=== block 1 ===
**Block 1: signal wires on met1**

Scale bar: 20 um.
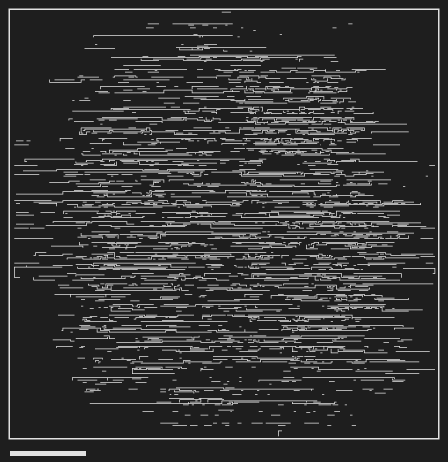
**Block 1: met2 routing**

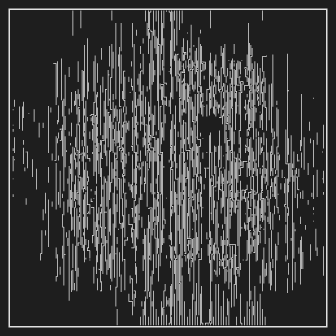
**Block 1: signal metal coverage by tile**

Scale bar: 20 um. 22 x 22 tiles, from black (low) to pale yellow (high), scaled to the fullest tile. Values are wire area over tile area, all layers added.
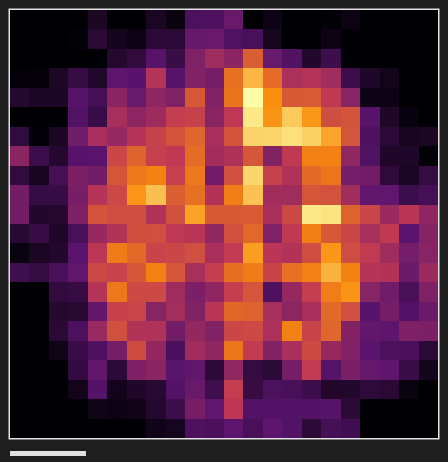
==> config.mk <==
export PLATFORM = sky130hd
export DESIGN_NAME = accum_ctrl_p
export DESIGN_NICKNAME = d
export VERILOG_FILES = /design/src/rtl/accum_ctrl_p.sv
export SDC_FILE = /design/constraint.sdc
export NUM_CORES = 1
export LEC_CHECK = 0
export CAP_MARGIN = 10
export CORE_MARGIN = 1
export CORE_UTILIZATION = 47
export DETAILED_ROUTE_END_ITERATION = 6
export PLACE_DENSITY = 0.79
export SYNTH_ARGS = -nofsm -noshare
export SYNTH_HDL_FRONTEND = slang
export SYNTH_SLANG_ARGS = --single-unit
export TNS_END_PERCENT = 5
==> constraint.sdc <==
create_clock -name clock -period 4.25 [get_ports clock]
set_input_delay 1.0625 -clock clock [delete_from_list [all_inputs] [get_ports clock]]
set_output_delay 1.0625 -clock clock [all_outputs]
set_load 0.02 [all_outputs]
==> src/rtl/accum_ctrl_p.sv <==
// accum_ctrl_p: parametrised accumulator-machine control unit.
// Sequences FETCH -> EXEC -> (MEM | DIV_WAIT) -> FETCH over a valid/ready
// memory handshake. Drives the external ALU, multiplier and divider and keeps
// sticky halt/illegal status.
// Optional feature macro: CTRL_CARRY_EN adds a carry flag loaded by ALU-class
// instructions and the BC (opcode 0111) branch-on-carry instruction.
module accum_ctrl_p #(
    parameter int                DATA_W   = 8,
    parameter int                ADDR_W   = 8,
    parameter logic [DATA_W-1:0] RESET_PC = {DATA_W{1'b0}}
) (
    input  logic              clock,
    input  logic              reset,
    output logic [ADDR_W-1:0] mem_addr,
    output logic              mem_req,
    output logic              mem_write,
    output logic [DATA_W-1:0] mem_wdata,
    input  logic [DATA_W-1:0] mem_rdata,
    input  logic              mem_ready,
    output logic [DATA_W-1:0] alu_a,
    output logic [DATA_W-1:0] alu_b,
    output logic [2:0]        alu_s,
    input  logic [DATA_W-1:0] alu_d,
    input  logic              alu_c,
    output logic [DATA_W-1:0] mul_a,
    output logic [DATA_W-1:0] mul_b,
    input  logic [DATA_W-1:0] mul_p,
    output logic [DATA_W-1:0] div_a,
    output logic [DATA_W-1:0] div_b,
    output logic              div_start,
    input  logic [DATA_W-1:0] div_q,
    input  logic              div_complete,
    output logic [DATA_W-1:0] pc,
    output logic              halted,
    output logic              illegal
);

    typedef enum logic [2:0] {
        S_FETCH    = 3'd0,
        S_EXEC     = 3'd1,
        S_MEM      = 3'd2,
        S_DIV_WAIT = 3'd3,
        S_HALT     = 3'd4
    } state_t;

    localparam logic [3:0] OP_ALU0 = 4'h0;
    localparam logic [3:0] OP_ALU1 = 4'h1;
    localparam logic [3:0] OP_ALU2 = 4'h2;
    localparam logic [3:0] OP_ALU3 = 4'h3;
    localparam logic [3:0] OP_B    = 4'h4;
    localparam logic [3:0] OP_BZ   = 4'h5;
    localparam logic [3:0] OP_BNN  = 4'h6;
    localparam logic [3:0] OP_BC   = 4'h7;
    localparam logic [3:0] OP_MUL  = 4'h8;
    localparam logic [3:0] OP_DIV  = 4'h9;
    localparam logic [3:0] OP_HLT  = 4'hA;
    localparam logic [3:0] OP_SET  = 4'hC;
    localparam logic [3:0] OP_MOV  = 4'hD;
    localparam logic [3:0] OP_LDST = 4'hE;
    localparam logic [3:0] OP_NOP  = 4'hF;

    localparam logic [DATA_W-1:0] ZERO = {DATA_W{1'b0}};
    localparam logic [DATA_W-1:0] ONE  = {{(DATA_W-1){1'b0}}, 1'b1};

    state_t            state_q, state_d;
    logic [DATA_W-1:0] acc_q, acc_d;
    logic [DATA_W-1:0] regs_q [0:7];
    logic [DATA_W-1:0] regs_d [0:7];
    logic [7:0]        instr_q, instr_d;
    logic              illegal_q, illegal_d;

`ifdef CTRL_CARRY_EN
    logic              carry_q, carry_d;
`else
    logic              unused_s;
    assign unused_s = alu_c;
`endif

    logic [3:0]        opcode_s;
    logic [2:0]        rsel_s;
    logic [DATA_W-1:0] rval_s;
    logic [DATA_W-1:0] boff_s;

    assign opcode_s = instr_q[7:4];
    assign rsel_s   = instr_q[2:0];
    assign rval_s   = regs_q[rsel_s];
    // Branch offset is a signed nibble, applied to the already-incremented PC.
    assign boff_s   = {{(DATA_W-4){instr_q[3]}}, instr_q[3:0]};

    assign alu_a   = acc_q;
    assign alu_b   = rval_s;
    assign alu_s   = instr_q[5:3];
    assign mul_a   = acc_q;
    assign mul_b   = rval_s;
    assign div_a   = acc_q;
    assign div_b   = rval_s;
    assign pc      = regs_q[7];
    assign illegal = illegal_q;

    // Next-state logic: FSM sequencing, instruction execution and register-file update.
    always_comb begin
        state_d   = state_q;
        acc_d     = acc_q;
        regs_d    = regs_q;
        instr_d   = instr_q;
        illegal_d = illegal_q;
`ifdef CTRL_CARRY_EN
        carry_d   = carry_q;
`endif
        case (state_q)
            S_FETCH: begin
                if (mem_ready) begin
                    instr_d   = mem_rdata[7:0];
                    regs_d[7] = regs_q[7] + ONE;
                    state_d   = S_EXEC;
                end else begin
                    state_d = S_FETCH;
                end
            end
            S_EXEC: begin
                state_d = S_FETCH;
                case (opcode_s)
                    OP_ALU0, OP_ALU1, OP_ALU2, OP_ALU3: begin
                        acc_d = alu_d;
`ifdef CTRL_CARRY_EN
                        carry_d = alu_c;
`endif
                    end
                    OP_MUL:  acc_d = mul_p;
                    OP_SET:  acc_d[3:0] = instr_q[3:0];
                    OP_MOV: begin
                        if (instr_q[3]) begin
                            regs_d[rsel_s] = acc_q;
                        end else begin
                            acc_d = rval_s;
                        end
                    end
                    OP_LDST: state_d = S_MEM;
                    OP_DIV:  state_d = S_DIV_WAIT;
                    OP_B:    regs_d[7] = regs_q[7] + boff_s;
                    OP_BZ: begin
                        if (acc_q == ZERO) begin
                            regs_d[7] = regs_q[7] + boff_s;
                        end else begin
                            regs_d[7] = regs_q[7];
                        end
                    end
                    OP_BNN: begin
                        if (!acc_q[DATA_W-1]) begin
                            regs_d[7] = regs_q[7] + boff_s;
                        end else begin
                            regs_d[7] = regs_q[7];
                        end
                    end
`ifdef CTRL_CARRY_EN
                    OP_BC: begin
                        if (carry_q) begin
                            regs_d[7] = regs_q[7] + boff_s;
                        end else begin
                            regs_d[7] = regs_q[7];
                        end
                    end
`endif
                    OP_NOP:  acc_d = acc_q;
                    OP_HLT:  state_d = S_HALT;
                    default: begin
                        illegal_d = 1'b1;
                        state_d   = S_HALT;
                    end
                endcase
            end
            S_MEM: begin
                if (mem_ready) begin
                    if (!instr_q[3]) begin
                        acc_d = mem_rdata;
                    end else begin
                        acc_d = acc_q;
                    end
                    state_d = S_FETCH;
                end else begin
                    state_d = S_MEM;
                end
            end
            S_DIV_WAIT: begin
                if (div_complete) begin
                    acc_d   = div_q;
                    state_d = S_FETCH;
                end else begin
                    state_d = S_DIV_WAIT;
                end
            end
            S_HALT:  state_d = S_HALT;
            default: state_d = S_FETCH;
        endcase
    end

    // Output decode from the state registers; reset masks the handshakes immediately.
    always_comb begin
        mem_req   = 1'b0;
        mem_write = 1'b0;
        mem_addr  = regs_q[7][ADDR_W-1:0];
        mem_wdata = ZERO;
        div_start = 1'b0;
        halted    = 1'b0;
        case (state_q)
            S_FETCH: mem_req = ~reset;
            S_MEM: begin
                mem_req   = ~reset;
                mem_write = ~reset & instr_q[3];
                mem_addr  = rval_s[ADDR_W-1:0];
                mem_wdata = acc_q;
            end
            S_EXEC:     div_start = ~reset & (opcode_s == OP_DIV);
            S_DIV_WAIT: div_start = 1'b0;
            S_HALT:     halted    = ~reset;
            default:    halted    = 1'b0;
        endcase
    end

    // State register with asynchronous reset to the architectural reset values.
    always_ff @(posedge clock or posedge reset) begin
        if (reset) begin
            state_q   <= S_FETCH;
            acc_q     <= ZERO;
            for (int i = 0; i < 7; i++) begin
                regs_q[i] <= ZERO;
            end
            regs_q[7] <= RESET_PC;
            instr_q   <= 8'hFF;
            illegal_q <= 1'b0;
`ifdef CTRL_CARRY_EN
            carry_q   <= 1'b0;
`endif
        end else begin
            state_q   <= state_d;
            acc_q     <= acc_d;
            regs_q    <= regs_d;
            instr_q   <= instr_d;
            illegal_q <= illegal_d;
`ifdef CTRL_CARRY_EN
            carry_q   <= carry_d;
`endif
        end
    end

endmodule

==> run notes <==
Implementation results.

STA classifies the critical path endpoint as an output port. The pre-antenna-repair detailed-routing pass consisted of 7 iterations. In this run the number of cells on the critical path is 5. In the hold report, the worst path ends at illegal. The remaining design rule violation count is 8. The checks that failed: design-rule violations. Per the final timing report, the hold violations number 0. The commonest cells after synthesis are 76 x dfrtp_1, 61 x mux2_2, 49 x buf_4, 38 x nor2_1, 31 x nand2_1. Entering global routing, the biggest net connects 85 pins. The internal reg-to-reg setup slack is 1250 ps. Looking at the VDD voltage map, the peak drop is 0.4151 mV. The cell with the biggest individual delay on the critical path is dfstp_2.

The count of cells along the worst hold path is 1. The count of non-CTS inverters in the layout is 17. The group with the largest share of power is combinational cells. The run finished, with violations left. Of the total power, the clock network draws 0.150. According to the timing report, the data required time at the worst endpoint equals 3190 ps. The share of the Yosys chip area taken by registers is 0.3719.
Notes on 'signal wires on met1' of block 1 above:
main direction: horizontal
nets with wire on the layer: 599
share of all routed wire: 41%
final WL: 16,760 um
via count of the routed design: 4,823
met1 Track Usage GR: 0.3580

Notes on 'met2 routing' of block 1 above:
main direction: vertical
nets with wire on the layer: 598
wire length on this layer: 7,910 um
share of all routed wire: 47%
met2 GRT Util: 0.4381

Notes on 'signal metal coverage by tile' of block 1 above:
densest ninth of the die: center
tiles over half the peak: 27%
fullest tile: 0.71
mean over tiles: 0.22
nearly empty tiles: 17%
average wire length per cell after detail routing: 21.62 um
combined global-route utilization of all metal layers: 0.2718

per-stage QoR:
stage / std cells / total power [mW] / hold WS [ps]
4_1_cts: 775 / 5.608 / 474.2
3_3_place_gp: 759 / 4.663 / 448.3
5_1_grt: 775 / 5.935 / 499.9
3_5_place_dp: 759 / 4.744 / 458.9
6_report: 775 / 5.653 / 471.2
2_1_floorplan: 568 / 3.754 / 472.1
cells by family after synthesis:
logic type,count (synthesis),share of synthesized area
compound gates,120,0.1525
buf+inv,99,0.1053
fa+ha+maj,9,0.02115
flops,84,0.3719
simple gates,158,0.1472
mux,94,0.1959
xor+xnor,4,0.006170

=== block 2 ===
### src/rtl/cmndf_threshold_module.sv
// YIN cumulative-mean-normalised difference stage with absolute-threshold lag search.
// state  | meaning: IDLE wait start | ACCEPT take d(tau) | DIVIDE quotient bits | EMIT output d', search | FINISH done pulse
module cmndf_threshold_module #(
  parameter int DIFF_WIDTH = 32,
  parameter int MAX_TAU    = 64,
  parameter int TAU_BITS   = 6,
  parameter int FRAC_BITS  = 12,
  parameter int MIN_TAU    = 2
) (
  input  logic                          clk,
  input  logic                          reset,
  input  logic                          start,
  input  logic [TAU_BITS+FRAC_BITS-1:0] threshold,
  input  logic                          diff_valid,
  input  logic [DIFF_WIDTH-1:0]         diff_data,
  output logic                          diff_ready,
  output logic                          cmndf_valid,
  output logic [TAU_BITS+FRAC_BITS-1:0] cmndf_value,
  output logic [TAU_BITS-1:0]           cmndf_tau,
  output logic                          done,
  output logic                          found,
  output logic [TAU_BITS-1:0]           tau_out,
  output logic [TAU_BITS+FRAC_BITS-1:0] min_value
);
  localparam int VW = TAU_BITS + FRAC_BITS;
  localparam int SW = DIFF_WIDTH + TAU_BITS;
  localparam int NW = SW + FRAC_BITS;
  localparam int CW = $clog2(NW + 1);
  localparam logic [VW-1:0] ONE = VW'(1) << FRAC_BITS;

  typedef enum logic [2:0] {IDLE, ACCEPT, DIVIDE, EMIT, FINISH} state_t;
  typedef enum logic [1:0] {SEEK, DESCEND, LOCKED} phase_t;

  state_t              state_q, state_d;
  phase_t              phase_q, phase_d;
  logic [TAU_BITS-1:0] tau_q, tau_d, tau_out_q, tau_out_d;
  logic [SW-1:0]       sum_q, sum_d, dvsr_q, dvsr_d, rem_q, rem_d;
  logic [NW-1:0]       num_q, num_d;
  logic [CW-1:0]       cnt_q, cnt_d;
  logic [VW-1:0]       thr_q, thr_d, val_q, val_d, min_q, min_d;
  logic                found_q, found_d;

  logic [SW:0]   rem_shift;
  logic [SW-1:0] rem_sub, sum_new, prod;
  logic          rem_ge;

  always_comb begin
    state_d   = state_q;
    phase_d   = phase_q;
    tau_d     = tau_q;
    tau_out_d = tau_out_q;
    sum_d     = sum_q;
    dvsr_d    = dvsr_q;
    rem_d     = rem_q;
    num_d     = num_q;
    cnt_d     = cnt_q;
    thr_d     = thr_q;
    val_d     = val_q;
    min_d     = min_q;
    found_d   = found_q;

    // numerator bits shift out the top while quotient bits fill in at the bottom
    rem_shift = {rem_q, num_q[NW-1]};
    rem_ge    = rem_shift >= {1'b0, dvsr_q};
    rem_sub   = rem_shift[SW-1:0] - dvsr_q;
    sum_new   = sum_q + SW'(diff_data);
    prod      = SW'(diff_data) * SW'(tau_q);

    case (state_q)
      IDLE: begin
        if (start) begin
          state_d   = ACCEPT;
          tau_d     = '0;
          sum_d     = '0;
          found_d   = 1'b0;
          tau_out_d = '0;
          min_d     = '0;
          thr_d     = threshold;
          phase_d   = SEEK;
        end
      end
      ACCEPT: begin
        if (diff_valid) begin
          if (tau_q == '0) begin
            val_d   = ONE;
            state_d = EMIT;
          end else begin
            sum_d = sum_new;
            if (sum_new == '0) begin
              val_d   = ONE;
              state_d = EMIT;
            end else begin
              num_d   = {prod, {FRAC_BITS{1'b0}}};
              rem_d   = '0;
              dvsr_d  = sum_new;
              cnt_d   = CW'(NW - 1);
              state_d = DIVIDE;
            end
          end
        end
      end
      DIVIDE: begin
        num_d = {num_q[NW-2:0], rem_ge};
        rem_d = rem_ge ? rem_sub : rem_shift[SW-1:0];
        if (cnt_q == '0) begin
          val_d   = num_d[VW-1:0];
          state_d = EMIT;
        end else begin
          cnt_d = cnt_q - 1'b1;
        end
      end
      EMIT: begin
        if (tau_q >= TAU_BITS'(MIN_TAU)) begin
          case (phase_q)
            SEEK: begin
              if (val_q < thr_q) begin
                found_d   = 1'b1;
                tau_out_d = tau_q;
                min_d     = val_q;
                phase_d   = DESCEND;
              end else if (tau_q == TAU_BITS'(MIN_TAU) || val_q < min_q) begin
                tau_out_d = tau_q;
                min_d     = val_q;
              end
            end
            DESCEND: begin
              if (val_q < min_q) begin
                tau_out_d = tau_q;
                min_d     = val_q;
              end else begin
                phase_d = LOCKED;
              end
            end
            default: ;
          endcase
        end
        if (tau_q == TAU_BITS'(MAX_TAU - 1)) begin
          state_d = FINISH;
        end else begin
          tau_d   = tau_q + 1'b1;
          state_d = ACCEPT;
        end
      end
      FINISH:  state_d = IDLE;
      default: state_d = IDLE;
    endcase
  end

  always_ff @(posedge clk) begin
    if (reset) begin
      state_q   <= IDLE;
      phase_q   <= SEEK;
      tau_q     <= '0;
      tau_out_q <= '0;
      sum_q     <= '0;
      dvsr_q    <= '0;
      rem_q     <= '0;
      num_q     <= '0;
      cnt_q     <= '0;
      thr_q     <= '0;
      val_q     <= '0;
      min_q     <= '0;
      found_q   <= 1'b0;
    end else begin
      state_q   <= state_d;
      phase_q   <= phase_d;
      tau_q     <= tau_d;
      tau_out_q <= tau_out_d;
      sum_q     <= sum_d;
      dvsr_q    <= dvsr_d;
      rem_q     <= rem_d;
      num_q     <= num_d;
      cnt_q     <= cnt_d;
      thr_q     <= thr_d;
      val_q     <= val_d;
      min_q     <= min_d;
      found_q   <= found_d;
    end
  end

  assign diff_ready  = (state_q == ACCEPT);
  assign cmndf_valid = (state_q == EMIT);
  assign cmndf_value = val_q;
  assign cmndf_tau   = tau_q;
  assign done        = (state_q == FINISH);
  assign found       = found_q;
  assign tau_out     = tau_out_q;
  assign min_value   = min_q;
endmodule

### config.mk
export PLATFORM = sky130hd
export DESIGN_NAME = cmndf_threshold_module
export DESIGN_NICKNAME = d
export VERILOG_FILES = /design/src/rtl/cmndf_threshold_module.sv
export SDC_FILE = /design/constraint.sdc
export NUM_CORES = 1
export LEC_CHECK = 0
export CORE_MARGIN = 5
export CORE_UTILIZATION = 65
export CTS_CLUSTER_DIAMETER = 30
export DETAILED_ROUTE_END_ITERATION = 16
export GPL_TIMING_DRIVEN = 0
export PLACE_DENSITY_LB_ADDON = 0.1
export SLEW_MARGIN = 20
export SYNTH_ARGS = -nofsm -noshare
export SYNTH_HDL_FRONTEND = slang
export SYNTH_SLANG_ARGS = --single-unit
### constraint.sdc
create_clock -name clk -period 13.9 [get_ports clk]
set_clock_uncertainty 0.2 [all_clocks]
set_input_delay 2.78 -clock clk [delete_from_list [all_inputs] [get_ports clk]]
set_output_delay 2.78 -clock clk [all_outputs]
set_load 0.01 [all_outputs]
**Block 2: signal wires on met1**

Scale bar: 50 um.
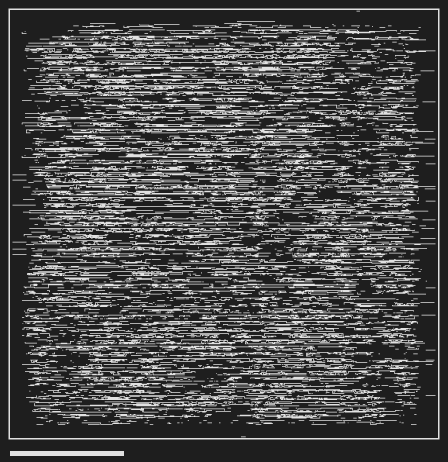
main direction: horizontal
wire length on this layer: 25.8 mm
share of all routed wire: 41%
nets with wire on the layer: 2,877
longest straight run: 50.6 um
via count of the routed design: 19,860
final WL: 63,800 um
met1 Track Usage GR: 0.4624

**Block 2: cell density map**

Scale bar: 50 um. 19 x 19 tiles, from black (low) to pale yellow (high), 0 to 100% covered.
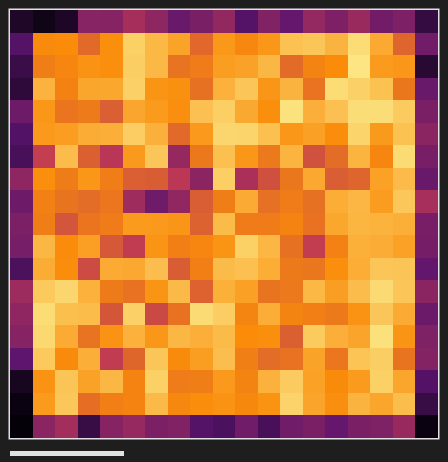
tiles over 75% full: 50%
nearly empty tiles: 0.30%
mean over tiles: 67%
fullest tile: 94%
share of the core filled by cells before placement: 0.6538
area of the core: 31,390 um2

**Block 2: met2 routing**

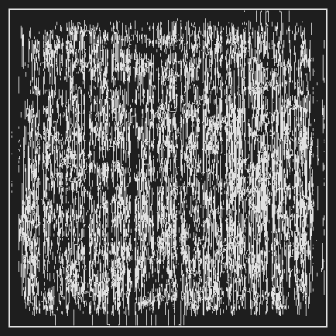
nets with wire on the layer: 2,638
wire length on this layer: 28.9 mm
share of all routed wire: 45%
longest straight run: 80.9 um
main direction: vertical
met2 GRT Util: 0.5673

==> run notes <==
Implementation results.

The flow ran to the end, and the final reports show no timing, DRC or antenna violations. The group with the largest share of power is clock. Yosys stat counts 2,551 cells in the synthesized netlist. The area-dominant cell class after layout is logic gates. The non-clock buffer share of cell area is 0.06705.

The per-cell routed wire length is 20.17 um. The final antenna diode tally reported by the flow is 0. The worst-margin pin slew is 945.2 ps. The sequential cell fraction of total power is 0.254. The synthesis log from Yosys contains 0 warnings. The endpoint required time on the critical path is 14,220 ps. The analysis reports a worst IR drop on VDD of 0.1128 mV.

The OpenROAD report gives the critical path a data arrival time of 8770 ps. Counting endpoints that fail hold in the final report gives 0. The number of input and output port buffers inserted is 105. Nets still carrying antenna violations after routing amount to 0. The cell count after placement is 3,058.

The worst setup path is captured at a flop. Per the synthesis report, the adder-cell share of the synthesized area is 0.2144. The largest non-sequential cell family by area is simple AND/OR/NAND/NOR gates. The combinational gate count is 1,914. The area fraction in and, or, nand and nor cells after synthesis is 0.2180. Summed over all combinational cells, the power is 783 uW. The fraction of final cell area spent on clock buffers and inverters in this run is 0.08275. Leaving out fill and tap cells, the most frequent cells in the layout are 250 x inv_1, 242 x nand2_1, 242 x dfxtp_1.

The power consumed by sequential cells is 738 uW. The via count of the first global-routing pass is 19,510. The number of top-level pins is 106.
-- layer usage --
layer | global-route usage | up-vias
met5 | 0 | -
met4 | 0.1796 | 0
met3 | 0.06720 | 218
met2 | 0.5673 | 1034
met1 | 0.4624 | 9437
li1 | - | 9173
-- state kept, by name, indices dropped and copies added (netlist names), 18 cells and up --
register / cells
min_value: 18
cmndf_value: 18
rem_q: 38
thr_q: 18
sum_q: 38
num_q: 50
dvsr_q: 38

=== block 3 ===
**Block 3: signal wires on met1**

Scale bar: 50 um.
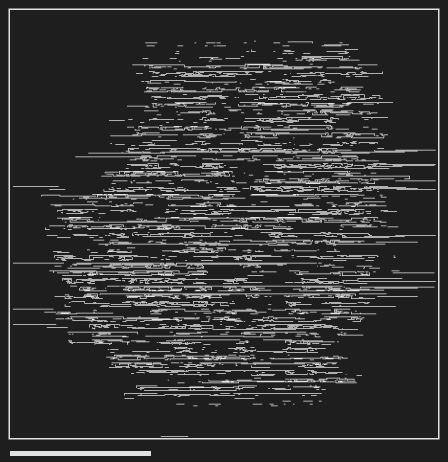
**Block 3: signal metal coverage by tile**

Scale bar: 50 um. 30 x 30 tiles, from black (low) to pale yellow (high), scaled to the fullest tile. Values are wire area over tile area, all layers added.
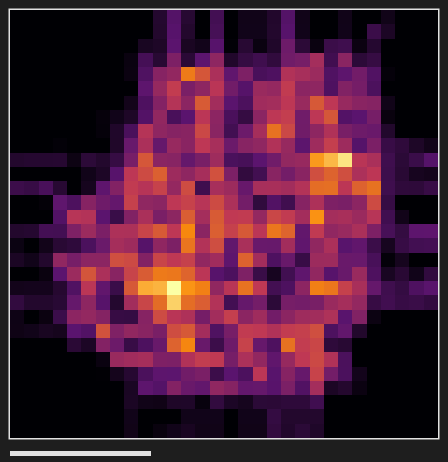
===== src/rtl/dac_pulse_sequencer.sv =====
// Triggered trapezoidal pulse generator feeding one DAC write channel.
// Define DAC_PULSE_SEQUENCER_REPEAT_EN to build the repeat/gap sequencing.
module dac_pulse_sequencer #(
    parameter int INT_DAC_DATA_WIDTH = 14,
    parameter int INT_CNT_WIDTH      = 16
) (
    input  logic                          in_clk,
    input  logic                          in_rst_n,
    input  logic                          in_trigger,
    input  logic [INT_DAC_DATA_WIDTH-1:0] in_cfg_amplitude,
    input  logic [INT_DAC_DATA_WIDTH-1:0] in_cfg_step,
    input  logic [INT_CNT_WIDTH-1:0]      in_cfg_hold,
    input  logic [INT_CNT_WIDTH-1:0]      in_cfg_gap,
    input  logic [7:0]                    in_cfg_repeat,
    input  logic                          in_ready,
    output logic [INT_DAC_DATA_WIDTH-1:0] out_data,
    output logic                          out_valid,
    output logic                          out_busy,
    output logic                          out_done,
    output logic                          out_trig_err
);

    localparam int W = INT_DAC_DATA_WIDTH;
    localparam int C = INT_CNT_WIDTH;
    localparam logic [C-1:0] CNT_ONE  = {{(C-1){1'b0}}, 1'b1};
    localparam logic [W-1:0] STEP_ONE = {{(W-1){1'b0}}, 1'b1};

    typedef enum logic [2:0] {
        IDLE,
        RISE,
        HOLD,
`ifdef DAC_PULSE_SEQUENCER_REPEAT_EN
        FALL,
        GAP
`else
        FALL
`endif
    } state_t;

    state_t            state_q, state_n;
    logic signed [W:0] level_q, level_n;
    logic [W-1:0]      amp_q, amp_n;
    logic [W-1:0]      step_q, step_n;
    logic [C-1:0]      hold_q, hold_n;
    logic [C-1:0]      cnt_q, cnt_n;
`ifdef DAC_PULSE_SEQUENCER_REPEAT_EN
    logic [C-1:0]      gap_q, gap_n;
    logic [7:0]        rep_q, rep_n;
`else
    logic              unused_cfg;
    assign unused_cfg = ^{in_cfg_gap, in_cfg_repeat};
`endif
    logic              done_n, err_n, busy_n;

    logic [W-1:0]      step_in;
    logic signed [W:0] r_target;
    logic [W-1:0]      r_step;
    logic signed [W:0] r_diff;
    logic [W:0]        r_mag;
    logic              r_hit;
    logic signed [W:0] r_next;

    assign step_in  = (in_cfg_step == '0) ? STEP_ONE : in_cfg_step;
    assign out_data = level_q[W-1:0];

    // One clamped ramp step toward the target; the IDLE case uses the live
    // config so the first ramp sample leaves on the accepting edge.
    always_comb begin
        r_target = '0;
        r_step   = step_q;
        if (state_q == IDLE) begin
            r_target = {in_cfg_amplitude[W-1], in_cfg_amplitude};
            r_step   = step_in;
        end else if (state_q == RISE) begin
            r_target = {amp_q[W-1], amp_q};
        end
        r_diff = r_target - level_q;
        r_mag  = r_diff[W] ? $unsigned(-r_diff) : $unsigned(r_diff);
        r_hit  = (r_mag <= {1'b0, r_step});
        if (r_hit)
            r_next = r_target;
        else if (r_diff[W])
            r_next = level_q - $signed({1'b0, r_step});
        else
            r_next = level_q + $signed({1'b0, r_step});
    end

    always_comb begin
        state_n = state_q;
        level_n = level_q;
        amp_n   = amp_q;
        step_n  = step_q;
        hold_n  = hold_q;
        cnt_n   = cnt_q;
`ifdef DAC_PULSE_SEQUENCER_REPEAT_EN
        gap_n   = gap_q;
        rep_n   = rep_q;
`endif
        done_n  = 1'b0;
        err_n   = in_trigger && (state_q != IDLE);
        busy_n  = (state_q != IDLE);
        if (in_ready) begin
            case (state_q)
                IDLE: begin
                    if (in_trigger) begin
                        amp_n  = in_cfg_amplitude;
                        step_n = step_in;
                        hold_n = in_cfg_hold;
`ifdef DAC_PULSE_SEQUENCER_REPEAT_EN
                        gap_n  = in_cfg_gap;
                        rep_n  = in_cfg_repeat;
`endif
                        if (in_cfg_amplitude == '0) begin
                            done_n = 1'b1;
                        end else begin
                            busy_n  = 1'b1;
                            level_n = r_next;
                            cnt_n   = in_cfg_hold;
                            if (!r_hit)
                                state_n = RISE;
                            else if (in_cfg_hold != '0)
                                state_n = HOLD;
                            else
                                state_n = FALL;
                        end
                    end
                end
                RISE: begin
                    level_n = r_next;
                    cnt_n   = hold_q;
                    if (r_hit)
                        state_n = (hold_q != '0) ? HOLD : FALL;
                end
                HOLD: begin
                    if (cnt_q <= CNT_ONE)
                        state_n = FALL;
                    else
                        cnt_n = cnt_q - CNT_ONE;
                end
                FALL: begin
                    level_n = r_next;
                    if (r_hit) begin
`ifdef DAC_PULSE_SEQUENCER_REPEAT_EN
                        if (rep_q != 8'd0) begin
                            rep_n = rep_q - 8'd1;
                            if (gap_q != '0) begin
                                state_n = GAP;
                                cnt_n   = gap_q;
                            end else begin
                                state_n = RISE;
                            end
                        end else
`endif
                        begin
                            state_n = IDLE;
                            done_n  = 1'b1;
                        end
                    end
                end
`ifdef DAC_PULSE_SEQUENCER_REPEAT_EN
                GAP: begin
                    if (cnt_q <= CNT_ONE)
                        state_n = RISE;
                    else
                        cnt_n = cnt_q - CNT_ONE;
                end
`endif
                default: state_n = IDLE;
            endcase
        end
    end

    always_ff @(posedge in_clk) begin
        if (!in_rst_n) begin
            state_q      <= IDLE;
            level_q      <= '0;
            amp_q        <= '0;
            step_q       <= '0;
            hold_q       <= '0;
            cnt_q        <= '0;
`ifdef DAC_PULSE_SEQUENCER_REPEAT_EN
            gap_q        <= '0;
            rep_q        <= '0;
`endif
            out_valid    <= 1'b0;
            out_busy     <= 1'b0;
            out_done     <= 1'b0;
            out_trig_err <= 1'b0;
        end else begin
            state_q      <= state_n;
            level_q      <= level_n;
            amp_q        <= amp_n;
            step_q       <= step_n;
            hold_q       <= hold_n;
            cnt_q        <= cnt_n;
`ifdef DAC_PULSE_SEQUENCER_REPEAT_EN
            gap_q        <= gap_n;
            rep_q        <= rep_n;
`endif
            out_valid    <= 1'b1;
            out_busy     <= busy_n;
            out_done     <= done_n;
            out_trig_err <= err_n;
        end
    end

endmodule


===== config.mk =====
export PLATFORM = sky130hd
export DESIGN_NAME = dac_pulse_sequencer
export DESIGN_NICKNAME = d
export VERILOG_FILES = /design/src/rtl/dac_pulse_sequencer.sv
export SDC_FILE = /design/constraint.sdc
export NUM_CORES = 1
export LEC_CHECK = 0
export CAP_MARGIN = 0
export CORE_MARGIN = 10
export CORE_UTILIZATION = 39
export CTS_CLUSTER_DIAMETER = 100
export DETAILED_ROUTE_END_ITERATION = 7
export SYNTH_ARGS = -nofsm -noshare
export SYNTH_HDL_FRONTEND = slang
export SYNTH_SLANG_ARGS = --single-unit

===== constraint.sdc =====
create_clock -name in_clk -period 7.45 [get_ports in_clk]
set_input_delay 0.745 -clock in_clk [delete_from_list [all_inputs] [get_ports in_clk]]
set_output_delay 0.745 -clock in_clk [all_outputs]
set_load 0.02 [all_outputs]

==> run notes <==
Implementation results.

By instance count after routing, the leading logic cell type is nand2_1. The critical path ends at level_q[13]. The post-synthesis async set-or-reset flop share is 0. The OpenROAD warning count is 55. At the pin with the least slew margin, the transition time is 1033 ps. Along the critical path, the tally of buffer and inverter instances is 2. Max-cap violations in this run came to 0.

The floorplan-stage core utilization is 0.3953. Counting instances in the post-synthesis netlist gives the leading cell types as 159 x nand2_1, 81 x dfxtp_1, 65 x nor2_1, 51 x ha_1, 45 x o21ai_0. In this run, placement finished with an instance count of 1,152. In this run the tightest slew margin relative to its limit is 0.3095. 0 antenna diodes ended up in the layout. The number of hold buffers added after CTS was 0. The number of slew-limit violations in the final report is 0.

In this run, the synthesized area fraction spent on AND-OR/OR-AND gates is recorded as 0.2418. During I/O placement, the number of pins put on the boundary was 90. The buffer levels on the longest clock path is 2. The detail route stage leaves a number of antenna-violating nets equal to 0. The run finished with clean final reports.

The routed length on met3 is 521 um. STA classifies the critical path endpoint as a flop. Looking at the reg2reg group, the worst path starts from state_q[1]. According to the report, the first pass of detailed routing completed in 5 iterations.

The total area inside the core boundary comes to 17,180 um2. The multi-input gate share of the layout cell area is 0.6074. The detailed-route vias per instance is 5.363. Counting endpoints that fail hold in the final report gives 0.

The area enclosed by the die boundary is 23,090 um2.
About 'signal wires on met1' of block 3:
wire length on this layer: 9,260 um
main direction: horizontal
longest straight run: 85.1 um
final WL: 18,730 um
met1 Track Usage GR: 0.2113
via count of the routed design: 6,264

About 'signal metal coverage by tile' of block 3:
mean over tiles: 0.13
tiles over half the peak: 11%
emptiest ninth of the die: upper left
fullest tile: 0.57
densest ninth of the die: center
combined global-route utilization of all metal layers: 0.1610
average wire length per cell after detail routing: 16.04 um

per-stage QoR:
stage                     hold slack, ps  worst slack (ps)
after floorplan                    439.0             997.3
after global placement             452.6             930.7
after detailed placement           458.1             854.1
after CTS                          467.0             809.7
after global routing               494.3             174.1
final                              464.7             830.4

=== block 4 ===
**Block 4: cell density map**

Scale bar: 10 um. 10 x 9 tiles, from black (low) to pale yellow (high), 0 to 100% covered.
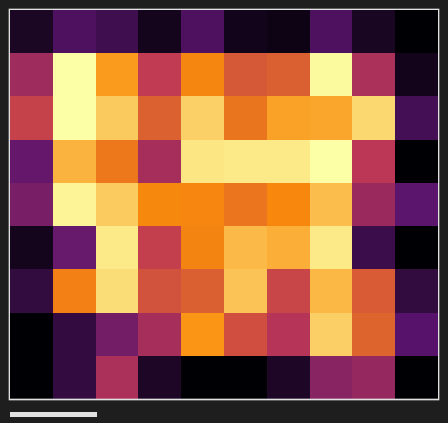
**Block 4: signal wires on met1**

Scale bar: 10 um.
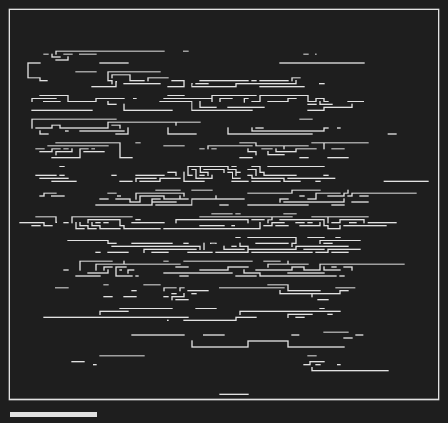
**src/rtl/uart_pkg.sv**
```systemverilog
// Shared UART definitions: FSM state encodings and default timing/width
// constants, used by fifo_uart_tx and the planned uart_rx.
package uart_pkg;

  localparam logic [2:0] IDLE   = 3'd0;
  localparam logic [2:0] POP    = 3'd1;
  localparam logic [2:0] LOAD   = 3'd2;
  localparam logic [2:0] START  = 3'd3;
  localparam logic [2:0] DATA   = 3'd4;
  localparam logic [2:0] PARITY = 3'd5;
  localparam logic [2:0] STOP   = 3'd6;

  localparam int DEF_CLKS_PER_BIT = 16;
  localparam int DEF_DATA_W       = 8;

endpackage

```
**src/rtl/uart_baud_tick.sv**
```systemverilog
// Baud counter: counts 0..CLKS_PER_BIT-1, pulses tick in the wrap cycle.
// Ports: clk, rst (sync, active-high), clr (sync clear), tick, cnt.
module uart_baud_tick #(
  parameter int CLKS_PER_BIT = 16,
  parameter int CW           = $clog2(CLKS_PER_BIT)
) (
  input  logic          clk,
  input  logic          rst,
  input  logic          clr,
  output logic          tick,
  output logic [CW-1:0] cnt
);

  localparam logic [CW-1:0] LAST = CW'(CLKS_PER_BIT - 1);

  logic [CW-1:0] cnt_q, cnt_d;

  always_comb begin
    cnt_d = cnt_q + 1'b1;
    if (clr || cnt_q == LAST) cnt_d = '0;
  end

  always_ff @(posedge clk) begin
    if (rst) cnt_q <= '0;
    else     cnt_q <= cnt_d;
  end

  assign tick = (cnt_q == LAST);
  assign cnt  = cnt_q;

endmodule

```
**src/rtl/fifo_uart_tx.sv**
```systemverilog
// FIFO drain stage: pops one word per frame and sends it as a UART frame
// (start, DATA_W bits LSB-first, optional even parity, stop bits) on tx.
// Ports: clk, rst (sync, active-high), enable, fifo_empty, fifo_data in;
//        fifo_pop, tx, busy, frame_done out (all registered).
// Optional feature: `define FIFO_UART_TX_PARITY_EN adds an even parity bit.
module fifo_uart_tx
  import uart_pkg::*;
#(
  parameter int DATA_W       = DEF_DATA_W,
  parameter int CLKS_PER_BIT = DEF_CLKS_PER_BIT,
  parameter int STOP_BITS    = 1
) (
  input  logic              clk,
  input  logic              rst,
  input  logic              enable,
  input  logic              fifo_empty,
  input  logic [DATA_W-1:0] fifo_data,
  output logic              fifo_pop,
  output logic              tx,
  output logic              busy,
  output logic              frame_done
);

  localparam int BW = $clog2(DATA_W + 1);
  localparam int CW = $clog2(CLKS_PER_BIT);

  localparam logic [BW-1:0] LAST_BIT  = BW'(DATA_W - 1);
  localparam logic [BW-1:0] LAST_STOP = BW'(STOP_BITS - 1);
  localparam logic [CW-1:0] PRE_WRAP  = CW'(CLKS_PER_BIT - 2);

  logic [2:0]        state_q, state_d;
  logic [DATA_W-1:0] shift_q, shift_d;
  logic [BW-1:0]     bit_q, bit_d;
  logic              tx_q, tx_d;
  logic              pop_q, pop_d;
  logic              busy_q, busy_d;
  logic              done_q, done_d;
  logic              par_q, par_d;

  logic          tick;
  logic          baud_clr;
  logic [CW-1:0] baud_cnt;

  uart_baud_tick #(
    .CLKS_PER_BIT(CLKS_PER_BIT),
    .CW          (CW)
  ) u_baud (
    .clk (clk),
    .rst (rst),
    .clr (baud_clr),
    .tick(tick),
    .cnt (baud_cnt)
  );

  always_comb begin
    state_d = state_q;
    shift_d = shift_q;
    bit_d   = bit_q;
    case (state_q)
      IDLE:  if (enable && !fifo_empty) state_d = POP;
      POP:   state_d = LOAD;
      LOAD: begin
        shift_d = fifo_data;
        bit_d   = '0;
        state_d = START;
      end
      START: if (tick) state_d = DATA;
      DATA: if (tick) begin
        if (bit_q == LAST_BIT) begin
          bit_d = '0;
`ifdef FIFO_UART_TX_PARITY_EN
          state_d = PARITY;
`else
          state_d = STOP;
`endif
        end else begin
          shift_d = shift_q >> 1;
          bit_d   = bit_q + 1'b1;
        end
      end
`ifdef FIFO_UART_TX_PARITY_EN
      PARITY: if (tick) state_d = STOP;
`endif
      STOP: if (tick) begin
        if (bit_q == LAST_STOP) begin
          bit_d   = '0;
          state_d = IDLE;
        end else begin
          bit_d = bit_q + 1'b1;
        end
      end
      default: state_d = IDLE;
    endcase
  end

  // Restart the bit period on every state change and while loading.
  assign baud_clr = (state_d != state_q) || (state_q == LOAD);

`ifdef FIFO_UART_TX_PARITY_EN
  assign par_d = (state_q == LOAD) ? ^fifo_data : par_q;
`else
  assign par_d = 1'b0;
`endif

  // Outputs are decoded from the next state so they appear registered.
  always_comb begin
    tx_d = 1'b1;
    case (state_d)
      START:  tx_d = 1'b0;
      DATA:   tx_d = shift_d[0];
`ifdef FIFO_UART_TX_PARITY_EN
      PARITY: tx_d = par_d;
`endif
      default: tx_d = 1'b1;
    endcase
  end

  assign pop_d  = (state_d == POP);
  assign busy_d = (state_d != IDLE);
  // Raised one cycle early so the flop is high in the final stop cycle.
  assign done_d = (state_q == STOP) && (bit_q == LAST_STOP)
                  && (baud_cnt == PRE_WRAP);

  always_ff @(posedge clk) begin
    if (rst) begin
      state_q <= IDLE;
      shift_q <= '0;
      bit_q   <= '0;
      tx_q    <= 1'b1;
      pop_q   <= 1'b0;
      busy_q  <= 1'b0;
      done_q  <= 1'b0;
      par_q   <= 1'b0;
    end else begin
      state_q <= state_d;
      shift_q <= shift_d;
      bit_q   <= bit_d;
      tx_q    <= tx_d;
      pop_q   <= pop_d;
      busy_q  <= busy_d;
      done_q  <= done_d;
      par_q   <= par_d;
    end
  end

  assign fifo_pop   = pop_q;
  assign tx         = tx_q;
  assign busy       = busy_q;
  assign frame_done = done_q;

endmodule

```
**config.mk**
```make
export PLATFORM = sky130hd
export DESIGN_NAME = fifo_uart_tx
export DESIGN_NICKNAME = d
export VERILOG_FILES = /design/src/rtl/uart_pkg.sv /design/src/rtl/uart_baud_tick.sv /design/src/rtl/fifo_uart_tx.sv
export SDC_FILE = /design/constraint.sdc
export NUM_CORES = 1
export LEC_CHECK = 0
export CAP_MARGIN = 0
export CORE_ASPECT_RATIO = 0.9
export CORE_MARGIN = 2
export CORE_UTILIZATION = 60
export DETAILED_ROUTE_END_ITERATION = 12
export DONT_BUFFER_PORTS = 1
export PLACE_DENSITY = 0.86
export SLEW_MARGIN = 10
export SYNTH_ARGS = -nofsm -noshare
export SYNTH_HDL_FRONTEND = slang
export SYNTH_SLANG_ARGS = --single-unit
```
**constraint.sdc**
```tcl
create_clock -name clk -period 2.5 [get_ports clk]
set_clock_uncertainty 0.1 [all_clocks]
set_input_delay 0.5 -clock clk [delete_from_list [all_inputs] [get_ports clk]]
set_output_delay 0.5 -clock clk [all_outputs]
set_load 0.05 [all_outputs]
```
==> run notes <==
Implementation results.

According to the floorplan report, the die height is 44.69 um. The buffer type at the clock tree root is clkbuf_4. The CTS sink count is 23. STA puts the critical path data required time at 2650 ps. Ranking logic cells in the layout by count gives the top entries 23 x dfxtp_1, 15 x nor2_1, 14 x nand2_1. For the worst min-delay path, the startpoint reported by OpenROAD is rst. In this run the static leakage power is 0.3823 nW. After synthesis, the cell types taking the most area are dfxtp_1 42%, a22oi_1 5.4%, nor2_1 5.1%.

The biggest fanout along the worst timing path is 5. The post-synthesis async set-or-reset flop share is 0. The path type of the worst min-delay path is input port to flop. The worst-case reg-to-reg setup slack stands at 660 ps.

The worst voltage drop across the vdd grid is 0.3856 mV. The completed layout was analyzed and its total power is 637.4 uW. Note, the detailed placer reported a final HPWL of 1489 um. The placement stage leaves a total instance area of 1106 um2. During tapcell insertion the tool placed 24 well taps. The tool warning count for the run is 28.

Setup repair after global routing left no endpoint under its margin. The flow ran to the end, and the final reports show no timing, DRC or antenna violations. From the final report, the count of setup violators was given as 0. The number of slew-limit violations in the final report is 0.
About 'cell density map' of block 4:
nearly empty tiles: 8.9%
fullest tile: 100%
mean over tiles: 50%
tiles over 75% full: 29%
share of the core filled by cells before placement: 0.6495
utilization after layout: 0.6664

About 'signal wires on met1' of block 4:
longest straight run: 16.6 um
nets with wire on the layer: 123
wire length on this layer: 964 um
share of all routed wire: 47%
final WL: 2064 um
met1 Track Usage GR: 0.2285
via count of the routed design: 874

state kept, by name (all words and copies together), names as in the netlist:
register and count:
state_q 3, busy 1, tx 1, bit_q 4, frame_done 1, shift_q 8, u_baud.cnt 4, fifo_pop 1
per-layer routing:
metal,routed length (um),vias up,track usage
li1,-,441,-
met1,963,410,0.2285
met2,981,19,0.3514
met3,103,4,0.07095
met4,15,0,0.09143
met5,0,-,0
power by group:
group	switching (mW)	total (mW)	internal, mW
Clock	0.107	0.170	0.0623
Combinational	0.0300	0.0561	0.0261
Sequential	0.0288	0.412	0.383

=== block 5 ===
**src/rtl/placement_pkg.sv**
```systemverilog
// placement_pkg: shared op codes, FSM states and grid constants for placement engines
package placement_pkg;
  typedef enum logic {OP_READ = 1'b0, OP_TAS = 1'b1} op_e;
  typedef enum logic [1:0] {IDLE, ISSUE, EVAL, DONE} state_e;
  localparam int EMPTY = -1;
  function automatic int grid_cells(input int n);
    return n * n;
  endfunction
endpackage

```
**src/rtl/rr_arbiter.sv**
```systemverilog
// rr_arbiter: combinational round-robin pick of the first request after ptr
module rr_arbiter #(
  parameter int N  = 4,
  parameter int IW = (N > 1) ? $clog2(N) : 1
) (
  input  logic [N-1:0]  req,
  input  logic [IW-1:0] ptr,
  output logic [N-1:0]  grant,
  output logic [IW-1:0] idx
);
  logic [IW-1:0] k;
  // scan farthest candidate first so the nearest requester after ptr overwrites it
  always_comb begin
    idx = '0;
    k   = '0;
    for (int i = N; i >= 1; i--) begin
      k = IW'((int'(ptr) + i) % N);
      if (req[k]) idx = k;
    end
    grant = |req ? N'(1) << idx : '0;
  end
endmodule

```
**src/rtl/grid_access_arbiter.sv**
```systemverilog
// grid_access_arbiter: round-robin READ / atomic TEST-AND-SET access to a shared grid RAM; GRID_ARB_STATS_EN adds op counters
module grid_access_arbiter #(
  parameter int NREQ   = 4,
  parameter int DATA_W = 32,
  parameter int ADDR_W = 12,
  parameter int GRID_N = 6,
  parameter logic [DATA_W-1:0] EMPTY = DATA_W'(placement_pkg::EMPTY)
) (
  input  logic                     clk,
  input  logic                     reset_n,
  input  logic [NREQ-1:0]          req,
  input  logic [NREQ-1:0]          op,
  input  logic [NREQ*ADDR_W-1:0]   addr,
  input  logic [NREQ*DATA_W-1:0]   wdata,
  output logic [NREQ-1:0]          ack,
  output logic [DATA_W-1:0]        rdata,
  output logic                     success,
  output logic                     mem_read,
  output logic                     mem_write,
  output logic [ADDR_W-1:0]        mem_addr,
  output logic [DATA_W-1:0]        mem_din,
  input  logic [DATA_W-1:0]        mem_dout,
  output logic [31:0]              stat_ops,
  output logic [31:0]              stat_fail
);
  import placement_pkg::*;
  localparam int IW = (NREQ > 1) ? $clog2(NREQ) : 1;
  localparam logic [ADDR_W:0] CELLS = (ADDR_W + 1)'(grid_cells(GRID_N));
  state_e state, state_d;
  op_e op_q, op_d;
  logic [IW-1:0] ptr, ptr_d, gidx, gidx_d, pick;
  logic [NREQ-1:0] grant, ack_d;
  logic [DATA_W-1:0] wd_q, wd_d, rdata_d, din_d;
  logic [ADDR_W-1:0] pick_addr, addr_d;
  logic success_d, rd_d, wr_d, hit;
  assign pick_addr = addr[pick*ADDR_W +: ADDR_W];
  assign hit = mem_dout == EMPTY;
  rr_arbiter #(.N(NREQ), .IW(IW)) u_rr (.req(req), .ptr(ptr), .grant(grant), .idx(pick));
  // next-state and next registered outputs; the TAS write is issued straight from the EVAL read so nothing can interleave
  always_comb begin
    state_d   = state;
    ptr_d     = ptr;
    gidx_d    = gidx;
    op_d      = op_q;
    wd_d      = wd_q;
    ack_d     = ack;
    rdata_d   = rdata;
    success_d = success;
    rd_d      = mem_read;
    wr_d      = mem_write;
    addr_d    = mem_addr;
    din_d     = mem_din;
    case (state)
      IDLE: if (|req) begin
        ptr_d  = pick;
        gidx_d = pick;
        op_d   = op_e'(op[pick]);
        wd_d   = wdata[pick*DATA_W +: DATA_W];
        if ({1'b0, pick_addr} < CELLS) begin
          rd_d    = 1'b1;
          addr_d  = pick_addr;
          state_d = ISSUE;
        end else begin
          ack_d     = grant;
          success_d = 1'b0;
          rdata_d   = EMPTY;
          state_d   = DONE;
        end
      end
      ISSUE: begin
        rd_d    = 1'b0;
        state_d = EVAL;
      end
      EVAL: begin
        rdata_d   = mem_dout;
        ack_d     = NREQ'(1) << gidx;
        success_d = op_q == OP_READ || hit;
        wr_d      = op_q == OP_TAS && hit;
        din_d     = (op_q == OP_TAS && hit) ? wd_q : mem_din;
        state_d   = DONE;
      end
      default: begin
        ack_d   = '0;
        wr_d    = 1'b0;
        state_d = IDLE;
      end
    endcase
  end
  // state and output registers; reset aborts any op in flight and drops the RAM strobes at once
  always_ff @(posedge clk or negedge reset_n) begin
    if (!reset_n) begin
      state     <= IDLE;
      ptr       <= IW'(NREQ - 1);
      gidx      <= '0;
      op_q      <= OP_READ;
      wd_q      <= '0;
      ack       <= '0;
      rdata     <= '0;
      success   <= 1'b0;
      mem_read  <= 1'b0;
      mem_write <= 1'b0;
      mem_addr  <= '0;
      mem_din   <= '0;
    end else begin
      state     <= state_d;
      ptr       <= ptr_d;
      gidx      <= gidx_d;
      op_q      <= op_d;
      wd_q      <= wd_d;
      ack       <= ack_d;
      rdata     <= rdata_d;
      success   <= success_d;
      mem_read  <= rd_d;
      mem_write <= wr_d;
      mem_addr  <= addr_d;
      mem_din   <= din_d;
    end
  end
`ifdef GRID_ARB_STATS_EN
  // count completions and lost TAS claims while ack is high
  always_ff @(posedge clk or negedge reset_n) begin
    if (!reset_n) begin
      stat_ops  <= '0;
      stat_fail <= '0;
    end else if (|ack) begin
      stat_ops <= stat_ops + 32'd1;
      if (op_q == OP_TAS && !success) stat_fail <= stat_fail + 32'd1;
    end
  end
`else
  assign stat_ops  = '0;
  assign stat_fail = '0;
`endif
endmodule

```
**config.mk**
```make
export PLATFORM = sky130hd
export DESIGN_NAME = grid_access_arbiter
export DESIGN_NICKNAME = d
export VERILOG_FILES = /design/src/rtl/placement_pkg.sv /design/src/rtl/rr_arbiter.sv /design/src/rtl/grid_access_arbiter.sv
export SDC_FILE = /design/constraint.sdc
export NUM_CORES = 1
export LEC_CHECK = 0
export CAP_MARGIN = 30
export CORE_AREA = 2 2 144 146
export DETAILED_ROUTE_END_ITERATION = 6
export DIE_AREA = 0 0 146 148
export GPL_TIMING_DRIVEN = 0
export MAX_ROUTING_LAYER = met4
export PLACE_DENSITY = 0.72
export SYNTH_ARGS = -nofsm -noshare
export SYNTH_HDL_FRONTEND = slang
export SYNTH_SLANG_ARGS = --single-unit
```
**constraint.sdc**
```tcl
create_clock -name clk -period 3.45 [get_ports clk]
set_clock_uncertainty 0.1 [all_clocks]
set_input_delay 0.69 -clock clk [delete_from_list [all_inputs] [get_ports clk]]
set_output_delay 0.69 -clock clk [all_outputs]
set_load 0.02 [all_outputs]
```
**Block 5: congestion heat map**

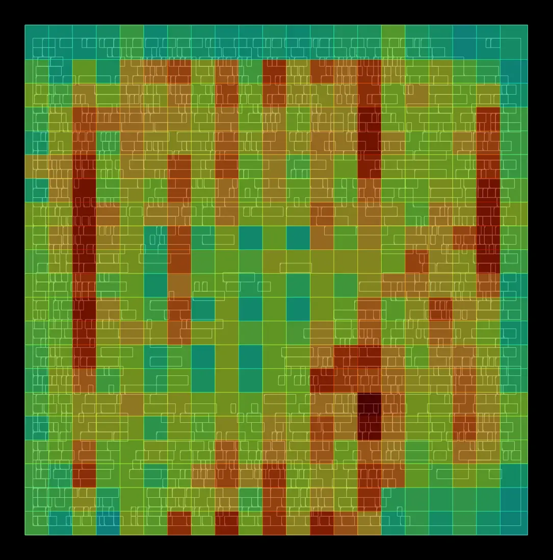
met1 Track Usage GR: 0.2887
layer with the highest usage after global routing: met2

==> run notes <==
Implementation results.

The non-clock buffer share of cell area is 0.3346. During tapcell insertion the tool placed 270 well taps. The flow ran to the end, and the final reports show no timing, DRC or antenna violations. The count of non-CTS inverters in the layout is 37.

The routed length on met3 is 1760 um. Synthesis instantiated 51 different standard cells from the library. The worst-case reg-to-reg setup slack stands at 430 ps. The number of fill cells is 1,876.

Summing every instance area after synthesis gives 6985 um2. The type recorded for the worst min-delay path is input port to async pin. The endpoint required time on the critical path is 3640 ps.

The share of the synthesized area in the top cell type is 0.4299. The source-to-sink clock delay at the later pin of the worst-skew pair is 400 ps. The routability-driven placement congestion ratio is 0.8803.

The CTS sink count is 122. The flow reports an fmax of 0.3031 GHz.
**Block 5: met2 routing**

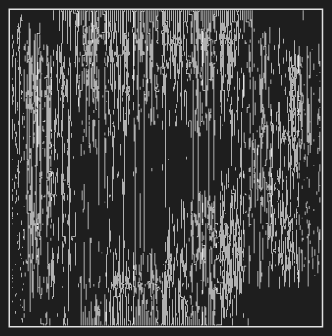
nets with wire on the layer: 1,174
wire length on this layer: 12,300 um
share of all routed wire: 50%
longest straight run: 84.0 um
main direction: vertical
via count of the routed design: 7,196
final WL: 24,790 um
met2 GRT Util: 0.3882

timing repair:
action                     in CTS  in global routing
setup endpoints to repair      70                 56
gates cloned                    0                  0
pin swaps                       0                  0
resized                         4                 10
per-stage QoR:
stage	setup slack, ps	total power [mW]	instances
finish	151.0	7.804	1500
global route	-2.912	8.381	1500
CTS	20.80	7.846	1501
detailed placement	-684.5	5.916	1471
global placement	-3222	5.833	1470
floorplan	653.8	4.391	900
where the power goes:
| group | switching [mW] | internal (mW) |
|---|---|---|
| combinational | 2.26 | 1.49 |
| sequential | 0.253 | 1.90 |
| clock | 0.619 | 1.28 |

=== block 6 ===
**Block 6: signal wires on met1**

Scale bar: 20 um.
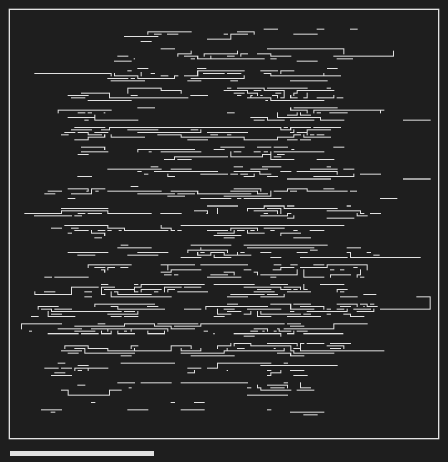
===== src/rtl/mult_pkg.sv =====
// Shared types and defaults for the sequential shift-and-add multiplier.
package mult_pkg;

  localparam int MULT_WIDTH = 4;

  typedef enum logic [1:0] {
    IDLE = 2'd0,
    CALC = 2'd1,
    DONE = 2'd2
  } mult_state_t;

endpackage


===== src/rtl/seq_multiplier.sv =====
// Unsigned shift-and-add multiplier: one partial product per clock, WIDTH
// iterations per operation, registered product with a one-cycle done strobe.
module seq_multiplier
  import mult_pkg::*;
#(
  parameter int WIDTH = MULT_WIDTH
) (
  input  logic               clk,
  input  logic               rst,
  input  logic               start,
  input  logic [WIDTH-1:0]   a,
  input  logic [WIDTH-1:0]   b,
  output logic [2*WIDTH-1:0] product,
  output logic               busy,
  output logic               done
);

  localparam int CNT_W = (WIDTH > 1) ? $clog2(WIDTH) : 1;
  localparam logic [CNT_W-1:0] LAST_CNT = CNT_W'(WIDTH - 1);

  mult_state_t        state, state_nxt;
  logic [2*WIDTH-1:0] mcand;
  logic [WIDTH-1:0]   mplr;
  logic [2*WIDTH-1:0] acc;
  logic [CNT_W-1:0]   cnt;

  logic               accept;
  logic               last_iter;
  logic [2*WIDTH-1:0] acc_sum;

  // A new operation can start from IDLE or from the single DONE cycle.
  assign accept    = start && (state != CALC);
  assign last_iter = (state == CALC) && (cnt == LAST_CNT);
  assign acc_sum   = acc + (mplr[0] ? mcand : '0);

  assign busy = (state == CALC);
  assign done = (state == DONE);

  always_comb begin
    state_nxt = state;
    case (state)
      IDLE:    if (start) state_nxt = CALC;
      CALC:    if (last_iter) state_nxt = DONE;
      DONE:    state_nxt = start ? CALC : IDLE;
      default: state_nxt = IDLE;
    endcase
  end

  always_ff @(posedge clk) begin
    if (rst) begin
      state   <= IDLE;
      mcand   <= '0;
      mplr    <= '0;
      acc     <= '0;
      cnt     <= '0;
      product <= '0;
    end else begin
      state <= state_nxt;
      if (accept) begin
        mcand <= {{WIDTH{1'b0}}, a};
        mplr  <= b;
        acc   <= '0;
        cnt   <= '0;
      end else if (state == CALC) begin
        acc   <= acc_sum;
        mcand <= mcand << 1;
        mplr  <= mplr >> 1;
        cnt   <= cnt + 1'b1;
        // The final edge's addition goes straight into the product register.
        if (last_iter) product <= acc_sum;
      end
    end
  end

endmodule

===== config.mk =====
export PLATFORM = sky130hd
export DESIGN_NAME = seq_multiplier
export DESIGN_NICKNAME = d
export VERILOG_FILES = /design/src/rtl/mult_pkg.sv /design/src/rtl/seq_multiplier.sv
export SDC_FILE = /design/constraint.sdc
export NUM_CORES = 1
export LEC_CHECK = 0
export CORE_UTILIZATION = 50
export DETAILED_ROUTE_END_ITERATION = 10
export PLACE_DENSITY = 0.73
export SLEW_MARGIN = 20
export SYNTH_ARGS = -nofsm -noshare
export SYNTH_HDL_FRONTEND = slang
export SYNTH_SLANG_ARGS = --single-unit

===== constraint.sdc =====
create_clock -name clk -period 2.4 [get_ports clk]
set_clock_uncertainty 0.05 [all_clocks]
set_input_delay 0.48 -clock clk [delete_from_list [all_inputs] [get_ports clk]]
set_output_delay 0.48 -clock clk [all_outputs]
set_load 0.05 [all_outputs]

==> run notes <==
Implementation results.

The synthesized netlist was found by Yosys to have 190 cells. The report lists the cells along the critical path as and2_1 > ha_1 > a2111oi_0 > a21boi_2 > o211ai_1 > and3_1. The count of cells along the worst hold path is 2. Per the run summary, max-cap violations total 0. The DRC violation total left in the routed layout is recorded as 0.

The total of plain and repair buffers excluding clock buffers is 24. The synthesis report lists the most area-consuming cells as dfxtp_1 39%, ha_1 6.1%, nand2_1 5.9%. The biggest fanout along the worst timing path is 9. In this design, the stage delay of the slowest critical-path cell is 480 ps. The source-to-sink clock delay at the later pin of the worst-skew pair is 350 ps. The placement-stage worst setup slack is 219.4 ps.

The area-dominant cell class after layout is logic gates. The buffer levels on the longest clock path is 2. The xor/xnor cell area share of the yosys netlist is 0.01602. At floorplan, the net count of the design was reported as 210.

The count of non-CTS inverters in the layout is 7. Per the final layout report, the fraction of cells sized above drive strength 1 comes to 0.1127. On the critical path, the stage with the largest delay is an instance of a2111oi_0.

The via count of the first global-routing pass was 1,414. The CTS sink count is 32. The timing report attributes the biggest portion of critical-path delay to AND-OR/OR-AND gates.

The count of cells in the finished layout, fillers not included, comes to 257. The number of warnings printed during yosys synthesis is 0. In this run the worst setup path begins at mplr[0]. For this block, the initial DRC count from the detailed router was 44.

Per the detail_route report, routed wire per instance is 14.32 um. The overall power after layout is 1.108 mW. The run finished with clean final reports.
## Picture notes: 'signal wires on met1' of block 6
wire length on this layer: 1,600 um
nets with wire on the layer: 215
longest straight run: 23.7 um
main direction: horizontal
final WL: 3680 um
via count of the routed design: 1,475

-- per-layer routing --
metal  track usage  up-vias  wire, um  share of wire
met1        0.2719      697      1598           0.43
li1              -      725         -              -
met2        0.4013       39      1807           0.49
met3       0.06987       14       178          0.048
met4        0.1224        0        95          0.026
met5             0        -         0              0
-- state kept, by name (all words and copies together) (netlist names) --
name	cells
product	8
acc	8
state	2
cnt	2
mplr	4
mcand	8
-- where the power goes --
group          switching (mW)  internal (mW)
combinational          0.0701         0.0536
clock                   0.204          0.217
sequential             0.0150          0.548

=== block 7 ===
**Block 7: congestion heat map**

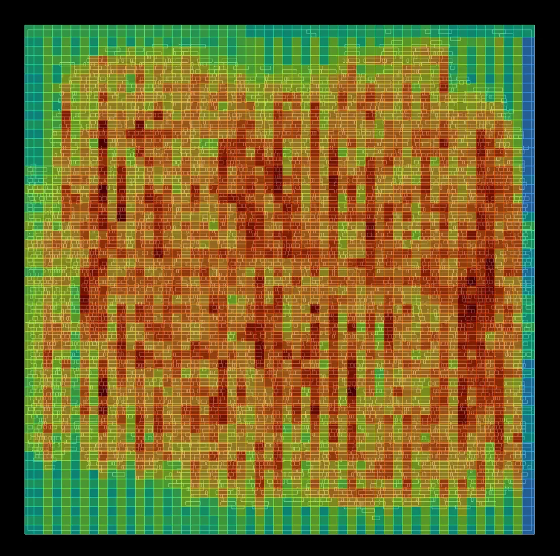
**Block 7: met2 routing**

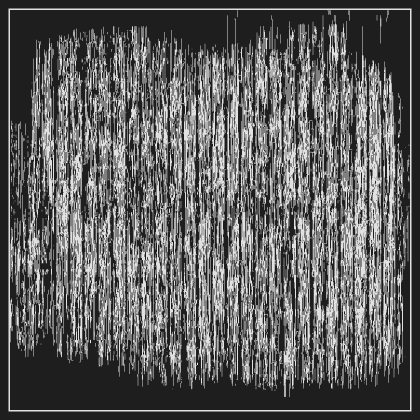
### src/rtl/mw_writeback_regfile_pkg.sv
// Shared constants for the writeback stage and register file.
// MEM_WB bundle field positions live here so producers and consumers agree.
package mw_writeback_regfile_pkg;

  localparam int DATA_W = 32;
  localparam int ADDR_W = 5;
  localparam int NREGS  = 32;
  localparam int MW_W   = 72;

  localparam int FLUSH   = 71;
  localparam int MEMRD   = 70;
  localparam int WE      = 69;
  localparam int LD_HI   = 68;
  localparam int LD_LO   = 37;
  localparam int ALU_HI  = 36;
  localparam int ALU_LO  = 5;
  localparam int DEST_HI = 4;
  localparam int DEST_LO = 0;

endpackage

### src/rtl/mw_writeback_regfile_if.sv
// MEM_WB input, decode read ports and writeback/debug outputs.
// master drives the bundle and read addresses; slave is the writeback stage.
interface mw_writeback_regfile_if;
  import mw_writeback_regfile_pkg::*;

  logic [MW_W-1:0]   MEM_WB;
  logic [ADDR_W-1:0] rd_addr_a;
  logic [ADDR_W-1:0] rd_addr_b;
  logic [DATA_W-1:0] rd_data_a;
  logic [DATA_W-1:0] rd_data_b;
  logic              wb_valid;
  logic [ADDR_W-1:0] wb_dest;
  logic [DATA_W-1:0] wb_data;
  logic [DATA_W-1:0] retire_count;

  modport master (
    output MEM_WB, rd_addr_a, rd_addr_b,
    input  rd_data_a, rd_data_b,
    input  wb_valid, wb_dest, wb_data,
    input  retire_count
  );

  modport slave (
    input  MEM_WB, rd_addr_a, rd_addr_b,
    output rd_data_a, rd_data_b,
    output wb_valid, wb_dest, wb_data,
    output retire_count
  );

endinterface

### src/rtl/mw_writeback_regfile_2r1w.sv
// 32x32 register file, one write port, two write-first read ports.
// r0 reads as zero; synchronous reset clears every entry.
module mw_writeback_regfile_2r1w
  import mw_writeback_regfile_pkg::*;
(
  input  logic              i_clk,
  input  logic              i_rst,
  input  logic              i_we,
  input  logic [ADDR_W-1:0] i_waddr,
  input  logic [DATA_W-1:0] i_wdata,
  input  logic [ADDR_W-1:0] i_raddr_a,
  input  logic [ADDR_W-1:0] i_raddr_b,
  output logic [DATA_W-1:0] o_rdata_a,
  output logic [DATA_W-1:0] o_rdata_b
);

  logic [DATA_W-1:0] r_regs [NREGS];
  logic              w_wr;

  assign w_wr = i_we && (i_waddr != '0);

  always_ff @(posedge i_clk) begin
    if (i_rst) begin
      for (int i = 0; i < NREGS; i++) begin
        r_regs[i] <= '0;
      end
    end else if (w_wr) begin
      r_regs[i_waddr] <= i_wdata;
    end
  end

  // Same-cycle writes are forwarded so decode never sees stale data.
  always_comb begin
    o_rdata_a = r_regs[i_raddr_a];
    o_rdata_b = r_regs[i_raddr_b];
    if (w_wr && i_raddr_a == i_waddr) o_rdata_a = i_wdata;
    if (w_wr && i_raddr_b == i_waddr) o_rdata_b = i_wdata;
    if (i_raddr_a == '0) o_rdata_a = '0;
    if (i_raddr_b == '0) o_rdata_b = '0;
  end

endmodule

### src/rtl/mw_writeback_regfile.sv
// Writeback stage: picks load or ALU data, commits to the register file,
// and registers the last committed result plus a retired-write counter.
module mw_writeback_regfile
  import mw_writeback_regfile_pkg::*;
(
  input logic clk,
  input logic rst,
  mw_writeback_regfile_if.slave bus
);

  logic              w_flush;
  logic              w_memrd;
  logic              w_we;
  logic [DATA_W-1:0] w_ld;
  logic [DATA_W-1:0] w_alu;
  logic [ADDR_W-1:0] w_dest;
  logic [DATA_W-1:0] w_sel;
  logic              w_commit;

  logic              r_wb_valid;
  logic [ADDR_W-1:0] r_wb_dest;
  logic [DATA_W-1:0] r_wb_data;
  logic [DATA_W-1:0] r_retire_count;

  assign w_flush = bus.MEM_WB[FLUSH];
  assign w_memrd = bus.MEM_WB[MEMRD];
  assign w_we    = bus.MEM_WB[WE];
  assign w_ld    = bus.MEM_WB[LD_HI:LD_LO];
  assign w_alu   = bus.MEM_WB[ALU_HI:ALU_LO];
  assign w_dest  = bus.MEM_WB[DEST_HI:DEST_LO];
  assign w_sel   = w_memrd ? w_ld : w_alu;

  // Gating on rst also disables the read bypass during reset.
  assign w_commit = w_we && !w_flush && (w_dest != '0) && !rst;

  mw_writeback_regfile_2r1w u_rf (
    .i_clk     (clk),
    .i_rst     (rst),
    .i_we      (w_commit),
    .i_waddr   (w_dest),
    .i_wdata   (w_sel),
    .i_raddr_a (bus.rd_addr_a),
    .i_raddr_b (bus.rd_addr_b),
    .o_rdata_a (bus.rd_data_a),
    .o_rdata_b (bus.rd_data_b)
  );

  always_ff @(posedge clk) begin
    if (rst) begin
      r_wb_valid     <= 1'b0;
      r_wb_dest      <= '0;
      r_wb_data      <= '0;
      r_retire_count <= '0;
    end else if (w_commit) begin
      r_wb_valid     <= 1'b1;
      r_wb_dest      <= w_dest;
      r_wb_data      <= w_sel;
      r_retire_count <= r_retire_count + 1'b1;
    end else if (w_flush) begin
      r_wb_valid <= 1'b0;
      r_wb_dest  <= '0;
      r_wb_data  <= '0;
    end else begin
      r_wb_valid <= 1'b0;
    end
  end

  assign bus.wb_valid     = r_wb_valid;
  assign bus.wb_dest      = r_wb_dest;
  assign bus.wb_data      = r_wb_data;
  assign bus.retire_count = r_retire_count;

endmodule
### src/flat_wrapper.sv
// flat-port wrapper written by rule: the top's interface ports become plain ports
module mw_writeback_regfile_flat import mw_writeback_regfile_pkg::*;
  (clk, rst, bus_MEM_WB, bus_rd_addr_a, bus_rd_addr_b, bus_rd_data_a, bus_rd_data_b, bus_wb_valid, bus_wb_dest, bus_wb_data, bus_retire_count);
  mw_writeback_regfile_if bus_i ();
  input logic clk;
  input logic rst;
  input wire logic [$bits(bus_i.MEM_WB)-1:0] bus_MEM_WB;
  input wire logic [$bits(bus_i.rd_addr_a)-1:0] bus_rd_addr_a;
  input wire logic [$bits(bus_i.rd_addr_b)-1:0] bus_rd_addr_b;
  output wire logic [$bits(bus_i.rd_data_a)-1:0] bus_rd_data_a;
  output wire logic [$bits(bus_i.rd_data_b)-1:0] bus_rd_data_b;
  output wire logic [$bits(bus_i.wb_valid)-1:0] bus_wb_valid;
  output wire logic [$bits(bus_i.wb_dest)-1:0] bus_wb_dest;
  output wire logic [$bits(bus_i.wb_data)-1:0] bus_wb_data;
  output wire logic [$bits(bus_i.retire_count)-1:0] bus_retire_count;
  assign bus_i.MEM_WB = bus_MEM_WB;
  assign bus_i.rd_addr_a = bus_rd_addr_a;
  assign bus_i.rd_addr_b = bus_rd_addr_b;
  assign bus_rd_data_a = bus_i.rd_data_a;
  assign bus_rd_data_b = bus_i.rd_data_b;
  assign bus_wb_valid = bus_i.wb_valid;
  assign bus_wb_dest = bus_i.wb_dest;
  assign bus_wb_data = bus_i.wb_data;
  assign bus_retire_count = bus_i.retire_count;
  mw_writeback_regfile u_core (.clk(clk), .rst(rst), .bus(bus_i));
endmodule
### config.mk
export PLATFORM = sky130hd
export DESIGN_NAME = mw_writeback_regfile_flat
export DESIGN_NICKNAME = d
export VERILOG_FILES = /design/src/rtl/mw_writeback_regfile_pkg.sv /design/src/rtl/mw_writeback_regfile_if.sv /design/src/rtl/mw_writeback_regfile_2r1w.sv /design/src/rtl/mw_writeback_regfile.sv /design/src/flat_wrapper.sv
export SDC_FILE = /design/constraint.sdc
export NUM_CORES = 2
export LEC_CHECK = 0
export CAP_MARGIN = 20
export CORE_MARGIN = 2
export CORE_UTILIZATION = 40
export CTS_CLUSTER_SIZE = 8
export DETAILED_ROUTE_END_ITERATION = 7
export PLACE_DENSITY = 0.53
export REMOVE_ABC_BUFFERS = 1
export SLEW_MARGIN = 10
export SYNTH_ARGS = -nofsm -noshare
export SYNTH_HDL_FRONTEND = slang
export SYNTH_SLANG_ARGS = --single-unit
### constraint.sdc
create_clock -name clk -period 3.2 [get_ports clk]
set_clock_uncertainty 0.1 [all_clocks]
set_input_delay 0.64 -clock clk [delete_from_list [all_inputs] [get_ports clk]]
set_output_delay 0.64 -clock clk [all_outputs]
set_load 0.02 [all_outputs]
==> run notes <==
Implementation results.

The total setup violations reported at the end of the flow is 64. The worst setup slack after layout is -348.7 ps. Per the layout report, the design carries 206 clock buffers. Global routing finished with a remaining overflow of 0. The worst flop-to-flop path endpoint is u_core.bus.retire_count[30]. The flow ran to the end, but the final reports show violations. The share of the Yosys chip area taken by registers is 0.5635. The final reports fail on negative setup slack. The overall power after layout is 38.78 mW. The total of plain and repair buffers excluding clock buffers is 1,042. The largest non-sequential cell family by area is multiplexers. The number of top-level pins is 218. The area-dominant cell class after layout is sequential cells. The combinational gate count is 2,973. The number of input and output port buffers inserted is 217.

The count of cells along the worst register-to-register path is 5. Dividing the synthesized area by the synthesized cell count gives 12.62 um2. Counting pins that exceed their max-slew limit in the final report gives 0. After synthesis, the share of cell area in mux cells is 0.2041. At the end of routability-driven placement, the weighted congestion stood at 0.9127. The category of cells accounting for the largest share of critical-path delay is AND-OR/OR-AND gates. Buffers inserted to repair hold after CTS numbered 0. The number of well taps is 1,890. Max-cap violations in this run came to 0.

The maximum number of pins on one net before global-route repair is 68.
Notes on 'congestion heat map' of block 7 above:
average wire length per cell after detail routing: 33.21 um
utilization after layout: 0.5317
combined global-route utilization of all metal layers: 0.3250
met1 Track Usage GR: 0.4422

Notes on 'met2 routing' of block 7 above:
nets with wire on the layer: 4,627
main direction: vertical
share of all routed wire: 45%
via count of the routed design: 44,960
met2 GRT Util: 0.5003
final WL: 239,900 um

==> state kept, by name, indices dropped and copies added, names as in the netlist <==
name	flops
u_core.bus.wb_data	32
u_core.bus.wb_valid	1
u_core.bus.retire_count	32
u_core.bus.wb_dest	5
u_core.u_rf.r_regs	1024
==> layer usage <==
layer	share of wire	wire length [um]	global-route usage	vias up
met4	0.046	10950	0.1354	0
met2	0.45	108100	0.5003	2811
met5	0	0	0	-
met1	0.40	95290	0.4422	23040
li1	-	-	-	18610
met3	0.11	25560	0.07536	497

=== block 8 ===
**Block 8: cell density map**

Scale bar: 20 um. 12 x 12 tiles, from black (low) to pale yellow (high), 0 to 100% covered.
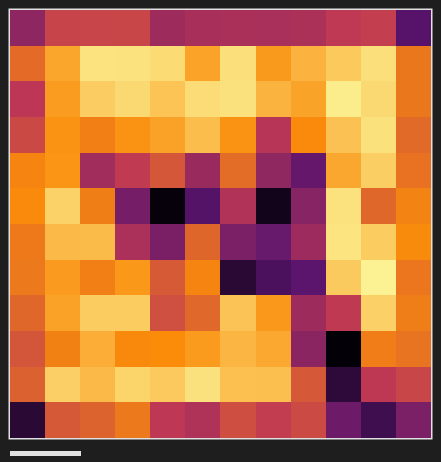
**Block 8: met2 routing**

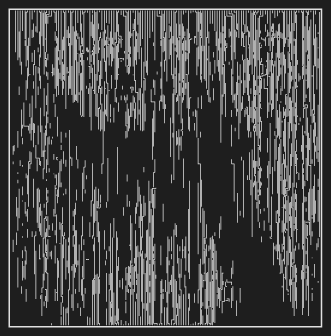
**Block 8: signal metal coverage by tile**

Scale bar: 20 um. 24 x 24 tiles, from black (low) to pale yellow (high), scaled to the fullest tile. Values are wire area over tile area, all layers added.
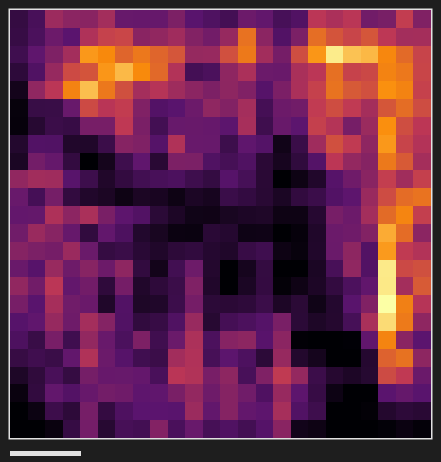
--- config.mk ---
export PLATFORM = sky130hd
export DESIGN_NAME = dmem_arbiter
export DESIGN_NICKNAME = d
export VERILOG_FILES = /design/src/rtl/dmem_arbiter.sv
export SDC_FILE = /design/constraint.sdc
export NUM_CORES = 1
export LEC_CHECK = 0
export ABC_AREA = 1
export ABC_CLOCK_PERIOD_IN_PS = 2500
export CORE_AREA = 2 2 117 119
export DETAILED_ROUTE_END_ITERATION = 8
export DIE_AREA = 0 0 119 121
export GPL_TIMING_DRIVEN = 1
export HOLD_SLACK_MARGIN = 0.08
export PLACE_DENSITY = 0.76
export REMOVE_ABC_BUFFERS = 1
export SLEW_MARGIN = 20
export SYNTH_ARGS = -nofsm -noshare
export SYNTH_HDL_FRONTEND = slang
export SYNTH_SLANG_ARGS = --single-unit
--- constraint.sdc ---
create_clock -name clock -period 2.5 [get_ports clock]
set_clock_uncertainty 0.15 [all_clocks]
set_input_delay 0.5 -clock clock [delete_from_list [all_inputs] [get_ports clock]]
set_output_delay 0.5 -clock clock [all_outputs]
set_load 0.1 [all_outputs]
--- src/rtl/dmem_arbiter.sv ---
// rtl/dmem_arbiter.sv - two-port data-memory arbiter with m1 starvation guard and read-data return routing
module dmem_arbiter #(
   parameter int unsigned STARVE_MAX = 4
) (
   input  logic        clock,
   input  logic        resetn,
   input  logic        m0_req,
   input  logic        m0_we,
   input  logic [31:0] m0_addr,
   input  logic [31:0] m0_wdata,
   output logic        m0_gnt,
   output logic        m0_rvalid,
   output logic [31:0] m0_rdata,
   input  logic        m1_req,
   input  logic        m1_we,
   input  logic [31:0] m1_addr,
   input  logic [31:0] m1_wdata,
   output logic        m1_gnt,
   output logic        m1_rvalid,
   output logic [31:0] m1_rdata,
   output logic        mem_en,
   output logic        mem_we,
   output logic [31:0] mem_addr,
   output logic [31:0] mem_wdata,
   input  logic [31:0] mem_rdata
);

   typedef enum logic [1:0] {IDLE, OWN0, OWN1} own_t;

   localparam logic [3:0] SMAX = 4'(STARVE_MAX);

   own_t        state, state_nxt;
   logic [3:0]  starve_cnt;
   logic        rd_pend;
   logic [31:0] m0_rdata_q, m1_rdata_q;
   logic        m1_forced;

   always_comb begin
      m1_forced = 1'b0;
      m0_gnt    = 1'b0;
      m1_gnt    = 1'b0;
      state_nxt = IDLE;
      mem_en    = 1'b0;
      mem_we    = 1'b0;
      mem_addr  = 32'h0;
      mem_wdata = 32'h0;
      m0_rvalid = 1'b0;
      m1_rvalid = 1'b0;

      m1_forced = (starve_cnt == SMAX);
      m0_gnt    = m0_req && !(m1_req && m1_forced);
      m1_gnt    = m1_req && !m0_gnt;

      if (m0_gnt)
         state_nxt = OWN0;
      else if (m1_gnt)
         state_nxt = OWN1;

      // Grants stay live in reset; only the memory strobe is suppressed.
      if (resetn && m0_gnt) begin
         mem_en    = 1'b1;
         mem_we    = m0_we;
         mem_addr  = m0_addr;
         mem_wdata = m0_wdata;
      end else if (resetn && m1_gnt) begin
         mem_en    = 1'b1;
         mem_we    = m1_we;
         mem_addr  = m1_addr;
         mem_wdata = m1_wdata;
      end

      m0_rvalid = rd_pend && (state == OWN0);
      m1_rvalid = rd_pend && (state == OWN1);
   end

   // Returned data bypasses straight through in the delivery cycle, then is held.
   assign m0_rdata = m0_rvalid ? mem_rdata : m0_rdata_q;
   assign m1_rdata = m1_rvalid ? mem_rdata : m1_rdata_q;

   always_ff @(posedge clock or negedge resetn) begin
      if (!resetn) begin
         state      <= IDLE;
         rd_pend    <= 1'b0;
         starve_cnt <= 4'd0;
         m0_rdata_q <= 32'h0;
         m1_rdata_q <= 32'h0;
      end else begin
         state   <= state_nxt;
         rd_pend <= (m0_gnt && !m0_we) || (m1_gnt && !m1_we);

         if (m1_gnt || !m1_req)
            starve_cnt <= 4'd0;
         else if (starve_cnt != SMAX)
            starve_cnt <= starve_cnt + 4'd1;

         if (m0_rvalid)
            m0_rdata_q <= mem_rdata;
         if (m1_rvalid)
            m1_rdata_q <= mem_rdata;
      end
   end

endmodule

==> run notes <==
Implementation results.

The flow ran to the end, but the final reports show violations. The checks that failed: negative setup slack. Counting distinct cell types in the post-synthesis netlist gives 20. Setup violations remaining at the end of the flow were counted as 65. The number of placement rows is 42. The worst setup slack after layout is -117.0 ps. The post-layout net count is 979. Per Yosys stat, the portion of area used by sequential elements is 0.4729. The endpoint required time on the critical path is 1850 ps.

After synthesis, the most frequently instantiated cells are 197 x nand2_1, 71 x dfrtp_1, 65 x nand4_1, 65 x o21ai_0, 42 x inv_1. The longest incremental delay of any stage on the critical path is reported as 380 ps. Per the final layout report, the fraction of cells sized above drive strength 1 comes to 0.3811. Data on the critical path arrives at its endpoint at 1970 ps. The total count of hold-check failures in the final report is 0.

The number of fill cells is 824.
Notes on 'cell density map' of block 8 above:
fullest tile: 97%
tiles over 75% full: 40%
mean over tiles: 65%
share of the core filled by cells before placement: 0.2871
utilization after layout: 0.7280
area of the core: 13,090 um2

Notes on 'met2 routing' of block 8 above:
longest straight run: 86.0 um
nets with wire on the layer: 848
via count of the routed design: 4,842
final WL: 19,250 um
met2 GRT Util: 0.4379

Notes on 'signal metal coverage by tile' of block 8 above:
fullest tile: 0.73
mean over tiles: 0.22
densest ninth of the die: upper right
nearly empty tiles: 5.2%
average wire length per cell after detail routing: 19.38 um
combined global-route utilization of all metal layers: 0.2430

## power by group through the flow
| stage | Combinational [mW] | Clock (mW) | Sequential [mW] |
|---|---|---|---|
| 2_1_floorplan | 2.67 | 0 | 1.48 |
| 3_3_place_gp | 4.59 | 0 | 1.47 |
| 3_5_place_dp | 4.63 | 0 | 1.48 |
| 4_1_cts | 4.73 | 1.20 | 1.46 |
| 5_1_grt | 4.96 | 1.25 | 1.48 |
| 6_report | 4.82 | 1.16 | 1.46 |
## sequential cells by signal, indices dropped and copies added, names as in the netlist
name,flops
m0_rdata_q,32
m1_rdata_q,32
rd_pend,1
starve_cnt,4
state,2

=== block 9 ===
<file path="src/rtl/run_ctrl.sv">
// ---------------------------------------------------------------------------
// run_ctrl -- run controller for the cpu core.
//
// Gates the core's clock-enable so that execution can be started, paused,
// single-stepped, limited to a cycle budget and stopped on PC breakpoints.
// It counts every cycle in which the core was enabled and reports why
// execution last stopped.
//
// Optional feature macro: RUN_CTRL_BP_EN
//   defined   : NUM_BP PC comparators, the resume-skip flag and o_bp_idx.
//   undefined : no comparators; breakpoints never hit, o_bp_idx is tied 0,
//               i_bp_addr / i_bp_valid are accepted but ignored.
//
// Parameters:
//   CNT_W   width of the cycle counter and the cycle limit
//   ADDR_W  width of the PC and breakpoint addresses
//   NUM_BP  number of breakpoint channels (1..16)
//
// Ports:
//   i_clk          system clock
//   i_rst_n        asynchronous active-low reset
//   i_start        pulse: run (fresh from IDLE/DONE, resume from PAUSED)
//   i_stop         pulse: pause; beats i_start when both are high
//   i_step         pulse: execute exactly one cycle from IDLE/PAUSED
//   i_max_cycles   cycle limit, 0 = unlimited
//   i_pc           PC of the instruction the core will execute next
//   i_cpu_halt     core executed a halt instruction this cycle
//   i_bp_addr      packed breakpoint addresses, channel 0 in the LSBs
//   i_bp_valid     per-channel breakpoint enable
//   o_cpu_en       core clock-enable (combinational)
//   o_cycle_count  number of enabled cycles, saturating
//   o_state        IDLE=0 RUN=1 STEP=2 PAUSED=3 DONE=4
//   o_done         high while in DONE
//   o_cause        0 none, 1 limit, 2 halt, 3 breakpoint
//   o_bp_idx       lowest-index breakpoint channel that hit
// ---------------------------------------------------------------------------
module run_ctrl #(
    parameter int CNT_W  = 32,
    parameter int ADDR_W = 32,
    parameter int NUM_BP = 4
) (
    input  logic                     i_clk,
    input  logic                     i_rst_n,
    input  logic                     i_start,
    input  logic                     i_stop,
    input  logic                     i_step,
    input  logic [CNT_W-1:0]         i_max_cycles,
    input  logic [ADDR_W-1:0]        i_pc,
    input  logic                     i_cpu_halt,
    input  logic [NUM_BP*ADDR_W-1:0] i_bp_addr,
    input  logic [NUM_BP-1:0]        i_bp_valid,
    output logic                     o_cpu_en,
    output logic [CNT_W-1:0]         o_cycle_count,
    output logic [2:0]               o_state,
    output logic                     o_done,
    output logic [1:0]               o_cause,
    output logic [3:0]               o_bp_idx
);

    typedef enum logic [2:0] {
        ST_IDLE   = 3'd0,
        ST_RUN    = 3'd1,
        ST_STEP   = 3'd2,
        ST_PAUSED = 3'd3,
        ST_DONE   = 3'd4
    } state_t;

    typedef enum logic [1:0] {
        CAUSE_NONE  = 2'd0,
        CAUSE_LIMIT = 2'd1,
        CAUSE_HALT  = 2'd2,
        CAUSE_BP    = 2'd3
    } cause_t;

    state_t           state_q, state_d;
    cause_t           cause_q, cause_d;
    logic [3:0]       bp_idx_q, bp_idx_d;
    logic             skip_q, skip_d;
    logic [CNT_W-1:0] cnt_q;
    logic             cnt_clear;

    logic             bp_hit_eff;
    logic [3:0]       bp_first;
    logic             limit_hit;

    // -----------------------------------------------------------------------
    // Breakpoint comparators
    // -----------------------------------------------------------------------
`ifdef RUN_CTRL_BP_EN
    logic [NUM_BP-1:0] bp_match;

    always_comb begin
        for (int n = 0; n < NUM_BP; n++) begin
            bp_match[n] = i_bp_valid[n] && (i_pc == i_bp_addr[n*ADDR_W +: ADDR_W]);
        end
    end

    // Scan from the top down so the last assignment is the lowest channel.
    always_comb begin
        bp_first = 4'd0;
        for (int n = NUM_BP - 1; n >= 0; n--) begin
            if (bp_match[n]) begin
                bp_first = 4'(n);
            end
        end
    end

    // The skip flag masks the breakpoint we just resumed from for one cycle.
    assign bp_hit_eff = (|bp_match) && !skip_q;
    assign o_bp_idx   = bp_idx_q;
`else
    logic unused_bp;

    assign bp_first   = 4'd0;
    assign bp_hit_eff = 1'b0;
    assign o_bp_idx   = 4'd0;
    assign unused_bp  = ^{i_bp_addr, i_bp_valid, i_pc, bp_idx_q};
`endif

    // -----------------------------------------------------------------------
    // Cycle limit: compare one bit wider so a saturated counter cannot wrap
    // the comparison, and ">=" covers a limit lowered below the count.
    // -----------------------------------------------------------------------
    logic [CNT_W:0] cnt_plus_one;

    assign cnt_plus_one = {1'b0, cnt_q} + {{CNT_W{1'b0}}, 1'b1};
    assign limit_hit    = (i_max_cycles != '0) && (cnt_plus_one >= {1'b0, i_max_cycles});

    // -----------------------------------------------------------------------
    // State and status registers
    // -----------------------------------------------------------------------
    // NOTE: clocked state uses non-blocking assignments so every register
    // samples pre-edge values regardless of statement order.
    always_ff @(posedge i_clk or negedge i_rst_n) begin
        if (!i_rst_n) begin
            state_q  <= ST_IDLE;
            cause_q  <= CAUSE_NONE;
            bp_idx_q <= 4'd0;
            skip_q   <= 1'b0;
        end else begin
            state_q  <= state_d;
            cause_q  <= cause_d;
            bp_idx_q <= bp_idx_d;
            skip_q   <= skip_d;
        end
    end

    // Counter: cleared on a fresh start, otherwise counts enabled cycles
    // and sticks at all-ones.
    always_ff @(posedge i_clk or negedge i_rst_n) begin
        if (!i_rst_n) begin
            cnt_q <= '0;
        end else if (cnt_clear) begin
            cnt_q <= '0;
        end else if (o_cpu_en && (cnt_q != '1)) begin
            cnt_q <= cnt_q + 1'b1;
        end
    end

    // -----------------------------------------------------------------------
    // Next-state logic
    // -----------------------------------------------------------------------
    // NOTE: every combinational output gets a default first, so no path
    // through the case leaves it unassigned and no latch is inferred.
    always_comb begin
        state_d   = state_q;
        cause_d   = cause_q;
        bp_idx_d  = bp_idx_q;
        skip_d    = skip_q;
        cnt_clear = 1'b0;

        case (state_q)
            ST_IDLE: begin
                if (i_start && !i_stop) begin
                    state_d   = ST_RUN;
                    cause_d   = CAUSE_NONE;
                    cnt_clear = 1'b1;
                end else if (i_step && !i_stop) begin
                    state_d = ST_STEP;
                end
            end

            ST_RUN: begin
                // Skip only ever covers the first cycle after a resume.
                skip_d = 1'b0;
                if (i_stop) begin
                    state_d = ST_PAUSED;
                    cause_d = CAUSE_NONE;
                end else if (bp_hit_eff) begin
                    state_d  = ST_PAUSED;
                    cause_d  = CAUSE_BP;
                    bp_idx_d = bp_first;
                end else if (i_cpu_halt) begin
                    // The core is enabled on this path (no stop, no hit).
                    state_d = ST_DONE;
                    cause_d = CAUSE_HALT;
                end else if (limit_hit) begin
                    state_d = ST_DONE;
                    cause_d = CAUSE_LIMIT;
                end
            end

            ST_STEP: begin
                if (i_cpu_halt) begin
                    state_d = ST_DONE;
                    cause_d = CAUSE_HALT;
                end else if (limit_hit) begin
                    state_d = ST_DONE;
                    cause_d = CAUSE_LIMIT;
                end else begin
                    state_d = ST_PAUSED;
                end
            end

            ST_PAUSED: begin
                if (i_start && !i_stop) begin
                    state_d = ST_RUN;
                    skip_d  = 1'b1;
                end else if (i_step && !i_stop) begin
                    state_d = ST_STEP;
                end
            end

            ST_DONE: begin
                if (i_start && !i_stop) begin
                    state_d   = ST_RUN;
                    cause_d   = CAUSE_NONE;
                    cnt_clear = 1'b1;
                end
            end

            default: begin
                state_d = ST_IDLE;
            end
        endcase
    end

    // -----------------------------------------------------------------------
    // Outputs. o_cpu_en is combinational so a breakpoint or stop blocks the
    // very cycle it appears in, and reset removes it without waiting for
    // an edge.
    // -----------------------------------------------------------------------
    always_comb begin
        o_cpu_en = 1'b0;
        o_done   = 1'b0;
        case (state_q)
            ST_RUN:  o_cpu_en = !bp_hit_eff && !i_stop;
            ST_STEP: o_cpu_en = 1'b1;
            ST_DONE: o_done   = 1'b1;
            default: begin
                o_cpu_en = 1'b0;
                o_done   = 1'b0;
            end
        endcase
    end

    assign o_cycle_count = cnt_q;
    assign o_state       = state_q;
    assign o_cause       = cause_q;

endmodule

</file>
<file path="config.mk">
export PLATFORM = sky130hd
export DESIGN_NAME = run_ctrl
export DESIGN_NICKNAME = d
export VERILOG_FILES = /design/src/rtl/run_ctrl.sv
export SDC_FILE = /design/constraint.sdc
export NUM_CORES = 1
export LEC_CHECK = 0
export CORE_UTILIZATION = 32
export DETAILED_ROUTE_END_ITERATION = 6
export GPL_TIMING_DRIVEN = 0
export PLACE_DENSITY = 0.77
export SYNTH_ARGS = -nofsm -noshare
export SYNTH_HDL_FRONTEND = slang
export SYNTH_SLANG_ARGS = --single-unit
</file>
<file path="constraint.sdc">
create_clock -name i_clk -period 3.65 [get_ports i_clk]
set_clock_uncertainty 0.15 [all_clocks]
set_input_delay 1.095 -clock i_clk [delete_from_list [all_inputs] [get_ports i_clk]]
set_output_delay 1.095 -clock i_clk [all_outputs]
set_load 0.02 [all_outputs]
</file>
**Block 9: congestion heat map**

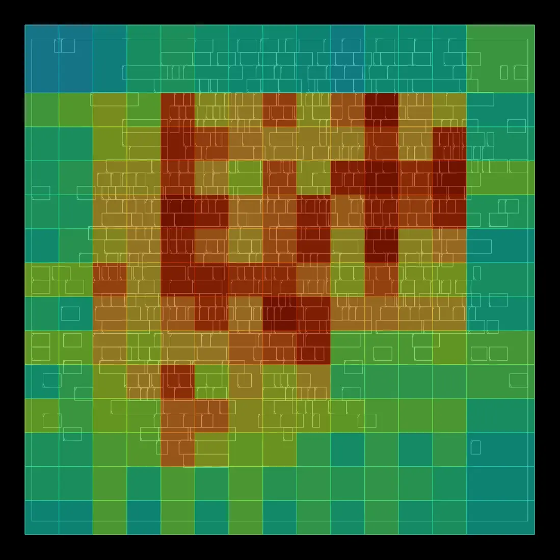
met1 Track Usage GR: 0.2829
met2 GRT Util: 0.3388
GR Layer Usage met3: 0.04839
combined global-route utilization of all metal layers: 0.2123

**Block 9: signal metal coverage by tile**

Scale bar: 20 um. 21 x 21 tiles, from black (low) to pale yellow (high), scaled to the fullest tile. Values are wire area over tile area, all layers added.
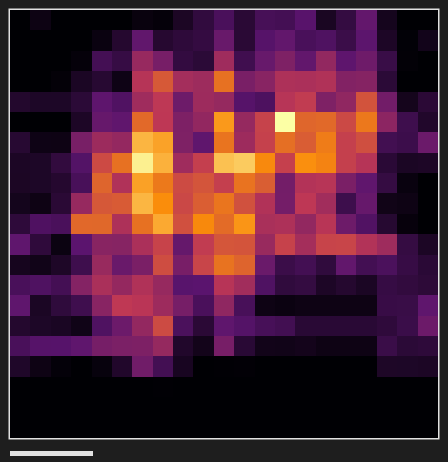
nearly empty tiles: 24%
emptiest ninth of the die: lower right
tiles over half the peak: 16%
fullest tile: 0.75
densest ninth of the die: center
final WL: 11,390 um
average wire length per cell after detail routing: 17.50 um

## registers in the layout, indices dropped and copies added (netlist names)
register / count
o_cause: 2
o_state: 3
o_cycle_count: 32
## power groups by stage
stage          clock [mW]  sequential, mW  combinational, mW
2_1_floorplan           0           0.532              0.437
3_3_place_gp            0           0.508              0.778
3_5_place_dp            0           0.508              0.796
4_1_cts             0.384           0.503              0.862
5_1_grt             0.400           0.512              0.978
6_report            0.384           0.506              0.913
## routing by layer
metal  up-vias  wire length, um  GRT usage
met3        37              935    0.04839
met4         0              421    0.07151
met2       198             5123     0.3388
met1      1712             4910     0.2829
li1       1666                -          -
met5         -                0          0
==> run notes <==
Implementation results.

The run finished with clean final reports. Of the total standard cell area in the layout, the sequential portion is 0.1984. The source-to-sink clock delay at the later pin of the worst-skew pair is 300 ps. The flow reported a cell area power density of 381.6 nW/um2. Of the total power, the clock network draws 0.213. The critical path ends at o_state[1]. The adder-cell area share of the yosys netlist is 0.1253. The most frequent standard cell in the layout excluding fill and tap cells is clkdlybuf4s50_1.

The fraction of layout instances using a drive strength above 1 is 0.1602. The data arrival time reported for the critical path is 3660 ps. The placed instances occupy a cell area of 4229 um2. The plain and repair buffers instantiated in the layout total 114. 315 cells are multi-input combinational gates. By count the netlist is led by 44 x inv_1, 41 x nand2_1, 37 x dfrtp_1, 33 x ha_1, 26 x nand3_1. Counting every instance in the synthesized netlist gives 412. Broken down by cell family, the worst path's largest delay share belongs to simple AND/OR/NAND/NOR gates. The number of fill cells is 905.

The floorplan step defined a die boundary enclosing 10,710 um2. The buffer type at the clock tree root is clkbuf_8. TritonCTS built the clock tree.

STA classifies the critical path startpoint as a flop. Among all cell classes, the greatest summed area belongs to logic gates. Sorting the synthesis cell report by count puts at the top inv_1. The worst stage delay on the critical path is 390 ps. The routability-driven placement congestion ratio is 0.9503. The region available for standard cell placement spans 9864 um2.

=== block 10 ===
**Block 10: congestion heat map**

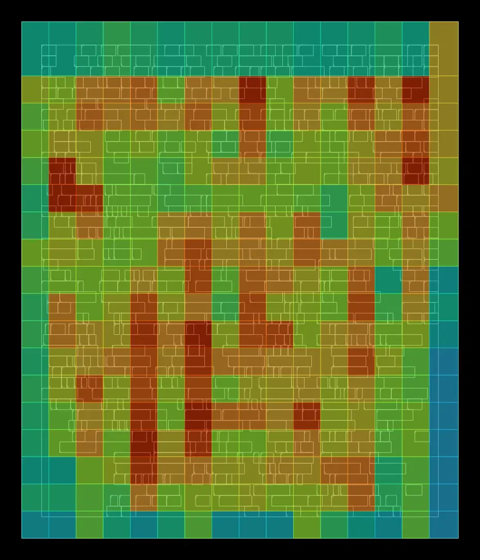
**Block 10: signal metal coverage by tile**

Scale bar: 20 um. 22 x 26 tiles, from black (low) to pale yellow (high), scaled to the fullest tile. Values are wire area over tile area, all layers added.
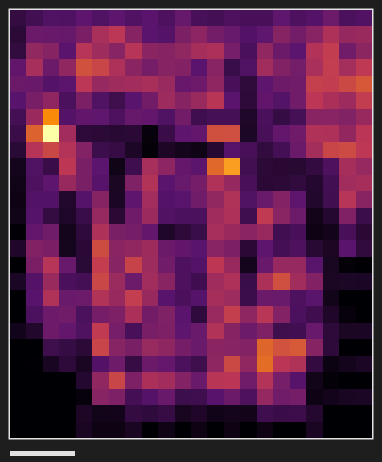
**Block 10: cell density map**

Scale bar: 20 um. 11 x 13 tiles, from black (low) to pale yellow (high), 0 to 100% covered.
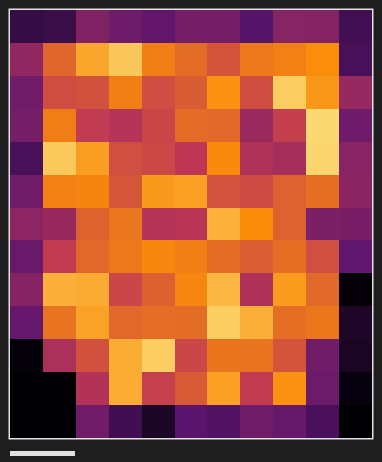
==> src/rtl/mux_req_arbiter.sv <==
// Round-robin arbiter in front of the 4-channel mux input.
// Each grant carries up to BURST_MAX beats. in_req is never raised while
// q_full is high. The block also keeps per-channel beat counters and a
// sticky watchdog that flags a grant blocked by q_full for too long.
module mux_req_arbiter #(
  parameter int DATA_W      = 32,
  parameter int BURST_MAX   = 2,
  parameter int STALL_LIMIT = 64,
  parameter int CNT_W       = 16
) (
  input  logic                  clk,
  input  logic                  rst,
  input  logic                  en,
  input  logic [3:0]            src_valid,
  input  logic [4*DATA_W-1:0]   src_data,
  output logic [3:0]            src_ready,
  input  logic                  q_full,
  output logic                  in_req,
  output logic [1:0]            in_chan,
  output logic [DATA_W-1:0]     in_data,
  output logic                  owner_vld,
  output logic                  stall_err,
  input  logic [1:0]            cnt_sel,
  input  logic                  cnt_clr,
  output logic [CNT_W-1:0]      cnt_val
);

  localparam int BURST_W = (BURST_MAX > 1) ? $clog2(BURST_MAX) : 1;
  localparam int STALL_W = $clog2(STALL_LIMIT + 1);

  typedef enum logic {IDLE, GRANT} state_e;

  state_e             state_q;
  logic [1:0]         rr_ptr_q;
  logic [1:0]         owner_q;
  logic [BURST_W-1:0] burst_cnt_q;
  logic [STALL_W-1:0] stall_cnt_q;
  logic [STALL_W-1:0] stall_cnt_d;
  logic               stall_err_q;
  logic [CNT_W-1:0]   cnt_q [4];

  logic               beat;
  logic               stalled;
  logic               burst_end;
  logic               pick_vld;
  logic [1:0]         pick_idx;

  // A beat is a push accepted by the mux this cycle.
  assign beat      = (state_q == GRANT) & en & src_valid[owner_q] & ~q_full;
  assign stalled   = (state_q == GRANT) & en & src_valid[owner_q] & q_full;
  assign burst_end = (burst_cnt_q == BURST_W'(BURST_MAX - 1));

  assign in_req    = beat;
  assign in_chan   = beat ? owner_q : 2'd0;
  assign in_data   = beat ? src_data[owner_q*DATA_W +: DATA_W] : '0;
  assign src_ready = beat ? (4'b0001 << owner_q) : 4'b0000;
  assign owner_vld = (state_q == GRANT);
  assign stall_err = stall_err_q;
  assign cnt_val   = cnt_q[cnt_sel];

  // Round-robin pick: first valid source starting at rr_ptr, wrapping mod 4.
  always_comb begin
    // NOTE: every output of a combinational block gets a default first so no latch is inferred.
    pick_vld = 1'b0;
    pick_idx = rr_ptr_q;
    // Scan from the far end so the candidate closest to rr_ptr wins.
    for (int k = 3; k >= 0; k--) begin
      if (src_valid[rr_ptr_q + 2'(k)]) begin
        pick_vld = 1'b1;
        pick_idx = rr_ptr_q + 2'(k);
      end
    end
  end

  // Grant FSM: IDLE picks an owner, GRANT streams beats until burst end, drop or disable.
  always_ff @(posedge clk or negedge rst) begin
    if (!rst) begin
      state_q     <= IDLE;
      rr_ptr_q    <= 2'd0;
      owner_q     <= 2'd0;
      burst_cnt_q <= '0;
    end else begin
      // NOTE: state registers use non-blocking assignment so all flops update from pre-edge values.
      unique case (state_q)
        IDLE: begin
          if (en && pick_vld) begin
            owner_q     <= pick_idx;
            burst_cnt_q <= '0;
            state_q     <= GRANT;
          end
        end
        GRANT: begin
          if (beat) begin
            burst_cnt_q <= burst_cnt_q + 1'b1;
            if (burst_end) begin
              state_q  <= IDLE;
              rr_ptr_q <= owner_q + 2'd1;
            end
          end else if (!en) begin
            state_q <= IDLE;
          end else if (!src_valid[owner_q]) begin
            state_q  <= IDLE;
            rr_ptr_q <= owner_q + 2'd1;
          end
        end
        default: state_q <= IDLE;
      endcase
    end
  end

  // Watchdog count: grows only while the owner is blocked by q_full, else clears.
  always_comb begin
    stall_cnt_d = '0;
    if (stalled) begin
      stall_cnt_d = (stall_cnt_q == STALL_W'(STALL_LIMIT)) ? stall_cnt_q
                                                            : stall_cnt_q + 1'b1;
    end
  end

  // Watchdog registers: the error flag is sticky until reset.
  always_ff @(posedge clk or negedge rst) begin
    if (!rst) begin
      stall_cnt_q <= '0;
      stall_err_q <= 1'b0;
    end else begin
      stall_cnt_q <= stall_cnt_d;
      if (stall_cnt_d == STALL_W'(STALL_LIMIT)) begin
        stall_err_q <= 1'b1;
      end
    end
  end

  // Per-channel beat counters; a clear wins over a same-cycle beat.
  always_ff @(posedge clk or negedge rst) begin
    if (!rst) begin
      // NOTE: the counter array is reset explicitly because its value is architecturally visible.
      for (int i = 0; i < 4; i++) cnt_q[i] <= '0;
    end else if (cnt_clr) begin
      for (int i = 0; i < 4; i++) cnt_q[i] <= '0;
    end else if (beat) begin
      cnt_q[owner_q] <= cnt_q[owner_q] + 1'b1;
    end
  end

endmodule
==> config.mk <==
export PLATFORM = sky130hd
export DESIGN_NAME = mux_req_arbiter
export DESIGN_NICKNAME = d
export VERILOG_FILES = /design/src/rtl/mux_req_arbiter.sv
export SDC_FILE = /design/constraint.sdc
export NUM_CORES = 1
export LEC_CHECK = 0
export CAP_MARGIN = 15
export CORE_ASPECT_RATIO = 1.2
export CORE_MARGIN = 5
export CORE_UTILIZATION = 45
export CTS_CLUSTER_SIZE = 16
export DETAILED_ROUTE_END_ITERATION = 16
export PLACE_DENSITY_LB_ADDON = 0.05
export SLEW_MARGIN = 40
export SYNTH_ARGS = -nofsm -noshare
export SYNTH_HDL_FRONTEND = slang
export SYNTH_SLANG_ARGS = --single-unit
==> constraint.sdc <==
create_clock -name clk -period 10.4 [get_ports clk]
set_clock_uncertainty 0.15 [all_clocks]
set_input_delay 3.12 -clock clk [delete_from_list [all_inputs] [get_ports clk]]
set_output_delay 3.12 -clock clk [all_outputs]
set_load 0.05 [all_outputs]
==> run notes <==
Implementation results.

The worst-case IR drop observed on VDD is 0.1655 mV. The number of placement rows is 44. In this run the cell area of the synthesized design comes to 5494 um2. The count of antenna-violating nets left after detailed routing is 0. Looking at the max-slew report, the worst-margin pin has a slew of 740.9 ps. The report lists the number of cells resized after CTS as 0.

The remaining design rule violation count is 0. Of all the cell area in the finished design, non-clock buffers hold 0.2602. The buffer levels on the longest clock path is 2.

Dividing the final minimum period by the clock period gives 0.8794. The largest individual stage delay along the critical path comes from the cell clkdlybuf4s50_1. In the final design, more cell area goes to logic gates than to any other class. Looking at the clock tree report, the root buffer type is clkbuf_16. The post-layout net count is 782. Multi-input combinational cells in the finished layout were counted as 336. The TritonCTS clock tree is yes. The setup TNS is 0 ps. The number of antenna violations at the first check in global routing is 3.

The run finished with clean final reports. The post-synth count of flops with an enable pin is 0. The final-layout clock-cell area share is 0.03666.

The total of plain and repair buffers excluding clock buffers is 203. Per STA, the worst path accumulates the most delay in the family buffers and inverters. For the worst setup path, the data arrival time is 5880 ps. The final layout report lists a filler cell count of 938. More flip-flops sit in one register than any other, and that register is cnt_q.

The cell repeated most along the worst path is clkdlybuf4s50_1. The power report attributes to the clock group a share of 0.264.
Notes on 'congestion heat map' of block 10 above:
met1 Track Usage GR: 0.2943
average wire length per cell after detail routing: 21.30 um
layer with the highest usage after global routing: met2
combined global-route utilization of all metal layers: 0.2292

Notes on 'signal metal coverage by tile' of block 10 above:
densest ninth of the die: upper right
fullest tile: 0.73
emptiest ninth of the die: lower left
tiles over half the peak: 6.5%
nearly empty tiles: 8.7%
final WL: 17,060 um
via count of the routed design: 4,580

Notes on 'cell density map' of block 10 above:
nearly empty tiles: 4.9%
tiles over 75% full: 18%
mean over tiles: 52%
densest ninth of the die: center
utilization after layout: 0.6398
area of the core: 12,060 um2
share of the core filled by cells before placement: 0.4557

==> cells by family after synthesis <==
family	after synthesis	share of synthesized area
simple gates	159	0.1471
buf+inv	50	0.05579
compound gates	75	0.1084
flops	78	0.3553
mux	77	0.2888
xor+xnor	18	0.02869
fa+ha+maj	7	0.01594
==> routing by layer <==
| metal | vias to the layer above | global-route usage | share of wire |
|---|---|---|---|
| met4 | 6 | 0.06884 | 0.019 |
| met5 | - | 0 | 0.0016 |
| met1 | 2266 | 0.2943 | 0.40 |
| li1 | 2097 | - | - |
| met2 | 180 | 0.3861 | 0.52 |
| met3 | 31 | 0.06080 | 0.061 |

=== block 11 ===
<file path="config.mk">
export PLATFORM = sky130hd
export DESIGN_NAME = spi_master_mc_flat
export DESIGN_NICKNAME = d
export VERILOG_FILES = /design/src/rtl/spi_master_mc_if.sv /design/src/rtl/spi_master_mc.sv /design/src/flat_wrapper.sv
export SDC_FILE = /design/constraint.sdc
export NUM_CORES = 1
export LEC_CHECK = 0
export CAP_MARGIN = 20
export CELL_PAD_IN_SITES_DETAIL_PLACEMENT = 1
export CELL_PAD_IN_SITES_GLOBAL_PLACEMENT = 1
export CORE_MARGIN = 1.5
export CORE_UTILIZATION = 40
export CTS_CLUSTER_SIZE = 12
export DETAILED_ROUTE_END_ITERATION = 10
export PLACE_DENSITY = 0.8
export REMOVE_ABC_BUFFERS = 1
export SYNTH_ARGS = -nofsm -noshare
export SYNTH_HDL_FRONTEND = slang
export SYNTH_SLANG_ARGS = --single-unit
</file>
<file path="constraint.sdc">
create_clock -name sclk -period 3.25 [get_ports sclk]
set_input_delay 0.975 -clock sclk [delete_from_list [all_inputs] [get_ports sclk]]
set_output_delay 0.975 -clock sclk [all_outputs]
set_load 0.1 [all_outputs]
</file>
<file path="src/rtl/spi_master_mc_if.sv">
// spi_master_mc_if
//   Bundles the word-side handshake and the SPI pins of spi_master_mc.
//   Parameters: DATA_W (bits per word), NUM_SS (number of slave selects).
//   Word side  : tx_valid, tx_ready, tx_data, tx_ss, mode, rx_valid, rx_data, busy
//   SPI pins   : spi_sck, mosi, miso, ssel_n
//   Debug      : state_dbg (current FSM state of the master)
//   Optional   : lsb_first, present only when SPI_MASTER_LSB_FIRST_EN is defined.
//   Modports   : master (the SPI master itself), slave (requester / pin side).
interface spi_master_mc_if #(
    parameter int DATA_W = 8,
    parameter int NUM_SS = 4
);
    localparam int SS_W = (NUM_SS > 1) ? $clog2(NUM_SS) : 1;

    logic              tx_valid;
    logic              tx_ready;
    logic [DATA_W-1:0] tx_data;
    logic [SS_W-1:0]   tx_ss;
    logic [1:0]        mode;
    logic              rx_valid;
    logic [DATA_W-1:0] rx_data;
    logic              busy;
    logic              spi_sck;
    logic              mosi;
    logic              miso;
    logic [NUM_SS-1:0] ssel_n;
    logic [1:0]        state_dbg;
`ifdef SPI_MASTER_LSB_FIRST_EN
    logic              lsb_first;
`endif

    modport master (
        input  tx_valid, tx_data, tx_ss, mode, miso,
`ifdef SPI_MASTER_LSB_FIRST_EN
        input  lsb_first,
`endif
        output tx_ready, rx_valid, rx_data, busy, spi_sck, mosi, ssel_n, state_dbg
    );

    modport slave (
        output tx_valid, tx_data, tx_ss, mode, miso,
`ifdef SPI_MASTER_LSB_FIRST_EN
        output lsb_first,
`endif
        input  tx_ready, rx_valid, rx_data, busy, spi_sck, mosi, ssel_n, state_dbg
    );
endinterface

</file>
<file path="src/rtl/spi_master_mc.sv">
// spi_master_mc
//   Multi-mode (CPOL/CPHA) SPI master. Sends one DATA_W-bit word on mosi while
//   capturing miso, with spi_sck derived from sclk by CLK_DIV cycles per
//   half-period. Sequence per word: SETUP, 2*DATA_W half-periods of XFER, HOLD,
//   each step CLK_DIV cycles long; rx_valid pulses on the cycle the FSM is back
//   in IDLE.
//   Ports: sclk (system clock, rising edge), rst (async, active high),
//          bus (spi_master_mc_if.master: word handshake, SPI pins, state_dbg).
//   Handshake: a word is accepted on the rising sclk edge where tx_valid and
//          tx_ready are both high; tx_ready is high only in IDLE, and tx_data,
//          tx_ss, mode (and lsb_first) are latched on that edge only.
//          rx_valid is a one-cycle pulse with no back-pressure; rx_data holds.
//   Optional: define SPI_MASTER_LSB_FIRST_EN to add bus.lsb_first (LSB-first
//          shifting when 1, latched at accept). Undefined: always MSB first.
module spi_master_mc #(
    parameter int DATA_W  = 8,
    parameter int NUM_SS  = 4,
    parameter int CLK_DIV = 4
) (
    input logic             sclk,
    input logic             rst,
    spi_master_mc_if.master bus
);
    localparam int SS_W  = (NUM_SS > 1) ? $clog2(NUM_SS) : 1;
    localparam int DIV_W = $clog2(CLK_DIV);
    localparam int HP_N  = 2 * DATA_W;
    localparam int HP_W  = $clog2(HP_N);

    typedef enum logic [1:0] {IDLE = 2'd0, SETUP = 2'd1, XFER = 2'd2, HOLD = 2'd3} state_t;

    state_t            state_q, state_d;
    logic [DIV_W-1:0]  div_q;
    logic [HP_W-1:0]   hp_q;
    logic [DATA_W-1:0] tx_sh_q, rx_sh_q, rx_data_q;
    logic              cpha_q, sck_q, mosi_q, rx_valid_q;
    logic [NUM_SS-1:0] ssel_q, ssel_dec;
    logic              lsb_q, lsb_in;
    logic              div_end, last_hp, toggle, lead, sample_en, drive_en, accept, done;
    logic              head, head_next, first_bit;
    logic [DATA_W-1:0] tx_next, rx_next;

`ifdef SPI_MASTER_LSB_FIRST_EN
    assign lsb_in = bus.lsb_first;
`else
    assign lsb_in = 1'b0;
    assign lsb_q  = 1'b0;
`endif

    // Shift direction depends on bit order; head is the bit currently on the wire side.
    assign head      = lsb_q ? tx_sh_q[0] : tx_sh_q[DATA_W-1];
    assign head_next = lsb_q ? tx_sh_q[1] : tx_sh_q[DATA_W-2];
    assign tx_next   = lsb_q ? (tx_sh_q >> 1) : (tx_sh_q << 1);
    assign rx_next   = lsb_q ? {bus.miso, rx_sh_q[DATA_W-1:1]} : {rx_sh_q[DATA_W-2:0], bus.miso};
    assign first_bit = lsb_in ? bus.tx_data[0] : bus.tx_data[DATA_W-1];

    assign accept = (state_q == IDLE) && bus.tx_valid;
    assign done   = (state_q == HOLD) && div_end;

    // Selected line goes low; an out-of-range index leaves every select high.
    always_comb begin
        ssel_dec = '1;
        for (int i = 0; i < NUM_SS; i++) begin
            if (bus.tx_ss == SS_W'(i)) ssel_dec[i] = 1'b0;
        end
    end

    // Next state plus the sck edge strobes. toggle marks the sclk edge that
    // starts a new half-period; lead says whether that edge is a bit's first toggle.
    always_comb begin
        state_d = state_q;
        div_end = (div_q == DIV_W'(CLK_DIV - 1));
        last_hp = (hp_q == HP_W'(HP_N - 1));
        toggle  = 1'b0;
        lead    = 1'b0;
        case (state_q)
            IDLE:  if (bus.tx_valid) state_d = SETUP;
            SETUP: if (div_end) begin
                       state_d = XFER;
                       toggle  = 1'b1;
                       lead    = 1'b1;
                   end
            XFER:  if (div_end) begin
                       if (last_hp) begin
                           state_d = HOLD;
                       end else begin
                           toggle = 1'b1;
                           lead   = hp_q[0];  // entering an even half-period
                       end
                   end
            HOLD:  if (div_end) state_d = IDLE;
            default: state_d = IDLE;
        endcase
        // CPHA=0 samples on leading, drives on trailing; CPHA=1 the reverse.
        sample_en = toggle && (lead != cpha_q);
        drive_en  = toggle && (lead == cpha_q);
    end

    always_ff @(posedge sclk or posedge rst) begin
        if (rst) begin
            state_q    <= IDLE;
            div_q      <= '0;
            hp_q       <= '0;
            tx_sh_q    <= '0;
            rx_sh_q    <= '0;
            rx_data_q  <= '0;
            cpha_q     <= 1'b0;
            sck_q      <= 1'b0;
            mosi_q     <= 1'b0;
            rx_valid_q <= 1'b0;
            ssel_q     <= '1;
        end else begin
            state_q    <= state_d;
            rx_valid_q <= 1'b0;
            div_q      <= (state_q == IDLE || div_end) ? '0 : div_q + 1'b1;
            if (accept) begin
                tx_sh_q <= bus.tx_data;
                cpha_q  <= bus.mode[0];
                sck_q   <= bus.mode[1];
                hp_q    <= '0;
                ssel_q  <= ssel_dec;
                if (!bus.mode[0]) mosi_q <= first_bit;
            end
            if (toggle) begin
                sck_q <= ~sck_q;
                if (state_q == XFER) hp_q <= hp_q + 1'b1;
            end
            if (drive_en) begin
                mosi_q  <= cpha_q ? head : head_next;
                tx_sh_q <= tx_next;
            end
            if (sample_en) rx_sh_q <= rx_next;
            if (done) begin
                ssel_q     <= '1;
                rx_valid_q <= 1'b1;
                rx_data_q  <= rx_sh_q;
            end
        end
    end

`ifdef SPI_MASTER_LSB_FIRST_EN
    always_ff @(posedge sclk or posedge rst) begin
        if (rst)         lsb_q <= 1'b0;
        else if (accept) lsb_q <= lsb_in;
    end
`endif

    assign bus.tx_ready  = (state_q == IDLE);
    assign bus.busy      = (state_q != IDLE);
    assign bus.rx_valid  = rx_valid_q;
    assign bus.rx_data   = rx_data_q;
    assign bus.spi_sck   = sck_q;
    assign bus.mosi      = mosi_q;
    assign bus.ssel_n    = ssel_q;
    assign bus.state_dbg = state_q;
endmodule
</file>
<file path="src/flat_wrapper.sv">
// flat-port wrapper written by rule: the top's interface ports become plain ports
module spi_master_mc_flat 
#(
    parameter int DATA_W  = 8,
    parameter int NUM_SS  = 4,
    parameter int CLK_DIV = 4
)
  (sclk, rst, bus_tx_valid, bus_tx_data, bus_tx_ss, bus_mode, bus_miso, bus_tx_ready, bus_rx_valid, bus_rx_data, bus_busy, bus_spi_sck, bus_mosi, bus_ssel_n, bus_state_dbg);
  spi_master_mc_if #(.DATA_W(DATA_W), .NUM_SS(NUM_SS)) bus_i ();
  input logic sclk;
  input logic rst;
  input wire logic [$bits(bus_i.tx_valid)-1:0] bus_tx_valid;
  input wire logic [$bits(bus_i.tx_data)-1:0] bus_tx_data;
  input wire logic [$bits(bus_i.tx_ss)-1:0] bus_tx_ss;
  input wire logic [$bits(bus_i.mode)-1:0] bus_mode;
  input wire logic [$bits(bus_i.miso)-1:0] bus_miso;
  output wire logic [$bits(bus_i.tx_ready)-1:0] bus_tx_ready;
  output wire logic [$bits(bus_i.rx_valid)-1:0] bus_rx_valid;
  output wire logic [$bits(bus_i.rx_data)-1:0] bus_rx_data;
  output wire logic [$bits(bus_i.busy)-1:0] bus_busy;
  output wire logic [$bits(bus_i.spi_sck)-1:0] bus_spi_sck;
  output wire logic [$bits(bus_i.mosi)-1:0] bus_mosi;
  output wire logic [$bits(bus_i.ssel_n)-1:0] bus_ssel_n;
  output wire logic [$bits(bus_i.state_dbg)-1:0] bus_state_dbg;
  assign bus_i.tx_valid = bus_tx_valid;
  assign bus_i.tx_data = bus_tx_data;
  assign bus_i.tx_ss = bus_tx_ss;
  assign bus_i.mode = bus_mode;
  assign bus_i.miso = bus_miso;
  assign bus_tx_ready = bus_i.tx_ready;
  assign bus_rx_valid = bus_i.rx_valid;
  assign bus_rx_data = bus_i.rx_data;
  assign bus_busy = bus_i.busy;
  assign bus_spi_sck = bus_i.spi_sck;
  assign bus_mosi = bus_i.mosi;
  assign bus_ssel_n = bus_i.ssel_n;
  assign bus_state_dbg = bus_i.state_dbg;
  spi_master_mc #(.DATA_W(DATA_W), .NUM_SS(NUM_SS), .CLK_DIV(CLK_DIV)) u_core (.sclk(sclk), .rst(rst), .bus(bus_i));
endmodule
</file>
**Block 11: congestion heat map**

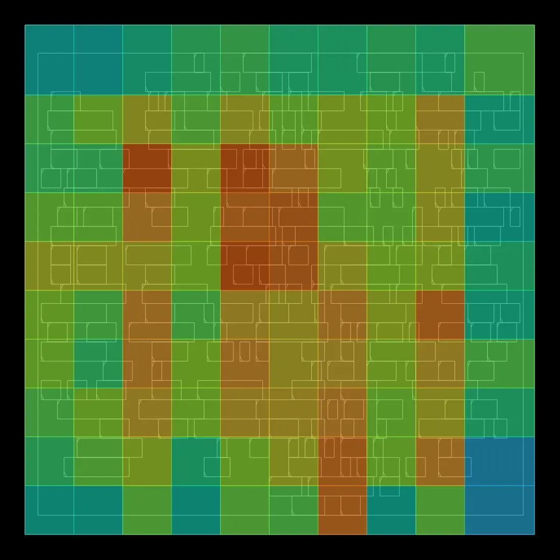
average wire length per cell after detail routing: 16.56 um
met1 Track Usage GR: 0.2122
met2 GRT Util: 0.3035
combined global-route utilization of all metal layers: 0.1744
utilization after layout: 0.5187

==> run notes <==
Implementation results.

The number of gates resized after cts is 0. For reference, the most critical setup path is categorized as flop to output port. Setup slack on the critical path of the routed design comes to 749.8 ps. The run finished with clean final reports. The setup TNS is 0 ps. The highest layer touched by signal routing is met4. The main area contributors are dfrtp_1 47%, mux2_2 15%, dfstp_2 5.5%. The number of placed instances, taps included, is 242. The most critical hold endpoint after final layout shows a slack of 434.5 ps. For reference, the top logic cell family by area is multiplexers.

Setup slack on the worst reg-to-reg path comes out at 1100 ps. The number of buffers inserted by post-CTS setup repair is 0. Per the synth stats, the proportion of register bits with asynchronous set or reset is 1.000. Per the final report, max-transition violations number 0. The first-pass GRT wire length is 6948 um. The number of warnings printed during yosys synthesis is 0. For this run, the detailed router reports a per-instance via density of 5.256. The final layout report lists a filler cell count of 475. Counting flops with a built-in enable in the synthesized netlist gives 0.

The complex-gate fraction of the synthesized area is 0.06969. The first routing iteration left 60 violations.
**Block 11: signal wires on met1**

Scale bar: 20 um.
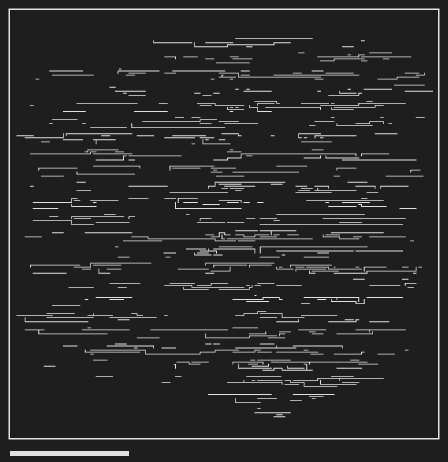
longest straight run: 23.9 um
wire length on this layer: 1,810 um
nets with wire on the layer: 194
final WL: 4141 um
via count of the routed design: 1,314

[cells by family after synthesis]
family	Yosys count
AOI/OAI and AO/OA	18
adders and majority gates	6
buffers and inverters	15
DFF	40
muxes	34
and+or+nand+nor	48
[worst register-to-register path, cell delays in order, from the launching register on]
cell       delay, ps
dfrtp_1          430
inv_1             90
ha_1             360
nand3_2          130
a2111oi_4        450
mux2i_4          240
mux2_2           330
[power breakdown]
part / total [mW] / internal (mW) / switching, mW / leakage (nW)
Combinational: 1.27 / 0.364 / 0.904 / 0.573
Clock: 0.321 / 0.151 / 0.170 / 0.0422
Sequential: 0.788 / 0.675 / 0.113 / 0.511

=== block 12 ===
--- config.mk ---
export PLATFORM = sky130hd
export DESIGN_NAME = spi_frame_ctrl
export DESIGN_NICKNAME = d
export VERILOG_FILES = /design/src/rtl/spi_frame_ctrl.sv
export SDC_FILE = /design/constraint.sdc
export NUM_CORES = 1
export LEC_CHECK = 0
export ABC_AREA = 1
export CORE_UTILIZATION = 50
export DETAILED_ROUTE_END_ITERATION = 8
export DONT_BUFFER_PORTS = 1
export PLACE_DENSITY = 0.65
export REMOVE_ABC_BUFFERS = 1
export SETUP_SLACK_MARGIN = 0.02
export SYNTH_ARGS = -nofsm -noshare
export SYNTH_HDL_FRONTEND = slang
export SYNTH_SLANG_ARGS = --single-unit
--- constraint.sdc ---
create_clock -name clk -period 1.5 [get_ports clk]
set_input_delay 0.225 -clock clk [delete_from_list [all_inputs] [get_ports clk]]
set_output_delay 0.225 -clock clk [all_outputs]
set_load 0.02 [all_outputs]
--- src/rtl/spi_frame_ctrl.sv ---
// Decodes SPI command words into pixel writes for the back bank of a double-buffered
// LED RAM; bank swaps are deferred to the scan driver's frame boundary.
module spi_frame_ctrl #(
    parameter int unsigned NUM_PIXELS  = 64,
    parameter int unsigned ADDR_W      = 6,
    parameter logic [7:0]  BRIGHT_INIT = 8'hFF
) (
    input  logic              clk,
    input  logic              reset,
    input  logic              word_valid,
    input  logic [20:0]       word_data,
    input  logic              frame_done,
    output logic              wr_en,
    output logic              wr_bank,
    output logic [ADDR_W-1:0] wr_addr,
    output logic [17:0]       wr_data,
    output logic              disp_bank,
    output logic [7:0]        brightness,
    output logic              commit_pending,
    output logic [7:0]        err_count,
    output logic [7:0]        drop_count
);

    localparam logic [2:0] OpNop     = 3'd0;
    localparam logic [2:0] OpSetAddr = 3'd1;
    localparam logic [2:0] OpWrite   = 3'd2;
    localparam logic [2:0] OpCommit  = 3'd3;
    localparam logic [2:0] OpBright  = 3'd4;

    typedef enum logic {StIdle, StWrite} state_e;

    state_e              state_q, state_d;
    logic [ADDR_W-1:0]   ptr_q, ptr_d;
    logic [ADDR_W-1:0]   wr_addr_q, wr_addr_d;
    logic [17:0]         wr_data_q, wr_data_d;
    logic                disp_bank_q, disp_bank_d;
    logic [7:0]          bright_q, bright_d;
    logic                pending_q, pending_d;
    logic [7:0]          err_q, err_d;
    logic [7:0]          drop_q, drop_d;

    logic [2:0]          op;
    logic [17:0]         payload;
    logic [ADDR_W-1:0]   ptr_next;

    assign op       = word_data[20:18];
    assign payload  = word_data[17:0];
    assign ptr_next = (32'(ptr_q) == NUM_PIXELS - 1) ? '0 : ptr_q + ADDR_W'(1);

    always_comb begin
        state_d     = StIdle;
        ptr_d       = ptr_q;
        wr_addr_d   = wr_addr_q;
        wr_data_d   = wr_data_q;
        disp_bank_d = disp_bank_q;
        bright_d    = bright_q;
        pending_d   = pending_q;
        err_d       = err_q;
        drop_d      = drop_q;

        // Swap uses the pending flag from before this edge, so a COMMIT arriving
        // alongside frame_done waits for the next frame.
        if (frame_done && pending_q) begin
            disp_bank_d = ~disp_bank_q;
            pending_d   = 1'b0;
            ptr_d       = '0;
        end

        if (word_valid) begin
            case (op)
                OpNop: ;
                OpSetAddr: begin
                    if (!pending_q) begin
                        if (32'(payload) >= NUM_PIXELS) begin
                            ptr_d = '0;
                            if (err_q != 8'hFF) err_d = err_q + 8'd1;
                        end else begin
                            ptr_d = payload[ADDR_W-1:0];
                        end
                    end
                end
                OpWrite: begin
                    if (pending_q) begin
                        if (drop_q != 8'hFF) drop_d = drop_q + 8'd1;
                    end else begin
                        state_d   = StWrite;
                        wr_addr_d = ptr_q;
                        wr_data_d = payload;
                        ptr_d     = ptr_next;
                    end
                end
                OpCommit: begin
                    if (!pending_q) pending_d = 1'b1;
                end
                OpBright: bright_d = payload[7:0];
                default: begin
                    if (err_q != 8'hFF) err_d = err_q + 8'd1;
                end
            endcase
        end
    end

    always_ff @(posedge clk) begin
        if (reset) begin
            state_q     <= StIdle;
            ptr_q       <= '0;
            wr_addr_q   <= '0;
            wr_data_q   <= '0;
            disp_bank_q <= 1'b0;
            bright_q    <= BRIGHT_INIT;
            pending_q   <= 1'b0;
            err_q       <= '0;
            drop_q      <= '0;
        end else begin
            state_q     <= state_d;
            ptr_q       <= ptr_d;
            wr_addr_q   <= wr_addr_d;
            wr_data_q   <= wr_data_d;
            disp_bank_q <= disp_bank_d;
            bright_q    <= bright_d;
            pending_q   <= pending_d;
            err_q       <= err_d;
            drop_q      <= drop_d;
        end
    end

    assign wr_en          = (state_q == StWrite);
    assign wr_bank        = ~disp_bank_q;
    assign wr_addr        = wr_addr_q;
    assign wr_data        = wr_data_q;
    assign disp_bank      = disp_bank_q;
    assign brightness     = bright_q;
    assign commit_pending = pending_q;
    assign err_count      = err_q;
    assign drop_count     = drop_q;

endmodule
**Block 12: met2 routing**

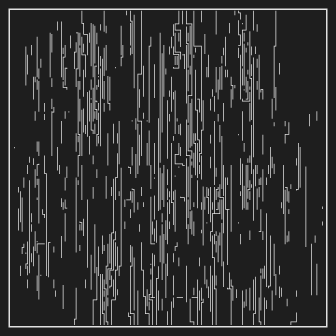
wire length on this layer: 2,990 um
nets with wire on the layer: 328
met2 GRT Util: 0.3381
via count of the routed design: 2,492
final WL: 6489 um

**Block 12: signal metal coverage by tile**

Scale bar: 20 um. 16 x 16 tiles, from black (low) to pale yellow (high), scaled to the fullest tile. Values are wire area over tile area, all layers added.
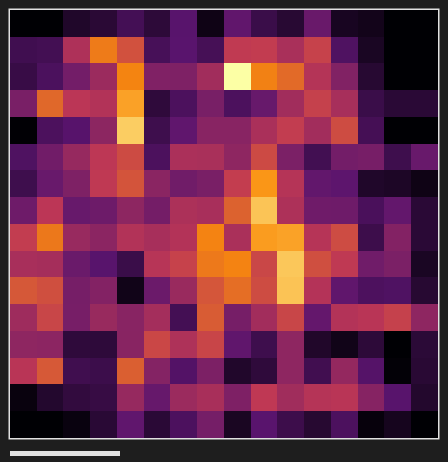
fullest tile: 0.53
densest ninth of the die: center
emptiest ninth of the die: upper right
average wire length per cell after detail routing: 13.66 um
combined global-route utilization of all metal layers: 0.2191

==> run notes <==
Implementation results.

The buffer levels on the longest clock path is 2. The largest cell class by area is logic gates. The sequential area share after synthesis is 0.3962. The global routing report lists met1 layer usage as 0.2700. The maximum number of pins on one net before global-route repair is 36. The clock network fraction of design power is 0.439. The number of input and output port buffers inserted is 0. The TritonCTS clock tree is yes. In the finished design, the share of the clock period the worst path needs comes to 0.9476.

The power share of the combinational group is 0.074. The endpoint required time on the critical path is 1680 ps. Per the post-synthesis report, the number of cells in the design is 375. The flow ran to the end, and the final reports show no timing, DRC or antenna violations. OpenSTA lists the critical path endpoint as err_count[2]. The final max-slew violation count recorded for this run is 0.
-- cell usage after synthesis, drive strengths merged (3+ instances only) --
cell    count
inv        41
xor2        8
a21oi      36
nor3        8
clkbuf      3
o21ai      33
nand3      31
nor2       52
nand2      76
ha          3
dfxtp      57
nand4      10
buf         9
o211ai      3
-- sequential cells by signal (all words and copies together), names as in the netlist --
register / flops
wr_en: 1
commit_pending: 1
brightness: 8
wr_addr: 6
ptr_q: 6
wr_data: 18
err_count: 8
disp_bank: 1
drop_count: 8

=== block 13 ===
**Block 13: cell density map**

Scale bar: 20 um. 12 x 12 tiles, from black (low) to pale yellow (high), 0 to 100% covered.
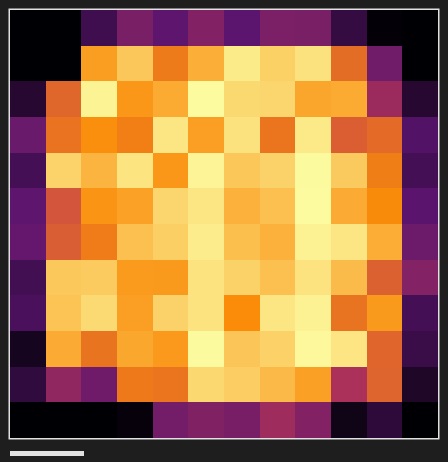
**Block 13: signal wires on met1**

Scale bar: 20 um.
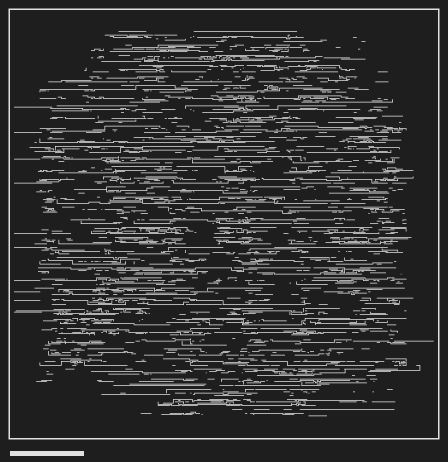
**src/rtl/register_file_pkg.sv**
```systemverilog
// Shared CPU definitions for the register file: widths, register count and
// the clear-sequencer state encoding.
package register_file_pkg;

  localparam int unsigned DATA_W    = 16;
  localparam int unsigned ADDR_W    = 3;
  localparam int unsigned REG_COUNT = 8;

  typedef enum logic {
    CLEAR = 1'b0,
    RUN   = 1'b1
  } state_t;

endpackage

```
**src/rtl/register_file_clear_seq.sv**
```systemverilog
// Clear sequencer: walks ClrIdx through every register after reset or a clear
// request, then holds Ready high in RUN until the next clear.
module regfile_clear_seq
  import register_file_pkg::*;
#(
  parameter int unsigned ADDR_W = register_file_pkg::ADDR_W
) (
  input  logic              clk,
  input  logic              reset_n,
  input  logic              clear_req,
  output state_t            state,
  output logic [ADDR_W-1:0] clr_idx,
  output logic              ready
);

  always_ff @(posedge clk) begin
    if (!reset_n) begin
      state   <= CLEAR;
      clr_idx <= '0;
      ready   <= 1'b0;
    end else begin
      case (state)
        CLEAR: begin
          // ClrIdx wraps to 0 naturally on the same edge that writes the last index
          clr_idx <= clr_idx + ADDR_W'(1);
          if (clr_idx == '1) begin
            state <= RUN;
            ready <= 1'b1;
          end
        end
        RUN: begin
          if (clear_req) begin
            state   <= CLEAR;
            clr_idx <= '0;
            ready   <= 1'b0;
          end
        end
        default: begin
          state   <= CLEAR;
          clr_idx <= '0;
          ready   <= 1'b0;
        end
      endcase
    end
  end

endmodule

```
**src/rtl/register_file.sv**
```systemverilog
// Eight-entry, one-write/two-read register file with write-through bypass and
// a sequenced clear that zeroes the array after reset or on request.
module register_file
  import register_file_pkg::*;
#(
  parameter int unsigned DATA_W = register_file_pkg::DATA_W,
  parameter int unsigned ADDR_W = register_file_pkg::ADDR_W
) (
  input  logic              Clk,
  input  logic              Reset_n,
  input  logic [ADDR_W-1:0] ReadAddr1,
  output logic [DATA_W-1:0] ReadData1,
  input  logic [ADDR_W-1:0] ReadAddr2,
  output logic [DATA_W-1:0] ReadData2,
  input  logic              WriteEnable,
  input  logic [ADDR_W-1:0] WriteAddr,
  input  logic [DATA_W-1:0] WriteData,
  input  logic              ClearReq,
  output logic              Ready
);

  localparam int unsigned DEPTH = 2 ** ADDR_W;

  state_t              state;
  logic [ADDR_W-1:0]   clr_idx;
  logic                user_we;
  logic                we;
  logic [ADDR_W-1:0]   waddr;
  logic [DATA_W-1:0]   wdata;
  logic [DATA_W-1:0]   mem [DEPTH];

  regfile_clear_seq #(
    .ADDR_W (ADDR_W)
  ) u_clear_seq (
    .clk       (Clk),
    .reset_n   (Reset_n),
    .clear_req (ClearReq),
    .state     (state),
    .clr_idx   (clr_idx),
    .ready     (Ready)
  );

  // A clear request in RUN wins over a same-cycle user write.
  assign user_we = (state == RUN) && WriteEnable && !ClearReq;

  always_comb begin
    we    = 1'b0;
    waddr = WriteAddr;
    wdata = WriteData;
    if (Reset_n) begin
      if (state == CLEAR) begin
        we    = 1'b1;
        waddr = clr_idx;
        wdata = '0;
      end else begin
        we = user_we;
      end
    end
  end

  always_ff @(posedge Clk) begin
    if (we) begin
      mem[waddr] <= wdata;
    end
  end

  always_comb begin
    ReadData1 = '0;
    ReadData2 = '0;
    if (Ready) begin
      ReadData1 = (user_we && (WriteAddr == ReadAddr1)) ? WriteData : mem[ReadAddr1];
      ReadData2 = (user_we && (WriteAddr == ReadAddr2)) ? WriteData : mem[ReadAddr2];
    end
  end

endmodule

```
**config.mk**
```make
export PLATFORM = sky130hd
export DESIGN_NAME = register_file
export DESIGN_NICKNAME = d
export VERILOG_FILES = /design/src/rtl/register_file_pkg.sv /design/src/rtl/register_file_clear_seq.sv /design/src/rtl/register_file.sv
export SDC_FILE = /design/constraint.sdc
export NUM_CORES = 1
export LEC_CHECK = 0
export CAP_MARGIN = 20
export CORE_MARGIN = 5
export CORE_UTILIZATION = 63
export DETAILED_ROUTE_END_ITERATION = 10
export HOLD_SLACK_MARGIN = 0.15
export PLACE_DENSITY = 0.86
export REMOVE_ABC_BUFFERS = 1
export SLEW_MARGIN = 40
export SYNTH_ARGS = -nofsm -noshare
export SYNTH_HDL_FRONTEND = slang
export SYNTH_SLANG_ARGS = --single-unit
```
**constraint.sdc**
```tcl
create_clock -name Clk -period 3.7 [get_ports Clk]
set_input_delay 0.37 -clock Clk [delete_from_list [all_inputs] [get_ports Clk]]
set_output_delay 0.37 -clock Clk [all_outputs]
set_load 0.01 [all_outputs]
```
==> run notes <==
Implementation results.

The share of the clock period used by the worst path is 0.8610. Per the hold report, the tightest min-delay path originates at Reset_n. The net switching component of the power is 802.3 uW. RePlAce ended its routability-driven mode at a weighted congestion of 0.8015. The HPWL after detailed placement is 10,940 um. Wire segments on met2 add up to 8544 um in the final route. The library cells used most frequently in the layout, excluding fill and tap cells, are 128 x edfxtp_1, 62 x mux2i_1, 62 x a21oi_1.

The setup check on the worst reg-to-reg path leaves a slack of 1600 ps. The hold slack is 609.5 ps. The number of distinct library cells after synthesis is 33. The routed metal-1 wirelength is 6697 um. The run finished with clean final reports. The final timing report counts setup violations totalling 0. The number of maximum-capacitance constraint violations is 0.

The cell count after placement is 658. The biggest fanout along the worst timing path is 9. The critical path endpoint category is an output port. The tree is rooted in a clkbuf_8.

The category of the worst setup path launch point is an input port.
Notes on 'cell density map' of block 13 above:
nearly empty tiles: 8.3%
tiles over 75% full: 51%
densest ninth of the die: center
fullest tile: 99%
mean over tiles: 61%
utilization after layout: 0.7615
area of the core: 10,840 um2
share of the core filled by cells before placement: 0.6412

Notes on 'signal wires on met1' of block 13 above:
share of all routed wire: 39%
wire length on this layer: 6,700 um
main direction: horizontal
longest straight run: 32.7 um
nets with wire on the layer: 520
via count of the routed design: 4,631
met1 Track Usage GR: 0.3562
final WL: 17,210 um

kinds of logic after synthesis:
| kind of cell | share of synthesized area |
|---|---|
| adder cells (fa/ha/maj) | 0.003600 |
| XOR/XNOR | 0.007561 |
| AND-OR/OR-AND | 0.1228 |
| AND/OR/NAND/NOR | 0.04122 |
| flip-flops | 0.5674 |
| buffers and inverters | 0.04338 |
| multiplexers | 0.2140 |
critical path: cells and delay by family:
| family | cells | cell delay (ps) |
|---|---|---|
| buf+inv | 3 | 1550 |
| simple gates | 1 | 400 |
| compound gates | 3 | 480 |

=== block 14 ===
File: src/rtl/z_core_mult_pkg.sv
// Z-Core multiplier shared package.
// Holds width constants and the reduction-tree row-count helpers.
package z_core_mult_pkg;

    localparam int XLEN    = 32;
    localparam int PROD_W  = 64;
    localparam int EXT_W   = 33;

    // One row per multiplier bit plus one row for the +1 of the
    // negated sign row.
    localparam int PP_ROWS = EXT_W + 1;

    // Rows remaining after lvl levels of 3:2 compression.
    function automatic int rows_at(int lvl);
        int n;
        n = PP_ROWS;
        for (int i = 0; i < lvl; i++) begin
            n = 2 * (n / 3) + (n % 3);
        end
        return n;
    endfunction

    // Number of levels needed to reach two rows.
    function automatic int tree_levels();
        int n;
        int l;
        n = PP_ROWS;
        l = 0;
        while (n > 2) begin
            n = 2 * (n / 3) + (n % 3);
            l++;
        end
        return l;
    endfunction

    localparam int LEVELS = tree_levels();

endpackage

File: src/rtl/z_core_csa.sv
// Parameterised-width 3:2 carry-save compressor.
// Ports: a/b/c in; sum = a^b^c; carry = majority(a,b,c) << 1.
module z_core_csa #(
    parameter int W = 64
) (
    input  logic [W-1:0] a,
    input  logic [W-1:0] b,
    input  logic [W-1:0] c,
    output logic [W-1:0] sum,
    output logic [W-1:0] carry
);

    logic [W-1:0] maj;

    assign sum   = a ^ b ^ c;
    assign maj   = (a & b) | (a & c) | (b & c);
    // Top carry bit falls off: arithmetic is modulo 2^W.
    assign carry = {maj[W-2:0], 1'b0};

endmodule

File: src/rtl/z_core_mult_unit.sv
// Z-Core RV32M 32x32->64 tree multiplier with per-operand signedness.
// Ports: clk, rstn, op1/op2 (+_signed), in_valid -> result (comb),
//        result_q / out_valid (registered, 1-cycle latency).
module z_core_mult_unit
    import z_core_mult_pkg::*;
(
    input  logic                clk,
    input  logic                rstn,
    input  logic [XLEN-1:0]     op1,
    input  logic [XLEN-1:0]     op2,
    input  logic                op1_signed,
    input  logic                op2_signed,
    input  logic                in_valid,
    output logic [PROD_W-1:0]   result,
    output logic [PROD_W-1:0]   result_q,
    output logic                out_valid
);

    logic [EXT_W-1:0]  a_ext;
    logic [EXT_W-1:0]  b_ext;
    logic [PROD_W-1:0] a_sx;

    // Row storage for every tree level; level 0 holds the partial products.
    logic [PROD_W-1:0] tree [0:LEVELS][0:PP_ROWS-1];

    assign a_ext = {op1_signed & op1[XLEN-1], op1};
    assign b_ext = {op2_signed & op2[XLEN-1], op2};

    // Multiplicand sign-extended to the product width.
    assign a_sx = {{(PROD_W-EXT_W){a_ext[EXT_W-1]}}, a_ext};

    // Rows 0..31 carry positive weight 2^j.
    for (genvar j = 0; j < EXT_W - 1; j++) begin : g_pp
        assign tree[0][j] = b_ext[j] ? (a_sx << j) : '0;
    end

    // Row 32 has weight -2^32: add ~(A<<32) and a +1 correction row.
    assign tree[0][EXT_W-1] = b_ext[EXT_W-1] ? ~(a_sx << (EXT_W-1)) : '0;
    assign tree[0][EXT_W]   = {{(PROD_W-1){1'b0}}, b_ext[EXT_W-1]};

    for (genvar l = 0; l < LEVELS; l++) begin : g_lvl
        localparam int N  = rows_at(l);
        localparam int NN = rows_at(l + 1);
        localparam int G  = N / 3;

        for (genvar g = 0; g < G; g++) begin : g_csa
            z_core_csa #(
                .W (PROD_W)
            ) u_csa (
                .a     (tree[l][3*g]),
                .b     (tree[l][3*g+1]),
                .c     (tree[l][3*g+2]),
                .sum   (tree[l+1][2*g]),
                .carry (tree[l+1][2*g+1])
            );
        end

        // Leftover rows ride through to the next level untouched.
        for (genvar r = 0; r < N % 3; r++) begin : g_pass
            assign tree[l+1][2*G+r] = tree[l][3*G+r];
        end

        for (genvar z = NN; z < PP_ROWS; z++) begin : g_zero
            assign tree[l+1][z] = '0;
        end
    end

    // Final carry-propagate adder.
    assign result = tree[LEVELS][0] + tree[LEVELS][1];

    always_ff @(posedge clk or negedge rstn) begin
        if (!rstn) begin
            result_q  <= '0;
            out_valid <= 1'b0;
        end else begin
            result_q  <= result;
            out_valid <= in_valid;
        end
    end

endmodule

File: config.mk
export PLATFORM = sky130hd
export DESIGN_NAME = z_core_mult_unit
export DESIGN_NICKNAME = d
export VERILOG_FILES = /design/src/rtl/z_core_mult_pkg.sv /design/src/rtl/z_core_csa.sv /design/src/rtl/z_core_mult_unit.sv
export SDC_FILE = /design/constraint.sdc
export NUM_CORES = 2
export LEC_CHECK = 0
export CAP_MARGIN = 20
export CELL_PAD_IN_SITES_DETAIL_PLACEMENT = 0
export CELL_PAD_IN_SITES_GLOBAL_PLACEMENT = 1
export CORE_MARGIN = 3
export CORE_UTILIZATION = 35
export CTS_CLUSTER_DIAMETER = 150
export DETAILED_ROUTE_END_ITERATION = 10
export PLACE_DENSITY = 0.67
export SYNTH_ARGS = -nofsm -noshare
export SYNTH_HDL_FRONTEND = slang
export SYNTH_HIERARCHICAL = 1
export SYNTH_SLANG_ARGS = --single-unit
File: constraint.sdc
create_clock -name clk -period 38.8 [get_ports clk]
set_input_delay 7.76 -clock clk [delete_from_list [all_inputs] [get_ports clk]]
set_output_delay 7.76 -clock clk [all_outputs]
set_load 0.02 [all_outputs]
**Block 14: congestion heat map**

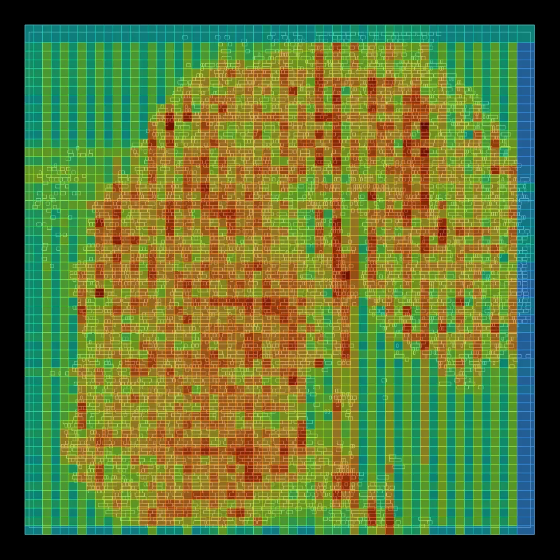
met2 GRT Util: 0.3022
GR Layer Usage met3: 0.04170
utilization after layout: 0.3976

**Block 14: signal metal coverage by tile**

Scale bar: 100 um. 20 x 20 tiles, from black (low) to pale yellow (high), scaled to the fullest tile. Values are wire area over tile area, all layers added.
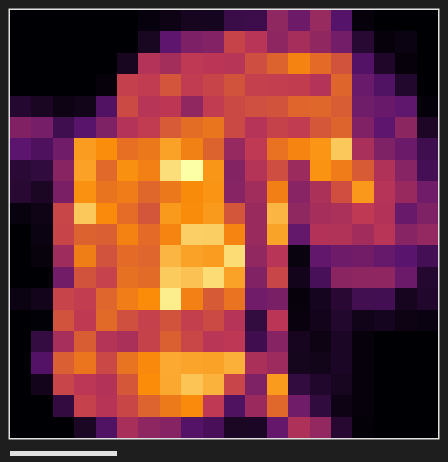
nearly empty tiles: 17%
emptiest ninth of the die: lower right
mean over tiles: 0.14
tiles over half the peak: 38%
via count of the routed design: 31,790
final WL: 146,600 um
average wire length per cell after detail routing: 21.99 um
combined global-route utilization of all metal layers: 0.1950

==> run notes <==
Implementation results.

Per the layout report, the design carries 14,670 filler cells. The post-synth register bit count is 65. The area taken by multi-input combinational cells is reported as 53,630 um2. Including well taps, the total number of placed cells is 6,645. In this run the vertical extent of the chip is 400.0 um. The buffer levels on the longest clock path is 2.

The run finished with clean final reports. At the pin with the least slew margin, the transition time is 968.8 ps. The H-tree was split into 3 levels.

The clock transition at the registers of the reported paths is 60 ps. The netlist uses 62 different library cells. The number of diodes added for antenna fixing is 5. The number of hold buffers added after CTS is 0. The cell area after technology mapping is 54,340 um2. The number of iterations in the first detailed-routing pass is 7. Of all the cell area in the finished design, the clock network holds 0.005219. The number of sequential cells reported for the layout is 65. In the final layout, flip-flops and latches occupy 1627 um2. In this run the core area contains 143 standard-cell rows. The combinational gate count is 4,252. The routed metal-1 wirelength is 67,070 um.

Ranking logic cells in the layout by count gives the top entries 2,017 x fa_1, 1,025 x and2_1, 591 x conb_1. Per the synthesis report, the adder-cell share of the synthesized area is 0.7576. The summed standard-cell area reported by yosys is 54,340 um2. Data on the critical path is required at its endpoint by 31,040 ps. Listed in order, past its start point the critical path passes clkdlybuf4s50_1 > buf_4 > and2_1 > fa_1 > fa_1 > fa_1 > fa_1 > fa_1 > fa_1 > fa_1 > fa_1 > ha_1 > nand4_1 > or3_1 > nor4_1 > a32oi_1 > a2111oi_0 > o21ai_1 > a21oi_1 > mux2i_1 > clkdlybuf4s50_1. In the synthesized netlist the dominant register cell turns out to be dfrtp_1.
**Block 14: met2 routing**

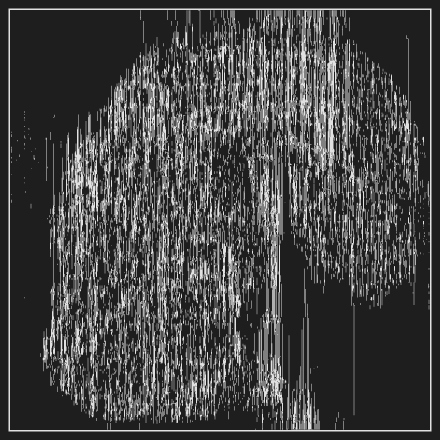
main direction: vertical
longest straight run: 143 um

## state kept, by name, summed over array words and instances (netlist names)
register,count
out_valid,1
result_q,64
## path summary, 6_finish.rpt
| check | startpoint | to | slack, ps |
|---|---|---|---|
| setup / recovery | op2[9] | result[62] | 13520 |
| hold / removal | rstn | result_q[63] | 7240 |
| min in group clk | in_valid | out_valid | 7830 |
| max in group asynchronous | rstn | result_q[32] | 30500 |


==> layout pictures side by side <==
Signal wires on met1.
image #1
Scale bar: 50 um.
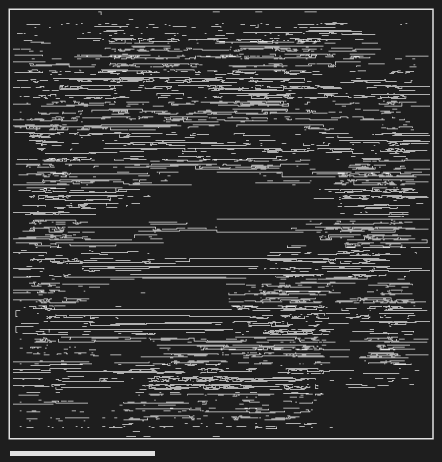
image #2
Scale bar: 20 um.
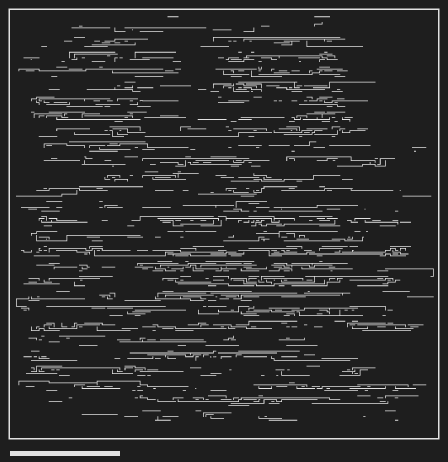
image #3
Scale bar: 100 um.
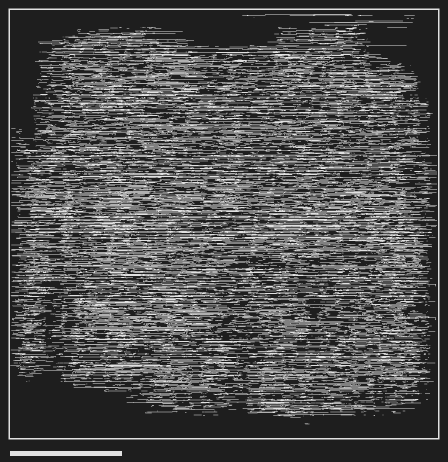
image #4
Scale bar: 20 um.
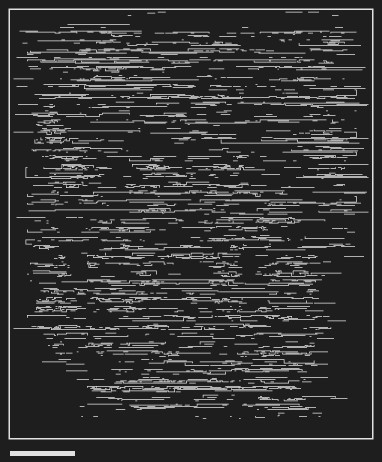
image #5
Scale bar: 20 um.
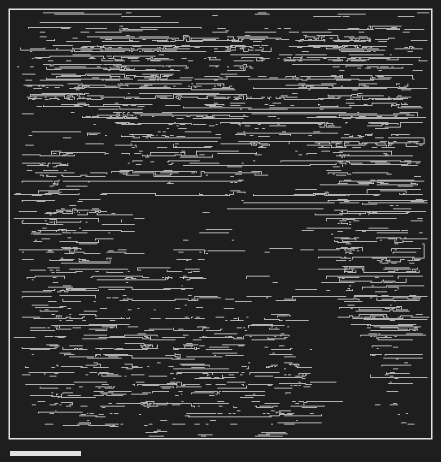
image #6
Scale bar: 20 um.
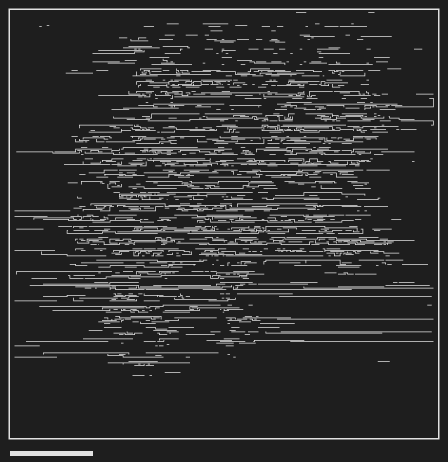
Block 5 is image #1.
Block 9 is image #6.
Block 12 is image #2.
Block 10 is image #4.
Block 7 is image #3.
Block 8 is image #5.
Of these, largest die: image #3
Of these, smallest die: image #2

Key to image #4:
share of all routed wire: 40%
nets with wire on the layer: 715
longest straight run: 42.3 um


==> screenshots <==
Congestion heat map.
Plate I
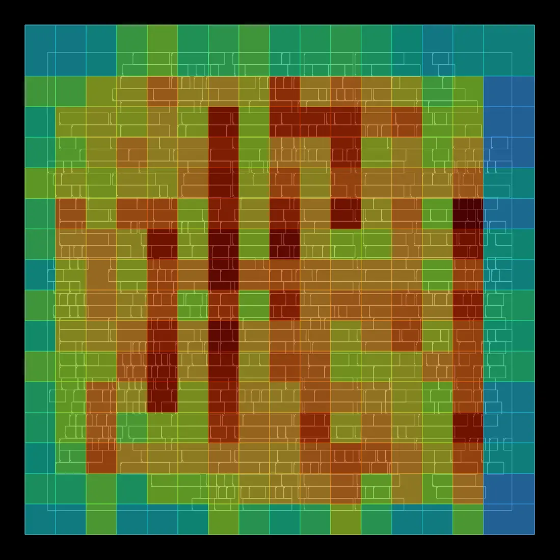
Plate II
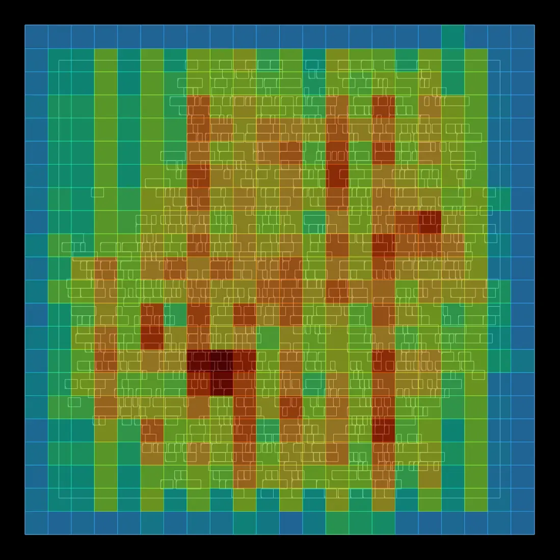
Plate III
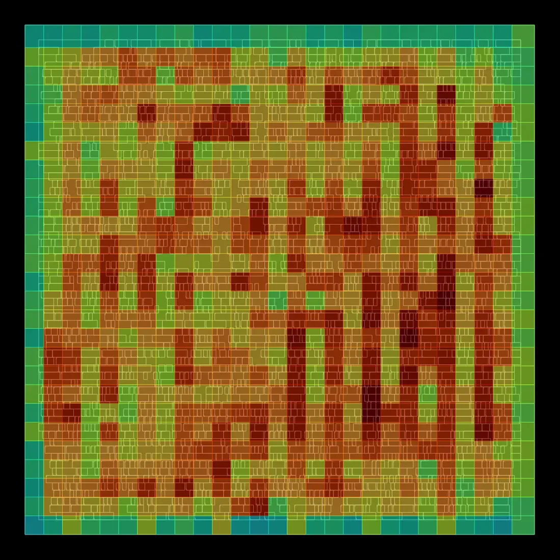
Plate IV
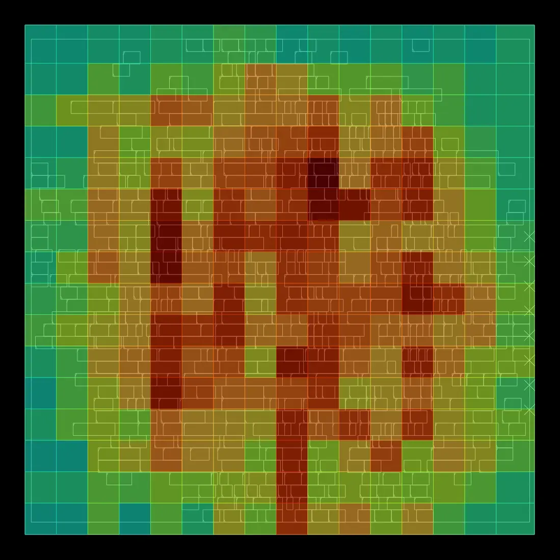
Plate V
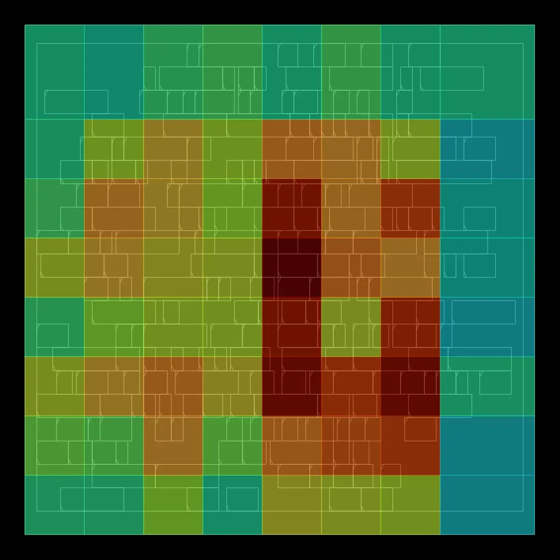
Plate VI
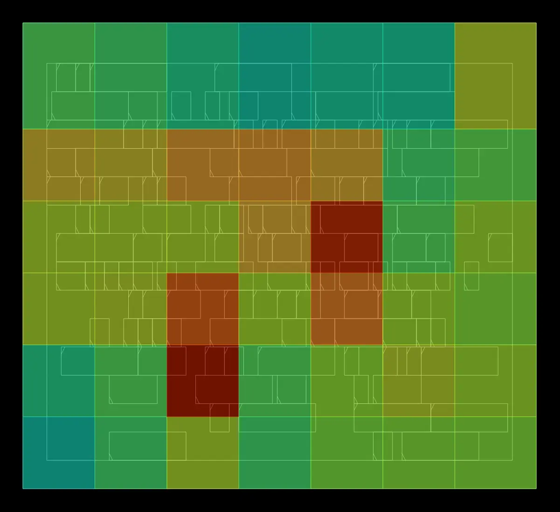
- Plate VI = block 4
- Plate V = block 6
- Plate IV = block 1
- Plate II = block 3
- Plate I = block 13
- Plate III = block 2
Of these, lowest track usage: Plate II

Power is estimated from default activity; no workload was simulated.
